=== block 1 ===
## config.mk

```make
export PLATFORM = sky130hd
export DESIGN_NAME = add_unit_arbiter
export DESIGN_NICKNAME = d
export VERILOG_FILES = /design/src/rtl/add_unit_arbiter_pkg.sv /design/src/rtl/add_unit_core.sv /design/src/rtl/add_unit_arbiter.sv
export SDC_FILE = /design/constraint.sdc
export NUM_CORES = 1
export LEC_CHECK = 0
export CAP_MARGIN = 30
export CORE_UTILIZATION = 35
export DETAILED_ROUTE_END_ITERATION = 16
export PLACE_DENSITY_LB_ADDON = 0.1
export RECOVER_POWER = 50
export SYNTH_ARGS = -nofsm -noshare
export SYNTH_HDL_FRONTEND = slang
export SYNTH_HIERARCHICAL = 1
export SYNTH_SLANG_ARGS = --single-unit
export TNS_END_PERCENT = 1
```

## constraint.sdc

```tcl
create_clock -name clk -period 3.2 [get_ports clk]
set_input_delay 0.32 -clock clk [delete_from_list [all_inputs] [get_ports clk]]
set_output_delay 0.32 -clock clk [all_outputs]
set_load 0.1 [all_outputs]
```

## src/rtl/add_unit_arbiter_pkg.sv

```systemverilog
// add_unit_arbiter_pkg
//   Shared constants and types for the shared-adder arbiter slice.
//   ARB_WORD_W  : processor word width (12)
//   ARB_ADD_W   : width of the shared carry-lookahead adder (8)
//   ARB_MAX_REQ : largest supported requester count (4)
//   req_id_t    : requester index, wide enough for ARB_MAX_REQ requesters
//   grant_t     : one-hot grant vector, one bit per possible requester
package add_unit_arbiter_pkg;

    localparam int ARB_WORD_W  = 12;
    localparam int ARB_ADD_W   = 8;
    localparam int ARB_MAX_REQ = 4;

    typedef logic [$clog2(ARB_MAX_REQ)-1:0] req_id_t;
    typedef logic [ARB_MAX_REQ-1:0]         grant_t;

    function automatic grant_t id_to_grant(input req_id_t id);
        return grant_t'(1) << id;
    endfunction

endpackage

```

## src/rtl/add_unit_core.sv

```systemverilog
// add_unit_core
//   Combinational 8-bit carry-lookahead adder built from two 4-bit
//   lookahead groups. The carry out of the top group is never formed:
//   the processor's add convention drops it.
//   a, b : 8-bit operands
//   sum  : (a + b) mod 256
module add_unit_core
    import add_unit_arbiter_pkg::*;
(
    input  logic [ARB_ADD_W-1:0] a,
    input  logic [ARB_ADD_W-1:0] b,
    output logic [ARB_ADD_W-1:0] sum
);

    // Bit 7 generate would only feed the discarded carry out.
    logic [6:0] g;
    logic [7:0] p;
    logic [7:0] c;
    logic       grp0_g;

    // Carries into bits 0..3 of a 4-bit group, fully looked ahead from cin.
    function automatic logic [3:0] cla4(input logic [2:0] gi,
                                        input logic [2:0] pi,
                                        input logic       cin);
        logic [3:0] cv;
        cv[0] = cin;
        cv[1] = gi[0] | (pi[0] & cin);
        cv[2] = gi[1] | (pi[1] & gi[0]) | (pi[1] & pi[0] & cin);
        cv[3] = gi[2] | (pi[2] & gi[1]) | (pi[2] & pi[1] & gi[0])
              | (pi[2] & pi[1] & pi[0] & cin);
        return cv;
    endfunction

    assign g = a[6:0] & b[6:0];
    assign p = a ^ b;

    // Group-0 generate is the carry into the upper group (carry-in is 0).
    assign grp0_g = g[3] | (p[3] & g[2]) | (p[3] & p[2] & g[1])
                  | (p[3] & p[2] & p[1] & g[0]);

    assign c[3:0] = cla4(g[2:0], p[2:0], 1'b0);
    assign c[7:4] = cla4(g[6:4], p[6:4], grp0_g);

    assign sum = p ^ c;

endmodule

```

## src/rtl/add_unit_arbiter.sv

```systemverilog
// add_unit_arbiter
//   Shares one 8-bit adder between NUM_REQ requesters. A requester is
//   granted when the result register is free (empty or being drained);
//   the granted operands go through the adder and the zero-extended sum
//   is registered together with the winner's ID.
//
//   Build option ADD_ARB_FIXED_PRIO_EN: when defined, the lowest-index
//   valid requester always wins and no rotation pointer exists. When
//   undefined (default), the search starts at the requester after the
//   last winner (round-robin).
//
//   clk, rst_n            : clock, asynchronous active-low reset
//   req_valid / req_ready : per-requester handshake (req_ready one-hot)
//   req_op_a / req_op_b   : packed operands, requester i at [i*WORD_W +: WORD_W]
//   rsp_valid / rsp_ready : result handshake
//   rsp_result            : {zeros, (a[7:0] + b[7:0]) mod 256}
//   rsp_id                : index of the requester that produced rsp_result
module add_unit_arbiter
    import add_unit_arbiter_pkg::*;
#(
    parameter int NUM_REQ = 2,
    parameter int WORD_W  = ARB_WORD_W,
    parameter int ADD_W   = ARB_ADD_W,
    parameter int ID_W    = $clog2(NUM_REQ)
) (
    input  logic                      clk,
    input  logic                      rst_n,
    input  logic [NUM_REQ-1:0]        req_valid,
    output logic [NUM_REQ-1:0]        req_ready,
    input  logic [NUM_REQ*WORD_W-1:0] req_op_a,
    input  logic [NUM_REQ*WORD_W-1:0] req_op_b,
    output logic                      rsp_valid,
    input  logic                      rsp_ready,
    output logic [WORD_W-1:0]         rsp_result,
    output logic [ID_W-1:0]           rsp_id
);

    logic              vld_p1;
    logic [WORD_W-1:0] result_p1;
    logic [ID_W-1:0]   id_p1;

    req_id_t           start;
    req_id_t           idx;
    req_id_t           win;
    logic              found;
    grant_t            valid_ext;
    grant_t            grant;
    logic              slot_free;
    logic              xfer;
    logic [WORD_W-1:0] a_sel;
    logic [WORD_W-1:0] b_sel;
    logic [ADD_W-1:0]  sum_p0;
    logic              unused_hi;

    function automatic logic [WORD_W-1:0] zero_ext(input logic [ADD_W-1:0] s);
        return {{(WORD_W-ADD_W){1'b0}}, s};
    endfunction

`ifdef ADD_ARB_FIXED_PRIO_EN
    assign start = '0;
`else
    req_id_t ptr_p1;

    // The pointer only moves on a transfer, so idle cycles keep the
    // rotation position and a waiting requester loses at most NUM_REQ-1 turns.
    always_ff @(posedge clk or negedge rst_n) begin
        if (!rst_n) begin
            ptr_p1 <= '0;
        end else if (xfer) begin
            ptr_p1 <= req_id_t'((int'(win) + 1) % NUM_REQ);
        end
    end

    assign start = ptr_p1;
`endif

    // ---- stage p0: arbitration, operand mux, shared adder ----
    assign valid_ext = grant_t'(req_valid);

    always_comb begin
        found = 1'b0;
        win   = '0;
        idx   = '0;
        for (int k = 0; k < NUM_REQ; k++) begin
            idx = req_id_t'((int'(start) + k) % NUM_REQ);
            if (!found && valid_ext[idx]) begin
                found = 1'b1;
                win   = idx;
            end
        end
    end

    assign grant     = found ? id_to_grant(win) : '0;
    assign slot_free = !vld_p1 || rsp_ready;
    // rst_n gates the grant so no requester sees ready while held in reset.
    assign xfer      = found && slot_free && rst_n;
    assign req_ready = xfer ? grant[NUM_REQ-1:0] : '0;

    always_comb begin
        a_sel = '0;
        b_sel = '0;
        for (int i = 0; i < NUM_REQ; i++) begin
            a_sel = a_sel | (req_op_a[i*WORD_W +: WORD_W] & {WORD_W{grant[i]}});
            b_sel = b_sel | (req_op_b[i*WORD_W +: WORD_W] & {WORD_W{grant[i]}});
        end
    end

    add_unit_core u_core (
        .a   (a_sel[ADD_W-1:0]),
        .b   (b_sel[ADD_W-1:0]),
        .sum (sum_p0)
    );

    // Operand bits above the adder width are architecturally ignored.
    assign unused_hi = ^{a_sel[WORD_W-1:ADD_W], b_sel[WORD_W-1:ADD_W], grant};

    // ---- stage p1: result register ----
    always_ff @(posedge clk or negedge rst_n) begin
        if (!rst_n) begin
            vld_p1    <= 1'b0;
            result_p1 <= '0;
            id_p1     <= '0;
        end else if (xfer) begin
            vld_p1    <= 1'b1;
            result_p1 <= zero_ext(sum_p0);
            id_p1     <= win[ID_W-1:0];
        end else if (rsp_ready) begin
            vld_p1    <= 1'b0;
        end
    end

    assign rsp_valid  = vld_p1;
    assign rsp_result = result_p1;
    assign rsp_id     = id_p1;

endmodule

```

==> run summary <==
flow finished, numbers: result of the run finished clean, Post-synth ARST share 100%, stage-log warning count 42, proportion of layout cells with a drive suffix above 1 27.9%, Net Switching 639 uW, final critical-path share of the clock period 89.7%, summed standard-cell area reported by yosys 977 um^2, ANT cells 0, number of optimization iterations in the first detailed-route pass 3, RSZ-0062 raised after global routing false, type of the worst min-delay path reg -> reg, cell area after placement 0.00149 mm^2, Required @ worst endpoint 3340 ps, routed via count 855, maximum net fanout on the critical path 9, final antenna-violating net count 0, GR peak layer met2
## power groups by stage
stage,Sequential [uW],Clock [uW],Combinational [uW]
2_1_floorplan,619,0,239
4_1_cts,227,91.3,835
6_report,225,88.1,822
5_1_grt,233,100,860
3_5_place_dp,230,0,833
3_3_place_gp,228,0,822
## area by class of cell
type	instances	area [um^2]	area share (%)
inverters	9	33.8	2.24
clock buffers	4	26.3	1.74
well taps	30	37.5	2.49
multi-input cells	63	616	40.8
flip-flops and latches	11	275	18.2
repair buffers	53	522	34.5
**Block 1: clock network drawn from the DEF**

Drawn at 6 px/um.
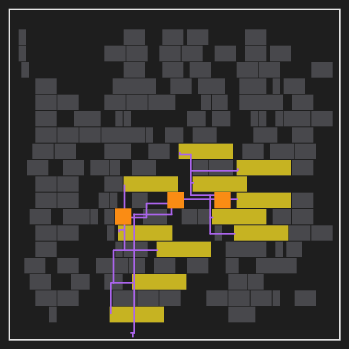
[yellow] flip-flops | count: 11
[orange] clock-net drivers | count: 3
[purple] clock wires | length: 116 um
routed clock nets: 4

**Block 1: cell density map**

Drawn at 6 px/um. 11 x 11 tiles, from white (low) to dark blue (high), 0 to 100% covered.
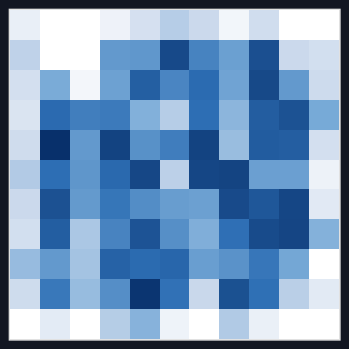
tiles over 75% full: 26%
densest ninth of the die: centre
fullest tile: 100%
nearly empty tiles: 9.9%
emptiest ninth of the die: north-west


=== block 2 ===
**Block 2: clock network drawn from the DEF**

Drawn at 2 px/um.
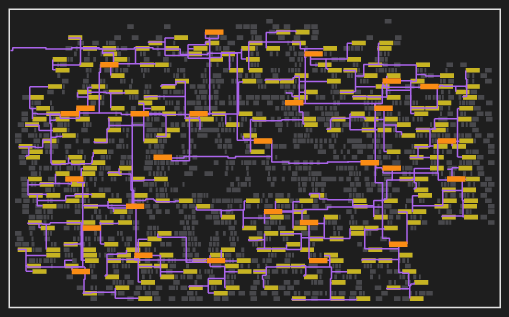
**Block 2: the clock network**

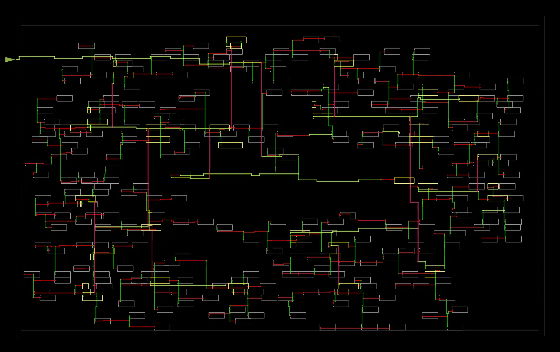
**Block 2: met3 routing**

Drawn at 2 px/um.
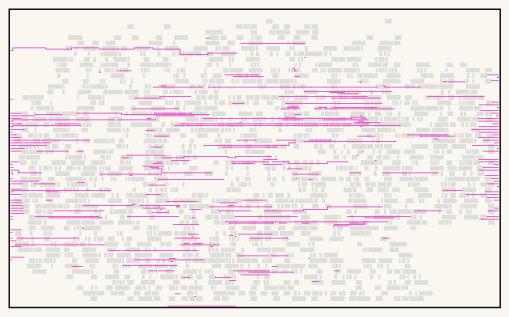
<file path="src/rtl/imm_gen_pipe.sv">
// imm_gen_pipe: pipelined RV32I/RV64I immediate generator with PC-relative
// target. Results are registered with one-cycle latency. A 2-entry skid
// buffer (output register + skid register) lets in_ready be a plain flop.
// Optional feature macro: IMM_GEN_ILLEGAL_EN adds the out_illegal flag.
module imm_gen_pipe #(
    parameter int XLEN      = 32,
    parameter bit RST_READY = 1'b1
) (
    input  logic            clk,
    input  logic            rst,
    input  logic            in_valid,
    output logic            in_ready,
    input  logic [31:0]     in_inst,
    input  logic [XLEN-1:0] in_pc,
    input  logic            flush,
    output logic            out_valid,
    input  logic            out_ready,
    output logic [XLEN-1:0] out_imm,
    output logic [2:0]      out_fmt,
    output logic [31:0]     out_inst,
    output logic [XLEN-1:0] out_pc,
`ifdef IMM_GEN_ILLEGAL_EN
    output logic            out_illegal,
`endif
    output logic [XLEN-1:0] out_target
);

    generate
        if (XLEN != 32 && XLEN != 64) begin : g_bad_xlen
            $error("imm_gen_pipe: XLEN must be 32 or 64");
        end
    endgenerate

    typedef enum logic [2:0] {
        FMT_NONE = 3'd0,
        FMT_I    = 3'd1,
        FMT_S    = 3'd2,
        FMT_B    = 3'd3,
        FMT_U    = 3'd4,
        FMT_J    = 3'd5
    } fmt_e;

    localparam logic [6:0] OP_IMM    = 7'b0010011;
    localparam logic [6:0] OP_LOAD   = 7'b0000011;
    localparam logic [6:0] OP_JALR   = 7'b1100111;
    localparam logic [6:0] OP_STORE  = 7'b0100011;
    localparam logic [6:0] OP_BRANCH = 7'b1100011;
    localparam logic [6:0] OP_JAL    = 7'b1101111;
    localparam logic [6:0] OP_LUI    = 7'b0110111;
    localparam logic [6:0] OP_AUIPC  = 7'b0010111;

    typedef struct packed {
        logic [31:0]     inst;
        logic [XLEN-1:0] pc;
        logic [XLEN-1:0] imm;
        logic [XLEN-1:0] target;
        fmt_e            fmt;
`ifdef IMM_GEN_ILLEGAL_EN
        logic            illegal;
`endif
    } entry_t;

    entry_t      dec;
    entry_t      out_q;
    entry_t      skid_q;
    logic        skid_valid;
    logic [31:0] imm32;
    fmt_e        fmt_d;

    logic accept, handoff, out_free;
    logic out_valid_n, skid_valid_n;
    logic load_out_dec, load_out_skid, load_skid;

    // Immediate decode: every format fits in 32 bits, so build a 32-bit
    // sign-extended value and widen it; this gives U-type its bit-31
    // extension on RV64 for free.
    always_comb begin
        imm32 = '0;
        fmt_d = FMT_NONE;
        case (in_inst[6:0])
            OP_IMM, OP_LOAD, OP_JALR: begin
                imm32 = {{20{in_inst[31]}}, in_inst[31:20]};
                fmt_d = FMT_I;
            end
            OP_STORE: begin
                imm32 = {{20{in_inst[31]}}, in_inst[31:25], in_inst[11:7]};
                fmt_d = FMT_S;
            end
            OP_BRANCH: begin
                imm32 = {{19{in_inst[31]}}, in_inst[31], in_inst[7],
                         in_inst[30:25], in_inst[11:8], 1'b0};
                fmt_d = FMT_B;
            end
            OP_JAL: begin
                imm32 = {{11{in_inst[31]}}, in_inst[31], in_inst[19:12],
                         in_inst[20], in_inst[30:21], 1'b0};
                fmt_d = FMT_J;
            end
            OP_LUI, OP_AUIPC: begin
                imm32 = {in_inst[31:12], 12'h000};
                fmt_d = FMT_U;
            end
            default: begin
                imm32 = '0;
                fmt_d = FMT_NONE;
            end
        endcase
    end

    // Pack the decoded entry; target is formed for every format, NONE included.
    always_comb begin
        dec        = '0;
        dec.inst   = in_inst;
        dec.pc     = in_pc;
        dec.imm    = XLEN'($signed(imm32));
        dec.target = in_pc + XLEN'($signed(imm32));
        dec.fmt    = fmt_d;
`ifdef IMM_GEN_ILLEGAL_EN
        // All eight opcodes end in 2'b11, so an exact 7-bit opcode miss
        // already covers the compressed-encoding case.
        dec.illegal = (fmt_d == FMT_NONE);
`endif
    end

    assign accept   = in_valid && in_ready;
    assign handoff  = out_valid && out_ready;
    assign out_free = !out_valid || handoff;

    // Skid control. An accept never coincides with skid_valid because
    // in_ready is exactly !skid_valid, so the skid slot never overflows.
    always_comb begin
        out_valid_n   = out_valid;
        skid_valid_n  = skid_valid;
        load_out_dec  = 1'b0;
        load_out_skid = 1'b0;
        load_skid     = 1'b0;
        if (flush) begin
            out_valid_n  = 1'b0;
            skid_valid_n = 1'b0;
        end else if (out_free) begin
            if (skid_valid) begin
                load_out_skid = 1'b1;
                out_valid_n   = 1'b1;
                skid_valid_n  = 1'b0;
            end else if (accept) begin
                load_out_dec = 1'b1;
                out_valid_n  = 1'b1;
            end else begin
                out_valid_n = 1'b0;
            end
        end else if (accept) begin
            load_skid    = 1'b1;
            skid_valid_n = 1'b1;
        end
    end

    // Valid flags and the registered in_ready.
    always_ff @(posedge clk) begin
        if (rst) begin
            out_valid  <= 1'b0;
            skid_valid <= 1'b0;
            in_ready   <= RST_READY;
        end else begin
            out_valid  <= out_valid_n;
            skid_valid <= skid_valid_n;
            in_ready   <= !skid_valid_n;
        end
    end

    // Data registers only move on a load, keeping held outputs stable.
    always_ff @(posedge clk) begin
        if (rst) begin
            out_q  <= '0;
            skid_q <= '0;
        end else begin
            if (load_out_skid)     out_q <= skid_q;
            else if (load_out_dec) out_q <= dec;
            if (load_skid)         skid_q <= dec;
        end
    end

    assign out_imm    = out_q.imm;
    assign out_fmt    = out_q.fmt;
    assign out_inst   = out_q.inst;
    assign out_pc     = out_q.pc;
    assign out_target = out_q.target;
`ifdef IMM_GEN_ILLEGAL_EN
    assign out_illegal = out_q.illegal;
`endif

endmodule

</file>
<file path="config.mk">
export PLATFORM = sky130hd
export DESIGN_NAME = imm_gen_pipe
export DESIGN_NICKNAME = d
export VERILOG_FILES = /design/src/rtl/imm_gen_pipe.sv
export SDC_FILE = /design/constraint.sdc
export NUM_CORES = 1
export LEC_CHECK = 0
export CAP_MARGIN = 15
export CORE_ASPECT_RATIO = 0.6
export CORE_MARGIN = 2
export CORE_UTILIZATION = 35
export CTS_CLUSTER_DIAMETER = 80
export DETAILED_ROUTE_END_ITERATION = 6
export SKIP_CTS_REPAIR_TIMING = 1
export SYNTH_ARGS = -nofsm -noshare
export SYNTH_HDL_FRONTEND = slang
export SYNTH_SLANG_ARGS = --single-unit
</file>
<file path="constraint.sdc">
create_clock -name clk -period 9.1 [get_ports clk]
set_input_delay 1.82 -clock clk [delete_from_list [all_inputs] [get_ports clk]]
set_output_delay 1.82 -clock clk [all_outputs]
set_load 0.03 [all_outputs]
</file>
==> run summary <==
flow finished, numbers: area leader, netlist sky130_fd_sc_hd__dfxtp_1, Dominant flop cell sky130_fd_sc_hd__dfxtp_1, buffering overhead 13.9%, Wirelength per Cell 20.9 um, Area leader share 43.6%, leading cell types by count after synthesis sky130_fd_sc_hd__nand2_1 (317), sky130_fd_sc_hd__a21oi_1 (273), sky130_fd_sc_hd__dfxtp_1 (265), Synth Area in XOR/XNOR 1.58%, length in cells of the worst reg-to-reg path 7, end point of the critical path out_target[28], count of cell types in the netlist 71, number of max-cap violations 0, count of non-CTS buffers in the layout 216, dominant kind of combinational cell AND-OR/OR-AND gates, type of the worst min-delay path reg -> reg, result of the run finished clean, capture endpoint of the worst hold path out_inst[13]
About 'clock network drawn from the DEF' of block 2:
[purple] clock wires | length: 3610 um
[yellow] flip-flops | count: 265
[orange] clock-net drivers | count: 27
routed clock nets: 28
flops lie: all over the die

About 'the clock network' of block 2:
sequential cell count of the final layout: 265
worst-case clock skew: 16.3 ps
Clock Buffer Count: 38
Late-Pin Clk Latency: 550 ps

About 'met3 routing' of block 2:
wire length on this layer: 3460 um
nets with wire on the layer: 190
longest straight run: 113 um
main direction: horizontal

[routing by layer]
layer  track usage (%)  routed length (um)  vias to the layer above
met5                 0                   0                        -
met4              4.42                 811                        0
met3              4.55                3460                       53
met2              33.0               17800                      427
met1              37.2               22300                     5758
li1                  -                   -                     5669
[power breakdown]
group	switching, uW	leakage (uW)	internal [uW]
clock	484	0.000442	686
sequential	16.3	0.00215	1190
combinational	209	0.00280	117
total	709	0.00539	1990
[sequential cells by signal, summed over array words and instances (netlist names)]
register / flops
out_target: 32
out_valid: 1
skid_valid: 1
out_imm: 32
skid_q: 131
in_ready: 1
out_fmt: 3
out_pc: 32
out_inst: 32

=== block 3 ===
File: config.mk
export PLATFORM = sky130hd
export DESIGN_NAME = instr_fetch_unit
export DESIGN_NICKNAME = d
export VERILOG_FILES = /design/src/rtl/instr_fetch_unit.sv
export SDC_FILE = /design/constraint.sdc
export NUM_CORES = 1
export LEC_CHECK = 0
export CORE_ASPECT_RATIO = 1.2
export CORE_MARGIN = 3
export CORE_UTILIZATION = 49
export DETAILED_ROUTE_END_ITERATION = 8
export GPL_TIMING_DRIVEN = 0
export MAX_ROUTING_LAYER = met4
export PLACE_DENSITY = 0.86
export SETUP_SLACK_MARGIN = 0.4
export SLEW_MARGIN = 10
export SYNTH_ARGS = -nofsm -noshare
export SYNTH_HDL_FRONTEND = slang
export SYNTH_SLANG_ARGS = --single-unit
File: constraint.sdc
create_clock -name clk -period 6.4 [get_ports clk]
set_input_delay 0.64 -clock clk [delete_from_list [all_inputs] [get_ports clk]]
set_output_delay 0.64 -clock clk [all_outputs]
set_load 0.03 [all_outputs]
File: src/rtl/instr_fetch_unit.sv
// rtl/instr_fetch_unit.sv - fetch stage: PC ownership, imem req/ack with timeout, instruction hold
module instr_fetch_unit #(
    parameter int                ADDR_W   = 32,
    parameter int                DATA_W   = 32,
    parameter logic [ADDR_W-1:0] PC_RESET = '0,
    parameter logic [ADDR_W-1:0] PC_STEP  = ADDR_W'(1),
    parameter int                TIMEOUT  = 16
) (
    input  logic              clk,
    input  logic              reset,
    input  logic              fetch_req,
    input  logic              upd_pc,
    input  logic              br_taken,
    input  logic [ADDR_W-1:0] br_target,
    input  logic              halt,
    output logic              imem_req,
    output logic [ADDR_W-1:0] imem_addr,
    input  logic              imem_ack,
    input  logic [DATA_W-1:0] imem_rdata,
    output logic [DATA_W-1:0] ins_out,
    output logic              ins_valid,
    output logic [ADDR_W-1:0] pc_out,
    output logic              fetch_busy,
    output logic              halted,
    output logic              fetch_err
);

    // Counter only needs to reach TIMEOUT-1.
    localparam int CNT_W = (TIMEOUT > 1) ? $clog2(TIMEOUT) : 1;
    localparam logic [CNT_W-1:0] CNT_MAX = CNT_W'(TIMEOUT - 1);

    typedef enum logic [2:0] {
        S_IDLE   = 3'd0,
        S_REQ    = 3'd1,
        S_HOLD   = 3'd2,
        S_HALTED = 3'd3,
        S_ERR    = 3'd4
    } state_t;

    state_t            state_q, state_d;
    logic [ADDR_W-1:0] pc_q, pc_d;
    logic              imem_req_q, imem_req_d;
    logic [ADDR_W-1:0] imem_addr_q, imem_addr_d;
    logic [DATA_W-1:0] ins_q, ins_d;
    logic              ins_valid_q, ins_valid_d;
    logic              fetch_err_q, fetch_err_d;
    logic [CNT_W-1:0]  cnt_q, cnt_d;

    // Next-state and registered-output logic; HALTED and ERR hold everything.
    always_comb begin
        state_d     = state_q;
        pc_d        = pc_q;
        imem_req_d  = imem_req_q;
        imem_addr_d = imem_addr_q;
        ins_d       = ins_q;
        ins_valid_d = ins_valid_q;
        fetch_err_d = fetch_err_q;
        cnt_d       = cnt_q;
        case (state_q)
            S_IDLE: begin
                if (fetch_req) begin
                    state_d     = S_REQ;
                    imem_req_d  = 1'b1;
                    imem_addr_d = pc_q;
                    cnt_d       = '0;
                end
            end
            S_REQ: begin
                // An ack arriving on the timeout cycle still wins.
                if (imem_ack) begin
                    state_d     = S_HOLD;
                    ins_d       = imem_rdata;
                    ins_valid_d = 1'b1;
                    imem_req_d  = 1'b0;
                end else if (cnt_q == CNT_MAX) begin
                    state_d     = S_ERR;
                    imem_req_d  = 1'b0;
                    fetch_err_d = 1'b1;
                end else begin
                    cnt_d = cnt_q + 1'b1;
                end
            end
            S_HOLD: begin
                // halt beats upd_pc so the PC of the halt instruction is kept.
                if (halt) begin
                    state_d     = S_HALTED;
                    ins_valid_d = 1'b0;
                end else if (upd_pc) begin
                    state_d     = S_IDLE;
                    ins_valid_d = 1'b0;
                    pc_d        = br_taken ? br_target : pc_q + PC_STEP;
                end
            end
            default: ;
        endcase
    end

    // State register with synchronous active-low reset taking priority.
    always_ff @(posedge clk) begin
        if (!reset) begin
            state_q     <= S_IDLE;
            pc_q        <= PC_RESET;
            imem_req_q  <= 1'b0;
            imem_addr_q <= PC_RESET;
            ins_q       <= '0;
            ins_valid_q <= 1'b0;
            fetch_err_q <= 1'b0;
            cnt_q       <= '0;
        end else begin
            state_q     <= state_d;
            pc_q        <= pc_d;
            imem_req_q  <= imem_req_d;
            imem_addr_q <= imem_addr_d;
            ins_q       <= ins_d;
            ins_valid_q <= ins_valid_d;
            fetch_err_q <= fetch_err_d;
            cnt_q       <= cnt_d;
        end
    end

    assign imem_req   = imem_req_q;
    assign imem_addr  = imem_addr_q;
    assign ins_out    = ins_q;
    assign ins_valid  = ins_valid_q;
    assign pc_out     = pc_q;
    assign fetch_err  = fetch_err_q;
    assign fetch_busy = (state_q == S_REQ);
    assign halted     = (state_q == S_HALTED);

endmodule

**Block 3: clock network drawn from the DEF**

Drawn at 3 px/um.
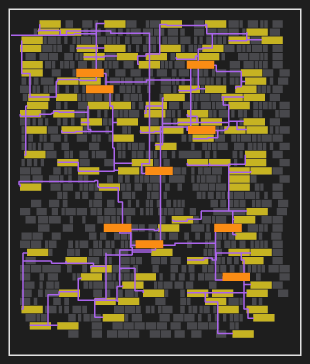
[orange] clock-net drivers | count: 9
[yellow] flip-flops | count: 106
[purple] clock wires | length: 1240 um
routed clock nets: 10

**Block 3: met1 routing**

Drawn at 2 px/um. Supply wires on this layer in grey.
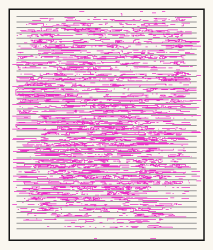
longest straight run: 62.8 um
share of all routed wire: 39%
wire length on this layer: 7050 um

==> run summary <==
flow finished, numbers: result of the run finished clean, fraction of the mapped netlist area in simple logic gates 28.9%, RSZ-0062 raised after global routing false, deepest level of the CTS H-tree 3, arrival time reported for the critical path endpoint 2100 ps, core outline area 0.00956 mm^2, antenna violations before repair 0, count of cell types in the netlist 65, growth of design area from synthesis to finish 44.2%, Avg Synthesized Cell Area 7.72 um^2, Max stage delay on crit path 660 ps, length in cells of the worst reg-to-reg path 5, total nets after synthesis 699, Crit. End Element output port, YS warnings 0, number of sinks handled by clock tree synthesis 106, summed standard-cell area reported by yosys 0.00483 mm^2, count of final hold-check violations 0, Static Leakage 0.00232 uW, origin of the critical flop-to-flop path state_q[2], area leader, netlist sky130_fd_sc_hd__dfxtp_1, number of remaining DRC errors 0, core occupancy in the finished layout 72.9%, startpoint kind of the worst setup timing path flip-flop, maximum clock path buffer count 2, logic depth of the worst path, buffers included 5, maximum net fanout on the critical path 10, number of buffer and inverter instances along the worst setup path 3, Crit Path Class reg -> out, Final Max Slew Viols 0, horizontal extent of the die 96.7 um, Via-to-Cell Ratio 5.93, worst hold slack after final layout 456 ps, Wirelength per Cell 19.1 um, number of buffers inserted to repair setup after CTS 0, total power 1460 uW
==> metrics by stage <==
stage,worst slack (ps),std cells
global placement,3400,919
CTS,3660,933
floorplan,4100,626
finish,3660,933
global route,3510,933
detailed placement,3340,919
==> final cells by class <==
type	count	area, um^2
multi-input combinational	469	2480
sequential	106	2120
fill	789	2590
clock inverter	4	52.6
inverter	6	22.5
buffer	45	209
clock buffer	10	229
timing repair buffer	170	1700
tap	123	154
==> power breakdown <==
group	total (uW)	internal, uW	switching [uW]
clock	546	301	245
sequential	690	676	13.3
combinational	228	93.9	134
total	1460	1070	392

=== block 4 ===
**src/rtl/mem_bus_arbiter_if.sv**
```systemverilog
// Bundle of the fetch port, load/store port and controller bus signals
// handled by mem_bus_arbiter.
// slave  : the arbiter's view (drives acks, read data and the bus request).
// master : the environment's view (drives requests and the controller response).
`timescale 1ns/1ps

interface mem_bus_arbiter_if #(
  parameter int ADDR_WIDTH = 32
);
  // Instruction-fetch port
  logic                  i_if_req;
  logic [ADDR_WIDTH-1:0] i_if_address;
  logic [31:0]           o_if_data;
  logic                  o_if_ack;

  // Load/store port
  logic                  i_ls_req;
  logic                  i_ls_write;
  logic [ADDR_WIDTH-1:0] i_ls_address;
  logic [31:0]           i_ls_data;
  logic [2:0]            i_ls_bhw;
  logic                  i_ls_unsigned;
  logic [31:0]           o_ls_data;
  logic                  o_ls_ack;
  logic                  o_ls_err;

  // Memory controller side
  logic [31:0]           o_bus_data;
  logic [ADDR_WIDTH-1:0] o_bus_address;
  logic [2:0]            o_bhw;
  logic                  o_write_notread;
  logic                  o_bus_DV;
  logic [31:0]           i_bus_data;
  logic                  i_bus_DV;
  logic                  o_busy;

  modport slave (
    input  i_if_req, i_if_address,
    input  i_ls_req, i_ls_write, i_ls_address, i_ls_data, i_ls_bhw, i_ls_unsigned,
    input  i_bus_data, i_bus_DV,
    output o_if_data, o_if_ack,
    output o_ls_data, o_ls_ack, o_ls_err,
    output o_bus_data, o_bus_address, o_bhw, o_write_notread, o_bus_DV, o_busy
  );

  modport master (
    output i_if_req, i_if_address,
    output i_ls_req, i_ls_write, i_ls_address, i_ls_data, i_ls_bhw, i_ls_unsigned,
    output i_bus_data, i_bus_DV,
    input  o_if_data, o_if_ack,
    input  o_ls_data, o_ls_ack, o_ls_err,
    input  o_bus_data, o_bus_address, o_bhw, o_write_notread, o_bus_DV, o_busy
  );
endinterface

```
**src/rtl/mem_bus_arbiter.sv**
```systemverilog
// Two-port arbiter and request formatter in front of the byte-serial memory
// controller. One transaction outstanding at a time; loads are size-masked
// and sign/zero-extended before being returned to the requester.
// Optional feature: define MEM_ARB_RR_EN for round-robin arbitration on
// simultaneous requests; otherwise the load/store port always wins ties.
`timescale 1ns/1ps

module mem_bus_arbiter #(
  parameter int ADDR_WIDTH = 32
) (
  input  logic               i_clk,
  input  logic               i_rst,
  mem_bus_arbiter_if.slave   bus
);

  typedef enum logic [1:0] {IDLE, ISSUE, WAIT, RESP} state_t;

  state_t                state_q, state_d;
  logic                  grant_ls_q, grant_ls_d;
  logic                  unsigned_q, unsigned_d;
  logic                  bus_dv_q, bus_dv_d;
  logic [ADDR_WIDTH-1:0] bus_addr_q, bus_addr_d;
  logic [31:0]           bus_data_q, bus_data_d;
  logic [2:0]            bhw_q, bhw_d;
  logic                  write_q, write_d;
  logic                  if_ack_q, if_ack_d;
  logic [31:0]           if_data_q, if_data_d;
  logic                  ls_ack_q, ls_ack_d;
  logic                  ls_err_q, ls_err_d;
  logic [31:0]           ls_data_q, ls_data_d;
  logic                  busy_q, busy_d;
`ifdef MEM_ARB_RR_EN
  logic                  last_ls_q, last_ls_d;
`endif

  logic                  pick_ls;
  logic                  bhw_legal;
  logic                  sign_ext;
  logic [31:0]           load_fmt;

  // Winner selection and read-data formatting
  always_comb begin
`ifdef MEM_ARB_RR_EN
    // On a tie, the port that was not granted last wins.
    pick_ls = bus.i_ls_req && (!bus.i_if_req || !last_ls_q);
`else
    pick_ls = bus.i_ls_req;
`endif
    bhw_legal = (bus.i_ls_bhw == 3'd1) || (bus.i_ls_bhw == 3'd2) || (bus.i_ls_bhw == 3'd4);
    sign_ext  = ~unsigned_q;
    // Upper bytes from the controller are dropped for narrow loads.
    case (bhw_q)
      3'd1:    load_fmt = {{24{sign_ext & bus.i_bus_data[7]}},  bus.i_bus_data[7:0]};
      3'd2:    load_fmt = {{16{sign_ext & bus.i_bus_data[15]}}, bus.i_bus_data[15:0]};
      default: load_fmt = bus.i_bus_data;
    endcase
  end

  // Next-state and next-output computation for the transaction FSM
  always_comb begin
    // NOTE: every _d gets a default first so no path leaves it unassigned,
    // which would otherwise infer a latch.
    state_d    = state_q;
    grant_ls_d = grant_ls_q;
    unsigned_d = unsigned_q;
    bus_addr_d = bus_addr_q;
    bus_data_d = bus_data_q;
    bhw_d      = bhw_q;
    write_d    = write_q;
`ifdef MEM_ARB_RR_EN
    last_ls_d  = last_ls_q;
`endif
    // Pulses and response data are zero unless set below.
    bus_dv_d   = 1'b0;
    if_ack_d   = 1'b0;
    if_data_d  = 32'd0;
    ls_ack_d   = 1'b0;
    ls_err_d   = 1'b0;
    ls_data_d  = 32'd0;

    case (state_q)
      IDLE: begin
        if (bus.i_if_req || bus.i_ls_req) begin
          grant_ls_d = pick_ls;
`ifdef MEM_ARB_RR_EN
          last_ls_d  = pick_ls;
`endif
          if (pick_ls && !bhw_legal) begin
            // Rejected without touching the bus.
            ls_ack_d = 1'b1;
            ls_err_d = 1'b1;
            state_d  = RESP;
          end else if (pick_ls) begin
            bus_addr_d = bus.i_ls_address;
            bus_data_d = bus.i_ls_data;
            bhw_d      = bus.i_ls_bhw;
            write_d    = bus.i_ls_write;
            unsigned_d = bus.i_ls_unsigned;
            bus_dv_d   = 1'b1;
            state_d    = ISSUE;
          end else begin
            bus_addr_d = bus.i_if_address;
            bus_data_d = 32'd0;
            bhw_d      = 3'd4;
            write_d    = 1'b0;
            unsigned_d = 1'b1;
            bus_dv_d   = 1'b1;
            state_d    = ISSUE;
          end
        end
      end
      ISSUE: state_d = WAIT;
      WAIT: begin
        if (bus.i_bus_DV) begin
          if (grant_ls_q) begin
            ls_ack_d  = 1'b1;
            ls_data_d = write_q ? 32'd0 : load_fmt;
          end else begin
            if_ack_d  = 1'b1;
            if_data_d = bus.i_bus_data;
          end
          bus_addr_d = '0;
          bus_data_d = 32'd0;
          bhw_d      = 3'd0;
          write_d    = 1'b0;
          state_d    = RESP;
        end
      end
      RESP:    state_d = IDLE;
      default: state_d = IDLE;
    endcase

    busy_d = (state_d != IDLE);
  end

  // State and registered outputs; synchronous reset clears everything
  always_ff @(posedge i_clk) begin
    // NOTE: sequential state uses non-blocking assignments so every flop
    // samples the pre-edge values regardless of statement order.
    if (i_rst) begin
      state_q    <= IDLE;
      grant_ls_q <= 1'b0;
      unsigned_q <= 1'b0;
      bus_dv_q   <= 1'b0;
      bus_addr_q <= '0;
      bus_data_q <= 32'd0;
      bhw_q      <= 3'd0;
      write_q    <= 1'b0;
      if_ack_q   <= 1'b0;
      if_data_q  <= 32'd0;
      ls_ack_q   <= 1'b0;
      ls_err_q   <= 1'b0;
      ls_data_q  <= 32'd0;
      busy_q     <= 1'b0;
`ifdef MEM_ARB_RR_EN
      last_ls_q  <= 1'b0;
`endif
    end else begin
      state_q    <= state_d;
      grant_ls_q <= grant_ls_d;
      unsigned_q <= unsigned_d;
      bus_dv_q   <= bus_dv_d;
      bus_addr_q <= bus_addr_d;
      bus_data_q <= bus_data_d;
      bhw_q      <= bhw_d;
      write_q    <= write_d;
      if_ack_q   <= if_ack_d;
      if_data_q  <= if_data_d;
      ls_ack_q   <= ls_ack_d;
      ls_err_q   <= ls_err_d;
      ls_data_q  <= ls_data_d;
      busy_q     <= busy_d;
`ifdef MEM_ARB_RR_EN
      last_ls_q  <= last_ls_d;
`endif
    end
  end

  assign bus.o_bus_DV        = bus_dv_q;
  assign bus.o_bus_address   = bus_addr_q;
  assign bus.o_bus_data      = bus_data_q;
  assign bus.o_bhw           = bhw_q;
  assign bus.o_write_notread = write_q;
  assign bus.o_if_ack        = if_ack_q;
  assign bus.o_if_data       = if_data_q;
  assign bus.o_ls_ack        = ls_ack_q;
  assign bus.o_ls_err        = ls_err_q;
  assign bus.o_ls_data       = ls_data_q;
  assign bus.o_busy          = busy_q;

endmodule
```
**src/flat_wrapper.sv**
```systemverilog
// flat-port wrapper written by rule: the top's interface ports become plain ports
module mem_bus_arbiter_flat 
#(
  parameter int ADDR_WIDTH = 32
)
  (i_clk, i_rst, bus_i_if_req, bus_i_if_address, bus_i_ls_req, bus_i_ls_write, bus_i_ls_address, bus_i_ls_data, bus_i_ls_bhw, bus_i_ls_unsigned, bus_i_bus_data, bus_i_bus_DV, bus_o_if_data, bus_o_if_ack, bus_o_ls_data, bus_o_ls_ack, bus_o_ls_err, bus_o_bus_data, bus_o_bus_address, bus_o_bhw, bus_o_write_notread, bus_o_bus_DV, bus_o_busy);
  mem_bus_arbiter_if #(.ADDR_WIDTH(ADDR_WIDTH)) bus_i ();
  input  logic i_clk;
  input  logic i_rst;
  input wire logic [$bits(bus_i.i_if_req)-1:0] bus_i_if_req;
  input wire logic [$bits(bus_i.i_if_address)-1:0] bus_i_if_address;
  input wire logic [$bits(bus_i.i_ls_req)-1:0] bus_i_ls_req;
  input wire logic [$bits(bus_i.i_ls_write)-1:0] bus_i_ls_write;
  input wire logic [$bits(bus_i.i_ls_address)-1:0] bus_i_ls_address;
  input wire logic [$bits(bus_i.i_ls_data)-1:0] bus_i_ls_data;
  input wire logic [$bits(bus_i.i_ls_bhw)-1:0] bus_i_ls_bhw;
  input wire logic [$bits(bus_i.i_ls_unsigned)-1:0] bus_i_ls_unsigned;
  input wire logic [$bits(bus_i.i_bus_data)-1:0] bus_i_bus_data;
  input wire logic [$bits(bus_i.i_bus_DV)-1:0] bus_i_bus_DV;
  output wire logic [$bits(bus_i.o_if_data)-1:0] bus_o_if_data;
  output wire logic [$bits(bus_i.o_if_ack)-1:0] bus_o_if_ack;
  output wire logic [$bits(bus_i.o_ls_data)-1:0] bus_o_ls_data;
  output wire logic [$bits(bus_i.o_ls_ack)-1:0] bus_o_ls_ack;
  output wire logic [$bits(bus_i.o_ls_err)-1:0] bus_o_ls_err;
  output wire logic [$bits(bus_i.o_bus_data)-1:0] bus_o_bus_data;
  output wire logic [$bits(bus_i.o_bus_address)-1:0] bus_o_bus_address;
  output wire logic [$bits(bus_i.o_bhw)-1:0] bus_o_bhw;
  output wire logic [$bits(bus_i.o_write_notread)-1:0] bus_o_write_notread;
  output wire logic [$bits(bus_i.o_bus_DV)-1:0] bus_o_bus_DV;
  output wire logic [$bits(bus_i.o_busy)-1:0] bus_o_busy;
  assign bus_i.i_if_req = bus_i_if_req;
  assign bus_i.i_if_address = bus_i_if_address;
  assign bus_i.i_ls_req = bus_i_ls_req;
  assign bus_i.i_ls_write = bus_i_ls_write;
  assign bus_i.i_ls_address = bus_i_ls_address;
  assign bus_i.i_ls_data = bus_i_ls_data;
  assign bus_i.i_ls_bhw = bus_i_ls_bhw;
  assign bus_i.i_ls_unsigned = bus_i_ls_unsigned;
  assign bus_i.i_bus_data = bus_i_bus_data;
  assign bus_i.i_bus_DV = bus_i_bus_DV;
  assign bus_o_if_data = bus_i.o_if_data;
  assign bus_o_if_ack = bus_i.o_if_ack;
  assign bus_o_ls_data = bus_i.o_ls_data;
  assign bus_o_ls_ack = bus_i.o_ls_ack;
  assign bus_o_ls_err = bus_i.o_ls_err;
  assign bus_o_bus_data = bus_i.o_bus_data;
  assign bus_o_bus_address = bus_i.o_bus_address;
  assign bus_o_bhw = bus_i.o_bhw;
  assign bus_o_write_notread = bus_i.o_write_notread;
  assign bus_o_bus_DV = bus_i.o_bus_DV;
  assign bus_o_busy = bus_i.o_busy;
  mem_bus_arbiter #(.ADDR_WIDTH(ADDR_WIDTH)) u_core (.i_clk(i_clk), .i_rst(i_rst), .bus(bus_i));
endmodule
```
**config.mk**
```make
export PLATFORM = sky130hd
export DESIGN_NAME = mem_bus_arbiter_flat
export DESIGN_NICKNAME = d
export VERILOG_FILES = /design/src/rtl/mem_bus_arbiter_if.sv /design/src/rtl/mem_bus_arbiter.sv /design/src/flat_wrapper.sv
export SDC_FILE = /design/constraint.sdc
export NUM_CORES = 1
export LEC_CHECK = 0
export CAP_MARGIN = 30
export CORE_MARGIN = 2
export CORE_UTILIZATION = 40
export CTS_CLUSTER_SIZE = 20
export DETAILED_ROUTE_END_ITERATION = 8
export HOLD_SLACK_MARGIN = 0.1
export PLACE_DENSITY = 0.81
export SLEW_MARGIN = 10
export SYNTH_ARGS = -nofsm -noshare
export SYNTH_HDL_FRONTEND = slang
export SYNTH_SLANG_ARGS = --single-unit
export TNS_END_PERCENT = 5
```
**constraint.sdc**
```tcl
create_clock -name i_clk -period 2.94 [get_ports i_clk]
set_clock_uncertainty 0.15 [all_clocks]
set_input_delay 0.441 -clock i_clk [delete_from_list [all_inputs] [get_ports i_clk]]
set_output_delay 0.441 -clock i_clk [all_outputs]
set_load 0.01 [all_outputs]
```
==> run summary <==
flow finished, numbers: result of the run finished clean, portion of total power attributed to sequential cells 35.3%, Least-Margin Pin Slew 645 ps, internal power contribution 4700 uW, arithmetic-cell share of the synthesized area counting full adders, half adders and majority gates 0.696%, met1 Use GR 25.2%, count of cell types in the netlist 36, worst setup slack after layout 614 ps, number of buffers added on ports 274, floorplan utilization 40.9%, final antenna-violating net count 0, sequential share of the synthesized area 52.4%, dominant kind of combinational cell simple AND/OR/NAND/NOR gates, Net Switching 2170 uW, startpoint kind of the worst setup timing path flip-flop, Hold-fix buffers, CTS 0, highest metal layer with signal wires met4, core outline area 0.0132 mm^2, depth of the worst hold-timing path 2, start point of the critical path u_core.state_q[0], origin of the worst min-delay path u_core.bus.o_bus_address[17], number of inverters outside the clock class in the layout 4, logic gate share of total power 32.6%, gate count after technology mapping 569, capture endpoint of the worst hold path u_core.bus.o_bus_address[17], crit-path leading delay family buffers and inverters, Chip Footprint 0.0144 mm^2, number of optimization iterations in the first detailed-route pass 4, YS warnings 0
## registers in the layout (all words and copies together) (netlist names)
name / cells
u_core.bus.o_bus_address: 32
u_core.bus.o_bus_data: 32
u_core.bus.o_if_data: 32
u_core.bus.o_ls_data: 32
u_core.bus.o_bhw: 3
u_core.state_q: 2
u_core.bus.o_bus_DV: 1
u_core.bus.o_busy: 1
u_core.bus.o_if_ack: 1
u_core.bus.o_ls_ack: 1
u_core.bus.o_ls_err: 1
u_core.bus.o_write_notread: 1
u_core.grant_ls_q: 1
u_core.unsigned_q: 1
**Block 4: clock network drawn from the DEF**

Drawn at 3 px/um.
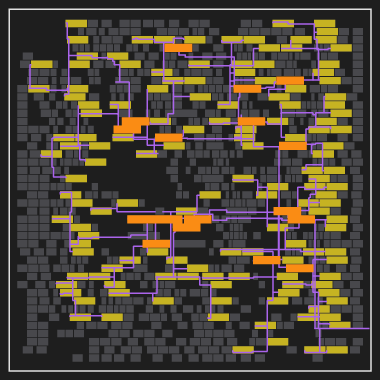
[purple] clock wires | length: 1620 um
[yellow] flip-flops | count: 141
[orange] clock-net drivers | count: 17
flops lie: all over the die
routed clock nets: 18

**Block 4: met3 routing**

Drawn at 4 px/um.
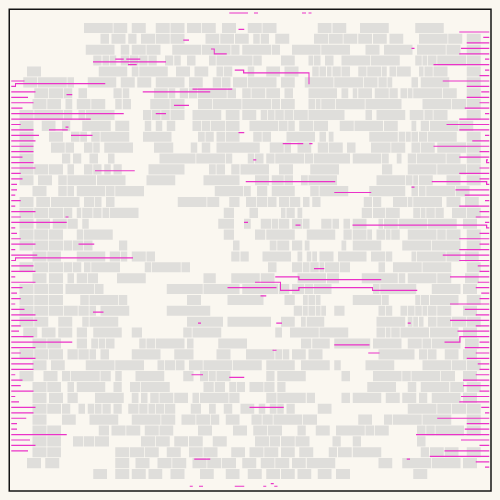
wire length on this layer: 1110 um
main direction: horizontal
nets with wire on the layer: 180
share of all routed wire: 6.9%
longest straight run: 33.4 um


=== block 5 ===
## src/rtl/apb_lsram_arbiter.sv

```systemverilog
// Two-requester APB3 sequencer: arbitrates M0/M1 req/done transfers onto one SRAM slave,
// running one SETUP/ACCESS transfer per grant with a bounded wait-state timeout.
module apb_lsram_arbiter #(
  parameter int unsigned APB_DWIDTH = 32,
  parameter int unsigned ARB_MODE   = 1,
  parameter int unsigned TIMEOUT    = 16
) (
  input  logic                  PCLK,
  input  logic                  PRESET,
  input  logic                  M0_REQ,
  input  logic                  M0_WRITE,
  input  logic [19:0]           M0_ADDR,
  input  logic [APB_DWIDTH-1:0] M0_WDATA,
  output logic [APB_DWIDTH-1:0] M0_RDATA,
  output logic                  M0_DONE,
  output logic                  M0_ERR,
  input  logic                  M1_REQ,
  input  logic                  M1_WRITE,
  input  logic [19:0]           M1_ADDR,
  input  logic [APB_DWIDTH-1:0] M1_WDATA,
  output logic [APB_DWIDTH-1:0] M1_RDATA,
  output logic                  M1_DONE,
  output logic                  M1_ERR,
  output logic                  PSEL,
  output logic                  PENABLE,
  output logic                  PWRITE,
  output logic [19:0]           PADDR,
  output logic [APB_DWIDTH-1:0] PWDATA,
  input  logic [APB_DWIDTH-1:0] PRDATA,
  input  logic                  PREADY,
  input  logic                  PSLVERR
);

  typedef enum logic [1:0] {S_IDLE, S_SETUP, S_ACCESS, S_DONE} state_e;

  localparam logic [7:0] TIMEOUT_CNT = 8'(TIMEOUT);

  state_e                state_q, state_d;
  logic                  win_q, win_d;    // 0 = M0, 1 = M1
  logic                  last_q, last_d;  // master granted most recently
  logic                  psel_q, psel_d;
  logic                  penable_q, penable_d;
  logic                  pwrite_q, pwrite_d;
  logic [19:0]           paddr_q, paddr_d;
  logic [APB_DWIDTH-1:0] pwdata_q, pwdata_d;
  logic [APB_DWIDTH-1:0] m0_rdata_q, m0_rdata_d;
  logic [APB_DWIDTH-1:0] m1_rdata_q, m1_rdata_d;
  logic                  m0_done_q, m0_done_d;
  logic                  m1_done_q, m1_done_d;
  logic                  m0_err_q, m0_err_d;
  logic                  m1_err_q, m1_err_d;
  logic [7:0]            cnt_q, cnt_d, cnt_inc;

  logic                  grant_m1;
  logic                  xfer_end;
  logic                  end_err;
  logic [APB_DWIDTH-1:0] end_rdata;

  assign cnt_inc = cnt_q + 8'd1;

  always_comb begin
    if (M0_REQ && M1_REQ) grant_m1 = (ARB_MODE == 0) ? 1'b0 : ~last_q;
    else                  grant_m1 = M1_REQ;
  end

  always_comb begin
    // NOTE: every next-state signal gets its hold value first, so no path can infer a latch.
    state_d    = state_q;
    win_d      = win_q;
    last_d     = last_q;
    psel_d     = psel_q;
    penable_d  = penable_q;
    pwrite_d   = pwrite_q;
    paddr_d    = paddr_q;
    pwdata_d   = pwdata_q;
    m0_rdata_d = m0_rdata_q;
    m1_rdata_d = m1_rdata_q;
    m0_done_d  = 1'b0;
    m1_done_d  = 1'b0;
    m0_err_d   = 1'b0;
    m1_err_d   = 1'b0;
    cnt_d      = cnt_q;
    xfer_end   = 1'b0;
    end_err    = 1'b0;
    end_rdata  = '0;

    unique case (state_q)
      S_IDLE: begin
        if (M0_REQ || M1_REQ) begin
          win_d    = grant_m1;
          pwrite_d = grant_m1 ? M1_WRITE : M0_WRITE;
          paddr_d  = grant_m1 ? M1_ADDR  : M0_ADDR;
          pwdata_d = grant_m1 ? M1_WDATA : M0_WDATA;
          psel_d   = 1'b1;
          state_d  = S_SETUP;
        end
      end
      S_SETUP: begin
        penable_d = 1'b1;
        state_d   = S_ACCESS;
      end
      S_ACCESS: begin
        if (PREADY) begin
          xfer_end  = 1'b1;
          end_err   = PSLVERR;
          end_rdata = PRDATA;
        end else begin
          cnt_d = cnt_inc;
          // A zero TIMEOUT disables the abort; PREADY in the same cycle always wins.
          if (TIMEOUT != 0 && cnt_inc == TIMEOUT_CNT) begin
            xfer_end = 1'b1;
            end_err  = 1'b1;
          end
        end
        if (xfer_end) begin
          psel_d    = 1'b0;
          penable_d = 1'b0;
          state_d   = S_DONE;
        end
      end
      S_DONE: begin
        last_d  = win_q;
        cnt_d   = '0;
        state_d = S_IDLE;
      end
      default: state_d = S_IDLE;
    endcase

    if (xfer_end) begin
      if (win_q) begin
        m1_done_d = 1'b1;
        m1_err_d  = end_err;
        if (!pwrite_q) m1_rdata_d = end_rdata;
      end else begin
        m0_done_d = 1'b1;
        m0_err_d  = end_err;
        if (!pwrite_q) m0_rdata_d = end_rdata;
      end
    end
  end

  // NOTE: state registers use non-blocking assignments so every flop samples pre-edge values.
  always_ff @(posedge PCLK or posedge PRESET) begin
    if (PRESET) begin
      state_q    <= S_IDLE;
      win_q      <= 1'b0;
      last_q     <= 1'b1;
      psel_q     <= 1'b0;
      penable_q  <= 1'b0;
      pwrite_q   <= 1'b0;
      paddr_q    <= '0;
      pwdata_q   <= '0;
      m0_rdata_q <= '0;
      m1_rdata_q <= '0;
      m0_done_q  <= 1'b0;
      m1_done_q  <= 1'b0;
      m0_err_q   <= 1'b0;
      m1_err_q   <= 1'b0;
      cnt_q      <= '0;
    end else begin
      state_q    <= state_d;
      win_q      <= win_d;
      last_q     <= last_d;
      psel_q     <= psel_d;
      penable_q  <= penable_d;
      pwrite_q   <= pwrite_d;
      paddr_q    <= paddr_d;
      pwdata_q   <= pwdata_d;
      m0_rdata_q <= m0_rdata_d;
      m1_rdata_q <= m1_rdata_d;
      m0_done_q  <= m0_done_d;
      m1_done_q  <= m1_done_d;
      m0_err_q   <= m0_err_d;
      m1_err_q   <= m1_err_d;
      cnt_q      <= cnt_d;
    end
  end

  assign PSEL     = psel_q;
  assign PENABLE  = penable_q;
  assign PWRITE   = pwrite_q;
  assign PADDR    = paddr_q;
  assign PWDATA   = pwdata_q;
  assign M0_RDATA = m0_rdata_q;
  assign M1_RDATA = m1_rdata_q;
  assign M0_DONE  = m0_done_q;
  assign M1_DONE  = m1_done_q;
  assign M0_ERR   = m0_err_q;
  assign M1_ERR   = m1_err_q;

endmodule

```

## config.mk

```make
export PLATFORM = sky130hd
export DESIGN_NAME = apb_lsram_arbiter
export DESIGN_NICKNAME = d
export VERILOG_FILES = /design/src/rtl/apb_lsram_arbiter.sv
export SDC_FILE = /design/constraint.sdc
export NUM_CORES = 1
export LEC_CHECK = 0
export CELL_PAD_IN_SITES_DETAIL_PLACEMENT = 0
export CELL_PAD_IN_SITES_GLOBAL_PLACEMENT = 1
export CORE_MARGIN = 3
export CORE_UTILIZATION = 31
export CTS_BUF_LIST = sky130_fd_sc_hd__clkbuf_2
export CTS_CLUSTER_DIAMETER = 120
export CTS_CLUSTER_SIZE = 20
export DETAILED_ROUTE_END_ITERATION = 8
export PLACE_DENSITY_LB_ADDON = 0.1
export SYNTH_ARGS = -nofsm -noshare
export SYNTH_HDL_FRONTEND = slang
export SYNTH_SLANG_ARGS = --single-unit
```

## constraint.sdc

```tcl
create_clock -name PCLK -period 6 [get_ports PCLK]
set_input_delay 1.2 -clock PCLK [delete_from_list [all_inputs] [get_ports PCLK]]
set_output_delay 1.2 -clock PCLK [all_outputs]
set_load 0.005 [all_outputs]
```

**Block 5: the clock network**

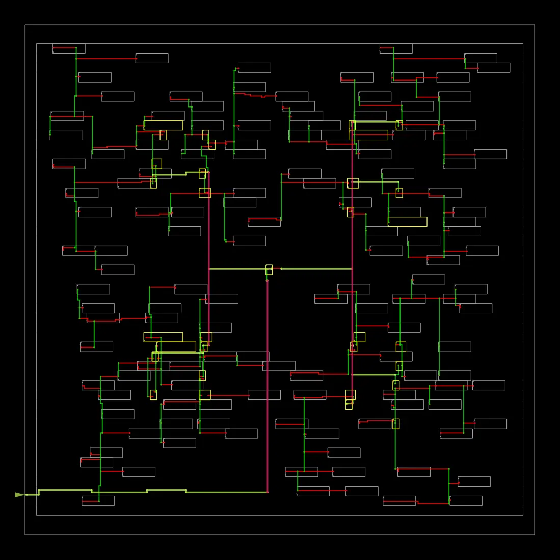
Num CTS Buffers: 17
worst-case clock skew: 49.5 ps
sequential cell count of the final layout: 135
clk pwr: 679 uW

**Block 5: met1 routing**

Drawn at 2 px/um. Supply wires on this layer in grey.
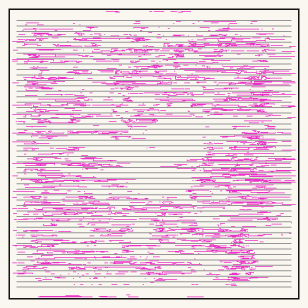
longest straight run: 36.8 um
nets with wire on the layer: 877
main direction: horizontal
wire length on this layer: 7670 um

==> run summary <==
flow finished, numbers: result of the run finished clean, post-synthesis cell area 0.00590 mm^2, count of cells resized by post-cts repair 0, Crit Path Class reg -> reg, Area-dominant class flip-flops and latches, maximum net fanout on the critical path 32, multiplexer share of the synthesized area 9.35%, number of sinks handled by clock tree synthesis 135, yosys aoi share 13.1%, capture endpoint of the worst hold path PADDR[12], highest metal layer with signal wires met4, shortest period the worst path allows 3070 ps, Crit. End Element flip-flop, die height 144 um, RSZ-0062 raised after global routing false, origin of the critical flop-to-flop path cnt_q[0], wire length of the first global-routing pass 29700 um, Avg Synthesized Cell Area 9.69 um^2, logic depth of the worst path, buffers included 6, Clock Buffer Count 18, Wirelength per Cell 17.1 um, count of final hold-check violations 0, number of inverters outside the clock class in the layout 5
state kept, by name (all words and copies together), names as in the netlist, 2 cells and up:
signal	cells
M0_RDATA	32
M1_RDATA	32
PADDR	20
PWDATA	32
cnt_q	8
state_q	2
through the flow:
stage                     worst slack, ps  cells  util (%)  cell area [um^2]  power [uW]
after floorplan                      1190    609         -              5900        2200
after global placement               2370   1071      47.7              8750        3290
after detailed placement             2260   1071      47.7              8750        3320
after CTS                            2830   1103      49.4              9060        4020
after global routing                 2700   1104      49.4              9060        4270
final                                2930   1104      49.4              9060        3940

=== block 6 ===
**Block 6: met3 routing**

Drawn at 6 px/um.
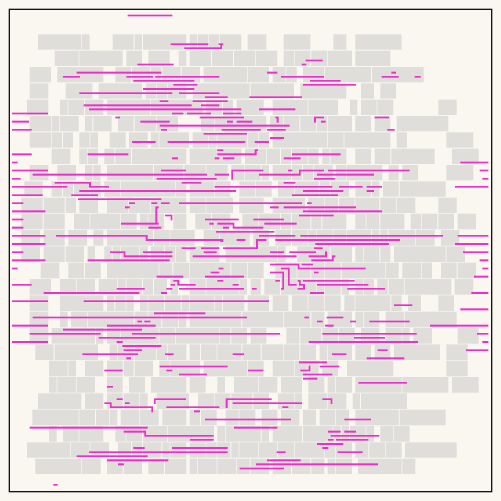
==> src/rtl/fetch_unit.sv <==
// Program counter and fetch sequencer: steps through the instruction ROM, resolves
// branches and halts from the decoder, and counts retired instructions and taken branches.
module fetch_unit #(
    parameter int unsigned PC_W  = 10,
    parameter int unsigned CNT_W = 16
) (
    input  logic             Clk,
    input  logic             Reset,
    input  logic             Start,
    input  logic [PC_W-1:0]  StartAddr,
    input  logic             BranchEn,
    input  logic             ConditionBranch,
    input  logic             CondFlag,
    input  logic [PC_W-1:0]  BranchTarget,
    input  logic             Halt,
    output logic [PC_W-1:0]  ProgCtr,
    output logic             Fetching,
    output logic             Done,
    output logic [CNT_W-1:0] InstCount,
    output logic [CNT_W-1:0] BranchCount
);

    typedef enum logic [1:0] {
        StIdle = 2'd0,
        StRun  = 2'd1,
        StDone = 2'd2
    } state_t;

    state_t state;

    logic             take_branch;
    logic [PC_W-1:0]  pc_next_seq;
    logic [CNT_W-1:0] inst_inc;
    logic [CNT_W-1:0] branch_inc;

    always_comb begin
        take_branch = BranchEn && (!ConditionBranch || CondFlag);
        // Sequential PC wraps naturally at the address-width boundary.
        pc_next_seq = ProgCtr + PC_W'(1);
        inst_inc    = (InstCount == {CNT_W{1'b1}}) ? InstCount : InstCount + CNT_W'(1);
        branch_inc  = (BranchCount == {CNT_W{1'b1}}) ? BranchCount : BranchCount + CNT_W'(1);
    end

    always_ff @(posedge Clk) begin
        if (Reset) begin
            state       <= StIdle;
            ProgCtr     <= '0;
            Fetching    <= 1'b0;
            Done        <= 1'b0;
            InstCount   <= '0;
            BranchCount <= '0;
        end else begin
            unique case (state)
                StIdle, StDone: begin
                    if (Start) begin
                        state       <= StRun;
                        ProgCtr     <= StartAddr;
                        Fetching    <= 1'b1;
                        Done        <= 1'b0;
                        InstCount   <= '0;
                        BranchCount <= '0;
                    end
                end
                StRun: begin
                    InstCount <= inst_inc;
                    if (Halt) begin
                        // PC stays on the halt instruction for post-run inspection.
                        state    <= StDone;
                        Fetching <= 1'b0;
                        Done     <= 1'b1;
                    end else if (take_branch) begin
                        ProgCtr     <= BranchTarget;
                        BranchCount <= branch_inc;
                    end else begin
                        ProgCtr <= pc_next_seq;
                    end
                end
                default: begin
                    state    <= StIdle;
                    Fetching <= 1'b0;
                    Done     <= 1'b0;
                end
            endcase
        end
    end

endmodule

==> config.mk <==
export PLATFORM = sky130hd
export DESIGN_NAME = fetch_unit
export DESIGN_NICKNAME = d
export VERILOG_FILES = /design/src/rtl/fetch_unit.sv
export SDC_FILE = /design/constraint.sdc
export NUM_CORES = 1
export LEC_CHECK = 0
export CAP_MARGIN = 20
export CORE_MARGIN = 1.5
export CORE_UTILIZATION = 44
export CTS_CLUSTER_DIAMETER = 50
export DETAILED_ROUTE_END_ITERATION = 7
export PLACE_DENSITY = 0.84
export SLEW_MARGIN = 20
export SYNTH_ARGS = -nofsm -noshare
export SYNTH_HDL_FRONTEND = slang
export SYNTH_SLANG_ARGS = --single-unit
==> constraint.sdc <==
create_clock -name Clk -period 1.6 [get_ports Clk]
set_input_delay 0.24 -clock Clk [delete_from_list [all_inputs] [get_ports Clk]]
set_output_delay 0.24 -clock Clk [all_outputs]
set_load 0.02 [all_outputs]
==> run summary <==
flow finished, numbers: number of sinks handled by clock tree synthesis 45, combinational share of cell area 42.0%, non-filler cells in the finished layout 563, total nets after synthesis 347, number of buffers added on ports 70, number of optimization iterations in the first detailed-route pass 7, failing checks setup timing, filler instances 330, Chip Footprint 0.00642 mm^2, gate count after technology mapping 317, summed standard-cell area reported by yosys 0.00262 mm^2, cells traversed along the worst timing path nand4_1 -> nor3_2 -> nor4b_4 -> xnor2_1 -> nor2_1, area leader, netlist sky130_fd_sc_hd__dfxtp_1, worst setup slack after layout -304 ps, Clock Power Share 29.9%, sequential cell count of the final layout 45, multiplexer share of the synthesized area 0.812%, Crit. End Element flip-flop, RSZ-0062 raised after global routing true, final count of negative-setup-slack endpoints 31, maximum net fanout on the critical path 7, number of placed instances with taps included 536, Seq/total area 20.8%, result of the run finished, violations left, post-synthesis cell area 0.00262 mm^2
Notes on 'met3 routing' of block 6 above:
longest straight run: 35.4 um
nets with wire on the layer: 163
share of all routed wire: 11%

-- per-layer routing --
metal	track usage, %	vias to the layer above
met3	8.07	135
met1	40.3	1718
li1	-	1557
met4	20.2	0
met5	0	-
met2	57.3	380
-- power by group through the flow --
stage | combinational, uW | sequential, uW | clock (uW)
after floorplan | 214 | 1230 | 0
after global placement | 509 | 1190 | 0
after detailed placement | 519 | 1200 | 0
after CTS | 549 | 1170 | 762
after global routing | 698 | 1180 | 820
final | 670 | 1180 | 788

=== block 7 ===
<file path="src/rtl/pipelined_compressor_tree.sv">
// Pipelined carry-save compressor tree: NUM_ELEMENTS terms reduced by
// 6:3 / 3:2 levels to a (C, S) pair, with a register every LEVELS_PER_STAGE
// levels, a global-stall valid/ready handshake and an optional final adder.
module pipelined_compressor_tree #(
  parameter int NUM_ELEMENTS     = 9,
  parameter int BIT_LEN          = 16,
  parameter int LEVELS_PER_STAGE = 1,
  parameter int FINAL_ADD        = 0,
  parameter int TAG_W            = 8
) (
  input  logic               clk,
  input  logic               rst_n,
  input  logic               in_valid,
  output logic               in_ready,
  input  logic [TAG_W-1:0]   in_tag,
  input  logic [BIT_LEN-1:0] terms [NUM_ELEMENTS],
  output logic               out_valid,
  input  logic               out_ready,
  output logic [TAG_W-1:0]   out_tag,
  output logic [BIT_LEN-1:0] C,
  output logic [BIT_LEN-1:0] S,
  output logic [BIT_LEN-1:0] sum
);

  // Term count after one compressor level.
  function automatic int next_cnt(input int n);
    int r;
    if (n <= 2) return n;
    r = n % 6;
    return 3 * (n / 6) + ((r >= 4) ? 3 : (r == 3) ? 2 : r);
  endfunction

  function automatic int cnt_at(input int lvl);
    int n = NUM_ELEMENTS;
    for (int i = 0; i < lvl; i++) n = next_cnt(n);
    return n;
  endfunction

  function automatic int num_levels(input int n0);
    int n = n0;
    int d = 0;
    while (n > 2) begin
      n = next_cnt(n);
      d++;
    end
    return d;
  endfunction

  // 6:3 compressor: per-bit population count split into weight 1/2/4 vectors.
  function automatic logic [3*BIT_LEN-1:0] comp63(
    input logic [BIT_LEN-1:0] a, b, c, d, e, f);
    logic [BIT_LEN-1:0] w1, w2, w4;
    logic [2:0]         k;
    for (int i = 0; i < BIT_LEN; i++) begin
      k = 3'(a[i]) + 3'(b[i]) + 3'(c[i]) + 3'(d[i]) + 3'(e[i]) + 3'(f[i]);
      w1[i] = k[0];
      w2[i] = k[1];
      w4[i] = k[2];
    end
    return {w4 << 2, w2 << 1, w1};
  endfunction

  // 3:2 carry-save adder: {carry shifted left with MSB carry dropped, sum}.
  function automatic logic [2*BIT_LEN-1:0] csa32(
    input logic [BIT_LEN-1:0] a, b, c);
    return {((a & b) | (a & c) | (b & c)) << 1, a ^ b ^ c};
  endfunction

  localparam int D      = num_levels(NUM_ELEMENTS);
  localparam int STAGES = (D == 0) ? 1 : (D + LEVELS_PER_STAGE - 1) / LEVELS_PER_STAGE;
  localparam int NF     = cnt_at(D);

  logic en;
  assign en       = out_ready | ~out_valid;
  assign in_ready = en;

  for (genvar l = 0; l < D; l++) begin : g_lvl
    localparam int NI = cnt_at(l);
    localparam int NO = cnt_at(l + 1);
    localparam int G  = NI / 6;
    localparam int R  = NI % 6;
    logic [BIT_LEN-1:0] x [NI];
    logic [BIT_LEN-1:0] y [NO];

    if (l == 0) begin : g_src
      assign x = terms;
    end else if (l % LEVELS_PER_STAGE == 0) begin : g_src
      assign x = g_mid[l / LEVELS_PER_STAGE - 1].data_p;
    end else begin : g_src
      assign x = g_lvl[l - 1].y;
    end

    for (genvar g = 0; g < G; g++) begin : g_c63
      assign {y[3*g+2], y[3*g+1], y[3*g]} =
        comp63(x[6*g], x[6*g+1], x[6*g+2], x[6*g+3], x[6*g+4], x[6*g+5]);
    end

    if (R == 5) begin : g_rem
      assign {y[3*G+2], y[3*G+1], y[3*G]} =
        comp63(x[6*G], x[6*G+1], x[6*G+2], x[6*G+3], x[6*G+4], '0);
    end else if (R == 4) begin : g_rem
      assign {y[3*G+2], y[3*G+1], y[3*G]} =
        comp63(x[6*G], x[6*G+1], x[6*G+2], x[6*G+3], '0, '0);
    end else if (R == 3) begin : g_rem
      assign {y[3*G+1], y[3*G]} = csa32(x[6*G], x[6*G+1], x[6*G+2]);
    end else if (R == 2) begin : g_rem
      assign y[3*G]   = x[6*G];
      assign y[3*G+1] = x[6*G+1];
    end else if (R == 1) begin : g_rem
      assign y[3*G] = x[6*G];
    end
  end

  // ---- intermediate stage registers (every LEVELS_PER_STAGE levels) ----
  for (genvar s = 0; s < STAGES - 1; s++) begin : g_mid
    localparam int LV = (s + 1) * LEVELS_PER_STAGE - 1;
    localparam int NQ = cnt_at(LV + 1);
    logic [BIT_LEN-1:0] data_p [NQ];
    logic               vld_p;
    logic [TAG_W-1:0]   tag_p;
    logic               vld_in;
    logic [TAG_W-1:0]   tag_in;

    if (s == 0) begin : g_in
      assign vld_in = in_valid;
      assign tag_in = in_tag;
    end else begin : g_in
      assign vld_in = g_mid[s - 1].vld_p;
      assign tag_in = g_mid[s - 1].tag_p;
    end

    // Stage valid bit advances with the global enable, cleared by reset.
    always_ff @(posedge clk or negedge rst_n)
      if (!rst_n)  vld_p <= 1'b0;
      else if (en) vld_p <= vld_in;

    // Stage data and tag load whenever the pipeline moves; bubbles carry junk.
    always_ff @(posedge clk)
      if (en) begin
        data_p <= g_lvl[LV].y;
        tag_p  <= tag_in;
      end
  end

  // ---- carry-save output stage ----
  logic [BIT_LEN-1:0] fin [NF];
  logic               fin_vld;
  logic [TAG_W-1:0]   fin_tag;
  logic [BIT_LEN-1:0] c_nxt;

  if (D == 0) begin : g_fin
    assign fin = terms;
  end else begin : g_fin
    assign fin = g_lvl[D - 1].y;
  end

  if (STAGES == 1) begin : g_fin_ctl
    assign fin_vld = in_valid;
    assign fin_tag = in_tag;
  end else begin : g_fin_ctl
    assign fin_vld = g_mid[STAGES - 2].vld_p;
    assign fin_tag = g_mid[STAGES - 2].tag_p;
  end

  if (NF == 1) begin : g_cnxt
    assign c_nxt = '0;
  end else begin : g_cnxt
    assign c_nxt = fin[1];
  end

  logic               vld_p0;
  logic [BIT_LEN-1:0] c_p0, s_p0;
  logic [TAG_W-1:0]   tag_p0;

  // Last tree stage always registers C, S and the tag; outputs reset to 0.
  always_ff @(posedge clk or negedge rst_n)
    if (!rst_n) begin
      vld_p0 <= 1'b0;
      c_p0   <= '0;
      s_p0   <= '0;
      tag_p0 <= '0;
    end else if (en) begin
      vld_p0 <= fin_vld;
      c_p0   <= c_nxt;
      s_p0   <= fin[0];
      tag_p0 <= fin_tag;
    end

  // ---- optional carry-propagate stage ----
  if (FINAL_ADD != 0) begin : g_add
    logic               vld_p1;
    logic [BIT_LEN-1:0] c_p1, s_p1, sum_p1;
    logic [TAG_W-1:0]   tag_p1;

    // Resolve C + S, keeping C, S and tag aligned with the sum.
    always_ff @(posedge clk or negedge rst_n)
      if (!rst_n) begin
        vld_p1 <= 1'b0;
        c_p1   <= '0;
        s_p1   <= '0;
        sum_p1 <= '0;
        tag_p1 <= '0;
      end else if (en) begin
        vld_p1 <= vld_p0;
        c_p1   <= c_p0;
        s_p1   <= s_p0;
        sum_p1 <= c_p0 + s_p0;
        tag_p1 <= tag_p0;
      end

    assign out_valid = vld_p1;
    assign out_tag   = tag_p1;
    assign C         = c_p1;
    assign S         = s_p1;
    assign sum       = sum_p1;
  end else begin : g_noadd
    assign out_valid = vld_p0;
    assign out_tag   = tag_p0;
    assign C         = c_p0;
    assign S         = s_p0;
    assign sum       = '0;
  end

endmodule

</file>
<file path="config.mk">
export PLATFORM = sky130hd
export DESIGN_NAME = pipelined_compressor_tree
export DESIGN_NICKNAME = d
export VERILOG_FILES = /design/src/rtl/pipelined_compressor_tree.sv
export SDC_FILE = /design/constraint.sdc
export NUM_CORES = 1
export LEC_CHECK = 0
export CAP_MARGIN = 10
export CORE_UTILIZATION = 50
export CTS_CLUSTER_DIAMETER = 150
export DETAILED_ROUTE_END_ITERATION = 10
export GPL_ROUTABILITY_DRIVEN = 0
export GPL_TIMING_DRIVEN = 0
export HOLD_SLACK_MARGIN = 0.15
export PLACE_DENSITY = 0.8
export SLEW_MARGIN = 20
export SYNTH_ARGS = -nofsm -noshare
export SYNTH_HDL_FRONTEND = slang
export SYNTH_SLANG_ARGS = --single-unit
export TNS_END_PERCENT = 100
</file>
<file path="constraint.sdc">
create_clock -name clk -period 2.3 [get_ports clk]
set_input_delay 0.23 -clock clk [delete_from_list [all_inputs] [get_ports clk]]
set_output_delay 0.23 -clock clk [all_outputs]
set_load 0.01 [all_outputs]
</file>
**Block 7: met3 routing**

Drawn at 3 px/um.
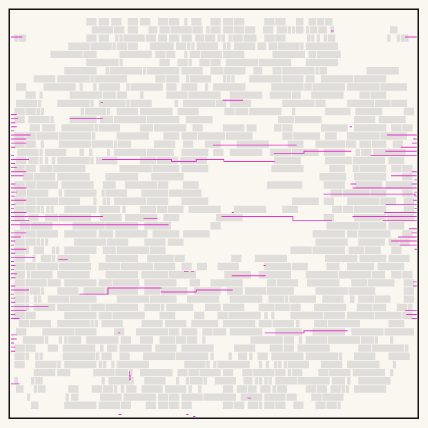
wire length on this layer: 698 um
main direction: horizontal

==> run summary <==
flow finished, numbers: result of the run finished clean, flip-flop and latch area 0.00511 mm^2, portion of total power attributed to sequential cells 44.0%, Hold-fix buffers, CTS 1, Seq/total area 42.7%, gate count after technology mapping 515, Clock Power Share 24.4%, Routed WL 15200 um, number of remaining DRC errors 0, proportion of layout cells with a drive suffix above 1 13.0%, Avg Synthesized Cell Area 17.4 um^2, routed via count 4518, setup TNS 0 ps, count of final hold-check violations 0, placed wire-length estimate 11400 um, horizontal extent of the die 136 um, Crit. End Element flip-flop, end point of the critical path g_lvl[1].x[60], Post-synth EDFFs 136, Peak supply drop 0.679 mV, Area leader share 45.6%, yosys aoi share 0%, Post-synth ARST share 23.2%, logic depth of the worst path, buffers included 7, stage-log warning count 26, met3 Resource Use GR 4.62%, row count 48, maximum number of pins on one net before global-route repair 74, deepest level of the CTS H-tree 4, internal power contribution 9190 uW, Final Max Slew Viols 0
**Block 7: met1 routing**

Drawn at 2 px/um. Supply wires on this layer in grey.
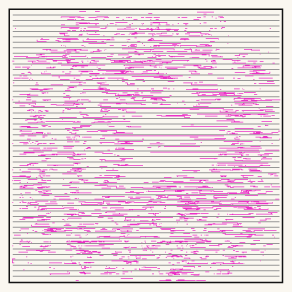
longest straight run: 61.2 um
share of all routed wire: 38%
nets with wire on the layer: 939
main direction: horizontal
wire length on this layer: 5790 um

power by group through the flow:
stage / clock (uW) / combinational [uW] / sequential, uW
final: 3060 / 3970 / 5520
after global routing: 3240 / 4460 / 5660
after CTS: 3110 / 4100 / 5560
after detailed placement: 0 / 4010 / 5600
after global placement: 0 / 3800 / 5540
after floorplan: 0 / 2180 / 5590
per-stage QoR:
stage          setup slack (ps)  cells  instance area, um^2
4_1_cts                    15.9    987                12000
3_5_place_dp               -445    953                11300
2_1_floorplan               156    532                 9020
5_1_grt                    3.56    987                12000
3_3_place_gp               -344    952                11300
6_report                   59.9    987                12000

=== block 8 ===
**Block 8: met3 routing**

Drawn at 4 px/um.
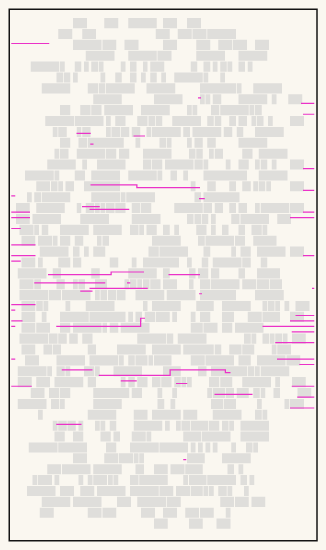
**Block 8: met1 routing**

Drawn at 3 px/um. Supply wires on this layer in grey.
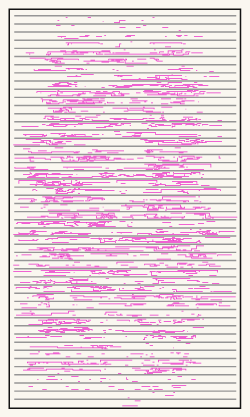
--- src/rtl/mram_feature_packer_pkg.sv ---
// Shared types and helpers for the MRAM feature packer: FSM states,
// pixels-per-word geometry and the final-lane to byte-enable lookup.
package mram_feature_packer_pkg;

  localparam int PIX_PER_WORD = 8;
  localparam int LANE_W       = $clog2(PIX_PER_WORD);
  localparam int BE_W         = 4;

  typedef enum logic [1:0] {
    IDLE,
    FILL,
    FLUSH,
    DONE
  } state_e;

  // Two nibbles share a byte, so the enable count is ceil((lane+1)/2).
  function automatic logic [BE_W-1:0] be_mask(input logic [LANE_W-1:0] lane);
    case (lane[LANE_W-1:1])
      2'd0:    be_mask = 4'b0001;
      2'd1:    be_mask = 4'b0011;
      2'd2:    be_mask = 4'b0111;
      default: be_mask = 4'b1111;
    endcase
  endfunction

endpackage

--- src/rtl/mram_feature_packer_if.sv ---
// Pixel stream in, MRAM Port A write bus out. The packer takes the slave
// view; the pixel source / memory side takes the master view.
interface mram_feature_packer_if #(
  parameter int ADDR_WIDTH = 10,
  parameter int DATA_WIDTH = 32,
  parameter int PIX_WIDTH  = 4
);
  logic                  pix_valid;
  logic [PIX_WIDTH-1:0]  pix_data;
  logic                  pix_last;
  logic                  pix_ready;
  logic [ADDR_WIDTH-1:0] MRAM_PORTA_addr;
  logic [DATA_WIDTH-1:0] MRAM_PORTA_wdata;
  logic                  MRAM_PORTA_en;
  logic [3:0]            MRAM_PORTA_we;

  modport slave (
    input  pix_valid, pix_data, pix_last,
    output pix_ready, MRAM_PORTA_addr, MRAM_PORTA_wdata, MRAM_PORTA_en, MRAM_PORTA_we
  );

  modport master (
    output pix_valid, pix_data, pix_last,
    input  pix_ready, MRAM_PORTA_addr, MRAM_PORTA_wdata, MRAM_PORTA_en, MRAM_PORTA_we
  );
endinterface

--- src/rtl/mram_feature_packer_lane_reg.sv ---
// Nibble-insert pack register with lane counter. Presents the word as it
// would look with the current pixel inserted, plus its byte-enable mask.
module mram_pack_lane_reg
  import mram_feature_packer_pkg::*;
#(
  parameter int PIX_WIDTH  = 4,
  parameter int DATA_WIDTH = 32
) (
  input  logic                  clk,
  input  logic                  reset,
  input  logic                  accept,
  input  logic                  last,
  input  logic [PIX_WIDTH-1:0]  pix_data,
  output logic                  word_done,
  output logic [DATA_WIDTH-1:0] word,
  output logic [BE_W-1:0]       be
);

  logic [LANE_W-1:0]     lane_q;
  logic [DATA_WIDTH-1:0] pack_q;

  assign word_done = accept && (last || (lane_q == LANE_W'(PIX_PER_WORD - 1)));
  // Upper lanes stay zero because the register clears after every word.
  assign word      = pack_q | (DATA_WIDTH'(pix_data) << (lane_q * PIX_WIDTH));
  assign be        = be_mask(lane_q);

  // NOTE: sequential state uses non-blocking assignments so every flop
  // samples pre-edge values regardless of block ordering.
  always_ff @(posedge clk) begin
    if (reset) begin
      lane_q <= '0;
      pack_q <= '0;
    end else if (word_done) begin
      lane_q <= '0;
      pack_q <= '0;
    end else if (accept) begin
      lane_q <= lane_q + LANE_W'(1);
      pack_q <= word;
    end
  end

endmodule

--- src/rtl/mram_feature_packer.sv ---
// Packs 4-bit feature pixels into 32-bit MRAM Port A writes with a per-frame
// word budget. Define MRAM_PACK_WORD_COUNT_EN to expose words_written.
module mram_feature_packer
  import mram_feature_packer_pkg::*;
#(
  parameter int          ADDR_WIDTH = 10,
  parameter int          DATA_WIDTH = 32,
  parameter int          PIX_WIDTH  = 4,
  parameter int unsigned BASE_ADDR  = 0
) (
  input  logic                  clk,
  input  logic                  reset,
  input  logic                  start,
  input  logic [ADDR_WIDTH:0]   max_words,
  mram_feature_packer_if.slave  bus,
  output logic                  busy,
  output logic                  done,
  output logic                  overflow
`ifdef MRAM_PACK_WORD_COUNT_EN
  ,
  output logic [ADDR_WIDTH:0]   words_written
`endif
);

  state_e                state_q, state_d;
  logic                  pix_ready;
  logic                  accept;
  logic                  word_done;
  logic [DATA_WIDTH-1:0] word;
  logic [BE_W-1:0]       be;
  logic                  write_ok;

  logic [ADDR_WIDTH:0]   max_words_q;
  logic [ADDR_WIDTH:0]   word_idx_q;
  logic                  overflow_q;
  logic                  en_q;
  logic [BE_W-1:0]       we_q;
  logic [ADDR_WIDTH-1:0] addr_q;
  logic [DATA_WIDTH-1:0] wdata_q;

  assign accept = bus.pix_valid && pix_ready;

  mram_pack_lane_reg #(
    .PIX_WIDTH  (PIX_WIDTH),
    .DATA_WIDTH (DATA_WIDTH)
  ) u_lane_reg (
    .clk       (clk),
    .reset     (reset),
    .accept    (accept),
    .last      (bus.pix_last),
    .pix_data  (bus.pix_data),
    .word_done (word_done),
    .word      (word),
    .be        (be)
  );

  always_ff @(posedge clk) begin
    if (reset) state_q <= IDLE;
    else       state_q <= state_d;
  end

  always_comb begin
    // NOTE: default assignment first so no path leaves state_d unassigned,
    // which would otherwise infer a latch.
    state_d = state_q;
    case (state_q)
      IDLE:    if (start) state_d = FILL;
      FILL:    if (accept && bus.pix_last) state_d = FLUSH;
      FLUSH:   state_d = DONE;
      DONE:    state_d = IDLE;
      default: state_d = IDLE;
    endcase
  end

  always_comb begin
    pix_ready = (state_q == FILL);
    busy      = (state_q != IDLE);
    done      = (state_q == DONE);
  end

  // word_idx only advances on committed writes, so once the budget is hit
  // every later word in the frame is dropped as well.
  assign write_ok = (word_idx_q != max_words_q);

  always_ff @(posedge clk) begin
    if (reset) begin
      max_words_q <= '0;
      word_idx_q  <= '0;
      overflow_q  <= 1'b0;
      en_q        <= 1'b0;
      we_q        <= '0;
      addr_q      <= '0;
      wdata_q     <= '0;
    end else begin
      en_q <= 1'b0;
      we_q <= '0;
      if (state_q == IDLE && start) begin
        max_words_q <= max_words;
        word_idx_q  <= '0;
        overflow_q  <= 1'b0;
      end
      if (word_done) begin
        if (write_ok) begin
          en_q       <= 1'b1;
          we_q       <= be;
          wdata_q    <= word;
          addr_q     <= ADDR_WIDTH'(BASE_ADDR) + word_idx_q[ADDR_WIDTH-1:0];
          word_idx_q <= word_idx_q + 1'b1;
        end else begin
          overflow_q <= 1'b1;
        end
      end
    end
  end

  assign bus.pix_ready        = pix_ready;
  assign bus.MRAM_PORTA_en    = en_q;
  assign bus.MRAM_PORTA_we    = we_q;
  assign bus.MRAM_PORTA_addr  = addr_q;
  assign bus.MRAM_PORTA_wdata = wdata_q;
  assign overflow             = overflow_q;

`ifdef MRAM_PACK_WORD_COUNT_EN
  assign words_written = word_idx_q;
`endif

endmodule

--- src/flat_wrapper.sv ---
// flat-port wrapper written by rule: the top's interface ports become plain ports
module mram_feature_packer_flat import mram_feature_packer_pkg::*;
#(
  parameter int          ADDR_WIDTH = 10,
  parameter int          DATA_WIDTH = 32,
  parameter int          PIX_WIDTH  = 4,
  parameter int unsigned BASE_ADDR  = 0
)
  (clk, reset, start, max_words, busy, done, overflow, bus_pix_valid, bus_pix_data, bus_pix_last, bus_pix_ready, bus_MRAM_PORTA_addr, bus_MRAM_PORTA_wdata, bus_MRAM_PORTA_en, bus_MRAM_PORTA_we);
  mram_feature_packer_if #(.ADDR_WIDTH(ADDR_WIDTH), .DATA_WIDTH(DATA_WIDTH), .PIX_WIDTH(PIX_WIDTH)) bus_i ();
  input  logic clk;
  input  logic reset;
  input  logic start;
  input  logic [ADDR_WIDTH:0] max_words;
  output logic busy;
  output logic done;
  output logic overflow;
  input wire logic [$bits(bus_i.pix_valid)-1:0] bus_pix_valid;
  input wire logic [$bits(bus_i.pix_data)-1:0] bus_pix_data;
  input wire logic [$bits(bus_i.pix_last)-1:0] bus_pix_last;
  output wire logic [$bits(bus_i.pix_ready)-1:0] bus_pix_ready;
  output wire logic [$bits(bus_i.MRAM_PORTA_addr)-1:0] bus_MRAM_PORTA_addr;
  output wire logic [$bits(bus_i.MRAM_PORTA_wdata)-1:0] bus_MRAM_PORTA_wdata;
  output wire logic [$bits(bus_i.MRAM_PORTA_en)-1:0] bus_MRAM_PORTA_en;
  output wire logic [$bits(bus_i.MRAM_PORTA_we)-1:0] bus_MRAM_PORTA_we;
  assign bus_i.pix_valid = bus_pix_valid;
  assign bus_i.pix_data = bus_pix_data;
  assign bus_i.pix_last = bus_pix_last;
  assign bus_pix_ready = bus_i.pix_ready;
  assign bus_MRAM_PORTA_addr = bus_i.MRAM_PORTA_addr;
  assign bus_MRAM_PORTA_wdata = bus_i.MRAM_PORTA_wdata;
  assign bus_MRAM_PORTA_en = bus_i.MRAM_PORTA_en;
  assign bus_MRAM_PORTA_we = bus_i.MRAM_PORTA_we;
  mram_feature_packer #(.ADDR_WIDTH(ADDR_WIDTH), .DATA_WIDTH(DATA_WIDTH), .PIX_WIDTH(PIX_WIDTH), .BASE_ADDR(BASE_ADDR)) u_core (.clk(clk), .reset(reset), .start(start), .max_words(max_words), .bus(bus_i), .busy(busy), .done(done), .overflow(overflow));
endmodule
--- config.mk ---
export PLATFORM = sky130hd
export DESIGN_NAME = mram_feature_packer_flat
export DESIGN_NICKNAME = d
export VERILOG_FILES = /design/src/rtl/mram_feature_packer_pkg.sv /design/src/rtl/mram_feature_packer_if.sv /design/src/rtl/mram_feature_packer_lane_reg.sv /design/src/rtl/mram_feature_packer.sv /design/src/flat_wrapper.sv
export SDC_FILE = /design/constraint.sdc
export NUM_CORES = 1
export LEC_CHECK = 0
export CAP_MARGIN = 20
export CORE_ASPECT_RATIO = 1.75
export CORE_UTILIZATION = 45
export DETAILED_ROUTE_END_ITERATION = 6
export MAX_ROUTING_LAYER = met4
export PLACE_DENSITY = 0.66
export SLEW_MARGIN = 5
export SYNTH_ARGS = -nofsm -noshare
export SYNTH_HDL_FRONTEND = slang
export SYNTH_SLANG_ARGS = --single-unit
--- constraint.sdc ---
create_clock -name clk -period 5.2 [get_ports clk]
set_input_delay 0.78 -clock clk [delete_from_list [all_inputs] [get_ports clk]]
set_output_delay 0.78 -clock clk [all_outputs]
set_load 0.01 [all_outputs]
==> run summary <==
flow finished, numbers: Crit Path Class in -> reg, Post-synth EDFFs 0, antenna violations before repair 0, Seq/total area 40.5%, Chip Footprint 0.0101 mm^2, number of buffers inserted to repair setup after CTS 0, gate count after technology mapping 504, net count of the finished layout 566, result of the run finished clean, logic depth of the worst path, buffers included 6, wire length of the first global-routing pass 16300 um, final antenna-violating net count 0, number of violations reported at the end of detailed-routing iteration 0 219, start point of the critical path bus_pix_valid, GR Layer Usage met2 36.6%, Least-Margin Pin Slew 1030 ps, Top-Level Pins 71, horizontal extent of the die 76.6 um, count of cell types in the netlist 40, cells traversed along the worst timing path clkdlybuf4s50_1 -> and2_1 -> o21ai_0 -> nand2b_1 -> buf_4 -> nor2_1, dominant kind of combinational cell simple AND/OR/NAND/NOR gates, Place WS 2090 ps, Area-dominant class flip-flops and latches, sequential cell count of the final layout 107, depth of the worst hold-timing path 2, total power 2140 uW
About 'met3 routing' of block 8:
longest straight run: 20.9 um
nets with wire on the layer: 43

About 'met1 routing' of block 8:
longest straight run: 21.2 um
main direction: horizontal
nets with wire on the layer: 501

==> per-stage QoR <==
| step | instances | utilization (%) |
|---|---|---|
| floorplan | 504 | - |
| global placement | 649 | 52.8 |
| detailed placement | 649 | 52.8 |
| CTS | 663 | 55.8 |
| global route | 663 | 55.8 |
| finish | 663 | 55.8 |
==> power by group <==
part	total (uW)	internal (uW)	switching [uW]
Combinational	534	218	316
Clock	655	369	286
Sequential	947	892	55.3

=== block 9 ===
**Block 9: cell density map**

Drawn at 3 px/um. 11 x 12 tiles, from white (low) to dark blue (high), 0 to 100% covered.
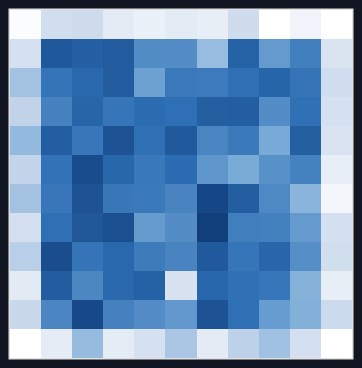
**Block 9: the clock network**

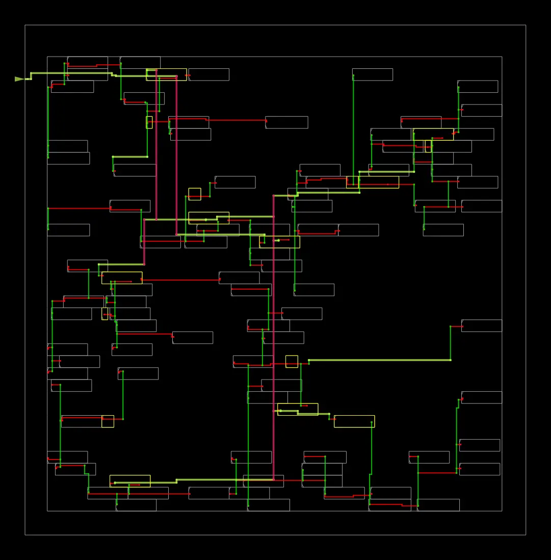
--- src/rtl/button_press_counter.sv ---
// Pushbutton front end: two-flop synchroniser, debounce FSM, press/release/long-press
// event pulses and a wrapping press counter for the LED/counter display logic.
module button_press_counter #(
    parameter int unsigned DEBOUNCE_CYCLES = 1000000,
    parameter int unsigned LONG_CYCLES     = 100000000,
    parameter int unsigned CNT_W           = 32
) (
    input  logic             clk,
    input  logic             rst,
    input  logic             btn,
    input  logic             clr_count,
    output logic             btn_level,
    output logic             press_pulse,
    output logic             release_pulse,
    output logic             long_pulse,
    output logic [CNT_W-1:0] press_count
);

    localparam int unsigned DCNT_W = (DEBOUNCE_CYCLES > 2) ? $clog2(DEBOUNCE_CYCLES) : 1;
    localparam int unsigned HCNT_W = $clog2(LONG_CYCLES + 1);

    localparam logic [DCNT_W-1:0] DCNT_LAST = DCNT_W'(DEBOUNCE_CYCLES - 1);
    localparam logic [DCNT_W-1:0] DCNT_ONE  = DCNT_W'(1);
    localparam logic [HCNT_W-1:0] HCNT_FIRE = HCNT_W'(LONG_CYCLES - 1);
    localparam logic [HCNT_W-1:0] HCNT_MAX  = HCNT_W'(LONG_CYCLES);
    localparam logic [HCNT_W-1:0] HCNT_ONE  = HCNT_W'(1);
    localparam logic [CNT_W-1:0]  CNT_ONE   = CNT_W'(1);

    typedef enum logic [1:0] {
        StIdle,
        StDbPress,
        StHeld,
        StDbRelease
    } state_e;

    // Synchroniser flops; only btn_s2_q is seen by the FSM.
    logic btn_s1_q;
    logic btn_s2_q;

    state_e             state_q, state_d;
    logic [DCNT_W-1:0]  dcnt_q, dcnt_d;
    logic [HCNT_W-1:0]  hcnt_q, hcnt_d;
    logic               long_done_q, long_done_d;
    logic               level_q, level_d;
    logic               press_q, press_d;
    logic               release_q, release_d;
    logic               long_q, long_d;
    logic [CNT_W-1:0]   count_q, count_d;

    logic               count_inc;
    logic               hold_active;
    logic [HCNT_W-1:0]  hcnt_next;

    // Bring the raw asynchronous button into the clock domain.
    always_ff @(posedge clk or negedge rst) begin
        if (!rst) begin
            btn_s1_q <= 1'b0;
            btn_s2_q <= 1'b0;
        end else begin
            btn_s1_q <= btn;
            btn_s2_q <= btn_s1_q;
        end
    end

    // FSM, debounce/hold counters and registered event pulses.
    always_ff @(posedge clk or negedge rst) begin
        if (!rst) begin
            state_q     <= StIdle;
            dcnt_q      <= '0;
            hcnt_q      <= '0;
            long_done_q <= 1'b0;
            level_q     <= 1'b0;
            press_q     <= 1'b0;
            release_q   <= 1'b0;
            long_q      <= 1'b0;
        end else begin
            state_q     <= state_d;
            dcnt_q      <= dcnt_d;
            hcnt_q      <= hcnt_d;
            long_done_q <= long_done_d;
            level_q     <= level_d;
            press_q     <= press_d;
            release_q   <= release_d;
            long_q      <= long_d;
        end
    end

    // Press counter register.
    always_ff @(posedge clk or negedge rst) begin
        if (!rst) begin
            count_q <= '0;
        end else begin
            count_q <= count_d;
        end
    end

    // Hold timer keeps running through release debounce so a long press can still
    // complete while a release is being qualified.
    always_comb begin
        hold_active = (state_q == StHeld) || (state_q == StDbRelease);
        hcnt_next   = (hcnt_q == HCNT_MAX) ? hcnt_q : hcnt_q + HCNT_ONE;
    end

    // Next-state logic: debounce in both directions, long-press detection.
    always_comb begin
        state_d     = state_q;
        dcnt_d      = dcnt_q;
        hcnt_d      = hcnt_q;
        long_done_d = long_done_q;
        level_d     = level_q;
        press_d     = 1'b0;
        release_d   = 1'b0;
        long_d      = 1'b0;
        count_inc   = 1'b0;

        // Fires on the cycle the hold count reaches LONG_CYCLES-1, i.e. LONG_CYCLES-1
        // cycles after press_pulse; long_done limits it to once per press.
        if (hold_active) begin
            hcnt_d = hcnt_next;
            if ((hcnt_next == HCNT_FIRE) && !long_done_q) begin
                long_d      = 1'b1;
                long_done_d = 1'b1;
            end
        end

        unique case (state_q)
            StIdle: begin
                if (btn_s2_q) begin
                    state_d = StDbPress;
                    dcnt_d  = '0;
                end
            end
            StDbPress: begin
                if (!btn_s2_q) begin
                    state_d = StIdle;
                end else if (dcnt_q == DCNT_LAST) begin
                    state_d     = StHeld;
                    level_d     = 1'b1;
                    press_d     = 1'b1;
                    count_inc   = 1'b1;
                    hcnt_d      = '0;
                    long_done_d = 1'b0;
                end else begin
                    dcnt_d = dcnt_q + DCNT_ONE;
                end
            end
            StHeld: begin
                if (!btn_s2_q) begin
                    state_d = StDbRelease;
                    dcnt_d  = '0;
                end
            end
            StDbRelease: begin
                if (btn_s2_q) begin
                    // Release bounce: stay pressed.
                    state_d = StHeld;
                end else if (dcnt_q == DCNT_LAST) begin
                    state_d   = StIdle;
                    level_d   = 1'b0;
                    release_d = 1'b1;
                end else begin
                    dcnt_d = dcnt_q + DCNT_ONE;
                end
            end
            default: begin
                state_d = StIdle;
            end
        endcase
    end

    // Clear takes priority, then the press in the same cycle still counts.
    always_comb begin
        count_d = count_q;
        if (clr_count) begin
            count_d = count_inc ? CNT_ONE : '0;
        end else if (count_inc) begin
            count_d = count_q + CNT_ONE;
        end
    end

    assign btn_level     = level_q;
    assign press_pulse   = press_q;
    assign release_pulse = release_q;
    assign long_pulse    = long_q;
    assign press_count   = count_q;

    // Press and release events are mutually exclusive and each lasts one cycle.
    a_press_release_excl: assert property (@(posedge clk) disable iff (!rst)
        !(press_pulse && release_pulse));
    a_press_single: assert property (@(posedge clk) disable iff (!rst)
        press_pulse |=> !press_pulse);
    a_release_single: assert property (@(posedge clk) disable iff (!rst)
        release_pulse |=> !release_pulse);

endmodule

--- config.mk ---
export PLATFORM = sky130hd
export DESIGN_NAME = button_press_counter
export DESIGN_NICKNAME = d
export VERILOG_FILES = /design/src/rtl/button_press_counter.sv
export SDC_FILE = /design/constraint.sdc
export NUM_CORES = 1
export LEC_CHECK = 0
export ABC_AREA = 1
export CORE_AREA = 5 5 109 111
export CTS_BUF_LIST = sky130_fd_sc_hd__clkbuf_16
export CTS_CLUSTER_DIAMETER = 150
export DETAILED_ROUTE_END_ITERATION = 8
export DIE_AREA = 0 0 114 116
export PLACE_DENSITY_LB_ADDON = 0.08
export SKIP_CTS_REPAIR_TIMING = 1
export SLEW_MARGIN = 20
export SYNTH_ARGS = -nofsm -noshare
export SYNTH_HDL_FRONTEND = slang
export SYNTH_SLANG_ARGS = --single-unit
export TNS_END_PERCENT = 5
--- constraint.sdc ---
create_clock -name clk -period 2 [get_ports clk]
set_clock_uncertainty 0.15 [all_clocks]
set_input_delay 0.2 -clock clk [delete_from_list [all_inputs] [get_ports clk]]
set_output_delay 0.2 -clock clk [all_outputs]
set_load 0.02 [all_outputs]
==> run summary <==
flow finished, numbers: final std cell area, no fill 0.00734 mm^2, worst setup slack after layout -122 ps, Final Max Slew Viols 0, growth of design area from synthesis to finish 30.6%, terminus of the critical flop-to-flop path long_done_q, die height 116 um, number of optimization iterations in the first detailed-route pass 5, portion of total power attributed to sequential cells 51.1%, Static Leakage 0.00303 uW, number of buffers added on ports 39, failing checks setup timing, buffering overhead 15.2%, antenna violations before repair 0, Least-Margin Pin Slew 615 ps, arithmetic-cell share of the synthesized area counting full adders, half adders and majority gates 0.890%, post-synthesis cell area 0.00562 mm^2, Chip Footprint 0.0132 mm^2, maximum number of pins on one net before global-route repair 47, number of flip-flops under the largest register name 32, fraction of the mapped netlist area in simple logic gates 35.9%, result of the run finished, violations left, largest power group registers, met1 Use GR 34.5%, count of cell types in the netlist 33, final antenna-violating net count 0, Avg Synthesized Cell Area 6.92 um^2, post-synthesis cell count from yosys 812, number of remaining DRC errors 0, final count of negative-setup-slack endpoints 2, Clock-cell share 3.63%, Top-Level Pins 40, start point of the critical path hcnt_q[1], Combinational Area 0.00321 mm^2, Crit Path Class reg -> reg, leading cell types by count after synthesis sky130_fd_sc_hd__nand2_1 (191), sky130_fd_sc_hd__nor2_1 (131), sky130_fd_sc_hd__dfrtp_1 (88), non-filler cells in the finished layout 1071, total nets after synthesis 820, global-route total usage across every layer 26.0%
About 'cell density map' of block 9:
tiles over 75% full: 26%
fullest tile: 94%
densest ninth of the die: centre
nearly empty tiles: 3.8%
mean over tiles: 54%

About 'the clock network' of block 9:
sequential cell count of the final layout: 88
Late-Pin Clk Latency: 350 ps
Clock Buffer Count: 9

==> cells in the final DEF (no fill, tap or decap), drive strengths merged <==
cell type and count:
o21a 2, a21oi 52, nand3 50, nand2 193, ha 4, nor4 13, clkinv 1, clkbuf 10
clkinvlp 4, xnor2 4, a21o 2, nor3 28, buf 86, a31oi 1, or2 1, inv 97
xor2 31, o31ai 9, nand4 38, a22oi 1, nor2 135, dfrtp 88, a211oi 3, dlygate4sd3 1
o21ai 36, nor3b 3, clkdlybuf4s50 38

=== block 10 ===
**Block 10: the clock network**

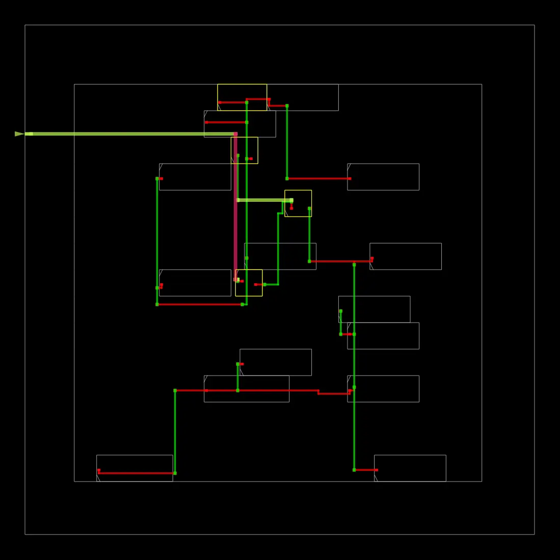
**Block 10: met1 routing**

Drawn at 6 px/um. Supply wires on this layer in grey.
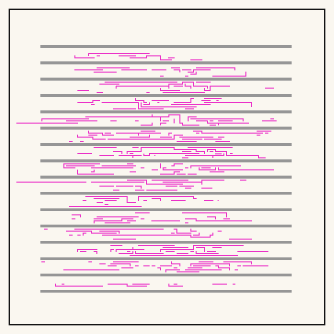
[src/rtl/crc_pkg.sv]
// ---------------------------------------------------------------------------
// crc_pkg
// Shared definitions for the serial CRC/LFSR engine: the controller state
// enumeration, default generator constants and a counter-width helper.
// Constants are held 32 bits wide so that any legal WIDTH (4..32) can take
// them with a size cast (zero-extension or truncation to WIDTH bits).
// ---------------------------------------------------------------------------
package crc_pkg;

   typedef enum logic [1:0] {
      ST_IDLE  = 2'd0,
      ST_SHIFT = 2'd1,
      ST_DRAIN = 2'd2,
      ST_DONE  = 2'd3
   } crc_state_e;

   localparam int          CRC_WIDTH_DEF = 8;
   localparam logic [31:0] CRC_SEED_DEF  = 32'h0000_00D8;
   localparam logic [31:0] CRC_POLY_DEF  = 32'h0000_0044;

   // Bits needed to count 0..w inclusive.
   function automatic int cnt_width(input int w);
      return $clog2(w + 1);
   endfunction

endpackage

[src/rtl/crc_lfsr_step.sv]
// ---------------------------------------------------------------------------
// crc_lfsr_step
// Combinational single-bit Galois LFSR update.
//   fb          = DATA ^ STATE[0]
//   NEXT[W-1]   = fb
//   NEXT[i]     = STATE[i+1] ^ (POLY[i] & fb)    for i < W-1
// POLY[WIDTH-1] has no tap position and is ignored.
//
// Ports
//   STATE  in  WIDTH  current register value
//   DATA   in  1      message bit being folded in
//   NEXT   out WIDTH  register value after one step
// ---------------------------------------------------------------------------
module crc_lfsr_step
   import crc_pkg::*;
#(
   parameter int               WIDTH = CRC_WIDTH_DEF,
   parameter logic [WIDTH-1:0] POLY  = WIDTH'(CRC_POLY_DEF)
) (
   input  logic [WIDTH-1:0] STATE,
   input  logic             DATA,
   output logic [WIDTH-1:0] NEXT
);

   logic fb;

   always_comb begin
      fb          = DATA ^ STATE[0];
      NEXT        = '0;
      NEXT[WIDTH-1] = fb;
      for (int i = 0; i < WIDTH - 1; i++) begin
         NEXT[i] = STATE[i+1] ^ (POLY[i] & fb);
      end
   end

endmodule

[src/rtl/crc_lfsr_engine.sv]
// ---------------------------------------------------------------------------
// crc_lfsr_engine
// Serial CRC engine: accepts a message one bit at a time, folds each bit into
// a Galois LFSR, then streams the final register (XOR_OUT applied) out LSB
// first under ready/valid handshake, and pulses DONE after the last bit.
//
// Ports
//   CLK         in   1  clock, all state on rising edge
//   RST         in   1  synchronous active-high reset, overrides everything
//   START       in   1  abort any run, reload SEED, enter SHIFT
//   DATA        in   1  serial message bit
//   DATA_VALID  in   1  DATA qualifier (only honoured in SHIFT)
//   LAST        in   1  final message bit marker, sampled with DATA_VALID
//   IN_READY    out  1  high in SHIFT
//   CRC         out  1  serial CRC bit (register LSB) during DRAIN, else 0
//   CRC_VALID   out  1  high in DRAIN
//   CRC_READY   in   1  downstream accepts CRC bit
//   BUSY        out  1  high in SHIFT or DRAIN
//   DONE        out  1  one-cycle pulse after the final CRC bit transfer
// ---------------------------------------------------------------------------
module crc_lfsr_engine
   import crc_pkg::*;
#(
   parameter int               WIDTH   = CRC_WIDTH_DEF,
   parameter logic [WIDTH-1:0] SEED    = WIDTH'(CRC_SEED_DEF),
   parameter logic [WIDTH-1:0] POLY    = WIDTH'(CRC_POLY_DEF),
   parameter logic [WIDTH-1:0] XOR_OUT = '0
) (
   input  logic CLK,
   input  logic RST,
   input  logic START,
   input  logic DATA,
   input  logic DATA_VALID,
   input  logic LAST,
   output logic IN_READY,
   output logic CRC,
   output logic CRC_VALID,
   input  logic CRC_READY,
   output logic BUSY,
   output logic DONE
);

   localparam int CNT_W = cnt_width(WIDTH);

   crc_state_e       state;
   crc_state_e       state_nxt;
   logic [WIDTH-1:0] lfsr;
   logic [WIDTH-1:0] step_nxt;
   logic [CNT_W-1:0] bit_cnt;
   logic             accept;
   logic             xfer;
   logic             last_xfer;

   assign accept    = DATA_VALID & (state == ST_SHIFT);
   assign xfer      = CRC_READY & (state == ST_DRAIN);
   assign last_xfer = xfer & (bit_cnt == CNT_W'(WIDTH - 1));

   crc_lfsr_step #(
      .WIDTH (WIDTH),
      .POLY  (POLY)
   ) u_step (
      .STATE (lfsr),
      .DATA  (DATA),
      .NEXT  (step_nxt)
   );

   always_ff @(posedge CLK) begin
      if (RST) begin
         state <= ST_IDLE;
      end else begin
         state <= state_nxt;
      end
   end

   // START wins over every other transition, including a simultaneous
   // accepted bit, so an abort never leaks a partially folded message.
   always_comb begin
      state_nxt = state;
      if (START) begin
         state_nxt = ST_SHIFT;
      end else begin
         unique case (state)
            ST_IDLE:  state_nxt = ST_IDLE;
            ST_SHIFT: if (accept && LAST) state_nxt = ST_DRAIN;
            ST_DRAIN: if (last_xfer)      state_nxt = ST_DONE;
            ST_DONE:  state_nxt = ST_IDLE;
            default:  state_nxt = ST_IDLE;
         endcase
      end
   end

   // The LAST bit is folded in and the output mask applied in the same edge,
   // so the register already holds the finished CRC when DRAIN begins.
   always_ff @(posedge CLK) begin
      if (RST || START) begin
         lfsr    <= SEED;
         bit_cnt <= '0;
      end else if (accept) begin
         lfsr    <= LAST ? (step_nxt ^ XOR_OUT) : step_nxt;
         bit_cnt <= '0;
      end else if (xfer) begin
         lfsr    <= lfsr >> 1;
         bit_cnt <= bit_cnt + CNT_W'(1);
      end
   end

   assign IN_READY  = (state == ST_SHIFT);
   assign CRC_VALID = (state == ST_DRAIN);
   assign CRC       = (state == ST_DRAIN) & lfsr[0];
   assign BUSY      = (state == ST_SHIFT) | (state == ST_DRAIN);
   assign DONE      = (state == ST_DONE);

endmodule

[config.mk]
export PLATFORM = sky130hd
export DESIGN_NAME = crc_lfsr_engine
export DESIGN_NICKNAME = d
export VERILOG_FILES = /design/src/rtl/crc_pkg.sv /design/src/rtl/crc_lfsr_step.sv /design/src/rtl/crc_lfsr_engine.sv
export SDC_FILE = /design/constraint.sdc
export NUM_CORES = 1
export LEC_CHECK = 0
export CORE_MARGIN = 5
export CORE_UTILIZATION = 47
export DETAILED_ROUTE_END_ITERATION = 7
export GPL_ROUTABILITY_DRIVEN = 0
export PLACE_DENSITY = 0.8
export SYNTH_ARGS = -nofsm -noshare
export SYNTH_HDL_FRONTEND = slang
export SYNTH_HIERARCHICAL = 1
export SYNTH_SLANG_ARGS = --single-unit
[constraint.sdc]
create_clock -name CLK -period 1.3 [get_ports CLK]
set_input_delay 0.26 -clock CLK [delete_from_list [all_inputs] [get_ports CLK]]
set_output_delay 0.26 -clock CLK [all_outputs]
set_load 0.01 [all_outputs]
==> run summary <==
flow finished, numbers: count of final hold-check violations 0, Pwr per Cell Area 968 mW/mm^2, final count of negative-setup-slack endpoints 13, length in cells of the worst reg-to-reg path 7, sequential power 468 uW, origin of the worst min-delay path CRC_READY, filler instances 110, Largest cells by area sky130_fd_sc_hd__dfxtp_1 (33%), sky130_fd_sc_hd__ha_1 (8.9%), sky130_fd_sc_hd__nand3_1 (6.5%), Static Leakage 0.000557 uW, row count 15, depth of the worst hold-timing path 4, cell area after placement 0.00104 mm^2, Clock-cell share 2.85%, startpoint kind of the worst setup timing path flip-flop, sequential share of the synthesized area 33.3%, deepest level of the CTS H-tree 1, headroom to the max-slew limit 78.3%, total nets after synthesis 107, YS warnings 6, sequential cell count of the final layout 14, number of buffer and inverter instances along the worst setup path 3, Routed met3 length 147 um, worst setup slack after layout -81.7 ps, ANT cells 0, RSZ-0062 raised after global routing true, terminus of the critical flop-to-flop path lfsr[6], detailed-route wire length on metal 1 892 um, floorplan utilization 49.3%, buffer cell driving the clock tree root sky130_fd_sc_hd__clkbuf_4, count of cells resized by post-cts repair 54, maximum clock path buffer count 2, via count of the first global-routing pass 751, area leader, netlist sky130_fd_sc_hd__dfxtp_1, worst hold slack after final layout 471 ps, result of the run finished, violations left, total power 1230 uW, failing checks setup timing, type of the worst min-delay path in -> reg, Post-synth EDFFs 0, growth of design area from synthesis to finish 51.4%
About 'the clock network' of block 10:
number of sinks handled by clock tree synthesis: 14
worst-case clock skew: 1.10 ps
Num CTS Buffers: 3

About 'met1 routing' of block 10:
nets with wire on the layer: 114
main direction: horizontal
wire length on this layer: 893 um
longest straight run: 17.9 um
share of all routed wire: 39%

==> placed cells by master, fill, tap and decap left out, drive strengths merged <==
master,count
dfxtp,14
buf,26
and3,3
a21oi,2
or2,2
dlymetal6s2s,1
a22o,1
nor2,11
clkdlybuf4s50,5
inv,3
or3,1
a311oi,4
nand3,11
xor3,2
clkbuf,4
and2,1
xor2,3
ha,6
o21ai,4
nand4b,1
a211oi,2
nand2,8
a221oi,5
==> state kept, by name, indices dropped and copies added, names as in the netlist <==
name / cells
lfsr: 8
bit_cnt: 4
state: 2

=== block 11 ===
**Block 11: clock network drawn from the DEF**

Drawn at 3 px/um.
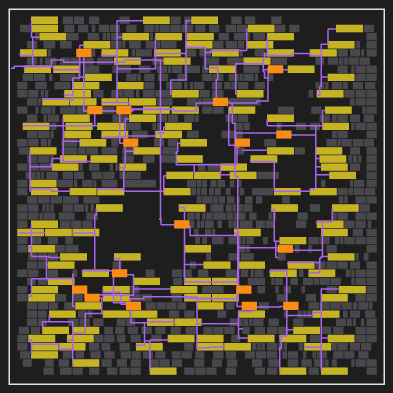
===== config.mk =====
export PLATFORM = sky130hd
export DESIGN_NAME = mem_port_arbiter_flat
export DESIGN_NICKNAME = d
export VERILOG_FILES = /design/src/rtl/mem_port_arbiter_pkg.sv /design/src/rtl/mem_port_arbiter_if.sv /design/src/rtl/mem_port_arbiter_rr_arb2.sv /design/src/rtl/mem_port_arbiter.sv /design/src/flat_wrapper.sv
export SDC_FILE = /design/constraint.sdc
export NUM_CORES = 1
export LEC_CHECK = 0
export CAP_MARGIN = 20
export CORE_MARGIN = 2
export CORE_UTILIZATION = 44
export CTS_BUF_LIST = sky130_fd_sc_hd__clkbuf_8
export DETAILED_ROUTE_END_ITERATION = 8
export GPL_ROUTABILITY_DRIVEN = 0
export PLACE_DENSITY = 0.83
export REMOVE_ABC_BUFFERS = 1
export SKIP_CTS_REPAIR_TIMING = 1
export SYNTH_ARGS = -nofsm -noshare
export SYNTH_HDL_FRONTEND = slang
export SYNTH_SLANG_ARGS = --single-unit

===== constraint.sdc =====
create_clock -name clk -period 2.68 [get_ports clk]
set_input_delay 0.268 -clock clk [delete_from_list [all_inputs] [get_ports clk]]
set_output_delay 0.268 -clock clk [all_outputs]
set_load 0.005 [all_outputs]

===== src/rtl/mem_port_arbiter_pkg.sv =====
// ---------------------------------------------------------------------------
// mem_port_arbiter_pkg : shared encodings for the IF/D memory port arbiter
// Rev 1.0
// ---------------------------------------------------------------------------
`default_nettype none

package mem_port_arbiter_pkg;

  typedef enum logic [1:0] {
    ST_IDLE = 2'd0,
    ST_BUSY = 2'd1,
    ST_RESP = 2'd2
  } state_e;

  typedef enum logic {
    OWNER_IF = 1'b0,
    OWNER_D  = 1'b1
  } owner_e;

  localparam int WE_W = 4;

endpackage

`default_nettype wire


===== src/rtl/mem_port_arbiter_if.sv =====
// ---------------------------------------------------------------------------
// mem_port_arbiter_if : core-side request ports and memory-side handshake
// Rev 1.0
// ---------------------------------------------------------------------------
`default_nettype none

interface mem_port_arbiter_if
  import mem_port_arbiter_pkg::*;
#(
  parameter int ADDR_W = 32,
  parameter int DATA_W = 32
);

  logic              if_req;
  logic [ADDR_W-1:0] if_addr;
  logic              if_gnt;
  logic              if_rvalid;
  logic [DATA_W-1:0] if_rdata;

  logic              d_req;
  logic [ADDR_W-1:0] d_addr;
  logic [WE_W-1:0]   d_we;
  logic [DATA_W-1:0] d_wdata;
  logic              d_gnt;
  logic              d_rvalid;
  logic [DATA_W-1:0] d_rdata;

  logic              mem_req;
  logic [ADDR_W-1:0] mem_addr;
  logic [WE_W-1:0]   mem_we;
  logic [DATA_W-1:0] mem_wdata;
  logic              mem_ack;
  logic [DATA_W-1:0] mem_rdata;

  logic              err;

  // Arbiter side
  modport slave (
    input  if_req, if_addr, d_req, d_addr, d_we, d_wdata, mem_ack, mem_rdata,
    output if_gnt, if_rvalid, if_rdata, d_gnt, d_rvalid, d_rdata,
    output mem_req, mem_addr, mem_we, mem_wdata, err
  );

  // Core + memory side
  modport master (
    output if_req, if_addr, d_req, d_addr, d_we, d_wdata, mem_ack, mem_rdata,
    input  if_gnt, if_rvalid, if_rdata, d_gnt, d_rvalid, d_rdata,
    input  mem_req, mem_addr, mem_we, mem_wdata, err
  );

endinterface

`default_nettype wire


===== src/rtl/mem_port_arbiter_rr_arb2.sv =====
// ---------------------------------------------------------------------------
// mem_port_arbiter_rr_arb2 : two-way round-robin picker, IF favoured last
// Rev 1.0
// ---------------------------------------------------------------------------
`default_nettype none

module mem_port_arbiter_rr_arb2
  import mem_port_arbiter_pkg::*;
(
  input  logic   clk,
  input  logic   rst_n,
  input  logic   en,
  input  logic   req_if,
  input  logic   req_d,
  output logic   gnt_if,
  output logic   gnt_d,
  output owner_e winner
);

  owner_e last_owner_q;
  owner_e last_owner_d;

  // On a tie, whoever did not win last time goes first.
  always_comb begin
    if (req_if && req_d) begin
      winner = (last_owner_q == OWNER_IF) ? OWNER_D : OWNER_IF;
    end else if (req_d) begin
      winner = OWNER_D;
    end else begin
      winner = OWNER_IF;
    end
    gnt_if       = en && req_if && (winner == OWNER_IF);
    gnt_d        = en && req_d && (winner == OWNER_D);
    last_owner_d = (gnt_if || gnt_d) ? winner : last_owner_q;
  end

  always_ff @(posedge clk or negedge rst_n) begin
    if (!rst_n) begin
      last_owner_q <= OWNER_IF;
    end else begin
      last_owner_q <= last_owner_d;
    end
  end

endmodule

`default_nettype wire


===== src/rtl/mem_port_arbiter.sv =====
// ---------------------------------------------------------------------------
// mem_port_arbiter : shares one variable-latency memory between IF and D ports
// Rev 1.0
// ---------------------------------------------------------------------------
`default_nettype none

module mem_port_arbiter
  import mem_port_arbiter_pkg::*;
#(
  parameter int                ADDR_W   = 32,
  parameter int                DATA_W   = 32,
  parameter int                TIMEOUT  = 255,
  parameter int                CNT_W    = 8,
  parameter logic [DATA_W-1:0] ERR_DATA = DATA_W'(32'hDEAD_BEEF)
) (
  input  logic               clk,
  input  logic               rst_n,
  mem_port_arbiter_if.slave  bus
);

  state_e            state_q, state_d;
  owner_e            owner_q, owner_d;
  logic [ADDR_W-1:0] addr_q, addr_d;
  logic [WE_W-1:0]   we_q, we_d;
  logic [DATA_W-1:0] wdata_q, wdata_d;
  logic [CNT_W-1:0]  wdog_q, wdog_d;
  logic              mem_req_q, mem_req_d;
  logic              if_rvalid_q, if_rvalid_d;
  logic              d_rvalid_q, d_rvalid_d;
  logic [DATA_W-1:0] if_rdata_q, if_rdata_d;
  logic [DATA_W-1:0] d_rdata_q, d_rdata_d;
  logic              err_q, err_d;

  logic              arb_gnt_if;
  logic              arb_gnt_d;
  owner_e            arb_winner;
  logic              timed_out;
  logic [DATA_W-1:0] resp_data;

  mem_port_arbiter_rr_arb2 u_rr_arb2 (
    .clk    (clk),
    .rst_n  (rst_n),
    .en     (state_q == ST_IDLE),
    .req_if (bus.if_req),
    .req_d  (bus.d_req),
    .gnt_if (arb_gnt_if),
    .gnt_d  (arb_gnt_d),
    .winner (arb_winner)
  );

  always_comb begin
    state_d     = state_q;
    owner_d     = owner_q;
    addr_d      = addr_q;
    we_d        = we_q;
    wdata_d     = wdata_q;
    wdog_d      = wdog_q;
    mem_req_d   = mem_req_q;
    if_rvalid_d = 1'b0;
    d_rvalid_d  = 1'b0;
    if_rdata_d  = if_rdata_q;
    d_rdata_d   = d_rdata_q;
    err_d       = err_q;
    // The watchdog reads k in the k-th BUSY cycle, so TIMEOUT bounds mem_req cycles.
    timed_out   = (wdog_q == CNT_W'(TIMEOUT));
    resp_data   = bus.mem_ack ? ((we_q != '0) ? '0 : bus.mem_rdata) : ERR_DATA;

    case (state_q)
      ST_IDLE: begin
        if (arb_gnt_if || arb_gnt_d) begin
          owner_d   = arb_winner;
          addr_d    = arb_gnt_d ? bus.d_addr : bus.if_addr;
          we_d      = arb_gnt_d ? bus.d_we : '0;
          wdata_d   = arb_gnt_d ? bus.d_wdata : '0;
          wdog_d    = CNT_W'(1);
          mem_req_d = 1'b1;
          state_d   = ST_BUSY;
        end
      end
      ST_BUSY: begin
        if (bus.mem_ack || timed_out) begin
          err_d     = err_q | ~bus.mem_ack;
          mem_req_d = 1'b0;
          state_d   = ST_RESP;
          if (owner_q == OWNER_D) begin
            d_rdata_d  = resp_data;
            d_rvalid_d = 1'b1;
          end else begin
            if_rdata_d  = resp_data;
            if_rvalid_d = 1'b1;
          end
        end else begin
          wdog_d = wdog_q + 1'b1;
        end
      end
      ST_RESP: begin
        wdog_d  = '0;
        state_d = ST_IDLE;
      end
      default: begin
        state_d = ST_IDLE;
      end
    endcase
  end

  always_ff @(posedge clk or negedge rst_n) begin
    if (!rst_n) begin
      state_q     <= ST_IDLE;
      owner_q     <= OWNER_IF;
      addr_q      <= '0;
      we_q        <= '0;
      wdata_q     <= '0;
      wdog_q      <= '0;
      mem_req_q   <= 1'b0;
      if_rvalid_q <= 1'b0;
      d_rvalid_q  <= 1'b0;
      if_rdata_q  <= '0;
      d_rdata_q   <= '0;
      err_q       <= 1'b0;
    end else begin
      state_q     <= state_d;
      owner_q     <= owner_d;
      addr_q      <= addr_d;
      we_q        <= we_d;
      wdata_q     <= wdata_d;
      wdog_q      <= wdog_d;
      mem_req_q   <= mem_req_d;
      if_rvalid_q <= if_rvalid_d;
      d_rvalid_q  <= d_rvalid_d;
      if_rdata_q  <= if_rdata_d;
      d_rdata_q   <= d_rdata_d;
      err_q       <= err_d;
    end
  end

  assign bus.if_gnt    = arb_gnt_if;
  assign bus.d_gnt     = arb_gnt_d;
  assign bus.if_rvalid = if_rvalid_q;
  assign bus.if_rdata  = if_rdata_q;
  assign bus.d_rvalid  = d_rvalid_q;
  assign bus.d_rdata   = d_rdata_q;
  assign bus.mem_req   = mem_req_q;
  assign bus.mem_addr  = addr_q;
  assign bus.mem_we    = we_q;
  assign bus.mem_wdata = wdata_q;
  assign bus.err       = err_q;

endmodule

`default_nettype wire


===== src/flat_wrapper.sv =====
// flat-port wrapper written by rule: the top's interface ports become plain ports
module mem_port_arbiter_flat import mem_port_arbiter_pkg::*;
#(
  parameter int                ADDR_W   = 32,
  parameter int                DATA_W   = 32,
  parameter int                TIMEOUT  = 255,
  parameter int                CNT_W    = 8,
  parameter logic [DATA_W-1:0] ERR_DATA = DATA_W'(32'hDEAD_BEEF)
)
  (clk, rst_n, bus_if_req, bus_if_addr, bus_d_req, bus_d_addr, bus_d_we, bus_d_wdata, bus_mem_ack, bus_mem_rdata, bus_if_gnt, bus_if_rvalid, bus_if_rdata, bus_d_gnt, bus_d_rvalid, bus_d_rdata, bus_mem_req, bus_mem_addr, bus_mem_we, bus_mem_wdata, bus_err);
  mem_port_arbiter_if #(.ADDR_W(ADDR_W), .DATA_W(DATA_W)) bus_i ();
  input  logic clk;
  input  logic rst_n;
  input wire logic [$bits(bus_i.if_req)-1:0] bus_if_req;
  input wire logic [$bits(bus_i.if_addr)-1:0] bus_if_addr;
  input wire logic [$bits(bus_i.d_req)-1:0] bus_d_req;
  input wire logic [$bits(bus_i.d_addr)-1:0] bus_d_addr;
  input wire logic [$bits(bus_i.d_we)-1:0] bus_d_we;
  input wire logic [$bits(bus_i.d_wdata)-1:0] bus_d_wdata;
  input wire logic [$bits(bus_i.mem_ack)-1:0] bus_mem_ack;
  input wire logic [$bits(bus_i.mem_rdata)-1:0] bus_mem_rdata;
  output wire logic [$bits(bus_i.if_gnt)-1:0] bus_if_gnt;
  output wire logic [$bits(bus_i.if_rvalid)-1:0] bus_if_rvalid;
  output wire logic [$bits(bus_i.if_rdata)-1:0] bus_if_rdata;
  output wire logic [$bits(bus_i.d_gnt)-1:0] bus_d_gnt;
  output wire logic [$bits(bus_i.d_rvalid)-1:0] bus_d_rvalid;
  output wire logic [$bits(bus_i.d_rdata)-1:0] bus_d_rdata;
  output wire logic [$bits(bus_i.mem_req)-1:0] bus_mem_req;
  output wire logic [$bits(bus_i.mem_addr)-1:0] bus_mem_addr;
  output wire logic [$bits(bus_i.mem_we)-1:0] bus_mem_we;
  output wire logic [$bits(bus_i.mem_wdata)-1:0] bus_mem_wdata;
  output wire logic [$bits(bus_i.err)-1:0] bus_err;
  assign bus_i.if_req = bus_if_req;
  assign bus_i.if_addr = bus_if_addr;
  assign bus_i.d_req = bus_d_req;
  assign bus_i.d_addr = bus_d_addr;
  assign bus_i.d_we = bus_d_we;
  assign bus_i.d_wdata = bus_d_wdata;
  assign bus_i.mem_ack = bus_mem_ack;
  assign bus_i.mem_rdata = bus_mem_rdata;
  assign bus_if_gnt = bus_i.if_gnt;
  assign bus_if_rvalid = bus_i.if_rvalid;
  assign bus_if_rdata = bus_i.if_rdata;
  assign bus_d_gnt = bus_i.d_gnt;
  assign bus_d_rvalid = bus_i.d_rvalid;
  assign bus_d_rdata = bus_i.d_rdata;
  assign bus_mem_req = bus_i.mem_req;
  assign bus_mem_addr = bus_i.mem_addr;
  assign bus_mem_we = bus_i.mem_we;
  assign bus_mem_wdata = bus_i.mem_wdata;
  assign bus_err = bus_i.err;
  mem_port_arbiter #(.ADDR_W(ADDR_W), .DATA_W(DATA_W), .TIMEOUT(TIMEOUT), .CNT_W(CNT_W), .ERR_DATA(ERR_DATA)) u_core (.clk(clk), .rst_n(rst_n), .bus(bus_i));
endmodule

==> run summary <==
flow finished, numbers: result of the run finished clean, origin of the critical flop-to-flop path u_core.wdog_q[0], Max stage delay cell, worst path sky130_fd_sc_hd__clkdlybuf4s50_1, Area-dominant class flip-flops and latches, dominant kind of combinational cell multiplexers, number of sinks handled by clock tree synthesis 148, growth of design area from synthesis to finish 52.3%, internal power contribution 7090 uW, Static Leakage 0.00444 uW, proportion of layout cells with a drive suffix above 1 14.8%, floorplan utilization 44.4%, Clock Power Share 16.3%, logic depth of the worst path, buffers included 5, Crit. End Element output port, maximum number of pins on one net before global-route repair 103, Routed met3 length 1270 um, clk pwr 1700 uW, net count of the finished layout 926, Combinational Area 0.00249 mm^2, Required @ worst endpoint 2410 ps, number of buffer and inverter instances along the worst setup path 2, worst-case clock skew 9.12 ps, highest metal layer with signal wires met5, horizontal extent of the die 124 um, Net Switching 3340 uW, arrival time reported for the critical path endpoint 2150 ps, switching power share of the total 32.0%, number of placed instances with taps included 947, shortest period the worst path allows 2420 ps, Clock Buffer Count 18, sequential cell count of the final layout 148, routed via count 5118, ANT cells 0, core occupancy in the finished layout 67.7%
## Picture notes: 'clock network drawn from the DEF' of block 11
[yellow] flip-flops | count: 148
[purple] clock wires | length: 1810 um
[orange] clock-net drivers | count: 17
flops lie: all over the die
routed clock nets: 18

## flip-flops by register name, summed over array words and instances (netlist names)
name,cells
u_core.bus.d_rdata,32
u_core.bus.if_rdata,32
u_core.bus.mem_addr,32
u_core.bus.mem_wdata,32
u_core.wdog_q,8
u_core.bus.mem_we,4
u_core.state_q,2
u_core.bus.d_rvalid,1
u_core.bus.err,1
u_core.bus.if_rvalid,1
u_core.bus.mem_req,1
u_core.owner_q,1
u_core.u_rr_arb2.last_owner_q,1

=== block 12 ===
**Block 12: clock network drawn from the DEF**

Drawn at 3 px/um.
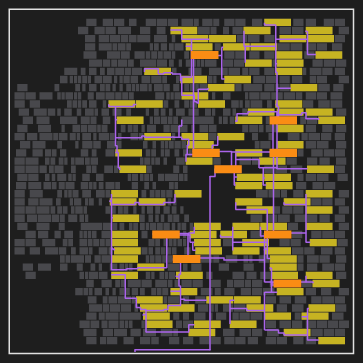
**Block 12: met1 routing**

Drawn at 2 px/um. Supply wires on this layer in grey.
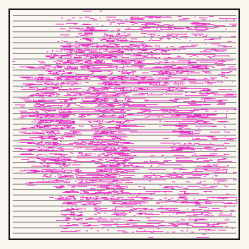
**Block 12: met3 routing**

Drawn at 4 px/um.
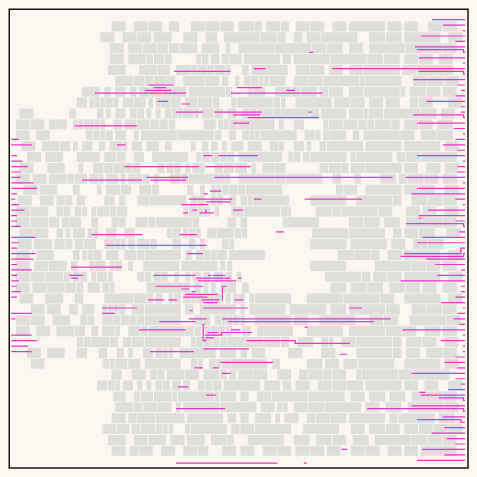
--- config.mk ---
export PLATFORM = sky130hd
export DESIGN_NAME = instr_fetch_unit
export DESIGN_NICKNAME = d
export VERILOG_FILES = /design/src/rtl/instr_fetch_unit.sv
export SDC_FILE = /design/constraint.sdc
export NUM_CORES = 1
export LEC_CHECK = 0
export CORE_UTILIZATION = 51
export DETAILED_ROUTE_END_ITERATION = 8
export MAX_ROUTING_LAYER = met4
export PLACE_DENSITY = 0.95
export SYNTH_ARGS = -nofsm -noshare
export SYNTH_HDL_FRONTEND = slang
export SYNTH_SLANG_ARGS = --single-unit
--- constraint.sdc ---
create_clock -name clk -period 3.82 [get_ports clk]
set_input_delay 0.382 -clock clk [delete_from_list [all_inputs] [get_ports clk]]
set_output_delay 0.382 -clock clk [all_outputs]
set_load 0.01 [all_outputs]
--- src/rtl/instr_fetch_unit.sv ---
`default_nettype none
// ============================================================================
// Module      : instr_fetch_unit
// Description : Instruction fetch unit. Issues one request at a time to
//               instruction memory, holds the returned word for
//               decode with a valid/ready handshake, and handles taken-branch
//               redirects, including squashing an in-flight response.
//               Optional macro FETCH_PERF_CNT_EN adds fetch_count and
//               flush_count performance counters.
// Revision    : 1.0 - initial release
// ============================================================================
module instr_fetch_unit #(
  parameter logic [31:0] RESET_PC = 32'h0000_0000
) (
  input  logic        clk,
  input  logic        rst_n,
  output logic        imem_req,
  output logic [31:0] imem_addr,
  input  logic        imem_rvalid,
  input  logic [31:0] imem_rdata,
  output logic [31:0] instruction,
  output logic [6:0]  opcode,
  output logic [31:0] pc_out,
  output logic        out_valid,
  input  logic        out_ready,
  input  logic        redirect_valid,
  input  logic [31:0] redirect_base,
  input  logic [31:0] redirect_imm
`ifdef FETCH_PERF_CNT_EN
  ,
  output logic [31:0] fetch_count,
  output logic [31:0] flush_count
`endif
);

  // S_IDLE is the fetch-pending state held during reset; FETCH follows one
  // edge after reset release so no request is issued while reset is active.
  typedef enum logic [1:0] {
    S_IDLE  = 2'd0,
    S_FETCH = 2'd1,
    S_WAIT  = 2'd2,
    S_HOLD  = 2'd3
  } state_t;

  state_t      r_state;
  state_t      w_next_state;
  logic [31:0] r_pc;
  logic [31:0] w_pc_next;
  logic        r_flush;
  logic        w_flush_next;
  logic [31:0] r_instr;
  logic [31:0] r_pc_out;
  logic        r_out_valid;
  logic        w_latch;
  logic        w_accept;
  logic        w_squash;
  logic [31:0] w_target;

  // Branch immediate is a halfword offset; wraps modulo 2^32.
  assign w_target = redirect_base + (redirect_imm << 1);

  // State register.
  always_ff @(posedge clk or negedge rst_n) begin
    if (!rst_n) r_state <= S_IDLE;
    else        r_state <= w_next_state;
  end

  // Next state, pc/flush update, memory request and handshake decode.
  always_comb begin
    w_next_state = r_state;
    w_pc_next    = r_pc;
    w_flush_next = r_flush;
    w_latch      = 1'b0;
    w_accept     = 1'b0;
    w_squash     = 1'b0;
    imem_req     = 1'b0;
    imem_addr    = 32'h0000_0000;
    unique case (r_state)
      S_IDLE: begin
        w_next_state = S_FETCH;
      end
      S_FETCH: begin
        imem_req     = 1'b1;
        imem_addr    = r_pc;
        w_next_state = S_WAIT;
        if (redirect_valid) begin
          w_pc_next    = w_target;
          w_flush_next = 1'b1;
        end
      end
      S_WAIT: begin
        if (imem_rvalid) begin
          if (redirect_valid || r_flush) begin
            // Response belongs to the wrong path: drop it and refetch.
            w_squash     = 1'b1;
            w_flush_next = 1'b0;
            w_next_state = S_FETCH;
            if (redirect_valid) w_pc_next = w_target;
          end else begin
            w_latch      = 1'b1;
            w_next_state = S_HOLD;
          end
        end else if (redirect_valid) begin
          w_pc_next    = w_target;
          w_flush_next = 1'b1;
        end
      end
      S_HOLD: begin
        if (redirect_valid) begin
          // A simultaneous handshake still counts; the branch target wins.
          w_accept     = out_ready;
          w_squash     = ~out_ready;
          w_pc_next    = w_target;
          w_next_state = S_FETCH;
        end else if (out_ready) begin
          w_accept     = 1'b1;
          w_pc_next    = r_pc + 32'd4;
          w_next_state = S_FETCH;
        end
      end
      default: begin
        w_next_state = S_IDLE;
      end
    endcase
  end

  // PC, flush-pending flag and the held instruction registers.
  always_ff @(posedge clk or negedge rst_n) begin
    if (!rst_n) begin
      r_pc        <= RESET_PC;
      r_flush     <= 1'b0;
      r_instr     <= 32'h0000_0000;
      r_pc_out    <= 32'h0000_0000;
      r_out_valid <= 1'b0;
    end else begin
      r_pc    <= w_pc_next;
      r_flush <= w_flush_next;
      if (w_latch) begin
        r_instr     <= imem_rdata;
        r_pc_out    <= r_pc;
        r_out_valid <= 1'b1;
      end else if (r_state == S_HOLD && w_next_state == S_FETCH) begin
        r_out_valid <= 1'b0;
      end
    end
  end

  assign instruction = r_instr;
  assign opcode      = r_instr[6:0];
  assign pc_out      = r_pc_out;
  assign out_valid   = r_out_valid;

`ifdef FETCH_PERF_CNT_EN
  logic [31:0] r_fetch_count;
  logic [31:0] r_flush_count;

  // Completed handshakes and dropped/discarded instructions.
  always_ff @(posedge clk or negedge rst_n) begin
    if (!rst_n) begin
      r_fetch_count <= 32'h0000_0000;
      r_flush_count <= 32'h0000_0000;
    end else begin
      if (w_accept) r_fetch_count <= r_fetch_count + 32'd1;
      if (w_squash) r_flush_count <= r_flush_count + 32'd1;
    end
  end

  assign fetch_count = r_fetch_count;
  assign flush_count = r_flush_count;
`endif

endmodule
`default_nettype wire

==> run summary <==
flow finished, numbers: most numerous cell in the Yosys netlist sky130_fd_sc_hd__dfrtp_1, number of remaining DRC errors 0, multiplexer share of the synthesized area 11.3%, Synth Area in XOR/XNOR 3.81%, yosys aoi share 18.5%, horizontal extent of the die 114 um, fraction of the mapped netlist area in simple logic gates 17.3%, final count of negative-setup-slack endpoints 0, post-synthesis cell area 0.00643 mm^2, global-route total usage across every layer 28.1%, Final Max Slew Viols 0, startpoint kind of the worst setup timing path input pin, result of the run finished clean, area leader, netlist sky130_fd_sc_hd__dfrtp_1, Top-Level Pins 206, routed via count 6026, leading cell types by count after synthesis sky130_fd_sc_hd__dfrtp_1 (100), sky130_fd_sc_hd__a21oi_1 (71), sky130_fd_sc_hd__nand2_1 (69), YS warnings 0, worst-case clock skew 3.42 ps, maximum clock path buffer count 2, number of buffers inserted to repair setup after CTS 0, die height 114 um, shortest period the worst path allows 3120 ps, max frequency 320 MHz, ANT cells 0, logic depth of the worst path, buffers included 12, logic gate share of total power 51.5%, sequential cell count of the final layout 100
## Picture notes: 'clock network drawn from the DEF' of block 12
[yellow] flip-flops | count: 100
[orange] clock-net drivers | count: 9
[purple] clock wires | length: 1050 um
routed clock nets: 10

## Picture notes: 'met1 routing' of block 12
longest straight run: 40.5 um
share of all routed wire: 41%
wire length on this layer: 7270 um
nets with wire on the layer: 890

## Picture notes: 'met3 routing' of block 12
nets with wire on the layer: 182
wire length on this layer: 1370 um
longest straight run: 44.2 um
main direction: horizontal
share of all routed wire: 7.7%

==> metal layers <==
metal,part of all wire (%),vias up,GRT usage [%],routed length (um)
li1,-,2884,-,-
met1,41,2819,34.3,7270
met2,49,291,48.0,8800
met3,7.7,32,3.39,1370
met4,2.1,0,10.4,373
met5,0,-,-,0
==> metrics by stage <==
| step | util, % | setup slack [ps] |
|---|---|---|
| after floorplan | - | 1250 |
| after global placement | 70.3 | 474 |
| after global routing | 72.5 | 476 |
| after CTS | 72.5 | 705 |
| after detailed placement | 70.3 | 361 |
| final | 72.5 | 698 |

=== block 13 ===
**Block 13: met1 routing**

Drawn at 1.5 px/um. Supply wires on this layer in grey.
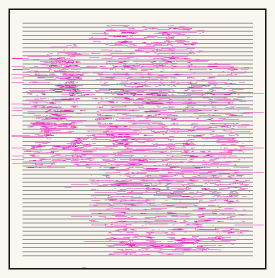
**Block 13: clock network drawn from the DEF**

Drawn at 2 px/um.
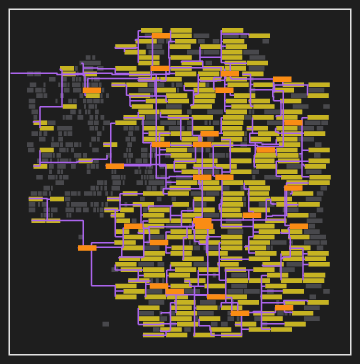
===== src/rtl/jtdsp16_do_ctrl_if.sv =====
`default_nettype none
// ============================================================================
//  Module   : jtdsp16_do_ctrl_if
//  Brief    : Decoder/fetch-side bundle of the DSP16 do/redo sequencer.
//             The master side is the decoder and fetch path.
//             The slave side is jtdsp16_do_ctrl.
//             The cloop signal exists only when JTDSP16_DO_CLOOP_EN is defined.
//  Revision : 1.0  initial release
// ============================================================================
interface jtdsp16_do_ctrl_if #(
    parameter int KW = 7
);
    logic             do_start;
    logic [KW+3:0]    do_data;      // [KW+3:KW]=N (0 means redo), [KW-1:0]=K
    logic             ins_adv;
    logic [15:0]      rom_dout;
    logic             cache_sel;
    logic [15:0]      cache_dout;
    logic             do_halt;
    logic             busy;
    logic             done;
`ifdef JTDSP16_DO_CLOOP_EN
    logic [KW-1:0]    cloop;

    modport master (
        output do_start, do_data, ins_adv, rom_dout,
        input  cache_sel, cache_dout, do_halt, busy, done, cloop
    );
    modport slave (
        input  do_start, do_data, ins_adv, rom_dout,
        output cache_sel, cache_dout, do_halt, busy, done, cloop
    );
`else
    modport master (
        output do_start, do_data, ins_adv, rom_dout,
        input  cache_sel, cache_dout, do_halt, busy, done
    );
    modport slave (
        input  do_start, do_data, ins_adv, rom_dout,
        output cache_sel, cache_dout, do_halt, busy, done
    );
`endif
endinterface
`default_nettype wire


===== src/rtl/jtdsp16_do_ctrl.sv =====
`default_nettype none
// ============================================================================
//  Module   : jtdsp16_do_ctrl
//  Brief    : Instruction-cache sequencer for DSP16 "do K {N instr}" / "redo K".
//             The first pass is captured from ROM.
//             The block is then replayed K-1 times from the cache.
//             The PC is held while the block is replayed.
//             Optional macro JTDSP16_DO_CLOOP_EN adds the cloop output.
//             cloop gives the iterations remaining, and reads 0 when idle.
//  Revision : 1.0  initial release
// ============================================================================
module jtdsp16_do_ctrl #(
    parameter int CW = 4,           // cache address width, depth 2**CW-1
    parameter int KW = 7            // iteration count width
) (
    input  wire logic              clk,
    input  wire logic              rst,
    input  wire logic              cen,
    jtdsp16_do_ctrl_if.slave       bus
);

    typedef enum logic [1:0] {
        IDLE = 2'd0,
        LOAD = 2'd1,
        LOOP = 2'd2
    } state_t;

    state_t          state_q;
    logic [CW-1:0]   addr_q;
    logic [KW-1:0]   cnt_q;
    logic [3:0]      ni_q;
    logic            cache_sel_q;
    logic            do_halt_q;
    logic            busy_q;
    logic            done_q;
    logic [15:0]     mem_q [0:(2**CW)-2];

    logic [3:0]      w_n;
    logic [KW-1:0]   w_k;
    logic            w_last;
    logic            w_cnt_one;

    assign w_n       = bus.do_data[KW+3:KW];
    // A K of zero runs the block once, same as K=1
    assign w_k       = (bus.do_data[KW-1:0] == '0) ? KW'(1) : bus.do_data[KW-1:0];
    assign w_last    = (addr_q == CW'(ni_q - 4'd1));
    assign w_cnt_one = (cnt_q == KW'(1));

    // Capture ROM words on the first pass; the RAM is not reset
    always_ff @(posedge clk) begin
        if (cen && bus.ins_adv && state_q == LOAD) begin
            mem_q[addr_q] <= bus.rom_dout;
        end
    end

    // Loop sequencer: state, counters and registered handshake outputs
    always_ff @(posedge clk) begin
        if (rst) begin
            state_q     <= IDLE;
            addr_q      <= '0;
            cnt_q       <= '0;
            ni_q        <= '0;
            cache_sel_q <= 1'b0;
            do_halt_q   <= 1'b0;
            busy_q      <= 1'b0;
            done_q      <= 1'b0;
        end else if (cen) begin
            done_q <= 1'b0;
            case (state_q)
                IDLE: begin
                    if (bus.do_start) begin
                        if (w_n != 4'd0) begin
                            ni_q    <= w_n;
                            cnt_q   <= w_k;
                            addr_q  <= '0;
                            busy_q  <= 1'b1;
                            state_q <= LOAD;
                        end else if (ni_q != 4'd0) begin
                            // redo: replay the block already in the cache
                            cnt_q       <= w_k;
                            addr_q      <= '0;
                            busy_q      <= 1'b1;
                            cache_sel_q <= 1'b1;
                            do_halt_q   <= 1'b1;
                            state_q     <= LOOP;
                        end else begin
                            // redo with no block captured since reset
                            done_q <= 1'b1;
                        end
                    end
                end
                LOAD: begin
                    if (bus.ins_adv) begin
                        if (w_last) begin
                            addr_q <= '0;
                            if (w_cnt_one) begin
                                cnt_q   <= '0;
                                busy_q  <= 1'b0;
                                done_q  <= 1'b1;
                                state_q <= IDLE;
                            end else begin
                                cnt_q       <= cnt_q - KW'(1);
                                cache_sel_q <= 1'b1;
                                do_halt_q   <= 1'b1;
                                state_q     <= LOOP;
                            end
                        end else begin
                            addr_q <= addr_q + CW'(1);
                        end
                    end
                end
                LOOP: begin
                    if (bus.ins_adv) begin
                        if (w_last) begin
                            addr_q <= '0;
                            if (w_cnt_one) begin
                                cnt_q       <= '0;
                                busy_q      <= 1'b0;
                                done_q      <= 1'b1;
                                cache_sel_q <= 1'b0;
                                do_halt_q   <= 1'b0;
                                state_q     <= IDLE;
                            end else begin
                                cnt_q <= cnt_q - KW'(1);
                            end
                        end else begin
                            addr_q <= addr_q + CW'(1);
                        end
                    end
                end
                default: state_q <= IDLE;
            endcase
        end
    end

    assign bus.cache_sel  = cache_sel_q;
    assign bus.cache_dout = mem_q[addr_q];
    assign bus.do_halt    = do_halt_q;
    assign bus.busy       = busy_q;
    assign bus.done       = done_q;
`ifdef JTDSP16_DO_CLOOP_EN
    assign bus.cloop      = cnt_q;
`endif

endmodule
`default_nettype wire


===== src/flat_wrapper.sv =====
// flat-port wrapper written by rule: the top's interface ports become plain ports
module jtdsp16_do_ctrl_flat 
#(
    parameter int CW = 4,                                                
    parameter int KW = 7                                    
)
  (clk, rst, cen, bus_do_start, bus_do_data, bus_ins_adv, bus_rom_dout, bus_cache_sel, bus_cache_dout, bus_do_halt, bus_busy, bus_done);
  jtdsp16_do_ctrl_if #(.KW(KW)) bus_i ();
  input  wire logic clk;
  input  wire logic rst;
  input  wire logic cen;
  input wire logic [$bits(bus_i.do_start)-1:0] bus_do_start;
  input wire logic [$bits(bus_i.do_data)-1:0] bus_do_data;
  input wire logic [$bits(bus_i.ins_adv)-1:0] bus_ins_adv;
  input wire logic [$bits(bus_i.rom_dout)-1:0] bus_rom_dout;
  output wire logic [$bits(bus_i.cache_sel)-1:0] bus_cache_sel;
  output wire logic [$bits(bus_i.cache_dout)-1:0] bus_cache_dout;
  output wire logic [$bits(bus_i.do_halt)-1:0] bus_do_halt;
  output wire logic [$bits(bus_i.busy)-1:0] bus_busy;
  output wire logic [$bits(bus_i.done)-1:0] bus_done;
  assign bus_i.do_start = bus_do_start;
  assign bus_i.do_data = bus_do_data;
  assign bus_i.ins_adv = bus_ins_adv;
  assign bus_i.rom_dout = bus_rom_dout;
  assign bus_cache_sel = bus_i.cache_sel;
  assign bus_cache_dout = bus_i.cache_dout;
  assign bus_do_halt = bus_i.do_halt;
  assign bus_busy = bus_i.busy;
  assign bus_done = bus_i.done;
  jtdsp16_do_ctrl #(.CW(CW), .KW(KW)) u_core (.clk(clk), .rst(rst), .cen(cen), .bus(bus_i));
endmodule

===== config.mk =====
export PLATFORM = sky130hd
export DESIGN_NAME = jtdsp16_do_ctrl_flat
export DESIGN_NICKNAME = d
export VERILOG_FILES = /design/src/rtl/jtdsp16_do_ctrl_if.sv /design/src/rtl/jtdsp16_do_ctrl.sv /design/src/flat_wrapper.sv
export SDC_FILE = /design/constraint.sdc
export NUM_CORES = 1
export LEC_CHECK = 0
export CAP_MARGIN = 20
export CELL_PAD_IN_SITES_DETAIL_PLACEMENT = 0
export CELL_PAD_IN_SITES_GLOBAL_PLACEMENT = 2
export CORE_AREA = 8 8 162 164
export DETAILED_ROUTE_END_ITERATION = 8
export DIE_AREA = 0 0 170 172
export HOLD_SLACK_MARGIN = 0.02
export MAX_ROUTING_LAYER = met4
export PLACE_DENSITY = 0.82
export REMOVE_ABC_BUFFERS = 1
export SETUP_SLACK_MARGIN = 0.05
export SYNTH_ARGS = -nofsm -noshare
export SYNTH_HDL_FRONTEND = slang
export SYNTH_SLANG_ARGS = --single-unit
export TNS_END_PERCENT = 1

===== constraint.sdc =====
create_clock -name clk -period 3.3 [get_ports clk]
set_input_delay 0.33 -clock clk [delete_from_list [all_inputs] [get_ports clk]]
set_output_delay 0.33 -clock clk [all_outputs]
set_load 0.01 [all_outputs]

==> run summary <==
flow finished, numbers: result of the run finished clean, setup TNS 0 ps, startpoint kind of the worst setup timing path flip-flop, post-synthesis cell area 0.0107 mm^2, end point of the critical path bus_cache_dout[4], floorplan utilization 44.9%, met1 Use GR 21.0%, highest-count cells in the layout ignoring fill and taps sky130_fd_sc_hd__edfxtp_1 (240), sky130_fd_sc_hd__mux4_2 (64), sky130_fd_sc_hd__clkdlybuf4s50_1 (51), maximum number of pins on one net before global-route repair 47, Crit Path Class reg -> out, Hold-fix buffers, CTS 0, via count of the first global-routing pass 5928, growth of design area from synthesis to finish 18.3%, top flop regs u_core.mem_q: 240 flops, u_core.cnt_q: 7 flops, number of max-cap violations 0, gate count after technology mapping 580, maximum clock path buffer count 3, number of buffers inserted to repair setup after CTS 0, cell type with the highest occurrence count on the critical path sky130_fd_sc_hd__mux4_2, detailed-route wire length on metal 1 9840 um, global-route total usage across every layer 16.4%, routed via count 5568, terminus of the critical flop-to-flop path u_core.bus.cache_sel, stage-log warning count 32, Crit. End Element output port, deepest level of the CTS H-tree 1, ANT cells 0
About 'met1 routing' of block 13:
nets with wire on the layer: 678
share of all routed wire: 43%

About 'clock network drawn from the DEF' of block 13:
[yellow] flip-flops | count: 264
[orange] clock-net drivers | count: 27
[purple] clock wires | length: 2930 um
routed clock nets: 28

-- report_power, final --
part           leakage [uW]  switching (uW)  total, uW  internal, uW
sequential          0.00235            27.7       3700          3680
combinational       0.00123             285        542           257
clock              0.000402            1200       2770          1570
total               0.00399            1510       7020          5500
-- layout make-up --
type	count	share of cell area, %
Clock buffer	29	5.40
Clock inverter	18	0.939
Inverter	15	0.445
Multi-Input combinational cell	269	22.5
Sequential cell	264	60.8
Tap cell	324	3.20
Timing Repair Buffer	91	6.80
-- tightest hold or removal path: cells and delay by family (launching register included) --
family          cells  cell delay (ps)
compound gates      1               60
flops               1              310
simple gates        1               60

=== block 14 ===
**Block 14: clock network drawn from the DEF**

Drawn at 2 px/um.
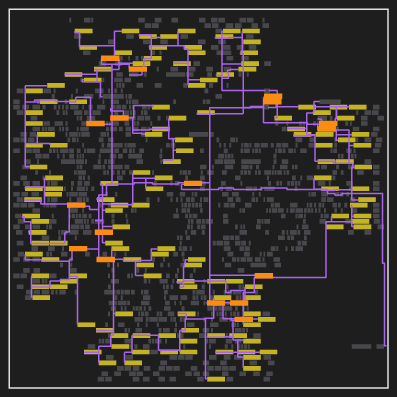
**Block 14: the clock network**

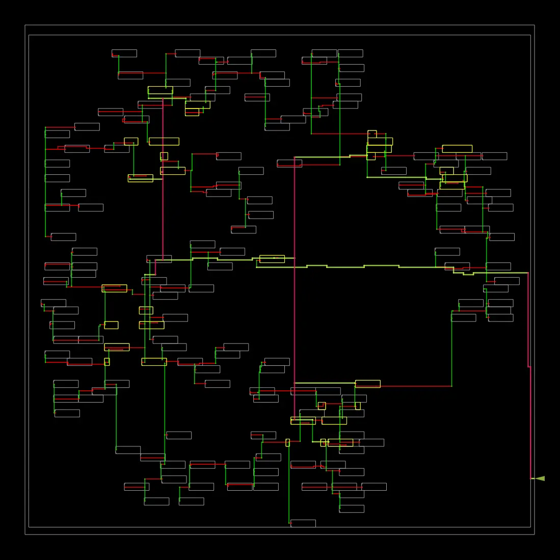
$ cat config.mk
export PLATFORM = sky130hd
export DESIGN_NAME = falign_pipe
export DESIGN_NICKNAME = d
export VERILOG_FILES = /design/src/rtl/falign_pkg.sv /design/src/rtl/falign_sticky_shr.sv /design/src/rtl/falign_pipe.sv
export SDC_FILE = /design/constraint.sdc
export NUM_CORES = 1
export LEC_CHECK = 0
export CAP_MARGIN = 40
export CORE_UTILIZATION = 25
export CTS_CLUSTER_DIAMETER = 50
export DETAILED_ROUTE_END_ITERATION = 7
export HOLD_SLACK_MARGIN = 0.12
export PLACE_DENSITY = 0.53
export SLEW_MARGIN = 20
export SYNTH_ARGS = -nofsm -noshare
export SYNTH_HDL_FRONTEND = slang
export SYNTH_SLANG_ARGS = --single-unit
$ cat constraint.sdc
create_clock -name clk -period 5.95 [get_ports clk]
set_clock_uncertainty 0.2 [all_clocks]
set_input_delay 1.19 -clock clk [delete_from_list [all_inputs] [get_ports clk]]
set_output_delay 1.19 -clock clk [all_outputs]
set_load 0.005 [all_outputs]
$ cat src/rtl/falign_pkg.sv
// falign_pkg: shared FALU opcode macros and default alignment-pipe sizes.
//   No ports. Provides `FADDOP/`FSUBOP/`FMULOP and EXP_W_DEF/MAN_W_DEF/OP_W_DEF.
`ifndef FALIGN_OPCODES
`define FALIGN_OPCODES
`define FADDOP 5'h00
`define FSUBOP 5'h01
`define FMULOP 5'h02
`endif

package falign_pkg;
    localparam int EXP_W_DEF = 8;
    localparam int MAN_W_DEF = 23;
    localparam int OP_W_DEF  = 5;
endpackage

$ cat src/rtl/falign_sticky_shr.sv
// falign_sticky_shr: combinational right shifter that folds every shifted-out bit into bit 0.
//   din  in  W     value to shift
//   sh   in  SH_W  shift amount (any value; amounts >= W leave only the sticky bit)
//   dout out W     (din >> sh) with OR of discarded bits in bit 0
module falign_sticky_shr #(
    parameter int W    = 27,
    parameter int SH_W = 8
) (
    input  logic [W-1:0]    din,
    input  logic [SH_W-1:0] sh,
    output logic [W-1:0]    dout
);
    logic sticky;
    // SV shifts by >= W yield zero, so the mask becomes all ones and the clamp falls out naturally.
    always_comb begin
        sticky = |(din & ~({W{1'b1}} << sh));
        dout   = (din >> sh) | {{(W-1){1'b0}}, sticky};
    end
endmodule

$ cat src/rtl/falign_pipe.sv
// falign_pipe: two-stage operand alignment pipe; orders by magnitude, restores hidden bits,
//   and right-shifts the smaller significand by the exponent difference with guard/round/sticky.
//   clk, rstn                 clock, asynchronous active-low reset
//   in_valid/in_ready         input handshake; in_a/in_b {sign,exp,man}, in_op opcode
//   out_valid/out_ready       output handshake; out_op opcode of the result
//   sign_max/sign_min         signs of larger/smaller operand
//   exp_max                   effective exponent of larger operand (denormal -> 1)
//   frac_max/frac_min         {hidden,man,3'b000}; frac_min shifted with sticky in bit 0
//   swapped                   1 when B was selected as max
module falign_pipe
    import falign_pkg::*;
#(
    parameter int EXP_W = EXP_W_DEF,
    parameter int MAN_W = MAN_W_DEF,
    parameter int OP_W  = OP_W_DEF
) (
    input  logic                   clk,
    input  logic                   rstn,
    input  logic                   in_valid,
    output logic                   in_ready,
    input  logic [EXP_W+MAN_W:0]   in_a,
    input  logic [EXP_W+MAN_W:0]   in_b,
    input  logic [OP_W-1:0]        in_op,
    output logic                   out_valid,
    input  logic                   out_ready,
    output logic [OP_W-1:0]        out_op,
    output logic                   sign_max,
    output logic                   sign_min,
    output logic [EXP_W-1:0]       exp_max,
    output logic [MAN_W+3:0]       frac_max,
    output logic [MAN_W+3:0]       frac_min,
    output logic                   swapped
);
    localparam int FRAC_W = MAN_W + 1;
    localparam int GRS_W  = FRAC_W + 3;

    logic              s2_ready, s1_load, s2_load;
    logic              a_sgn, b_sgn, a_hid, b_hid, b_wins;
    logic [EXP_W-1:0]  a_exp, b_exp, a_eff, b_eff, sh_amt;
    logic [MAN_W-1:0]  a_man, b_man;
    logic [GRS_W-1:0]  shr_out;

    logic              s1_v_d, s1_v_q, s1_smax_d, s1_smax_q, s1_smin_d, s1_smin_q, s1_swap_d, s1_swap_q;
    logic [OP_W-1:0]   s1_op_d, s1_op_q;
    logic [EXP_W-1:0]  s1_emax_d, s1_emax_q, s1_diff_d, s1_diff_q;
    logic [FRAC_W-1:0] s1_sigmax_d, s1_sigmax_q, s1_sigmin_d, s1_sigmin_q;

    logic              s2_v_d, s2_v_q, s2_smax_d, s2_smax_q, s2_smin_d, s2_smin_q, s2_swap_d, s2_swap_q;
    logic [OP_W-1:0]   s2_op_d, s2_op_q;
    logic [EXP_W-1:0]  s2_emax_d, s2_emax_q;
    logic [GRS_W-1:0]  s2_fmax_d, s2_fmax_q, s2_fmin_d, s2_fmin_q;

    // Handshake and S1: compare/swap. The hidden bit joins the key so a denormal
    // (eff exp 1, hidden 0) orders below a normal with exponent 1.
    always_comb begin
        s2_ready    = !s2_v_q || out_ready;
        in_ready    = !s1_v_q || s2_ready;
        s1_load     = in_valid && in_ready;
        a_sgn       = in_a[EXP_W+MAN_W];
        b_sgn       = in_b[EXP_W+MAN_W];
        a_exp       = in_a[MAN_W +: EXP_W];
        b_exp       = in_b[MAN_W +: EXP_W];
        a_man       = in_a[MAN_W-1:0];
        b_man       = in_b[MAN_W-1:0];
        a_hid       = |a_exp;
        b_hid       = |b_exp;
        a_eff       = a_hid ? a_exp : EXP_W'(1);
        b_eff       = b_hid ? b_exp : EXP_W'(1);
        b_wins      = {b_eff, b_hid, b_man} > {a_eff, a_hid, a_man};
        s1_v_d      = in_ready ? in_valid : s1_v_q;
        s1_op_d     = s1_load ? in_op : s1_op_q;
        s1_smax_d   = s1_load ? (b_wins ? b_sgn : a_sgn) : s1_smax_q;
        s1_smin_d   = s1_load ? (b_wins ? a_sgn : b_sgn) : s1_smin_q;
        s1_emax_d   = s1_load ? (b_wins ? b_eff : a_eff) : s1_emax_q;
        s1_diff_d   = s1_load ? (b_wins ? b_eff - a_eff : a_eff - b_eff) : s1_diff_q;
        s1_sigmax_d = s1_load ? (b_wins ? {b_hid, b_man} : {a_hid, a_man}) : s1_sigmax_q;
        s1_sigmin_d = s1_load ? (b_wins ? {a_hid, a_man} : {b_hid, b_man}) : s1_sigmin_q;
        s1_swap_d   = s1_load ? b_wins : s1_swap_q;
    end

    // Multiply needs both significands unshifted; only the ordering is kept.
    assign sh_amt = (s1_op_q == OP_W'(`FMULOP)) ? '0 : s1_diff_q;

    falign_sticky_shr #(.W(GRS_W), .SH_W(EXP_W)) u_shr (
        .din  ({s1_sigmin_q, 3'b000}),
        .sh   (sh_amt),
        .dout (shr_out)
    );

    always_comb begin
        s2_load   = s1_v_q && s2_ready;
        s2_v_d    = s2_ready ? s1_v_q : s2_v_q;
        s2_op_d   = s2_load ? s1_op_q : s2_op_q;
        s2_smax_d = s2_load ? s1_smax_q : s2_smax_q;
        s2_smin_d = s2_load ? s1_smin_q : s2_smin_q;
        s2_emax_d = s2_load ? s1_emax_q : s2_emax_q;
        s2_fmax_d = s2_load ? {s1_sigmax_q, 3'b000} : s2_fmax_q;
        s2_fmin_d = s2_load ? shr_out : s2_fmin_q;
        s2_swap_d = s2_load ? s1_swap_q : s2_swap_q;
    end

    always_ff @(posedge clk or negedge rstn) begin
        if (!rstn) begin
            s1_v_q      <= 1'b0;
            s1_op_q     <= '0;
            s1_smax_q   <= 1'b0;
            s1_smin_q   <= 1'b0;
            s1_emax_q   <= '0;
            s1_diff_q   <= '0;
            s1_sigmax_q <= '0;
            s1_sigmin_q <= '0;
            s1_swap_q   <= 1'b0;
            s2_v_q      <= 1'b0;
            s2_op_q     <= '0;
            s2_smax_q   <= 1'b0;
            s2_smin_q   <= 1'b0;
            s2_emax_q   <= '0;
            s2_fmax_q   <= '0;
            s2_fmin_q   <= '0;
            s2_swap_q   <= 1'b0;
        end else begin
            s1_v_q      <= s1_v_d;
            s1_op_q     <= s1_op_d;
            s1_smax_q   <= s1_smax_d;
            s1_smin_q   <= s1_smin_d;
            s1_emax_q   <= s1_emax_d;
            s1_diff_q   <= s1_diff_d;
            s1_sigmax_q <= s1_sigmax_d;
            s1_sigmin_q <= s1_sigmin_d;
            s1_swap_q   <= s1_swap_d;
            s2_v_q      <= s2_v_d;
            s2_op_q     <= s2_op_d;
            s2_smax_q   <= s2_smax_d;
            s2_smin_q   <= s2_smin_d;
            s2_emax_q   <= s2_emax_d;
            s2_fmax_q   <= s2_fmax_d;
            s2_fmin_q   <= s2_fmin_d;
            s2_swap_q   <= s2_swap_d;
        end
    end

    assign out_valid = s2_v_q;
    assign out_op    = s2_op_q;
    assign sign_max  = s2_smax_q;
    assign sign_min  = s2_smin_q;
    assign exp_max   = s2_emax_q;
    assign frac_max  = s2_fmax_q;
    assign frac_min  = s2_fmin_q;
    assign swapped   = s2_swap_q;
endmodule

==> run summary <==
flow finished, numbers: result of the run finished clean, count of non-CTS buffers in the layout 157, setup TNS 0 ps, Combinational Area 0.00469 mm^2, Max stage delay cell, worst path sky130_fd_sc_hd__or4_1, Seq/total area 31.5%, Synth flops 141, number of multi-input logic gates 704, Max stage delay on crit path 540 ps, arithmetic-cell share of the synthesized area counting full adders, half adders and majority gates 6.20%, core occupancy in the finished layout 33.1%, number of max-cap violations 0, Required @ worst endpoint 6120 ps, area leader, netlist sky130_fd_sc_hd__dfrtp_1, leading cell types by count after synthesis sky130_fd_sc_hd__dfrtp_1 (141), sky130_fd_sc_hd__nand2_1 (123), sky130_fd_sc_hd__o21ai_0 (102), wire length of the first global-routing pass 43400 um, max frequency 210 MHz, ANT cells 0, fraction of the mapped netlist area in simple logic gates 12.7%, shortest period the worst path allows 4760 ps, GRT overflow 0, number of inverters outside the clock class in the layout 52, detailed-route wire length on metal 1 12900 um, cells traversed along the worst timing path clkdlybuf4s50_1 -> or4_1 -> nor2_1 -> nor2_1 -> ha_1 -> nand3_1 -> nor3_1 -> nand3_1 -> a31oi_1 -> a21o_1 -> mux2i_4 -> o221ai_2 -> a311o_1 -> nand3_1, number of placed instances with taps included 1502, flip-flop and latch area 0.00353 mm^2, Wirelength per Cell 17.8 um, Post-synth ARST share 100%, Crit Path Class in -> reg, post-synthesis cell area 0.00871 mm^2
## Picture notes: 'clock network drawn from the DEF' of block 14
[purple] clock wires | length: 2330 um
[orange] clock-net drivers | count: 17
[yellow] flip-flops | count: 141
flops lie: all over the die
routed clock nets: 18

## Picture notes: 'the clock network' of block 14
Late-Pin Clk Latency: 430 ps
Num CTS Buffers: 17
clk pwr: 1100 uW
Clock Buffer Count: 23
number of sinks handled by clock tree synthesis: 141

[worst paths after layout]
check                                   to      startpoint  depth (start not counted)
setup / recovery              s1_diff_q[6]        in_a[24]                         14
hold / removal              s1_sigmax_q[5]  s1_sigmax_q[5]                          2
setup reg to reg               frac_min[4]      s1_op_q[0]                         10
hold reg to reg             s1_sigmax_q[5]  s1_sigmax_q[5]                          2
max in group asynchronous  s1_sigmax_q[22]            rstn                          2
min in group asynchronous     frac_max[10]            rstn                          1
[report_power, final]
group / leakage, uW / switching, uW / internal [uW]
Sequential: 0.00175 / 204 / 1170
Combinational: 0.00279 / 690 / 653
Clock: 0.000296 / 428 / 673

=== block 15 ===
$ cat src/rtl/pipe_stage_elastic.sv
// pipe_stage_elastic: elastic pipeline register with a two-entry skid buffer.
// It uses a valid/ready handshake, and in_ready is fully registered except for flush.
// A synchronous flush drops all held entries and inserts a bubble.
// Optional feature, macro PIPE_STAGE_ELASTIC_STATS_EN: adds saturating stall_cnt and flush_cnt outputs.
module pipe_stage_elastic #(
    parameter int                 WIDTH  = 96,
    parameter logic [WIDTH-1:0]   BUBBLE = '0
) (
    input  logic             clk,
    input  logic             rst,
    input  logic             flush,
    input  logic             in_valid,
    output logic             in_ready,
    input  logic [WIDTH-1:0] in_data,
    output logic             out_valid,
    input  logic             out_ready,
    output logic [WIDTH-1:0] out_data
`ifdef PIPE_STAGE_ELASTIC_STATS_EN
    ,
    output logic [15:0]      stall_cnt,
    output logic [7:0]       flush_cnt
`endif
);

    logic             r_main_vld;
    logic             r_skid_vld;
    logic [WIDTH-1:0] r_main_data;
    logic [WIDTH-1:0] r_skid_data;
    logic             w_acc;
    logic             w_con;

    // The skid register is the only thing that can block input.
    // Flush also blocks input, so a word taken in the flush cycle is never dropped silently.
    assign in_ready  = !r_skid_vld && !flush;
    assign w_acc     = in_valid && in_ready;
    assign w_con     = r_main_vld && out_ready;
    assign out_valid = r_main_vld;
    assign out_data  = r_main_data;

    // Occupancy/data update. Empty slots always hold BUBBLE, so out_data needs no mux.
    always_ff @(posedge clk) begin
        if (rst || flush) begin
            r_main_vld  <= 1'b0;
            r_skid_vld  <= 1'b0;
            r_main_data <= BUBBLE;
            r_skid_data <= BUBBLE;
        end else if (!r_main_vld) begin
            if (w_acc) begin
                r_main_vld  <= 1'b1;
                r_main_data <= in_data;
            end
        end else if (!r_skid_vld) begin
            if (w_acc && w_con) begin
                r_main_data <= in_data;
            end else if (w_acc) begin
                r_skid_vld  <= 1'b1;
                r_skid_data <= in_data;
            end else if (w_con) begin
                r_main_vld  <= 1'b0;
                r_main_data <= BUBBLE;
            end
        end else if (w_con) begin
            r_main_data <= r_skid_data;
            r_skid_vld  <= 1'b0;
            r_skid_data <= BUBBLE;
        end
    end

`ifdef PIPE_STAGE_ELASTIC_STATS_EN
    logic [15:0] r_stall_cnt;
    logic [7:0]  r_flush_cnt;

    // Saturating event counters. Only rst clears them, so they keep counting through flushes.
    always_ff @(posedge clk) begin
        if (rst) begin
            r_stall_cnt <= '0;
            r_flush_cnt <= '0;
        end else begin
            if (r_main_vld && !out_ready && r_stall_cnt != 16'hFFFF)
                r_stall_cnt <= r_stall_cnt + 16'd1;
            if (flush && r_flush_cnt != 8'hFF)
                r_flush_cnt <= r_flush_cnt + 8'd1;
        end
    end

    assign stall_cnt = r_stall_cnt;
    assign flush_cnt = r_flush_cnt;
`endif

endmodule

$ cat config.mk
export PLATFORM = sky130hd
export DESIGN_NAME = pipe_stage_elastic
export DESIGN_NICKNAME = d
export VERILOG_FILES = /design/src/rtl/pipe_stage_elastic.sv
export SDC_FILE = /design/constraint.sdc
export NUM_CORES = 1
export LEC_CHECK = 0
export ABC_AREA = 1
export CAP_MARGIN = 30
export CORE_ASPECT_RATIO = 0.6
export CORE_MARGIN = 4
export CORE_UTILIZATION = 55
export DETAILED_ROUTE_END_ITERATION = 8
export DONT_BUFFER_PORTS = 1
export HOLD_SLACK_MARGIN = 0.08
export PLACE_DENSITY = 0.78
export SETUP_SLACK_MARGIN = 0.15
export SLEW_MARGIN = 20
export SYNTH_ARGS = -nofsm -noshare
export SYNTH_HDL_FRONTEND = slang
export SYNTH_SLANG_ARGS = --single-unit
$ cat constraint.sdc
create_clock -name clk -period 1.4 [get_ports clk]
set_input_delay 0.21 -clock clk [delete_from_list [all_inputs] [get_ports clk]]
set_output_delay 0.21 -clock clk [all_outputs]
set_load 0.01 [all_outputs]
**Block 15: clock network drawn from the DEF**

Drawn at 3 px/um.
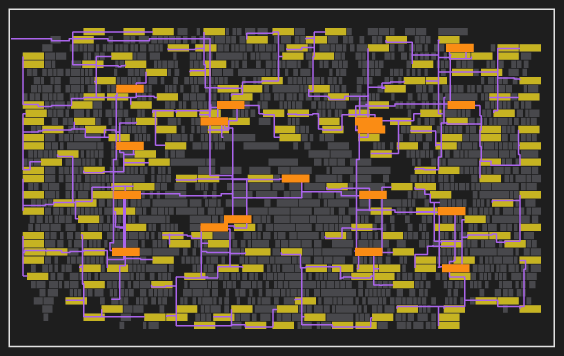
[purple] clock wires | length: 2420 um
[orange] clock-net drivers | count: 17
[yellow] flip-flops | count: 194
flops lie: all over the die
routed clock nets: 18

==> run summary <==
flow finished, numbers: deepest level of the CTS H-tree 4, worst setup slack after layout -141 ps, total power 12900 uW, count of final hold-check violations 1, Pwr per Cell Area 965 mW/mm^2, final weighted congestion of routability-driven global placement 0.833, Crit Path Class reg -> reg, area leader, netlist sky130_fd_sc_hd__dfxtp_1, GR peak layer met2, number of buffers inserted to repair setup after CTS 15, Hold-fix buffers, CTS 96, flip-flop and latch area 0.00389 mm^2, Clock Buffer Count 21, number of violations reported at the end of detailed-routing iteration 0 1332, Clock Power Share 40.5%, type of the worst min-delay path in -> reg, Avg Synthesized Cell Area 6.59 um^2, GRT overflow 0, sequential cell count of the final layout 194, setup TNS -7630 ps, number of remaining DRC errors 0, failing checks hold timing, setup timing, worst-case clock skew 9.23 ps, die height 112 um, final count of negative-setup-slack endpoints 126, logic gate share of total power 14.6%, buffering overhead 20.9%, met3 Resource Use GR 8.91%, global-route total usage across every layer 30.6%, switching power share of the total 26.8%, yosys aoi share 19.7%, clk pwr 5210 uW, worst hold slack after final layout -6.34 ps, result of the run finished, violations left, CTS tree built, Peak supply drop 0.847 mV, origin of the worst min-delay path in_valid, number of multi-input logic gates 1074, shortest period the worst path allows 1540 ps, sequential power 5780 uW, cell area after placement 0.0103 mm^2
critical path, cell delays in order, from the launching register on:
cell and delay (ps):
sky130_fd_sc_hd__dfxtp_4 380, sky130_fd_sc_hd__nor2_4 50, sky130_fd_sc_hd__buf_6 110, sky130_fd_sc_hd__nand3_4 120, sky130_fd_sc_hd__nand2_8 80, sky130_fd_sc_hd__buf_12 160
sky130_fd_sc_hd__buf_12 140, sky130_fd_sc_hd__o21ai_0 310, sky130_fd_sc_hd__a21oi_2 50
state kept, by name, indices dropped and copies added, names as in the netlist:
signal / cells
out_valid: 1
out_data: 96
r_skid_vld: 1
r_skid_data: 96

=== block 16 ===
File: src/rtl/i2c_pkg.sv
// Shared types and widths for the I2C target write receiver.
// Holds the FSM state encoding and the address and byte widths.
package i2c_pkg;

    localparam int I2C_ADDR_W = 7;
    localparam int I2C_BYTE_W = 8;
    localparam logic [3:0] BIT_CNT_MAX = 4'd8;

    typedef enum logic [2:0] {
        IDLE,
        ADDR,
        ADDR_ACK,
        DATA,
        HOLD,
        DATA_ACK
    } i2c_state_e;

endpackage

File: src/rtl/i2c_line_sync.sv
// Two-flop synchroniser for one open-drain bus line, with registered edge strobes.
// All flops reset to 1 so that a released bus produces no edge when reset ends.
module i2c_line_sync (
    input  logic clk,
    input  logic rst,
    input  logic line_in,
    output logic level,
    output logic rise,
    output logic fall
);

    logic sync_p0;
    logic sync_p1;
    logic prev_p2;

    always_ff @(posedge clk) begin
        if (rst) begin
            sync_p0 <= 1'b1;
            sync_p1 <= 1'b1;
            prev_p2 <= 1'b1;
            rise    <= 1'b0;
            fall    <= 1'b0;
        end else begin
            sync_p0 <= line_in;
            sync_p1 <= sync_p0;
            // edge register: strobes and level below stay aligned to the same sample
            prev_p2 <= sync_p1;
            rise    <= sync_p1 & ~prev_p2;
            fall    <= ~sync_p1 & prev_p2;
        end
    end

    assign level = prev_p2;

endmodule

File: src/rtl/i2c_target_rx.sv
// Clock-stretching I2C target write receiver: START/STOP detection, 7-bit address
// match, byte reception, and an SCL hold until the consumer accepts each byte.
module i2c_target_rx #(
    parameter logic [6:0] ADDR = 7'h42
) (
    input  logic       clk,
    input  logic       rst,
    input  logic       scl_in,
    input  logic       sda_in,
    output logic       scl_hold,
    output logic       sda_pull,
    output logic [7:0] rx_data,
    output logic       rx_valid,
    input  logic       rx_ready,
    output logic       busy
);

    import i2c_pkg::*;

    logic scl_lvl, scl_rise, scl_fall;
    logic sda_lvl, sda_rise, sda_fall;
    logic start_det, stop_det;

    i2c_state_e              state, state_nxt;
    logic [3:0]              bit_cnt, bit_cnt_nxt;
    logic [I2C_BYTE_W-1:0]   shift, shift_nxt;
    logic [I2C_BYTE_W-1:0]   rx_data_nxt;
    logic                    rx_valid_nxt, scl_hold_nxt, sda_pull_nxt, busy_nxt;

    i2c_line_sync u_scl_sync (
        .clk     (clk),
        .rst     (rst),
        .line_in (scl_in),
        .level   (scl_lvl),
        .rise    (scl_rise),
        .fall    (scl_fall)
    );

    i2c_line_sync u_sda_sync (
        .clk     (clk),
        .rst     (rst),
        .line_in (sda_in),
        .level   (sda_lvl),
        .rise    (sda_rise),
        .fall    (sda_fall)
    );

    assign start_det = sda_fall & scl_lvl;
    assign stop_det  = sda_rise & scl_lvl;

    always_ff @(posedge clk) begin
        if (rst) begin
            state    <= IDLE;
            bit_cnt  <= 4'd0;
            shift    <= '0;
            rx_data  <= '0;
            rx_valid <= 1'b0;
            scl_hold <= 1'b0;
            sda_pull <= 1'b0;
            busy     <= 1'b0;
        end else begin
            state    <= state_nxt;
            bit_cnt  <= bit_cnt_nxt;
            shift    <= shift_nxt;
            rx_data  <= rx_data_nxt;
            rx_valid <= rx_valid_nxt;
            scl_hold <= scl_hold_nxt;
            sda_pull <= sda_pull_nxt;
            busy     <= busy_nxt;
        end
    end

    always_comb begin
        state_nxt    = state;
        bit_cnt_nxt  = bit_cnt;
        shift_nxt    = shift;
        rx_data_nxt  = rx_data;
        rx_valid_nxt = rx_valid;
        scl_hold_nxt = scl_hold;
        sda_pull_nxt = sda_pull;
        busy_nxt     = busy;

        if ((start_det || stop_det) && scl_hold) begin
            // bus error: the master cannot legally signal while SCL is held
            state_nxt    = IDLE;
            bit_cnt_nxt  = 4'd0;
            rx_data_nxt  = '0;
            rx_valid_nxt = 1'b0;
            scl_hold_nxt = 1'b0;
            sda_pull_nxt = 1'b0;
            busy_nxt     = 1'b0;
        end else if (stop_det) begin
            state_nxt    = IDLE;
            bit_cnt_nxt  = 4'd0;
            rx_valid_nxt = 1'b0;
            scl_hold_nxt = 1'b0;
            sda_pull_nxt = 1'b0;
            busy_nxt     = 1'b0;
        end else if (start_det) begin
            // i2c_pkg:: scope needed: the module parameter ADDR hides the state name
            state_nxt    = i2c_pkg::ADDR;
            bit_cnt_nxt  = 4'd0;
            rx_valid_nxt = 1'b0;
            scl_hold_nxt = 1'b0;
            sda_pull_nxt = 1'b0;
            busy_nxt     = 1'b1;
        end else begin
            case (state)
                i2c_pkg::ADDR, DATA: begin
                    if (scl_rise && bit_cnt < BIT_CNT_MAX) begin
                        shift_nxt   = {shift[I2C_BYTE_W-2:0], sda_lvl};
                        bit_cnt_nxt = bit_cnt + 4'd1;
                    end else if (scl_fall && bit_cnt == BIT_CNT_MAX) begin
                        if (state == DATA) begin
                            rx_data_nxt  = shift;
                            rx_valid_nxt = 1'b1;
                            scl_hold_nxt = 1'b1;
                            state_nxt    = HOLD;
                        end else if (shift[I2C_BYTE_W-1:I2C_BYTE_W-I2C_ADDR_W] == ADDR
                                     && !shift[0]) begin
                            sda_pull_nxt = 1'b1;
                            state_nxt    = ADDR_ACK;
                        end else begin
                            state_nxt = IDLE;
                            busy_nxt  = 1'b0;
                        end
                    end
                end
                ADDR_ACK: begin
                    if (scl_fall) begin
                        sda_pull_nxt = 1'b0;
                        bit_cnt_nxt  = 4'd0;
                        state_nxt    = DATA;
                    end
                end
                HOLD: begin
                    // ACK goes out while SCL is still held, giving SDA setup before release
                    if (rx_valid && rx_ready) begin
                        rx_valid_nxt = 1'b0;
                        sda_pull_nxt = 1'b1;
                        state_nxt    = DATA_ACK;
                    end
                end
                DATA_ACK: begin
                    scl_hold_nxt = 1'b0;
                    if (scl_fall) begin
                        sda_pull_nxt = 1'b0;
                        bit_cnt_nxt  = 4'd0;
                        state_nxt    = DATA;
                    end
                end
                default: begin
                    state_nxt = IDLE;
                end
            endcase
        end
    end

endmodule

File: config.mk
export PLATFORM = sky130hd
export DESIGN_NAME = i2c_target_rx
export DESIGN_NICKNAME = d
export VERILOG_FILES = /design/src/rtl/i2c_pkg.sv /design/src/rtl/i2c_line_sync.sv /design/src/rtl/i2c_target_rx.sv
export SDC_FILE = /design/constraint.sdc
export NUM_CORES = 1
export LEC_CHECK = 0
export CAP_MARGIN = 20
export CORE_ASPECT_RATIO = 0.9
export CORE_MARGIN = 4
export CORE_UTILIZATION = 59
export DETAILED_ROUTE_END_ITERATION = 12
export MAX_ROUTING_LAYER = met4
export PLACE_DENSITY = 0.82
export SYNTH_ARGS = -nofsm -noshare
export SYNTH_HDL_FRONTEND = slang
export SYNTH_SLANG_ARGS = --single-unit
File: constraint.sdc
create_clock -name clk -period 2.7 [get_ports clk]
set_input_delay 0.81 -clock clk [delete_from_list [all_inputs] [get_ports clk]]
set_output_delay 0.81 -clock clk [all_outputs]
set_load 0.02 [all_outputs]
==> run summary <==
flow finished, numbers: arithmetic-cell share of the synthesized area counting full adders, half adders and majority gates 1.58%, maximum number of pins on one net before global-route repair 17, Max stage delay on crit path 630 ps, sequential power 557 uW, Logic power comb 34.5 uW, number of buffers added on ports 16, result of the run finished clean, Crit. End Element output port, cell area after placement 0.00173 mm^2, Least-Margin Pin Slew 703 ps, core outline area 0.00251 mm^2, YS warnings 0, max frequency 464 MHz, Avg Synthesized Cell Area 9.05 um^2, Chip Footprint 0.00358 mm^2
worst max-delay path by stage:
stage,endpoint,slack [ps]
2_1_floorplan,sda_pull,1130
3_3_place_gp,busy,570
3_5_place_dp,busy,510
4_1_cts,scl_hold,520
5_1_grt,scl_hold,500
6_report,scl_hold,550
flip-flops by register name, indices dropped and copies added (netlist names), 3 cells and up:
| name | flops |
|---|---|
| rx_data | 8 |
| bit_cnt | 4 |
| state | 3 |
| shift | 8 |
per-layer routing:
layer	up-vias	part of all wire [%]	track usage, %
met5	-	0	-
met4	0	1.6	7.55
met3	7	6.5	5.71
met2	44	47	31.3
met1	609	45	24.2
li1	648	-	-
**Block 16: the clock network**

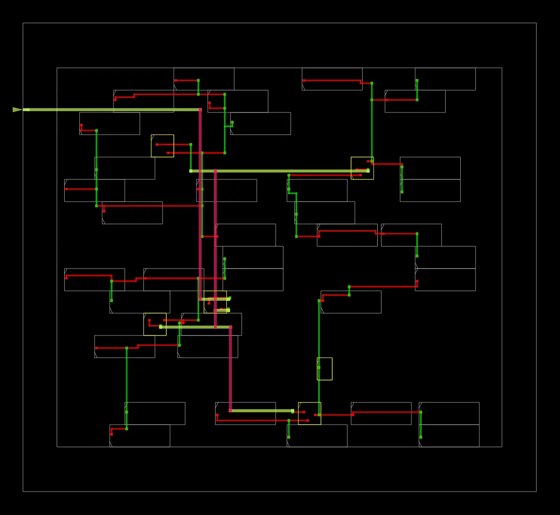
clk pwr: 256 uW
Clock Buffer Count: 5
number of sinks handled by clock tree synthesis: 37
Num CTS Buffers: 5

**Block 16: met1 routing**

Drawn at 4 px/um. Supply wires on this layer in grey.
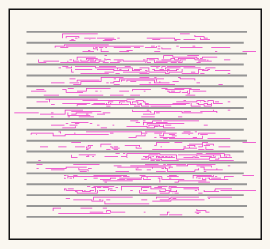
longest straight run: 19.3 um
nets with wire on the layer: 188
share of all routed wire: 45%
main direction: horizontal

**Block 16: clock network drawn from the DEF**

Drawn at 6 px/um.
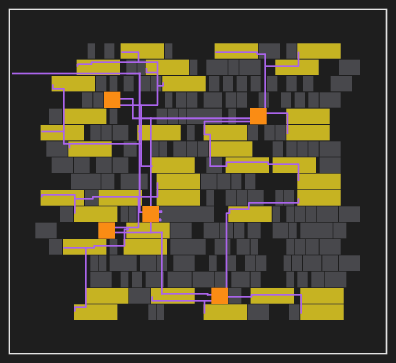
[purple] clock wires | length: 401 um
[yellow] flip-flops | count: 37
[orange] clock-net drivers | count: 5
routed clock nets: 6


=== block 17 ===
**Block 17: the clock network**

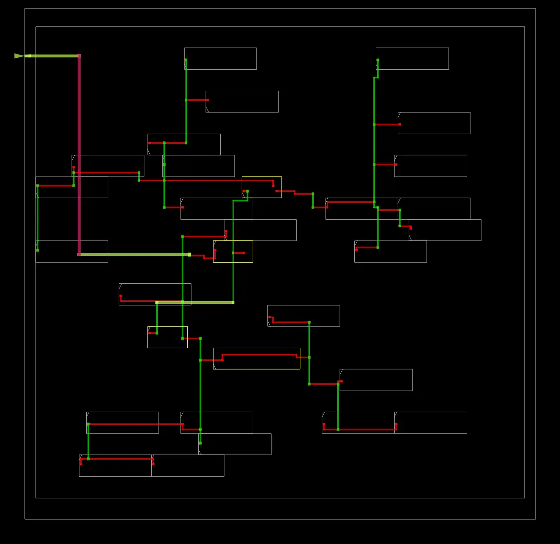
**Block 17: met3 routing**

Drawn at 8 px/um.
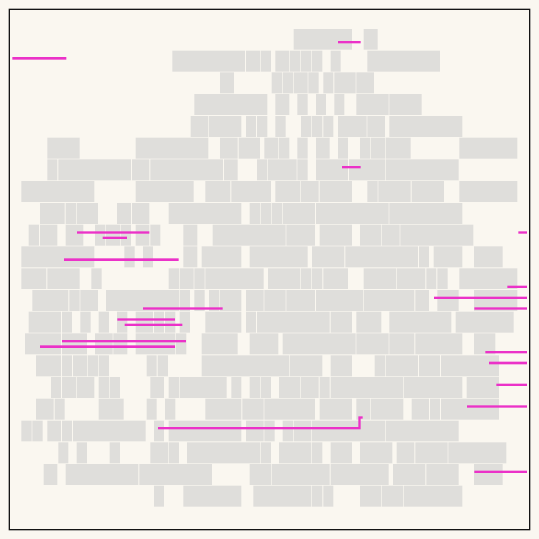
**Block 17: met1 routing**

Drawn at 4 px/um. Supply wires on this layer in grey.
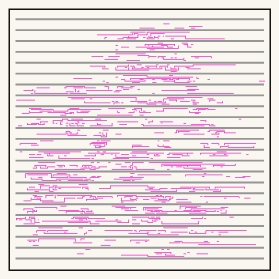
### src/rtl/hdb3_enc_scheduler.sv
// hdb3_enc_scheduler: time-division arbiter feeding one shared HDB3 encoder chain.
// Define HDB3_SCHED_PRIO_EN for fixed lowest-index priority instead of round robin.
module hdb3_enc_scheduler #(
  parameter int NUM_CH    = 2,
  parameter int BURST_LEN = 16,
  parameter int FLUSH_CYC = 5,
  parameter int CNT_W     = 8
) (
  input  logic              clk,
  input  logic              rst,
  input  logic [NUM_CH-1:0] req,
  input  logic [NUM_CH-1:0] ch_bit,
  output logic [NUM_CH-1:0] ch_ack,
  output logic [NUM_CH-1:0] grant,
  output logic              enc_en,
  output logic              enc_bit,
  output logic              busy,
  output logic              burst_done
);

  localparam int PW = (NUM_CH > 2) ? $clog2(NUM_CH) : 1;
  localparam int FL = (FLUSH_CYC < 1) ? 1 : FLUSH_CYC;

  localparam logic [CNT_W-1:0] BIT_LAST = CNT_W'(BURST_LEN - 1);
  localparam logic [CNT_W-1:0] FL_LAST  = CNT_W'(FL - 1);
  localparam logic [PW-1:0]    CH_LAST  = PW'(NUM_CH - 1);
  localparam logic [PW:0]      CH_NUM   = (PW + 1)'(NUM_CH);

  localparam logic [1:0] S_IDLE  = 2'd0;
  localparam logic [1:0] S_SEND  = 2'd1;
  localparam logic [1:0] S_FLUSH = 2'd2;

  logic [1:0]       state;
  logic [CNT_W-1:0] bit_cnt;
  logic [CNT_W-1:0] flush_cnt;
  logic [PW-1:0]    ptr;
  logic [PW-1:0]    g_idx;

  logic              found;
  logic [PW-1:0]     sel_idx;
  logic [PW:0]       idx_w;
  logic [NUM_CH-1:0] sel_oh;
  logic              cur_req;
  logic              cur_bit;

  // Scan starts at ptr; in the priority build ptr never moves off 0.
  always_comb begin
    found   = 1'b0;
    sel_idx = '0;
    idx_w   = '0;
    for (int i = 0; i < NUM_CH; i++) begin
      idx_w = {1'b0, ptr} + (PW + 1)'(i);
      if (idx_w >= CH_NUM) begin
        idx_w = idx_w - CH_NUM;
      end
      if (!found && req[idx_w[PW-1:0]]) begin
        found   = 1'b1;
        sel_idx = idx_w[PW-1:0];
      end
    end
  end

  always_comb begin
    sel_oh = '0;
    sel_oh[sel_idx] = 1'b1;
  end

  assign cur_req = req[g_idx];
  assign cur_bit = ch_bit[g_idx];

  assign ch_ack = (rst && state == S_SEND) ? (grant & req) : '0;

  always_ff @(negedge clk or negedge rst) begin
    if (!rst) begin
      state      <= S_IDLE;
      grant      <= '0;
      g_idx      <= '0;
      ptr        <= '0;
      bit_cnt    <= '0;
      flush_cnt  <= '0;
      enc_en     <= 1'b0;
      enc_bit    <= 1'b0;
      busy       <= 1'b0;
      burst_done <= 1'b0;
    end else begin
      burst_done <= 1'b0;
      unique case (state)
        S_IDLE: begin
          enc_en  <= 1'b0;
          enc_bit <= 1'b0;
          if (found) begin
            grant   <= sel_oh;
            g_idx   <= sel_idx;
            busy    <= 1'b1;
            bit_cnt <= '0;
            state   <= S_SEND;
          end
        end
        S_SEND: begin
          if (cur_req) begin
            enc_en  <= 1'b1;
            enc_bit <= cur_bit;
            bit_cnt <= bit_cnt + 1'b1;
            if (bit_cnt == BIT_LAST) begin
              flush_cnt <= '0;
              state     <= S_FLUSH;
            end
          end else begin
            enc_en    <= 1'b0;
            enc_bit   <= 1'b0;
            flush_cnt <= '0;
            state     <= S_FLUSH;
          end
        end
        S_FLUSH: begin
          enc_en  <= 1'b0;
          enc_bit <= 1'b0;
          if (flush_cnt == FL_LAST) begin
            burst_done <= 1'b1;
            grant      <= '0;
            busy       <= 1'b0;
            flush_cnt  <= '0;
            state      <= S_IDLE;
`ifndef HDB3_SCHED_PRIO_EN
            ptr <= (g_idx == CH_LAST) ? '0 : g_idx + PW'(1);
`endif
          end else begin
            flush_cnt <= flush_cnt + 1'b1;
          end
        end
        default: begin
          state   <= S_IDLE;
          grant   <= '0;
          busy    <= 1'b0;
          enc_en  <= 1'b0;
          enc_bit <= 1'b0;
        end
      endcase
    end
  end

endmodule

### config.mk
export PLATFORM = sky130hd
export DESIGN_NAME = hdb3_enc_scheduler
export DESIGN_NICKNAME = d
export VERILOG_FILES = /design/src/rtl/hdb3_enc_scheduler.sv
export SDC_FILE = /design/constraint.sdc
export NUM_CORES = 1
export LEC_CHECK = 0
export ABC_AREA = 1
export ABC_CLOCK_PERIOD_IN_PS = 1900
export CORE_UTILIZATION = 41
export CTS_CLUSTER_SIZE = 12
export DETAILED_ROUTE_END_ITERATION = 6
export PLACE_DENSITY = 0.72
export SLEW_MARGIN = 20
export SYNTH_ARGS = -nofsm -noshare
export SYNTH_HDL_FRONTEND = slang
export SYNTH_SLANG_ARGS = --single-unit
### constraint.sdc
create_clock -name clk -period 1.9 [get_ports clk]
set_input_delay 0.475 -clock clk [delete_from_list [all_inputs] [get_ports clk]]
set_output_delay 0.475 -clock clk [all_outputs]
set_load 0.05 [all_outputs]
==> run summary <==
flow finished, numbers: flip-flop and latch area 651 um^2, maximum clock path buffer count 2, failing checks setup timing, Via-to-Cell Ratio 5.10, sequential share of the synthesized area 40.2%, total nets after synthesis 229, worst setup slack after layout -754 ps, final count of negative-setup-slack endpoints 30, Seq/total area 25.6%, Synth flops 26, deepest level of the CTS H-tree 1, terminus of the critical flop-to-flop path bit_cnt[6], crit-path leading delay family flip-flops, number of multi-input logic gates 159, number of buffers added on ports 13, origin of the critical flop-to-flop path state[0], Wirelength per Cell 13.4 um, leading cell types by count after synthesis sky130_fd_sc_hd__nand2_1 (70), sky130_fd_sc_hd__dfrtn_1 (26), sky130_fd_sc_hd__inv_1 (25), Net Switching 1520 uW, result of the run finished, violations left
About 'the clock network' of block 17:
Clock Buffer Count: 3
worst-case clock skew: 1.24 ps
Late-Pin Clk Latency: 280 ps

About 'met3 routing' of block 17:
longest straight run: 25.1 um
nets with wire on the layer: 19
share of all routed wire: 4.0%
main direction: horizontal
wire length on this layer: 165 um

About 'met1 routing' of block 17:
share of all routed wire: 40%
nets with wire on the layer: 240
main direction: horizontal
wire length on this layer: 1630 um
longest straight run: 17.0 um

==> repair_timing <==
item	4_1_cts	5_1_grt
cloned	2	0
pin swaps	15	16
setup buffers	6	5
setup endpoints to repair	32	31
resized	46	19
==> registers in the layout (all words and copies together), names as in the netlist <==
| name | count |
|---|---|
| ptr | 1 |
| flush_cnt | 8 |
| burst_done | 1 |
| bit_cnt | 8 |
| enc_en | 1 |
| busy | 1 |
| enc_bit | 1 |
| state | 2 |
| g_idx | 1 |
| grant | 2 |
==> tightest hold or removal path: cells and delay by family, from the launching register on <==
family / cells / cell delay, ps
AND/OR/NAND/NOR: 2 / 130
flip-flops: 1 / 450

=== block 18 ===
**Block 18: the clock network**

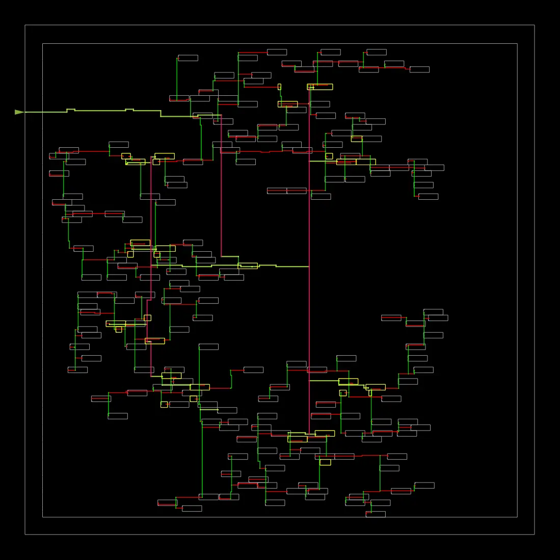
==> src/rtl/ds_emu_pkg.sv <==
// Shared types and arithmetic helpers for the multi-channel delta-sigma emulator.
package ds_emu_pkg;

  typedef enum logic {
    DS_ORDER1 = 1'b0,
    DS_ORDER2 = 1'b1
  } ds_mode_e;

  // Integrator width for a given level width: three bits of headroom over the level.
  function automatic int unsigned acc_w(input int unsigned in_w);
    return in_w + 3;
  endfunction

  // Adds two already sign-extended operands and clamps the result to the signed
  // range of a w-bit integrator; ovf reports whether the clamp engaged.
  function automatic longint sat_add(input longint a, input longint b,
                                     input int unsigned w, output logic ovf);
    longint hi;
    longint lo;
    longint s;
    hi  = (longint'(1) <<< (w - 1)) - 1;
    lo  = -hi - 1;
    s   = a + b;
    ovf = 1'b0;
    if (s > hi) begin
      s   = hi;
      ovf = 1'b1;
    end else if (s < lo) begin
      s   = lo;
      ovf = 1'b1;
    end
    return s;
  endfunction

endpackage

==> src/rtl/ds_modulator_ch.sv <==
// One delta-sigma channel: first/second integrator, output bit and sticky overflow flag.
module ds_modulator_ch
  import ds_emu_pkg::*;
#(
  parameter int unsigned IN_W  = 12,
  parameter int unsigned ACC_W = acc_w(IN_W)
) (
  input  logic                   clk,
  input  logic                   rst_n,
  input  logic                   tick,
  input  logic                   clr_i2,
  input  logic                   clr_ovf,
  input  logic signed [IN_W-1:0] x,
  input  ds_mode_e               mode,
  output logic                   drive,
  output logic                   ovf
);

  localparam int unsigned SUM_W = ACC_W + 1;
  localparam logic signed [SUM_W-1:0] FS = SUM_W'(longint'(1) <<< (IN_W - 1));

  logic signed [ACC_W-1:0] i1;
  logic signed [ACC_W-1:0] i2;
  logic signed [ACC_W-1:0] i1_nxt;
  logic signed [ACC_W-1:0] i2_nxt;
  logic signed [SUM_W-1:0] x_ext;
  logic signed [SUM_W-1:0] fb;
  logic signed [SUM_W-1:0] i1_ext;
  logic signed [SUM_W-1:0] i2_ext;
  logic signed [SUM_W-1:0] i1n_ext;
  logic                    ovf1;
  logic                    ovf2;
  logic                    y;
  logic                    sat_hit;

  // Next integrator values and output bit for a tick, using current state.
  always_comb begin
    x_ext   = {{(SUM_W - IN_W){x[IN_W-1]}}, x};
    i1_ext  = {i1[ACC_W-1], i1};
    i2_ext  = {i2[ACC_W-1], i2};
    fb      = drive ? FS : -FS;
    ovf1    = 1'b0;
    ovf2    = 1'b0;
    i1_nxt  = ACC_W'(sat_add(longint'(i1_ext) + longint'(x_ext), -longint'(fb), ACC_W, ovf1));
    i1n_ext = {i1_nxt[ACC_W-1], i1_nxt};
    i2_nxt  = ACC_W'(sat_add(longint'(i2_ext) + longint'(i1n_ext), -longint'(fb), ACC_W, ovf2));
    if (mode == DS_ORDER2) begin
      y       = ~i2_nxt[ACC_W-1];
      sat_hit = ovf1 | ovf2;
    end else begin
      y       = ~i1_nxt[ACC_W-1];
      sat_hit = ovf1;
    end
  end

  // Integrator and output-bit state, advanced only on modulator ticks.
  always_ff @(posedge clk or negedge rst_n) begin
    if (!rst_n) begin
      i1    <= '0;
      i2    <= '0;
      drive <= 1'b0;
    end else begin
      if (tick) begin
        i1    <= i1_nxt;
        drive <= y;
        if (mode == DS_ORDER2) begin
          i2 <= i2_nxt;
        end
      end
      // A mode switch restarts i2 even when a tick (still in the old mode) shares the edge.
      if (clr_i2) begin
        i2 <= '0;
      end
    end
  end

  // Sticky saturation flag; a saturation on the clearing edge keeps it set.
  always_ff @(posedge clk or negedge rst_n) begin
    if (!rst_n) begin
      ovf <= 1'b0;
    end else if (tick && sat_hit) begin
      ovf <= 1'b1;
    end else if (clr_ovf) begin
      ovf <= 1'b0;
    end
  end

endmodule

==> src/rtl/ds_adc_emulator_mc.sv <==
// Multi-channel delta-sigma ADC emulator: rate divider, shadow level/mode registers,
// output strobe, and N_CH modulator channels.
module ds_adc_emulator_mc
  import ds_emu_pkg::*;
#(
  parameter int unsigned N_CH  = 4,
  parameter int unsigned IN_W  = 12,
  parameter int unsigned DIV   = 4,
  parameter int unsigned ACC_W = acc_w(IN_W)
) (
  input  logic                   CLK,
  input  logic                   RST_B,
  input  logic                   EN,
  input  logic                   LOAD,
  input  logic [N_CH*IN_W-1:0]   LEVEL,
  input  logic                   MODE,
  input  logic                   CLR_OVF,
  output logic [N_CH-1:0]        DRIVE,
  output logic                   STROBE,
  output logic [N_CH-1:0]        OVF
);

  localparam int unsigned    CNT_W    = (DIV > 1) ? $clog2(DIV) : 1;
  localparam logic [CNT_W-1:0] CNT_LAST = CNT_W'(DIV - 1);

  logic [CNT_W-1:0]      cnt;
  logic                  tick;
  logic [N_CH*IN_W-1:0]  level_sh;
  ds_mode_e              mode_sh;
  ds_mode_e              mode_in;
  logic                  clr_i2;

  // Tick qualification and detection of a mode change being loaded.
  always_comb begin
    tick    = EN && (cnt == CNT_LAST);
    mode_in = ds_mode_e'(MODE);
    clr_i2  = LOAD && (mode_in != mode_sh);
  end

  // Rate divider: counts enabled cycles, wrapping after the tick cycle.
  always_ff @(posedge CLK or negedge RST_B) begin
    if (!RST_B) begin
      cnt <= '0;
    end else if (EN) begin
      cnt <= tick ? '0 : cnt + 1'b1;
    end
  end

  // Shadow registers; channels read the pre-edge values, so a coincident tick uses old settings.
  always_ff @(posedge CLK or negedge RST_B) begin
    if (!RST_B) begin
      level_sh <= '0;
      mode_sh  <= DS_ORDER1;
    end else if (LOAD) begin
      level_sh <= LEVEL;
      mode_sh  <= mode_in;
    end
  end

  // Strobe marks the edge on which DRIVE was just updated.
  always_ff @(posedge CLK or negedge RST_B) begin
    if (!RST_B) begin
      STROBE <= 1'b0;
    end else begin
      STROBE <= tick;
    end
  end

  for (genvar k = 0; k < N_CH; k++) begin : g_ch
    ds_modulator_ch #(
      .IN_W  (IN_W),
      .ACC_W (ACC_W)
    ) u_ch (
      .clk     (CLK),
      .rst_n   (RST_B),
      .tick    (tick),
      .clr_i2  (clr_i2),
      .clr_ovf (CLR_OVF),
      .x       (level_sh[k*IN_W +: IN_W]),
      .mode    (mode_sh),
      .drive   (DRIVE[k]),
      .ovf     (OVF[k])
    );
  end

endmodule
==> config.mk <==
export PLATFORM = sky130hd
export DESIGN_NAME = ds_adc_emulator_mc
export DESIGN_NICKNAME = d
export VERILOG_FILES = /design/src/rtl/ds_emu_pkg.sv /design/src/rtl/ds_modulator_ch.sv /design/src/rtl/ds_adc_emulator_mc.sv
export SDC_FILE = /design/constraint.sdc
export NUM_CORES = 1
export LEC_CHECK = 0
export CAP_MARGIN = 20
export CORE_MARGIN = 8
export CORE_UTILIZATION = 42
export CTS_CLUSTER_SIZE = 16
export DETAILED_ROUTE_END_ITERATION = 16
export GPL_ROUTABILITY_DRIVEN = 0
export PLACE_DENSITY_LB_ADDON = 0.2
export SLEW_MARGIN = 20
export SYNTH_ARGS = -nofsm -noshare
export SYNTH_HDL_FRONTEND = slang
export SYNTH_HIERARCHICAL = 1
export SYNTH_SLANG_ARGS = --single-unit
==> constraint.sdc <==
create_clock -name CLK -period 19.7 [get_ports CLK]
set_input_delay 3.94 -clock CLK [delete_from_list [all_inputs] [get_ports CLK]]
set_output_delay 3.94 -clock CLK [all_outputs]
set_load 0.1 [all_outputs]
==> run summary <==
flow finished, numbers: result of the run finished clean, Place WS 7970 ps, Least-Margin Pin Slew 1050 ps, worst-case clock skew 12.3 ps, number of buffers inserted to repair setup after CTS 0, total nets after synthesis 2529, Crit. End Element flip-flop, count of cells resized by post-cts repair 0, Seq/total area 19.8%, count of final hold-check violations 0, area leader, netlist sky130_fd_sc_hd__dfrtp_1, Avg Synthesized Cell Area 10.1 um^2, leading cell types by count after synthesis sky130_fd_sc_hd__ha_1 (221), sky130_fd_sc_hd__dfrtp_1 (180), sky130_fd_sc_hd__fa_1 (172), arithmetic-cell share of the synthesized area counting full adders, half adders and majority gates 29.5%, highest metal layer with signal wires met4, origin of the critical flop-to-flop path level_sh[37], max frequency 84.7 MHz, Well-Tap Cells 672, maximum net fanout on the critical path 18, number of violations reported at the end of detailed-routing iteration 0 1094, flip-flop and latch area 0.00450 mm^2, CTS tree built, number of inverters outside the clock class in the layout 96, FF-to-FF setup slack 7890 ps, row count 82, Wirelength per Cell 17.9 um, floorplan utilization 42.2%, capture endpoint of the worst hold path g_ch[3].u_ch/i2[5], clock-pin slew on the worst setup and hold paths 70 ps, number of sinks handled by clock tree synthesis 180, GRT overflow 0, Chip Footprint 0.0576 mm^2, number of remaining DRC errors 0, routed via count 16457, headroom to the max-slew limit 29.7%, Required @ worst endpoint 20060 ps, number of optimization iterations in the first detailed-route pass 5
Notes on 'the clock network' of block 18 above:
Clock Buffer Count: 21
Num CTS Buffers: 17
Late-Pin Clk Latency: 450 ps
sequential cell count of the final layout: 180

-- sequential cells by signal, indices dropped and copies added (netlist names) --
signal and flops:
g_ch.u_ch/drive 4, g_ch.u_ch/ovf 4, g_ch.u_ch/i1 60, level_sh 48, cnt 2, g_ch.u_ch/i2 60, mode_sh 1, STROBE 1
-- metal layers --
metal  vias up  GRT usage [%]
met5         -              0
met4         0           4.10
met3        46           1.95
met2       296           29.8
met1      8159           24.8
li1       7956              -

=== block 19 ===
`config.mk`:
```
export PLATFORM = sky130hd
export DESIGN_NAME = bcd_digit_counter
export DESIGN_NICKNAME = d
export VERILOG_FILES = /design/src/rtl/bcd_digit_counter.sv
export SDC_FILE = /design/constraint.sdc
export NUM_CORES = 1
export LEC_CHECK = 0
export ABC_CLOCK_PERIOD_IN_PS = 3350
export CAP_MARGIN = 20
export CORE_MARGIN = 2
export CORE_UTILIZATION = 45
export DETAILED_ROUTE_END_ITERATION = 12
export PLACE_DENSITY = 0.8
export SYNTH_ARGS = -nofsm -noshare
export SYNTH_HDL_FRONTEND = slang
export SYNTH_SLANG_ARGS = --single-unit
```
`constraint.sdc`:
```
create_clock -name CLK -period 3.35 [get_ports CLK]
set_clock_uncertainty 0.15 [all_clocks]
set_input_delay 0.67 -clock CLK [delete_from_list [all_inputs] [get_ports CLK]]
set_output_delay 0.67 -clock CLK [all_outputs]
set_load 0.05 [all_outputs]
```
`src/rtl/bcd_digit_counter.sv`:
```
// rtl/bcd_digit_counter.sv - synchronous mod-N up/down digit counter with 7-segment decode
// Optional macro LAP_HOLD_EN adds a lap-hold display freeze driven by LAP strobes.
module bcd_digit_counter #(
  parameter int MODULUS   = 10,
  parameter int RESET_VAL = 0
) (
  input  logic       CLK,
  input  logic       RST,
  input  logic       CE,
  input  logic       UP,
  input  logic       CLR,
  input  logic       LOAD,
  input  logic [3:0] LD_VAL,
  input  logic       LAP,
  output logic [3:0] VALUE,
  output logic       CO,
  output logic [6:0] SEG
);

  if (MODULUS < 2 || MODULUS > 10) begin : g_bad_modulus
    $error("bcd_digit_counter: MODULUS must be in 2..10");
  end
  if (RESET_VAL < 0 || RESET_VAL >= MODULUS) begin : g_bad_reset_val
    $error("bcd_digit_counter: RESET_VAL must be below MODULUS");
  end

  localparam logic [3:0] MAX_VAL = 4'(MODULUS - 1);
  localparam logic [3:0] RST_VAL = 4'(RESET_VAL);

  logic [3:0] value_next;
  logic [3:0] seg_src;

  function automatic logic [6:0] decode(input logic [3:0] v);
    case (v)
      4'd0:    decode = 7'h3F;
      4'd1:    decode = 7'h06;
      4'd2:    decode = 7'h5B;
      4'd3:    decode = 7'h4F;
      4'd4:    decode = 7'h66;
      4'd5:    decode = 7'h6D;
      4'd6:    decode = 7'h7D;
      4'd7:    decode = 7'h07;
      4'd8:    decode = 7'h7F;
      4'd9:    decode = 7'h6F;
      default: decode = 7'h00;
    endcase
  endfunction

  // RST is handled in the register; this is the value for every non-reset edge.
  always_comb begin
    value_next = VALUE;
    if (CLR) begin
      value_next = 4'd0;
    end else if (LOAD) begin
      value_next = (LD_VAL > MAX_VAL) ? MAX_VAL : LD_VAL;
    end else if (CE) begin
      if (UP) value_next = (VALUE == MAX_VAL) ? 4'd0 : VALUE + 4'd1;
      else    value_next = (VALUE == 4'd0) ? MAX_VAL : VALUE - 4'd1;
    end
  end

  always_ff @(posedge CLK) begin
    if (RST) VALUE <= RST_VAL;
    else     VALUE <= value_next;
  end

  // Combinational so the next digit steps on the same edge as this wrap.
  assign CO = CE & ~RST & ~CLR & ~LOAD & (UP ? (VALUE == MAX_VAL) : (VALUE == 4'd0));

`ifdef LAP_HOLD_EN
  logic       hold;
  logic [3:0] disp;

  always_ff @(posedge CLK) begin
    if (RST) begin
      hold <= 1'b0;
      disp <= RST_VAL;
    end else if (LAP) begin
      hold <= ~hold;
      if (!hold) disp <= value_next;
    end
  end

  assign seg_src = hold ? disp : VALUE;
`else
  logic unused_lap;
  assign unused_lap = LAP;
  assign seg_src    = VALUE;
`endif

  assign SEG = decode(seg_src);

endmodule

```
**Block 19: met1 routing**

Drawn at 6 px/um. Supply wires on this layer in grey.
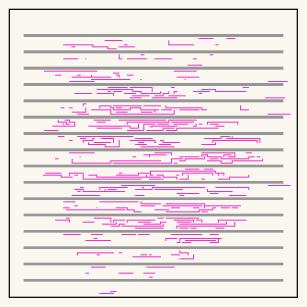
nets with wire on the layer: 114
wire length on this layer: 807 um

## path summary, 6_finish.rpt
kind / start / endpoint / slack, ps / cells after the start
hold reg to reg: VALUE[1] / VALUE[1] / 750 / 3
setup reg to reg: VALUE[0] / SEG[3] / 960 / 8
setup / recovery: RST / CO / 210 / 5
hold / removal: VALUE[1] / VALUE[1] / 750 / 3
## critical path, delay by kind of cell
family	cells	cell delay, ps
buffers and inverters	2	580
AOI/OAI and AO/OA	1	230
and+or+nand+nor	2	830
==> run summary <==
flow finished, numbers: detailed-route wire length on metal 1 806 um, filler instances 163, final count of negative-setup-slack endpoints 0, routed via count 752, cell area after placement 0.00109 mm^2, placed wire-length estimate 1340 um, antenna violations before repair 0, leading cell types by count after synthesis sky130_fd_sc_hd__dfxtp_1 (11), sky130_fd_sc_hd__inv_1 (8), sky130_fd_sc_hd__nor2_1 (8), largest power group registers, CTS tree built, Post-synth ARST share 0%, area leader, netlist sky130_fd_sc_hd__dfxtp_1, clock-pin slew on the worst setup and hold paths 70 ps, Synth Area in XOR/XNOR 3.05%, Seq/total area 19.8%, Chip Footprint 0.00228 mm^2, total nets after synthesis 114, result of the run finished clean, number of violations reported at the end of detailed-routing iteration 0 5, Top-Level Pins 23, Wirelength per Cell 12.2 um, final antenna-violating net count 0, setup TNS 0 ps, RSZ-0062 raised after global routing false, Required @ worst endpoint 2530 ps, number of buffers added on ports 21, row count 15, Clock Buffer Count 4, shortest period the worst path allows 3140 ps, Area leader share 25.5%

=== block 20 ===
**Block 20: met1 routing**

Drawn at 3 px/um. Supply wires on this layer in grey.
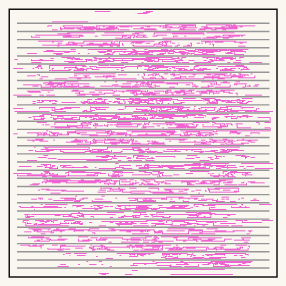
**Block 20: cell density map**

Drawn at 4 px/um. 9 x 9 tiles, from white (low) to dark blue (high), 0 to 100% covered.
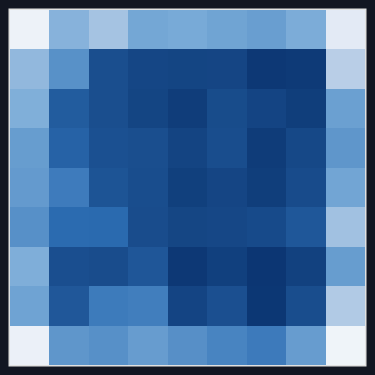
`src/rtl/pc_pkg.sv`:
```
// Shared types and defaults for the program-counter unit.
package pc_pkg;

  localparam int unsigned PC_NB_DEFAULT  = 32;
  localparam int unsigned PC_INC_DEFAULT = 4;

  typedef enum logic [1:0] {
    IDLE   = 2'd0,
    RUN    = 2'd1,
    STEP   = 2'd2,
    HALTED = 2'd3
  } pc_state_t;

endpackage

```
`src/rtl/pc_ctrl_fsm.sv`:
```
// Run/step/halt control FSM for the program-counter unit.
// Decides when the PC register may update and when fetch stops for good.
module pc_ctrl_fsm
  import pc_pkg::*;
(
  input  logic      i_clk,
  input  logic      i_reset,
  input  logic      i_enable,
  input  logic      i_step,
  input  logic      i_advance,   // sequential advance possible (no stall)
  input  logic      i_halt,      // raw halt decode, outranked by redirects
  input  logic      i_misalign,  // winning redirect target is misaligned
  input  logic      i_redirect,  // branch or jump present this cycle
  output pc_state_t o_state,
  output logic      o_update_en
);

  pc_state_t state;
  logic      stop;

  // A halt only counts when no older redirect discards it.
  assign stop = i_misalign | (i_halt & ~i_redirect);

  // State register and transitions; HALTED is left only through reset.
  always_ff @(posedge i_clk or posedge i_reset) begin
    if (i_reset) begin
      state <= IDLE;
    end else begin
      case (state)
        IDLE: begin
          if (i_enable)    state <= RUN;
          else if (i_step) state <= STEP;
        end
        RUN: begin
          if (stop)           state <= HALTED;
          else if (!i_enable) state <= IDLE;
        end
        STEP: begin
          if (stop)                        state <= HALTED;
          else if (i_redirect || i_advance) state <= IDLE;
        end
        HALTED:  state <= HALTED;
        default: state <= IDLE;
      endcase
    end
  end

  assign o_state     = state;
  assign o_update_en = (state == RUN) || (state == STEP);

endmodule

```
`src/rtl/pc_unit.sv`:
```
// Program-counter unit for the IF stage: fetch PC register, sequential
// incrementer, branch/jump redirect priority mux and debug run control.
// Optional build macro PC_ALIGN_CHECK_EN enables the redirect alignment check.
module pc_unit
  import pc_pkg::*;
#(
  parameter int unsigned      NB_PC    = PC_NB_DEFAULT,
  parameter int unsigned      PC_INC   = PC_INC_DEFAULT,
  parameter logic [NB_PC-1:0] RESET_PC = '0
) (
  input  logic             i_clk,
  input  logic             i_reset,
  input  logic             i_enable,
  input  logic             i_step,
  input  logic             i_stall,
  input  logic             i_branch_taken,
  input  logic [NB_PC-1:0] i_branch_target,
  input  logic             i_jump,
  input  logic [NB_PC-1:0] i_jump_target,
  input  logic             i_halt,
  output logic [NB_PC-1:0] o_pc,
  output logic [NB_PC-1:0] o_pc_next,
  output logic             o_fetch_valid,
  output logic [1:0]       o_state,
  output logic             o_misaligned
);

  localparam logic [NB_PC-1:0] INC = NB_PC'(PC_INC);

  logic [NB_PC-1:0] pc_q;
  logic [NB_PC-1:0] pc_d;
  logic [NB_PC-1:0] redirect_target;
  logic             redirect;
  logic             misalign;
  logic             update_en;
  pc_state_t        state;

  // Branch resolves in EX and is older than a jump in ID, so it wins.
  assign redirect        = i_branch_taken | i_jump;
  assign redirect_target = i_branch_taken ? i_branch_target : i_jump_target;

`ifdef PC_ALIGN_CHECK_EN
  localparam logic [NB_PC-1:0] ALIGN_MASK = NB_PC'(PC_INC - 1);

  logic misaligned_q;

  assign misalign = redirect && ((redirect_target & ALIGN_MASK) != '0);

  // Sticky misalignment flag, set only when the PC could have updated.
  always_ff @(posedge i_clk or posedge i_reset) begin
    if (i_reset)                    misaligned_q <= 1'b0;
    else if (update_en && misalign) misaligned_q <= 1'b1;
  end

  assign o_misaligned = misaligned_q;
`else
  assign misalign     = 1'b0;
  assign o_misaligned = 1'b0;
`endif

  pc_ctrl_fsm u_ctrl (
    .i_clk       (i_clk),
    .i_reset     (i_reset),
    .i_enable    (i_enable),
    .i_step      (i_step),
    .i_advance   (~i_stall),
    .i_halt      (i_halt),
    .i_misalign  (misalign),
    .i_redirect  (redirect),
    .o_state     (state),
    .o_update_en (update_en)
  );

  // Next-PC priority: redirect (ignores stall), halt hold, sequential, hold.
  always_comb begin
    pc_d = pc_q;
    if (update_en) begin
      if (redirect) begin
        if (!misalign) pc_d = redirect_target;
      end else if (!i_halt && !i_stall) begin
        pc_d = pc_q + INC;
      end
    end
  end

  // Fetch PC register.
  always_ff @(posedge i_clk or posedge i_reset) begin
    if (i_reset) pc_q <= RESET_PC;
    else         pc_q <= pc_d;
  end

  assign o_pc          = pc_q;
  assign o_pc_next     = pc_q + INC;
  assign o_state       = state;
  assign o_fetch_valid = (state == RUN) || (state == STEP);

endmodule

```
`config.mk`:
```
export PLATFORM = sky130hd
export DESIGN_NAME = pc_unit
export DESIGN_NICKNAME = d
export VERILOG_FILES = /design/src/rtl/pc_pkg.sv /design/src/rtl/pc_ctrl_fsm.sv /design/src/rtl/pc_unit.sv
export SDC_FILE = /design/constraint.sdc
export NUM_CORES = 1
export LEC_CHECK = 0
export ABC_AREA = 1
export CORE_MARGIN = 2
export CORE_UTILIZATION = 42
export DETAILED_ROUTE_END_ITERATION = 6
export PLACE_DENSITY = 0.77
export SLEW_MARGIN = 20
export SYNTH_ARGS = -nofsm -noshare
export SYNTH_HDL_FRONTEND = slang
export SYNTH_SLANG_ARGS = --single-unit
```
`constraint.sdc`:
```
create_clock -name i_clk -period 1.7 [get_ports i_clk]
set_input_delay 0.17 -clock i_clk [delete_from_list [all_inputs] [get_ports i_clk]]
set_output_delay 0.17 -clock i_clk [all_outputs]
set_load 0.005 [all_outputs]
```
==> run summary <==
flow finished, numbers: Via-to-Cell Ratio 5.51, multiplexer share of the synthesized area 0%, Seq/total area 14.8%, most numerous cell in the Yosys netlist sky130_fd_sc_hd__nand2_1, Net Switching 4540 uW, number of inverters outside the clock class in the layout 30, worst setup slack after layout -529 ps, result of the run finished, violations left, failing checks setup timing, RSZ-0062 raised after global routing true, highest metal layer with signal wires met4, largest power group combinational cells, final count of negative-setup-slack endpoints 37, count of cells resized by post-cts repair 148, number of flip-flops under the largest register name 32, Area leader share 28.2%
Notes on 'met1 routing' of block 20 above:
main direction: horizontal
share of all routed wire: 37%
longest straight run: 44.2 um

Notes on 'cell density map' of block 20 above:
emptiest ninth of the die: north-west
densest ninth of the die: centre
fullest tile: 97%

==> how the worst max path moves through the flow <==
stage / end / depth (start not counted) / slack (ps)
after floorplan: o_pc[12] / 7 / 150
after global placement: o_pc_next[26] / 9 / -240
after detailed placement: o_pc_next[26] / 9 / -290
after CTS: o_pc_next[16] / 8 / -330
after global routing: o_pc_next[16] / 8 / -530
final: o_pc_next[16] / 8 / -530

=== block 21 ===
**Block 21: met3 routing**

Drawn at 3 px/um.
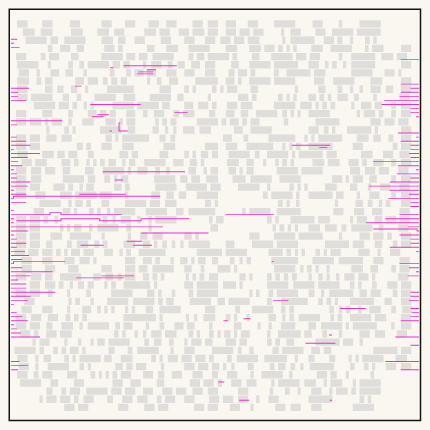
**Block 21: cell density map**

Drawn at 3 px/um. 14 x 14 tiles, from white (low) to dark blue (high), 0 to 100% covered.
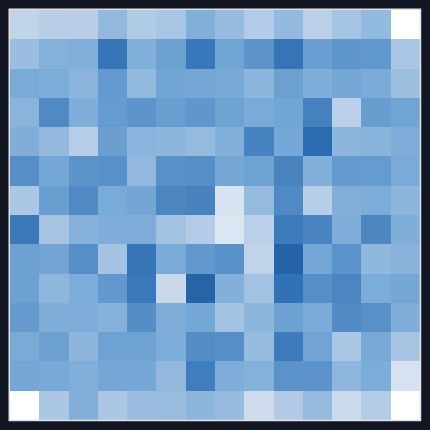
==> src/rtl/dtcm_lsu_pkg.sv <==
// dtcm_lsu_pkg -- shared types and helpers for the DTCM load/store unit.
//   size_e        : access size encoding (2'd3 is reserved and behaves as word)
//   state_e       : sequencer states (IDLE, SECOND)
//   DTCM_WORDS    : depth of the tightly coupled memory in 32-bit words
//   size_bytemask : byte-enable pattern of an access at offset 0
//   size_nbytes   : number of bytes touched by an access
package dtcm_lsu_pkg;

    typedef enum logic [1:0] {
        SZ_BYTE = 2'd0,
        SZ_HALF = 2'd1,
        SZ_WORD = 2'd2
    } size_e;

    typedef enum logic {
        IDLE   = 1'b0,
        SECOND = 1'b1
    } state_e;

    localparam int unsigned DTCM_WORDS = 1024;

    function automatic logic [3:0] size_bytemask(input logic [1:0] size);
        logic [3:0] mask;
        case (size)
            SZ_BYTE: mask = 4'b0001;
            SZ_HALF: mask = 4'b0011;
            default: mask = 4'b1111;
        endcase
        return mask;
    endfunction

    function automatic logic [2:0] size_nbytes(input logic [1:0] size);
        logic [2:0] n;
        case (size)
            SZ_BYTE: n = 3'd1;
            SZ_HALF: n = 3'd2;
            default: n = 3'd4;
        endcase
        return n;
    endfunction

endpackage

==> src/rtl/dtcm_lsu_align.sv <==
// dtcm_lsu_align -- purely combinational lane steering for the LSU.
// Store side: shifts right-justified store data and its byte mask onto the
// memory lanes of a (possibly) two-word window; reports whether the access
// straddles a word boundary.
// Load side: extracts the addressed bytes from a two-word window and
// zero/sign-extends them to 32 bits.
//   req_size_i/req_offset_i/req_wdata_i : current request attributes
//   split_o                             : access crosses into the next word
//   st_lo_*/st_hi_*                     : first/second access data and mask
//   ld_*_i                              : registered attributes and read words
//   ld_data_o                           : extended load result
module dtcm_lsu_align
    import dtcm_lsu_pkg::*;
(
    input  logic [1:0]  req_size_i,
    input  logic [1:0]  req_offset_i,
    input  logic [31:0] req_wdata_i,
    output logic        split_o,
    output logic [31:0] st_lo_data_o,
    output logic [31:0] st_hi_data_o,
    output logic [3:0]  st_lo_mask_o,
    output logic [3:0]  st_hi_mask_o,
    input  logic [1:0]  ld_size_i,
    input  logic        ld_unsigned_i,
    input  logic [1:0]  ld_offset_i,
    input  logic [31:0] ld_lo_word_i,
    input  logic [31:0] ld_hi_word_i,
    output logic [31:0] ld_data_o
);

    logic [63:0] st_shift_s;
    logic [7:0]  st_mask_s;
    logic [31:0] ld_raw_s;
    logic        ld_sign_s;

    assign split_o = ({1'b0, req_offset_i} + size_nbytes(req_size_i)) > 3'd4;

    // Store window: bytes that spill past lane 3 land in the second word.
    assign st_shift_s   = {32'd0, req_wdata_i} << {req_offset_i, 3'b000};
    assign st_mask_s    = {4'd0, size_bytemask(req_size_i)} << req_offset_i;
    assign st_lo_data_o = st_shift_s[31:0];
    assign st_hi_data_o = st_shift_s[63:32];
    assign st_lo_mask_o = st_mask_s[3:0];
    assign st_hi_mask_o = st_mask_s[7:4];

    // Load window: {second word, first word} shifted down by the byte offset.
    assign ld_raw_s = 32'({ld_hi_word_i, ld_lo_word_i} >> {ld_offset_i, 3'b000});

    // Extend the extracted bytes according to size and signedness.
    always_comb begin
        ld_sign_s = 1'b0;
        case (ld_size_i)
            SZ_BYTE: begin
                ld_sign_s = ~ld_unsigned_i & ld_raw_s[7];
                ld_data_o = {{24{ld_sign_s}}, ld_raw_s[7:0]};
            end
            SZ_HALF: begin
                ld_sign_s = ~ld_unsigned_i & ld_raw_s[15];
                ld_data_o = {{16{ld_sign_s}}, ld_raw_s[15:0]};
            end
            default: begin
                ld_data_o = ld_raw_s;
            end
        endcase
    end

endmodule

==> src/rtl/dtcm_lsu.sv <==
// dtcm_lsu -- load/store unit in front of a single-port data TCM.
// Accepts one request per cycle; accesses that straddle a word boundary take
// a second cycle (SECOND) for the following word. Non-split loads respond the
// cycle after acceptance, split loads two cycles after.
//   clk, reset                 : clock, synchronous active-high reset
//   req_*                      : core request channel (valid/ready handshake)
//   rsp_valid, rsp_rdata       : single-cycle load response, no backpressure
//   mem_addr/mem_wen/mem_wdata : TCM address, byte enables, lane-aligned data
//   mem_rdata                  : TCM read word, one cycle after mem_addr
module dtcm_lsu
    import dtcm_lsu_pkg::*;
(
    input  logic        clk,
    input  logic        reset,
    input  logic        req_valid,
    output logic        req_ready,
    input  logic        req_we,
    input  logic [1:0]  req_size,
    input  logic        req_unsigned,
    input  logic [31:0] req_addr,
    input  logic [31:0] req_wdata,
    output logic        rsp_valid,
    output logic [31:0] rsp_rdata,
    output logic [31:0] mem_addr,
    output logic [3:0]  mem_wen,
    output logic [31:0] mem_wdata,
    input  logic [31:0] mem_rdata
);

    state_e      state_q, state_d;
    logic        accept_s;
    logic        split_s;
    logic [31:0] st_lo_data_s, st_hi_data_s;
    logic [3:0]  st_lo_mask_s, st_hi_mask_s;
    logic [31:0] ld_lo_word_s;

    // Second-access context captured at acceptance.
    logic [31:0] sec_addr_q;
    logic [31:0] sec_data_q;
    logic [3:0]  sec_wen_q;

    // Load response context captured at acceptance.
    logic [1:0]  rsp_size_q;
    logic        rsp_unsigned_q;
    logic [1:0]  rsp_offset_q;
    logic        rsp_split_q;
    logic        ld_pend_q;    // load accepted last cycle, first read word arriving
    logic        ld_pend2_q;   // split load, second read word arriving
    logic [31:0] hold_q;       // first read word of a split load

    dtcm_lsu_align u_align (
        .req_size_i    (req_size),
        .req_offset_i  (req_addr[1:0]),
        .req_wdata_i   (req_wdata),
        .split_o       (split_s),
        .st_lo_data_o  (st_lo_data_s),
        .st_hi_data_o  (st_hi_data_s),
        .st_lo_mask_o  (st_lo_mask_s),
        .st_hi_mask_o  (st_hi_mask_s),
        .ld_size_i     (rsp_size_q),
        .ld_unsigned_i (rsp_unsigned_q),
        .ld_offset_i   (rsp_offset_q),
        .ld_lo_word_i  (ld_lo_word_s),
        .ld_hi_word_i  (mem_rdata),
        .ld_data_o     (rsp_rdata)
    );

    // For a split load the first word sits in hold_q and the live read is
    // the second word; otherwise the live read is the only word.
    assign ld_lo_word_s = ld_pend2_q ? hold_q : mem_rdata;

    assign rsp_valid = ~reset & ((ld_pend_q & ~rsp_split_q) | ld_pend2_q);

    // Next-state, handshake and TCM port drive.
    always_comb begin
        state_d   = state_q;
        req_ready = 1'b0;
        accept_s  = 1'b0;
        mem_addr  = {req_addr[31:2], 2'b00};
        mem_wen   = 4'b0000;
        mem_wdata = st_lo_data_s;
        case (state_q)
            IDLE: begin
                req_ready = ~reset;
                accept_s  = req_valid & ~reset;
                mem_wen   = (accept_s && req_we) ? st_lo_mask_s : 4'b0000;
                state_d   = (accept_s && split_s) ? SECOND : IDLE;
            end
            SECOND: begin
                mem_addr  = sec_addr_q;
                mem_wdata = sec_data_q;
                // Reset aborts the trailing half of a split store.
                mem_wen   = reset ? 4'b0000 : sec_wen_q;
                state_d   = IDLE;
            end
            default: begin
                state_d = IDLE;
            end
        endcase
    end

    // State and response-pending flags.
    always_ff @(posedge clk) begin
        if (reset) begin
            state_q    <= IDLE;
            ld_pend_q  <= 1'b0;
            ld_pend2_q <= 1'b0;
        end else begin
            state_q    <= state_d;
            ld_pend_q  <= accept_s & ~req_we;
            ld_pend2_q <= ld_pend_q & rsp_split_q;
        end
    end

    // Request context and split-load hold register.
    always_ff @(posedge clk) begin
        if (reset) begin
            sec_addr_q     <= 32'd0;
            sec_data_q     <= 32'd0;
            sec_wen_q      <= 4'b0000;
            rsp_size_q     <= 2'd0;
            rsp_unsigned_q <= 1'b0;
            rsp_offset_q   <= 2'd0;
            rsp_split_q    <= 1'b0;
            hold_q         <= 32'd0;
        end else begin
            if (accept_s) begin
                // Word address wraps modulo 2^32 for the second access.
                sec_addr_q <= {req_addr[31:2], 2'b00} + 32'd4;
                sec_data_q <= st_hi_data_s;
                sec_wen_q  <= req_we ? st_hi_mask_s : 4'b0000;
            end
            // Only loads touch the response context, so a store accepted while
            // a response is outstanding cannot disturb it.
            if (accept_s && !req_we) begin
                rsp_size_q     <= req_size;
                rsp_unsigned_q <= req_unsigned;
                rsp_offset_q   <= req_addr[1:0];
                rsp_split_q    <= split_s;
            end
            if (ld_pend_q && rsp_split_q) begin
                hold_q <= mem_rdata;
            end
        end
    end

endmodule

==> config.mk <==
export PLATFORM = sky130hd
export DESIGN_NAME = dtcm_lsu
export DESIGN_NICKNAME = d
export VERILOG_FILES = /design/src/rtl/dtcm_lsu_pkg.sv /design/src/rtl/dtcm_lsu_align.sv /design/src/rtl/dtcm_lsu.sv
export SDC_FILE = /design/constraint.sdc
export NUM_CORES = 1
export LEC_CHECK = 0
export CELL_PAD_IN_SITES_DETAIL_PLACEMENT = 1
export CELL_PAD_IN_SITES_GLOBAL_PLACEMENT = 1
export CORE_UTILIZATION = 38
export DETAILED_ROUTE_END_ITERATION = 8
export GPL_ROUTABILITY_DRIVEN = 0
export PLACE_DENSITY_LB_ADDON = 0.05
export REMOVE_ABC_BUFFERS = 1
export SLEW_MARGIN = 20
export SYNTH_ARGS = -nofsm -noshare
export SYNTH_HDL_FRONTEND = slang
export SYNTH_SLANG_ARGS = --single-unit
==> constraint.sdc <==
create_clock -name clk -period 4.1 [get_ports clk]
set_input_delay 0.41 -clock clk [delete_from_list [all_inputs] [get_ports clk]]
set_output_delay 0.41 -clock clk [all_outputs]
set_load 0.005 [all_outputs]
==> run summary <==
flow finished, numbers: number of sinks handled by clock tree synthesis 98, Seq/total area 21.2%, depth of the worst hold-timing path 2, growth of design area from synthesis to finish 35.2%, Post-synth ARST share 0%, Dominant flop cell sky130_fd_sc_hd__dfxtp_1, via count of the first global-routing pass 6893, final critical-path share of the clock period 84.4%, Top-Level Pins 205, Routed WL 22400 um, maximum net fanout on the critical path 29, result of the run finished clean, switching power share of the total 27.7%, gate count after technology mapping 843, GRT overflow 0, buffer cell driving the clock tree root sky130_fd_sc_hd__clkbuf_16, origin of the worst min-delay path sec_data_q[22], Logic power comb 693 uW, met3 Resource Use GR 3.37%, routed via count 6804, number of optimization iterations in the first detailed-route pass 4, cells traversed along the worst timing path buf_4 -> a2111oi_0 -> or4_1 -> o21ai_0 -> clkdlybuf4s50_1, number of violations reported at the end of detailed-routing iteration 0 317, final std cell area, no fill 0.00931 mm^2
About 'met3 routing' of block 21:
share of all routed wire: 4.4%
nets with wire on the layer: 139

About 'cell density map' of block 21:
mean over tiles: 48%
fullest tile: 80%
nearly empty tiles: 1.5%

==> kinds of logic after synthesis <==
kind of cell,count (synthesis)
mux,131
other cells,1
buf+inv,83
simple gates,345
xor+xnor,14
flops,98
compound gates,167
fa+ha+maj,4
==> sequential cells by signal, indices dropped and copies added (netlist names), 2 cells and up <==
| register | count |
|---|---|
| sec_addr_q | 30 |
| sec_data_q | 24 |
| rsp_size_q | 2 |
| sec_wen_q | 3 |
| rsp_offset_q | 2 |
| hold_q | 32 |

=== block 22 ===
===== config.mk =====
export PLATFORM = sky130hd
export DESIGN_NAME = program_counter
export DESIGN_NICKNAME = d
export VERILOG_FILES = /design/src/rtl/program_counter.sv
export SDC_FILE = /design/constraint.sdc
export NUM_CORES = 1
export LEC_CHECK = 0
export CORE_AREA = 2 2 69 77
export CTS_CLUSTER_DIAMETER = 200
export DETAILED_ROUTE_END_ITERATION = 8
export DIE_AREA = 0 0 71 79
export GPL_TIMING_DRIVEN = 0
export PLACE_DENSITY = 0.83
export SYNTH_ARGS = -nofsm -noshare
export SYNTH_HDL_FRONTEND = slang
export SYNTH_SLANG_ARGS = --single-unit

===== constraint.sdc =====
create_clock -name clk -period 5 [get_ports clk]
set_input_delay 0.75 -clock clk [delete_from_list [all_inputs] [get_ports clk]]
set_output_delay 0.75 -clock clk [all_outputs]
set_load 0.01 [all_outputs]

===== src/rtl/program_counter.sv =====
// RV32 program counter: sequential step, jump load, sticky halt.
// Drives the instruction-fetch address; halt freezes fetch until reset.
module program_counter #(
  parameter logic [31:0] RESET_ADDR = 32'h0000_0000,
  parameter logic [31:0] IMEM_BYTES = 32'h0000_1000
) (
  input  logic        clk,
  input  logic        rstn,
  input  logic        we,
  input  logic        imm,
  input  logic [31:0] imm_addr,
  output logic [31:0] instr_addr,
  output logic        halt
);

  localparam logic [32:0] LO = {1'b0, RESET_ADDR};
  localparam logic [32:0] HI = {1'b0, RESET_ADDR}
                             + {1'b0, IMEM_BYTES};

  logic [31:0] addr_q, addr_d;
  logic        halt_q, halt_d;
  logic [31:0] nxt;
  logic [32:0] nxt_w;
  logic        misal;
  logic        oor;
  logic        selfj;
  logic        stop;

  // Next-address candidate and the three terminal conditions.
  always_comb begin
    nxt   = imm ? imm_addr : addr_q + 32'd4;
    nxt_w = {1'b0, nxt};
    misal = nxt[1:0] != 2'b00;
    oor   = (nxt_w < LO) || (nxt_w >= HI);
    selfj = imm && (imm_addr == addr_q);
    stop  = misal || oor || selfj;
  end

  // Advance only when enabled and not halted; a bad target halts
  // without ever presenting the offending address.
  always_comb begin
    addr_d = addr_q;
    halt_d = halt_q;
    if (!halt_q && we) begin
      if (stop) begin
        halt_d = 1'b1;
      end else begin
        addr_d = nxt;
      end
    end
  end

  // State registers with synchronous active-low reset.
  always_ff @(posedge clk) begin
    if (!rstn) begin
      addr_q <= RESET_ADDR;
      halt_q <= 1'b0;
    end else begin
      addr_q <= addr_d;
      halt_q <= halt_d;
    end
  end

  assign instr_addr = addr_q;
  assign halt       = halt_q;

endmodule


**Block 22: clock network drawn from the DEF**

Drawn at 4 px/um.
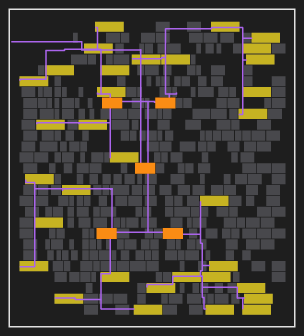
[orange] clock-net drivers | count: 5
[purple] clock wires | length: 461 um
[yellow] flip-flops | count: 33
routed clock nets: 6

==> run summary <==
flow finished, numbers: area leader, netlist sky130_fd_sc_hd__dfxtp_1, Chip Footprint 0.00561 mm^2, number of remaining DRC errors 0, result of the run finished clean, Well-Tap Cells 58, number of multi-input logic gates 231, clock-pin slew on the worst setup and hold paths 60 ps, terminus of the critical flop-to-flop path instr_addr[5], placed wire-length estimate 5890 um, count of non-CTS buffers in the layout 92, Seq/total area 20.7%, Wirelength per Cell 18.1 um, portion of total power attributed to sequential cells 47.5%, fraction of the mapped netlist area in simple logic gates 32.5%, worst setup slack after layout 1240 ps
**Block 22: the clock network**

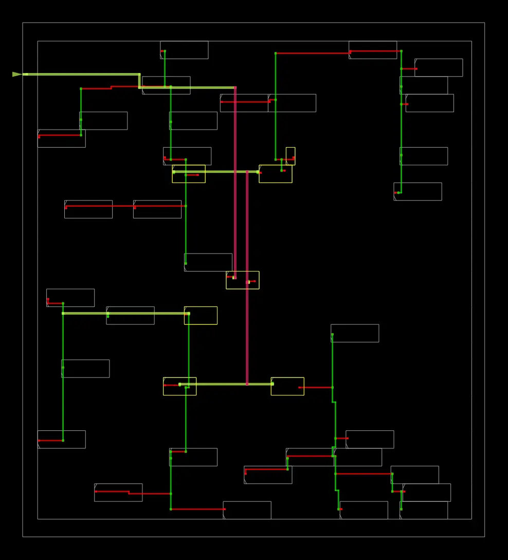
Late-Pin Clk Latency: 280 ps
sequential cell count of the final layout: 33

-- logic make-up after synthesis --
kind of cell / count (synthesis)
AND-OR/OR-AND: 58
XOR/XNOR: 37
AND/OR/NAND/NOR: 131
multiplexers: 4
adder cells (fa/ha/maj): 1
flip-flops: 33
buffers and inverters: 32
-- power groups by stage --
stage | registers [uW] | logic (uW) | clock network, uW
3_3_place_gp | 273 | 89.0 | 0
4_1_cts | 267 | 89.8 | 210
3_5_place_dp | 273 | 89.2 | 0
6_report | 267 | 91.7 | 204
2_1_floorplan | 273 | 38.8 | 0
5_1_grt | 267 | 97.8 | 218

=== block 23 ===
**Block 23: met1 routing**

Drawn at 2 px/um. Supply wires on this layer in grey.
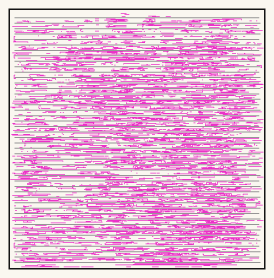
**Block 23: clock network drawn from the DEF**

Drawn at 3 px/um.
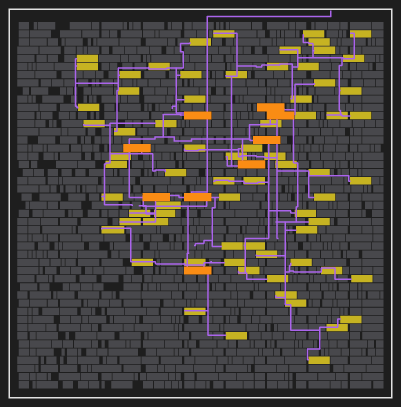
--- config.mk ---
export PLATFORM = sky130hd
export DESIGN_NAME = alu_arbiter
export DESIGN_NICKNAME = d
export VERILOG_FILES = /design/src/rtl/riscv_alu_pkg.sv /design/src/rtl/alu_arb_rr.sv /design/src/rtl/alu_arbiter.sv
export SDC_FILE = /design/constraint.sdc
export NUM_CORES = 1
export LEC_CHECK = 0
export ABC_AREA = 1
export CORE_AREA = 2 2 125 127
export DETAILED_ROUTE_END_ITERATION = 8
export DIE_AREA = 0 0 127 129
export GPL_ROUTABILITY_DRIVEN = 1
export PLACE_DENSITY = 0.75
export SLEW_MARGIN = 20
export SYNTH_ARGS = -nofsm -noshare
export SYNTH_HDL_FRONTEND = slang
export SYNTH_HIERARCHICAL = 1
export SYNTH_SLANG_ARGS = --single-unit
--- constraint.sdc ---
create_clock -name clk -period 1.4 [get_ports clk]
set_input_delay 0.21 -clock clk [delete_from_list [all_inputs] [get_ports clk]]
set_output_delay 0.21 -clock clk [all_outputs]
set_load 0.1 [all_outputs]
--- src/rtl/riscv_alu_pkg.sv ---
`default_nettype none
// ============================================================================
//  Module      : riscv_alu_pkg
//  Description : Shared definitions for the execute-stage ALU and its
//                arbiter: op encodings, ALU latency, the in-flight tag type
//                and a saturating counter helper.
//  Revision    : 1.0 - initial release
// ============================================================================
package riscv_alu_pkg;

  // Issue-to-result latency of the current ALU, in cycles.
  localparam int ALU_LAT = 2;

  typedef enum logic [3:0] {
    ALU_NOP  = 4'b0000,
    ALU_ADD  = 4'b0001,
    ALU_SUB  = 4'b0010,
    ALU_SLT  = 4'b0011,
    ALU_AND  = 4'b0100,
    ALU_OR   = 4'b0101,
    ALU_XOR  = 4'b0110,
    ALU_SLL  = 4'b0111,
    ALU_SRL  = 4'b1000,
    ALU_SRA  = 4'b1001,
    ALU_SLTU = 4'b1011
  } alu_op_e;

  // One entry of the in-flight tracking pipe: is an op present, and who owns it.
  typedef struct packed {
    logic valid;
    logic owner;  // 0 = req0 (integer pipe), 1 = req1 (branch/address unit)
  } alu_tag_t;

  // 16-bit increment that sticks at all-ones.
  function automatic logic [15:0] sat_inc16(input logic [15:0] val, input logic en);
    if (en && (val != 16'hFFFF)) begin
      return val + 16'd1;
    end
    return val;
  endfunction

endpackage
`default_nettype wire

--- src/rtl/alu_arb_rr.sv ---
`default_nettype none
// ============================================================================
//  Module      : alu_arb_rr
//  Description : Two-way round-robin picker. A lone requester always wins;
//                on contention the side that did not win last time wins.
//  Ports       : valid0/valid1 (in)  requests
//                last_grant    (in)  owner of the most recent accepted issue
//                grant         (out) winning side (0 = req0, 1 = req1)
//                any           (out) at least one request present
//  Revision    : 1.0 - initial release
// ============================================================================
module alu_arb_rr (
  input  logic valid0,
  input  logic valid1,
  input  logic last_grant,
  output logic grant,
  output logic any
);

  always_comb begin
    grant = 1'b0;
    any   = valid0 | valid1;
    if (valid0 && valid1) begin
      grant = ~last_grant;
    end else if (valid1) begin
      grant = 1'b1;
    end
  end

endmodule
`default_nettype wire

--- src/rtl/alu_arbiter.sv ---
`default_nettype none
// ============================================================================
//  Module      : alu_arbiter
//  Description : Shares the single execute-stage ALU between the integer pipe
//                (req0) and the branch/address unit (req1). Round-robin issue
//                with a valid/ready handshake, tracks each op through the
//                fixed ALU latency and routes the result back to its owner.
//  Ports       : clk, rst_n (sync, active-low), halt, flush
//                req0_*/req1_* : valid/ready/op/a/b issue interface
//                rsp0_*/rsp1_* : valid/data/zero/err result interface
//                alu_*         : drive to / results from the ALU
//  Config      : ALU_ARB_PERF_CNT_EN adds grant_cnt0, grant_cnt1 and
//                conflict_cnt saturating 16-bit performance counters.
//  Revision    : 1.0 - initial release
// ============================================================================
module alu_arbiter #(
  parameter int              DATA_W  = 32,
  parameter int              OP_W    = 4,
  parameter int              ALU_LAT = 2,
  parameter logic [OP_W-1:0] OP_NOP  = '0
) (
  input  logic              clk,
  input  logic              rst_n,
  input  logic              halt,
  input  logic              flush,
  input  logic              req0_valid,
  output logic              req0_ready,
  input  logic [OP_W-1:0]   req0_op,
  input  logic [DATA_W-1:0] req0_a,
  input  logic [DATA_W-1:0] req0_b,
  input  logic              req1_valid,
  output logic              req1_ready,
  input  logic [OP_W-1:0]   req1_op,
  input  logic [DATA_W-1:0] req1_a,
  input  logic [DATA_W-1:0] req1_b,
  output logic              rsp0_valid,
  output logic [DATA_W-1:0] rsp0_data,
  output logic              rsp0_zero,
  output logic              rsp0_err,
  output logic              rsp1_valid,
  output logic [DATA_W-1:0] rsp1_data,
  output logic              rsp1_zero,
  output logic              rsp1_err,
  output logic              alu_en,
  output logic [OP_W-1:0]   alu_op_val,
  output logic [DATA_W-1:0] alu_operand_a,
  output logic [DATA_W-1:0] alu_operand_b,
  input  logic [DATA_W-1:0] alu_out,
  input  logic              alu_zero_flag,
  input  logic              alu_done
`ifdef ALU_ARB_PERF_CNT_EN
  ,
  output logic [15:0]       grant_cnt0,
  output logic [15:0]       grant_cnt1,
  output logic [15:0]       conflict_cnt
`endif
);

  import riscv_alu_pkg::*;

  // --------------------------------------------------------------------------
  // State
  // --------------------------------------------------------------------------
  alu_tag_t          tag_q [ALU_LAT];
  alu_tag_t          tag_d [ALU_LAT];
  logic              last_grant_q, last_grant_d;
  logic [DATA_W-1:0] rsp0_data_q, rsp0_data_d;
  logic [DATA_W-1:0] rsp1_data_q, rsp1_data_d;
  logic              rsp0_zero_q, rsp0_zero_d;
  logic              rsp1_zero_q, rsp1_zero_d;

  logic     grant;
  logic     any_valid;
  logic     accept;
  alu_tag_t out_tag;
  logic     rsp0_fire;
  logic     rsp1_fire;

  // --------------------------------------------------------------------------
  // Arbitration and issue
  // --------------------------------------------------------------------------
  alu_arb_rr u_arb (
    .valid0     (req0_valid),
    .valid1     (req1_valid),
    .last_grant (last_grant_q),
    .grant      (grant),
    .any        (any_valid)
  );

  // Nothing is accepted while in reset: the op would be lost when the tag
  // pipe clears, so the requester keeps it instead.
  assign accept     = any_valid & ~halt & ~flush & rst_n;
  assign req0_ready = accept & ~grant;
  assign req1_ready = accept & grant;

  assign alu_en = 1'b1;

  always_comb begin
    alu_op_val    = OP_NOP;
    alu_operand_a = '0;
    alu_operand_b = '0;
    if (accept) begin
      alu_op_val    = grant ? req1_op : req0_op;
      alu_operand_a = grant ? req1_a  : req0_a;
      alu_operand_b = grant ? req1_b  : req0_b;
    end
  end

  // --------------------------------------------------------------------------
  // Tag pipe: mirrors the ALU pipeline so the result leaving the ALU can be
  // matched to its owner. It freezes with the ALU on halt; flush only clears
  // valids, so the ALU's result for a killed op simply goes nowhere.
  // --------------------------------------------------------------------------
  always_comb begin
    for (int i = 0; i < ALU_LAT; i++) begin
      tag_d[i] = tag_q[i];
    end
    last_grant_d = accept ? grant : last_grant_q;
    if (!halt) begin
      tag_d[0].valid = accept;
      tag_d[0].owner = grant;
      for (int i = 1; i < ALU_LAT; i++) begin
        tag_d[i] = tag_q[i-1];
      end
    end
    if (flush) begin
      for (int i = 0; i < ALU_LAT; i++) begin
        tag_d[i].valid = 1'b0;
      end
    end
  end

  // --------------------------------------------------------------------------
  // Response routing. Data/zero pass straight through from the ALU on the
  // response cycle and are otherwise held at the owner's last result.
  // --------------------------------------------------------------------------
  assign out_tag   = tag_q[ALU_LAT-1];
  assign rsp0_fire = out_tag.valid & ~out_tag.owner & ~halt;
  assign rsp1_fire = out_tag.valid &  out_tag.owner & ~halt;

  always_comb begin
    rsp0_data_d = rsp0_fire ? alu_out       : rsp0_data_q;
    rsp0_zero_d = rsp0_fire ? alu_zero_flag : rsp0_zero_q;
    rsp1_data_d = rsp1_fire ? alu_out       : rsp1_data_q;
    rsp1_zero_d = rsp1_fire ? alu_zero_flag : rsp1_zero_q;
  end

  assign rsp0_valid = rsp0_fire;
  assign rsp0_data  = rsp0_data_d;
  assign rsp0_zero  = rsp0_zero_d;
  assign rsp0_err   = rsp0_fire & ~alu_done;
  assign rsp1_valid = rsp1_fire;
  assign rsp1_data  = rsp1_data_d;
  assign rsp1_zero  = rsp1_zero_d;
  assign rsp1_err   = rsp1_fire & ~alu_done;

  always_ff @(posedge clk) begin
    if (!rst_n) begin
      for (int i = 0; i < ALU_LAT; i++) begin
        tag_q[i] <= '0;
      end
      last_grant_q <= 1'b1;  // req0 wins the first tie
      rsp0_data_q  <= '0;
      rsp0_zero_q  <= 1'b0;
      rsp1_data_q  <= '0;
      rsp1_zero_q  <= 1'b0;
    end else begin
      for (int i = 0; i < ALU_LAT; i++) begin
        tag_q[i] <= tag_d[i];
      end
      last_grant_q <= last_grant_d;
      rsp0_data_q  <= rsp0_data_d;
      rsp0_zero_q  <= rsp0_zero_d;
      rsp1_data_q  <= rsp1_data_d;
      rsp1_zero_q  <= rsp1_zero_d;
    end
  end

`ifdef ALU_ARB_PERF_CNT_EN
  // --------------------------------------------------------------------------
  // Performance counters
  // --------------------------------------------------------------------------
  logic [15:0] grant_cnt0_q, grant_cnt0_d;
  logic [15:0] grant_cnt1_q, grant_cnt1_d;
  logic [15:0] conflict_cnt_q, conflict_cnt_d;

  always_comb begin
    grant_cnt0_d   = sat_inc16(grant_cnt0_q, req0_ready);
    grant_cnt1_d   = sat_inc16(grant_cnt1_q, req1_ready);
    conflict_cnt_d = sat_inc16(conflict_cnt_q, req0_valid & req1_valid & ~halt);
  end

  always_ff @(posedge clk) begin
    if (!rst_n) begin
      grant_cnt0_q   <= '0;
      grant_cnt1_q   <= '0;
      conflict_cnt_q <= '0;
    end else begin
      grant_cnt0_q   <= grant_cnt0_d;
      grant_cnt1_q   <= grant_cnt1_d;
      conflict_cnt_q <= conflict_cnt_d;
    end
  end

  assign grant_cnt0   = grant_cnt0_q;
  assign grant_cnt1   = grant_cnt1_q;
  assign conflict_cnt = conflict_cnt_q;
`endif

endmodule
`default_nettype wire

==> run summary <==
flow finished, numbers: Static Leakage 0.00565 uW, ANT cells 8, sequential share of the synthesized area 33.0%, YS warnings 6, internal power contribution 4930 uW, number of multi-input logic gates 493, count of non-CTS buffers in the layout 469, Routed met3 length 2690 um, Crit Path Class reg -> out, final critical-path share of the clock period 147%, post-synthesis cell area 0.00430 mm^2, combinational share of cell area 32.6%, wire length of the first global-routing pass 41000 um, routed via count 7562, worst setup slack after layout -663 ps, filler instances 358, final count of negative-setup-slack endpoints 164, failing checks setup timing, result of the run finished, violations left, placed wire-length estimate 16000 um, total power 8110 uW, Post-synth EDFFs 0, Clock-cell share 2.20%, largest power group combinational cells, buffering overhead 46.9%, core occupancy in the finished layout 95.0%, Area leader share 33.0%, row count 45, Largest cells by area sky130_fd_sc_hd__dfxtp_1 (33%), sky130_fd_sc_hd__nand2_1 (27%), sky130_fd_sc_hd__inv_1 (15%), origin of the critical flop-to-flop path tag_q[0][3]
About 'met1 routing' of block 23:
wire length on this layer: 11700 um
main direction: horizontal
nets with wire on the layer: 1247
share of all routed wire: 32%
longest straight run: 60.7 um

About 'clock network drawn from the DEF' of block 23:
[yellow] flip-flops | count: 71
[purple] clock wires | length: 1260 um
[orange] clock-net drivers | count: 9
routed clock nets: 10

[timing repair]
| action | CTS | global route |
|---|---|---|
| setup buffers | 44 | 38 |
| resized | 147 | 245 |
| cloned | 21 | 7 |
| endpoints found under the hold margin | 0 | 0 |
| endpoints found under the setup margin | 141 | 170 |
| pin swaps | 34 | 92 |
[state kept, by name (all words and copies together), names as in the netlist]
name          cells
rsp1_data_q      32
rsp0_data_q      32
rsp1_zero_q       1
tag_q             4
rsp0_zero_q       1
last_grant_q      1
[cells by family after synthesis]
family,after synthesis
compound gates,76
buf+inv,221
flops,71
other cells,1
simple gates,416

=== block 24 ===
<file path="config.mk">
export PLATFORM = sky130hd
export DESIGN_NAME = lc3b_ctrl_sequencer
export DESIGN_NICKNAME = d
export VERILOG_FILES = /design/src/rtl/lc3b_ctrl_sequencer.sv
export SDC_FILE = /design/constraint.sdc
export NUM_CORES = 1
export LEC_CHECK = 0
export CAP_MARGIN = 20
export CORE_UTILIZATION = 49
export DETAILED_ROUTE_END_ITERATION = 7
export PLACE_DENSITY = 0.85
export SKIP_CTS_REPAIR_TIMING = 1
export SYNTH_ARGS = -nofsm -noshare
export SYNTH_HDL_FRONTEND = slang
export SYNTH_SLANG_ARGS = --single-unit
</file>
<file path="constraint.sdc">
create_clock -name clk -period 3.5 [get_ports clk]
set_clock_uncertainty 0.05 [all_clocks]
set_input_delay 1.05 -clock clk [delete_from_list [all_inputs] [get_ports clk]]
set_output_delay 1.05 -clock clk [all_outputs]
set_load 0.1 [all_outputs]
</file>
<file path="src/rtl/lc3b_ctrl_sequencer.sv">
// lc3b_ctrl_sequencer: ID-stage decode, LDI/STI two-phase sequencer and control-word stage chain.
// Optional watchdog on the indirect pointer fetch is enabled by defining CTRL_SEQ_TIMEOUT_EN.
package lc3b_ctrl_pkg;

  typedef enum logic [3:0] {
    op_br   = 4'b0000, op_add  = 4'b0001, op_ldb  = 4'b0010, op_stb  = 4'b0011,
    op_jsr  = 4'b0100, op_and  = 4'b0101, op_ldr  = 4'b0110, op_str  = 4'b0111,
    op_rti  = 4'b1000, op_not  = 4'b1001, op_ldi  = 4'b1010, op_sti  = 4'b1011,
    op_jmp  = 4'b1100, op_shf  = 4'b1101, op_lea  = 4'b1110, op_trap = 4'b1111
  } lc3b_opcode;

  typedef enum logic [2:0] {
    alu_add, alu_and, alu_not, alu_pass, alu_sll, alu_srl, alu_sra
  } lc3b_aluop;

  // alumux: 0 sr2, 1 imm4, 2 adj6, 3 imm5, 4 offset6
  // pcmux: 0 pc+2, 1 adder, 2 register, 3 memory; regfilemux: 0 alu, 1 mdr, 2 pc, 3 adder, 4 byte
  typedef struct packed {
    lc3b_aluop  aluop;
    logic [2:0] alumux_sel;
    logic [1:0] pcmux_sel;
    logic [2:0] regfilemux_sel;
    logic [1:0] datamux_sel;
    logic       storemux_sel;
    logic       writemux_sel;
    logic       destmux_sel;
    logic       adder_sel;
    logic       load_regfile;
    logic       load_cc;
    logic       mem_read;
    logic       mem_write;
    logic       branch_en;
  } lc3b_control_word;

  function automatic lc3b_control_word ctrl_blank();
    lc3b_control_word w;
    w       = '0;
    w.aluop = alu_add;
    return w;
  endfunction

  function automatic lc3b_control_word ctrl_nop();
    lc3b_control_word w;
    w                = ctrl_blank();
    w.pcmux_sel      = 2'd3;
    w.regfilemux_sel = 3'd4;
    w.datamux_sel    = 2'd2;
    return w;
  endfunction

endpackage

module lc3b_ctrl_sequencer
  import lc3b_ctrl_pkg::*;
#(
  parameter int STAGES  = 3,
  parameter int TIMEOUT = 64
) (
  input  logic             clk,
  input  logic             reset,
  input  logic             valid_in,
  input  lc3b_opcode       opcode,
  input  logic             bit11,
  input  logic             bit5,
  input  logic             bit4,
  input  logic             stall_in,
  input  logic             dmem_resp,
  output lc3b_control_word ctrl_id,
  output lc3b_control_word ctrl_stage [STAGES],
  output logic             load_pipe,
  output logic             ind_phase,
  output logic             seq_err
);

  if (STAGES < 1 || STAGES > 6) begin : g_bad_stages
    $error("lc3b_ctrl_sequencer: STAGES must be 1..6");
  end
  if (TIMEOUT < 2 || TIMEOUT > 255) begin : g_bad_timeout
    $error("lc3b_ctrl_sequencer: TIMEOUT must be 2..255");
  end

  typedef enum logic [1:0] {s_idle, s_wait1, s_issue2} state_t;

  state_t state, next_state;
  logic   is_ind;
  logic   wd_expire;
  logic   wd_drop;

  assign is_ind = valid_in && (opcode == op_ldi || opcode == op_sti);

  function automatic lc3b_control_word decode(input lc3b_opcode op,
                                              input logic b11, input logic b5, input logic b4);
    lc3b_control_word w;
    w = ctrl_blank();
    case (op)
      op_br:  w.branch_en = 1'b1;
      op_add, op_and: begin
        w.aluop        = (op == op_add) ? alu_add : alu_and;
        w.alumux_sel   = b5 ? 3'd3 : 3'd0;
        w.load_regfile = 1'b1;
        w.load_cc      = 1'b1;
      end
      op_not: begin
        w.aluop = alu_not; w.load_regfile = 1'b1; w.load_cc = 1'b1;
      end
      op_ldr: begin
        w.alumux_sel = 3'd2; w.mem_read = 1'b1; w.regfilemux_sel = 3'd1;
        w.load_regfile = 1'b1; w.load_cc = 1'b1;
      end
      op_str: begin
        w.alumux_sel = 3'd2; w.mem_write = 1'b1; w.storemux_sel = 1'b1;
      end
      op_jmp: w.pcmux_sel = 2'd2;
      op_jsr: begin
        w.destmux_sel = 1'b1; w.regfilemux_sel = 3'd2; w.load_regfile = 1'b1;
        w.pcmux_sel   = b11 ? 2'd1 : 2'd2;
        w.adder_sel   = b11;
      end
      op_ldb: begin
        w.alumux_sel = 3'd4; w.mem_read = 1'b1; w.regfilemux_sel = 3'd4;
        w.load_regfile = 1'b1; w.load_cc = 1'b1;
      end
      op_stb: begin
        w.alumux_sel = 3'd4; w.mem_write = 1'b1; w.storemux_sel = 1'b1; w.writemux_sel = 1'b1;
      end
      op_lea: begin
        w.regfilemux_sel = 3'd3; w.load_regfile = 1'b1; w.load_cc = 1'b1;
      end
      op_shf: begin
        w.aluop        = b4 ? (b5 ? alu_sra : alu_srl) : alu_sll;
        w.alumux_sel   = 3'd1;
        w.load_regfile = 1'b1;
        w.load_cc      = 1'b1;
      end
      op_trap: begin
        w.destmux_sel = 1'b1; w.regfilemux_sel = 3'd2; w.load_regfile = 1'b1;
        w.mem_read    = 1'b1; w.pcmux_sel = 2'd3;
      end
      default: w = ctrl_nop();
    endcase
    return w;
  endfunction

  // NOTE: every output of this block gets a default first so no path leaves one unassigned (no latches).
  always_comb begin
    next_state = state;
    ctrl_id    = ctrl_nop();
    load_pipe  = 1'b1;
    ind_phase  = 1'b0;
    seq_err    = 1'b0;
    case (state)
      s_idle: begin
        if (wd_drop) begin
          // the aborted indirect op still sits in IF/ID; let it fall out as a bubble
        end else if (is_ind) begin
          ctrl_id            = ctrl_blank();
          ctrl_id.alumux_sel = 3'd2;
          ctrl_id.mem_read   = 1'b1;
          load_pipe          = 1'b0;
          next_state         = s_wait1;
        end else if (valid_in) begin
          ctrl_id = decode(opcode, bit11, bit5, bit4);
        end
      end
      s_wait1: begin
        load_pipe = 1'b0;
        if (dmem_resp) begin
          next_state = s_issue2;
        end else if (wd_expire) begin
          next_state = s_idle;
          seq_err    = 1'b1;
        end
      end
      s_issue2: begin
        ind_phase           = 1'b1;
        ctrl_id             = ctrl_blank();
        ctrl_id.datamux_sel = 2'd1;
        if (opcode == op_ldi) begin
          ctrl_id.mem_read       = 1'b1;
          ctrl_id.regfilemux_sel = 3'd1;
          ctrl_id.load_regfile   = 1'b1;
          ctrl_id.load_cc        = 1'b1;
        end else begin
          ctrl_id.storemux_sel = 1'b1;
          ctrl_id.mem_write    = 1'b1;
        end
        next_state = s_idle;
      end
      default: next_state = s_idle;
    endcase
    if (stall_in) begin
      next_state = state;
      load_pipe  = 1'b0;
      seq_err    = 1'b0;
    end
  end

  // NOTE: sequential state uses non-blocking assignments so every register samples pre-edge values.
  always_ff @(posedge clk or posedge reset) begin
    if (reset) state <= s_idle;
    else       state <= next_state;
  end

  // NOTE: the stage chain is a handful of flops, not a RAM, so it is reset to a known NOP bubble.
  always_ff @(posedge clk or posedge reset) begin
    if (reset) begin
      for (int i = 0; i < STAGES; i++) ctrl_stage[i] <= ctrl_nop();
    end else if (!stall_in) begin
      ctrl_stage[0] <= ctrl_id;
      for (int i = 1; i < STAGES; i++) ctrl_stage[i] <= ctrl_stage[i-1];
    end
  end

`ifdef CTRL_SEQ_TIMEOUT_EN
  logic [7:0] wd_cnt;

  assign wd_expire = (state == s_wait1) && (wd_cnt == 8'(TIMEOUT - 1));

  always_ff @(posedge clk or posedge reset) begin
    if (reset) begin
      wd_cnt  <= 8'd0;
      wd_drop <= 1'b0;
    end else if (!stall_in) begin
      wd_cnt  <= (state == s_wait1 && next_state == s_wait1) ? wd_cnt + 8'd1 : 8'd0;
      wd_drop <= seq_err;
    end
  end
`else
  assign wd_expire = 1'b0;
  assign wd_drop   = 1'b0;
`endif

endmodule

</file>
**Block 24: met1 routing**

Drawn at 3 px/um. Supply wires on this layer in grey.
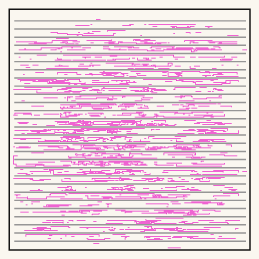
wire length on this layer: 3260 um
share of all routed wire: 39%
longest straight run: 36.8 um
main direction: horizontal

**Block 24: the clock network**

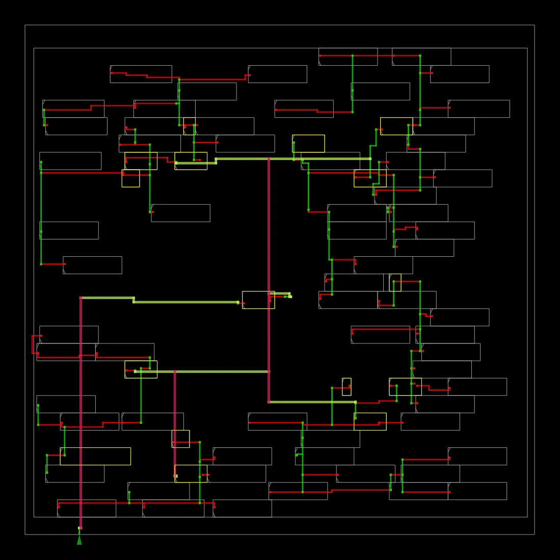
Clock Buffer Count: 11
number of sinks handled by clock tree synthesis: 65
sequential cell count of the final layout: 65
Late-Pin Clk Latency: 340 ps

==> run summary <==
flow finished, numbers: Least-Margin Pin Slew 589 ps, final critical-path share of the clock period 99.5%, number of placed instances with taps included 438, result of the run finished clean, CTS tree built, start point of the critical path valid_in, cells traversed along the worst timing path buf_6 -> or3b_4 -> or3_4 -> nor3_4 -> buf_12, setup TNS 0 ps, Clock Power Share 18.8%, startpoint kind of the worst setup timing path input pin, arrival time reported for the critical path endpoint 2380 ps, Area leader share 44.7%, buffering overhead 30.2%, flip-flop and latch area 0.00164 mm^2, Well-Tap Cells 72, buffer cell driving the clock tree root sky130_fd_sc_hd__clkbuf_8, count of cell types in the netlist 45, final weighted congestion of routability-driven global placement 0.881, Pwr per Cell Area 701 mW/mm^2, antenna violations before repair 0, Required @ worst endpoint 2400 ps, headroom to the max-slew limit 60.7%, maximum number of pins on one net before global-route repair 44, row count 27, clock-pin slew on the worst setup and hold paths 70 ps, portion of total power attributed to sequential cells 28.9%, Peak supply drop 0.710 mV, highest-count cells in the layout ignoring fill and taps sky130_fd_sc_hd__buf_4 (110), sky130_fd_sc_hd__dfrtp_1 (53), sky130_fd_sc_hd__mux2_2 (51), Net Switching 1660 uW, Static Leakage 0.00233 uW, core outline area 0.00568 mm^2, logic depth of the worst path, buffers included 5, clk pwr 631 uW
## layer usage
metal	track usage (%)	up-vias	share of wire, %
met5	0	-	0
met1	32.3	1218	39
met2	43.6	119	51
li1	-	1141	-
met3	5.94	28	6.6
met4	9.11	0	3.3
## state kept, by name, indices dropped and copies added (netlist names)
| name | flops |
|---|---|
| ctrl_stage | 63 |
| state | 2 |
## through the flow
stage | hold slack (ps) | total power, uW
after floorplan | 625 | 2290
after global placement | 439 | 2680
after detailed placement | 444 | 2700
after CTS | 451 | 3330
after global routing | 458 | 3460
final | 450 | 3350

=== block 25 ===
$ cat config.mk
export PLATFORM = sky130hd
export DESIGN_NAME = bcpu_bus_port
export DESIGN_NICKNAME = d
export VERILOG_FILES = /design/src/rtl/bcpu_defs.sv /design/src/rtl/bcpu_bus_input_sync.sv /design/src/rtl/bcpu_bus_port.sv
export SDC_FILE = /design/constraint.sdc
export NUM_CORES = 1
export LEC_CHECK = 0
export CORE_MARGIN = 1
export CORE_UTILIZATION = 59
export CTS_BUF_LIST = sky130_fd_sc_hd__clkbuf_8
export DETAILED_ROUTE_END_ITERATION = 16
export GPL_TIMING_DRIVEN = 1
export PLACE_DENSITY = 0.9
export SYNTH_ARGS = -nofsm -noshare
export SYNTH_HDL_FRONTEND = slang
export SYNTH_SLANG_ARGS = --single-unit
$ cat constraint.sdc
create_clock -name CLK -period 2.87 [get_ports CLK]
set_input_delay 0.574 -clock CLK [delete_from_list [all_inputs] [get_ports CLK]]
set_output_delay 0.574 -clock CLK [all_outputs]
set_load 0.1 [all_outputs]
$ cat src/rtl/bcpu_defs.sv
// rtl/bcpu_defs.sv - BCPU16 bus operation encodings and IBUS address-map constants
package bcpu_defs;

    // OBUS write operations issued by the core bus unit.
    typedef enum logic [1:0] {
        OBUSWRITE  = 2'd0,
        OBUSSET    = 2'd1,
        OBUSRESET  = 2'd2,
        OBUSINVERT = 2'd3
    } bus_wr_op_t;

    // IBUS read operations. The wait variants behave as plain reads here;
    // the core re-issues them until its condition is met.
    typedef enum logic [1:0] {
        IBUSREAD       = 2'd0,
        IBUSWAIT0      = 2'd1,
        IBUSWAIT1      = 2'd2,
        BUSOP_RESERVED = 2'd3
    } bus_rd_op_t;

    // Default bus address width of the BCPU16 core.
    localparam int BCPU_BUS_ADDR_WIDTH = 3;

    // MSB of the IBUS address; when set, the read targets the edge latches.
    localparam int IBUS_EDGE_SPACE_BIT = BCPU_BUS_ADDR_WIDTH - 1;

endpackage

$ cat src/rtl/bcpu_bus_input_sync.sv
// rtl/bcpu_bus_input_sync.sv - one input word: synchronizer chain, edge detect, sticky edge latch
//
// Ports:
//   clk, rst_n  - core clock, asynchronous active-low reset
//   edge_en     - 0 suppresses edge detection (warm-up after reset)
//   pins        - asynchronous input word
//   clr_mask    - bits of the edge latch to clear this cycle (read-to-clear)
//   live        - synchronized input word
//   latched     - sticky rising-edge latch word
module bcpu_bus_input_sync #(
    parameter int DATA_WIDTH  = 16,
    parameter int SYNC_STAGES = 2
) (
    input  logic                  clk,
    input  logic                  rst_n,
    input  logic                  edge_en,
    input  logic [DATA_WIDTH-1:0] pins,
    input  logic [DATA_WIDTH-1:0] clr_mask,
    output logic [DATA_WIDTH-1:0] live,
    output logic [DATA_WIDTH-1:0] latched
);

    logic [DATA_WIDTH-1:0] chain [SYNC_STAGES];
    logic [DATA_WIDTH-1:0] prev;
    logic [DATA_WIDTH-1:0] rise;

    assign live = chain[SYNC_STAGES-1];
    assign rise = edge_en ? (live & ~prev) : '0;

    always_ff @(posedge clk or negedge rst_n) begin
        if (!rst_n) begin
            for (int i = 0; i < SYNC_STAGES; i++) begin
                chain[i] <= '0;
            end
            prev    <= '0;
            latched <= '0;
        end else begin
            chain[0] <= pins;
            for (int i = 1; i < SYNC_STAGES; i++) begin
                chain[i] <= chain[i-1];
            end
            prev <= live;
            // Set has priority over clear so an edge arriving during the
            // clearing read is kept for the next poll.
            latched <= (latched & ~clr_mask) | rise;
        end
    end

endmodule

$ cat src/rtl/bcpu_bus_port.sv
// rtl/bcpu_bus_port.sv - BCPU16 OBUS/IBUS peripheral responder with GPIO output words and edge latches
//
// Ports:
//   CLK, RESET_N          - core clock, asynchronous active-low reset
//   OBUS_WR_EN/ADDR/OP/MASK/DATA - output word operation (write/set/reset/invert)
//   IBUS_RD_EN/ADDR/OP/MASK      - masked input read request
//   IBUS_RD_DATA/ZF/VALID        - registered read response (1-cycle latency)
//   OUT_PORTS             - flattened output words, word 0 in the LSBs
//   IN_PORTS              - flattened asynchronous input words, word 0 in the LSBs
module bcpu_bus_port
    import bcpu_defs::*;
#(
    parameter int                         ADDR_WIDTH      = BCPU_BUS_ADDR_WIDTH,
    parameter int                         DATA_WIDTH      = 16,
    parameter int                         SYNC_STAGES     = 2,
    parameter logic [DATA_WIDTH-1:0]      OUT_RESET_VALUE = '0
) (
    input  logic                                       CLK,
    input  logic                                       RESET_N,
    input  logic                                       OBUS_WR_EN,
    input  logic [ADDR_WIDTH-1:0]                      OBUS_ADDR,
    input  logic [1:0]                                 OBUS_OP,
    input  logic [DATA_WIDTH-1:0]                      OBUS_MASK,
    input  logic [DATA_WIDTH-1:0]                      OBUS_DATA,
    input  logic                                       IBUS_RD_EN,
    input  logic [ADDR_WIDTH-1:0]                      IBUS_ADDR,
    input  logic [1:0]                                 IBUS_OP,
    input  logic [DATA_WIDTH-1:0]                      IBUS_MASK,
    output logic [DATA_WIDTH-1:0]                      IBUS_RD_DATA,
    output logic                                       IBUS_RD_ZF,
    output logic                                       IBUS_RD_VALID,
    output logic [DATA_WIDTH*(2**ADDR_WIDTH)-1:0]      OUT_PORTS,
    input  logic [DATA_WIDTH*(2**(ADDR_WIDTH-1))-1:0]  IN_PORTS
);

    localparam int OUT_WORDS = 2**ADDR_WIDTH;
    localparam int IN_WORDS  = 2**(ADDR_WIDTH-1);
    localparam int IDX_W     = ADDR_WIDTH - 1;
    localparam int CNT_W     = $clog2(SYNC_STAGES + 2);
    // The edge-space select bit tracks the address MSB for any bus width.
    localparam int EDGE_BIT  = IBUS_EDGE_SPACE_BIT + (ADDR_WIDTH - BCPU_BUS_ADDR_WIDTH);

    function automatic logic [DATA_WIDTH-1:0] apply_wr_op(
        input bus_wr_op_t            op,
        input logic [DATA_WIDTH-1:0] word,
        input logic [DATA_WIDTH-1:0] mask,
        input logic [DATA_WIDTH-1:0] data
    );
        case (op)
            OBUSWRITE: return (word & ~mask) | (data & mask);
            OBUSSET:   return word | mask;
            OBUSRESET: return word & ~mask;
            default:   return word ^ mask;
        endcase
    endfunction

    // ---------------- OBUS: output words ----------------
    logic [DATA_WIDTH-1:0] out_words [OUT_WORDS];

    always_ff @(posedge CLK or negedge RESET_N) begin
        if (!RESET_N) begin
            for (int i = 0; i < OUT_WORDS; i++) begin
                out_words[i] <= OUT_RESET_VALUE;
            end
        end else if (OBUS_WR_EN) begin
            out_words[OBUS_ADDR] <= apply_wr_op(bus_wr_op_t'(OBUS_OP), out_words[OBUS_ADDR],
                                                OBUS_MASK, OBUS_DATA);
        end
    end

    for (genvar g = 0; g < OUT_WORDS; g++) begin : g_out
        assign OUT_PORTS[g*DATA_WIDTH +: DATA_WIDTH] = out_words[g];
    end

    // ---------------- Warm-up ----------------
    // Holds off edge detection until the synchronizers and prev registers
    // carry real pin samples, so pins already high at reset raise no event.
    logic [CNT_W-1:0] warm_cnt;
    logic             edge_en;

    always_ff @(posedge CLK or negedge RESET_N) begin
        if (!RESET_N) begin
            warm_cnt <= CNT_W'(SYNC_STAGES + 1);
        end else if (warm_cnt != '0) begin
            warm_cnt <= warm_cnt - CNT_W'(1);
        end
    end

    assign edge_en = (warm_cnt == '0);

    // ---------------- IBUS: input words ----------------
    bus_rd_op_t            rd_op;
    logic                  rd_edge_space;
    logic [IDX_W-1:0]      rd_idx;
    logic [DATA_WIDTH-1:0] live_words [IN_WORDS];
    logic [DATA_WIDTH-1:0] edge_words [IN_WORDS];
    logic [DATA_WIDTH-1:0] clr_masks  [IN_WORDS];

    assign rd_op         = bus_rd_op_t'(IBUS_OP);
    assign rd_edge_space = IBUS_ADDR[EDGE_BIT];
    assign rd_idx        = IBUS_ADDR[IDX_W-1:0];

    for (genvar g = 0; g < IN_WORDS; g++) begin : g_in
        // Every non-reserved read of an edge word clears the bits it returns.
        assign clr_masks[g] = (IBUS_RD_EN && rd_edge_space && rd_op != BUSOP_RESERVED
                               && rd_idx == IDX_W'(g)) ? IBUS_MASK : '0;

        bcpu_bus_input_sync #(
            .DATA_WIDTH  (DATA_WIDTH),
            .SYNC_STAGES (SYNC_STAGES)
        ) u_sync (
            .clk      (CLK),
            .rst_n    (RESET_N),
            .edge_en  (edge_en),
            .pins     (IN_PORTS[g*DATA_WIDTH +: DATA_WIDTH]),
            .clr_mask (clr_masks[g]),
            .live     (live_words[g]),
            .latched  (edge_words[g])
        );
    end

    logic [DATA_WIDTH-1:0] rd_masked;

    always_comb begin
        rd_masked = '0;
        if (rd_op != BUSOP_RESERVED) begin
            rd_masked = (rd_edge_space ? edge_words[rd_idx] : live_words[rd_idx]) & IBUS_MASK;
        end
    end

    always_ff @(posedge CLK or negedge RESET_N) begin
        if (!RESET_N) begin
            IBUS_RD_DATA  <= '0;
            IBUS_RD_ZF    <= 1'b1;
            IBUS_RD_VALID <= 1'b0;
        end else begin
            IBUS_RD_VALID <= IBUS_RD_EN;
            if (IBUS_RD_EN) begin
                IBUS_RD_DATA <= rd_masked;
                IBUS_RD_ZF   <= (rd_masked == '0);
            end
        end
    end

endmodule

**Block 25: clock network drawn from the DEF**

Drawn at 2 px/um.
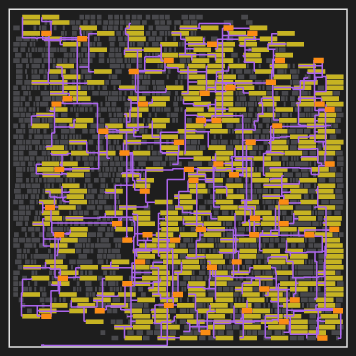
[orange] clock-net drivers | count: 60
[purple] clock wires | length: 4720 um
[yellow] flip-flops | count: 404
flops lie: all over the die

**Block 25: met3 routing**

Drawn at 3 px/um.
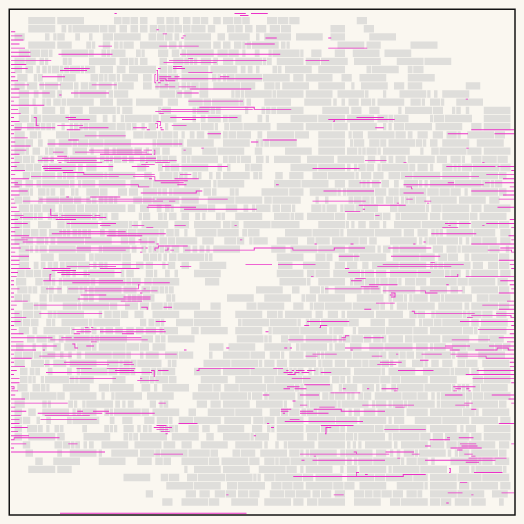
longest straight run: 61.9 um
share of all routed wire: 9.0%

==> run summary <==
flow finished, numbers: result of the run finished clean, count of cells resized by post-cts repair 0, number of flip-flops under the largest register name 128, Routed WL 46700 um, fraction of the mapped netlist area in simple logic gates 7.46%, Post-synth ARST share 100%, ANT cells 0, proportion of layout cells with a drive suffix above 1 22.6%, cells traversed along the worst timing path clkdlybuf4s50_1 -> buf_12 -> nor2b_1 -> buf_4 -> o2bb2ai_1 -> a221oi_2 -> inv_1 -> ha_1 -> o21ai_0 -> o21ai_0 -> o22ai_2 -> o21ai_0, global-route total usage across every layer 34.2%, start point of the critical path OBUS_ADDR[2], logic depth of the worst path, buffers included 12, terminus of the critical flop-to-flop path OUT_PORTS[93], setup TNS 0 ps, worst-case clock skew 39.1 ps, depth of the worst hold-timing path 0, deepest level of the CTS H-tree 2, flip-flop and latch area 0.0101 mm^2, Top-Level Pins 272, met3 Resource Use GR 6.75%, number of placed instances with taps included 2002, Hold-fix buffers, CTS 1, summed standard-cell area reported by yosys 0.0163 mm^2, via count of the first global-routing pass 13294, Required @ worst endpoint 3330 ps, final std cell area, no fill 0.0208 mm^2, growth of design area from synthesis to finish 27.9%, Crit Path Class in -> reg
[power breakdown]
group / total, uW / switching (uW) / internal, uW
combinational: 6180 / 4750 / 1420
clock: 4890 / 2230 / 2660
sequential: 6990 / 638 / 6350
[final cells by class]
class / count / share of cell area (%)
well taps: 341 / 2.05
clock inverters: 32 / 1.04
multi-input cells: 801 / 26.1
clock buffers: 79 / 5.22
repair buffers: 360 / 15.2
inverters: 97 / 1.75
flip-flops and latches: 404 / 48.6


==> layout pictures side by side <==
Met1 routing.
(a)
Drawn at 3 px/um. Supply wires on this layer in grey.
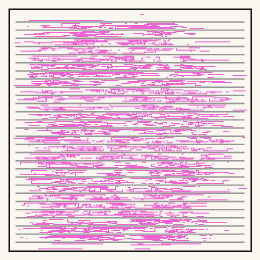
(b)
Drawn at 2 px/um. Supply wires on this layer in grey.
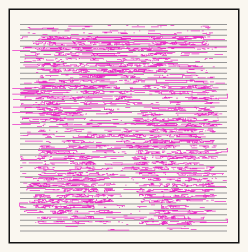
(c)
Drawn at 2 px/um. Supply wires on this layer in grey.
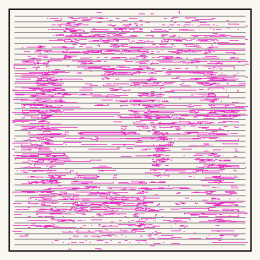
(d)
Drawn at 4 px/um. Supply wires on this layer in grey.
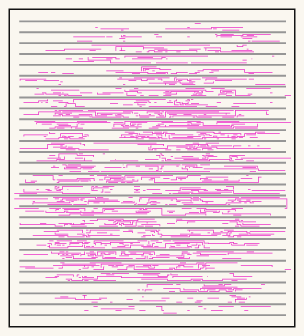
(e)
Drawn at 1.5 px/um. Supply wires on this layer in grey.
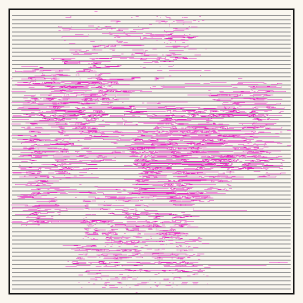
(f)
Drawn at 1.5 px/um. Supply wires on this layer in grey.
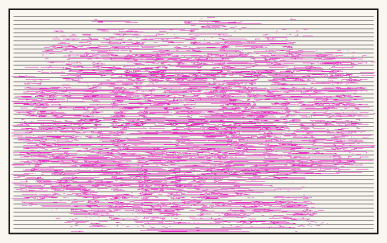
| from | picture |
|---|---|
| block 4 | (c) |
| block 14 | (e) |
| block 22 | (d) |
| block 2 | (f) |
| block 6 | (a) |
| block 9 | (b) |

Key to (c):
longest straight run: 31.7 um
nets with wire on the layer: 833
share of all routed wire: 40%


==> layout pictures side by side <==
Met1 routing.
Plate I
Drawn at 2 px/um. Supply wires on this layer in grey.
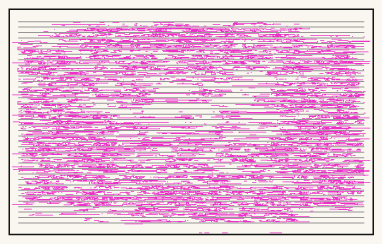
Plate II
Drawn at 4 px/um. Supply wires on this layer in grey.
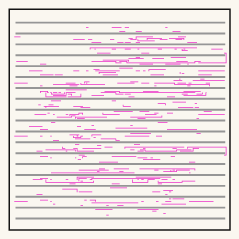
Plate III
Drawn at 2 px/um. Supply wires on this layer in grey.
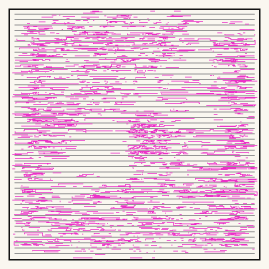
Plate IV
Drawn at 2 px/um. Supply wires on this layer in grey.
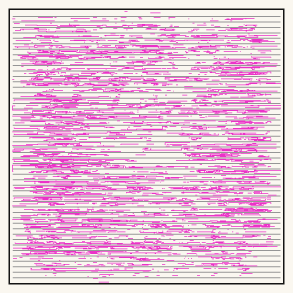
Plate V
Drawn at 1 px/um. Supply wires on this layer in grey.
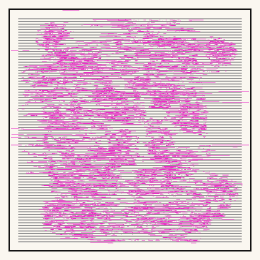
Plate VI
Drawn at 1.5 px/um. Supply wires on this layer in grey.
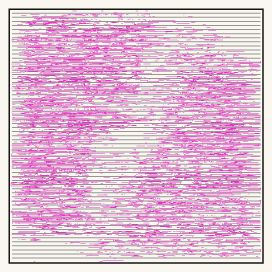
- Plate I = block 15
- Plate II = block 1
- Plate V = block 18
- Plate III = block 11
- Plate VI = block 25
- Plate IV = block 21

No activity file was given, so power comes from the tool's default toggle rates.
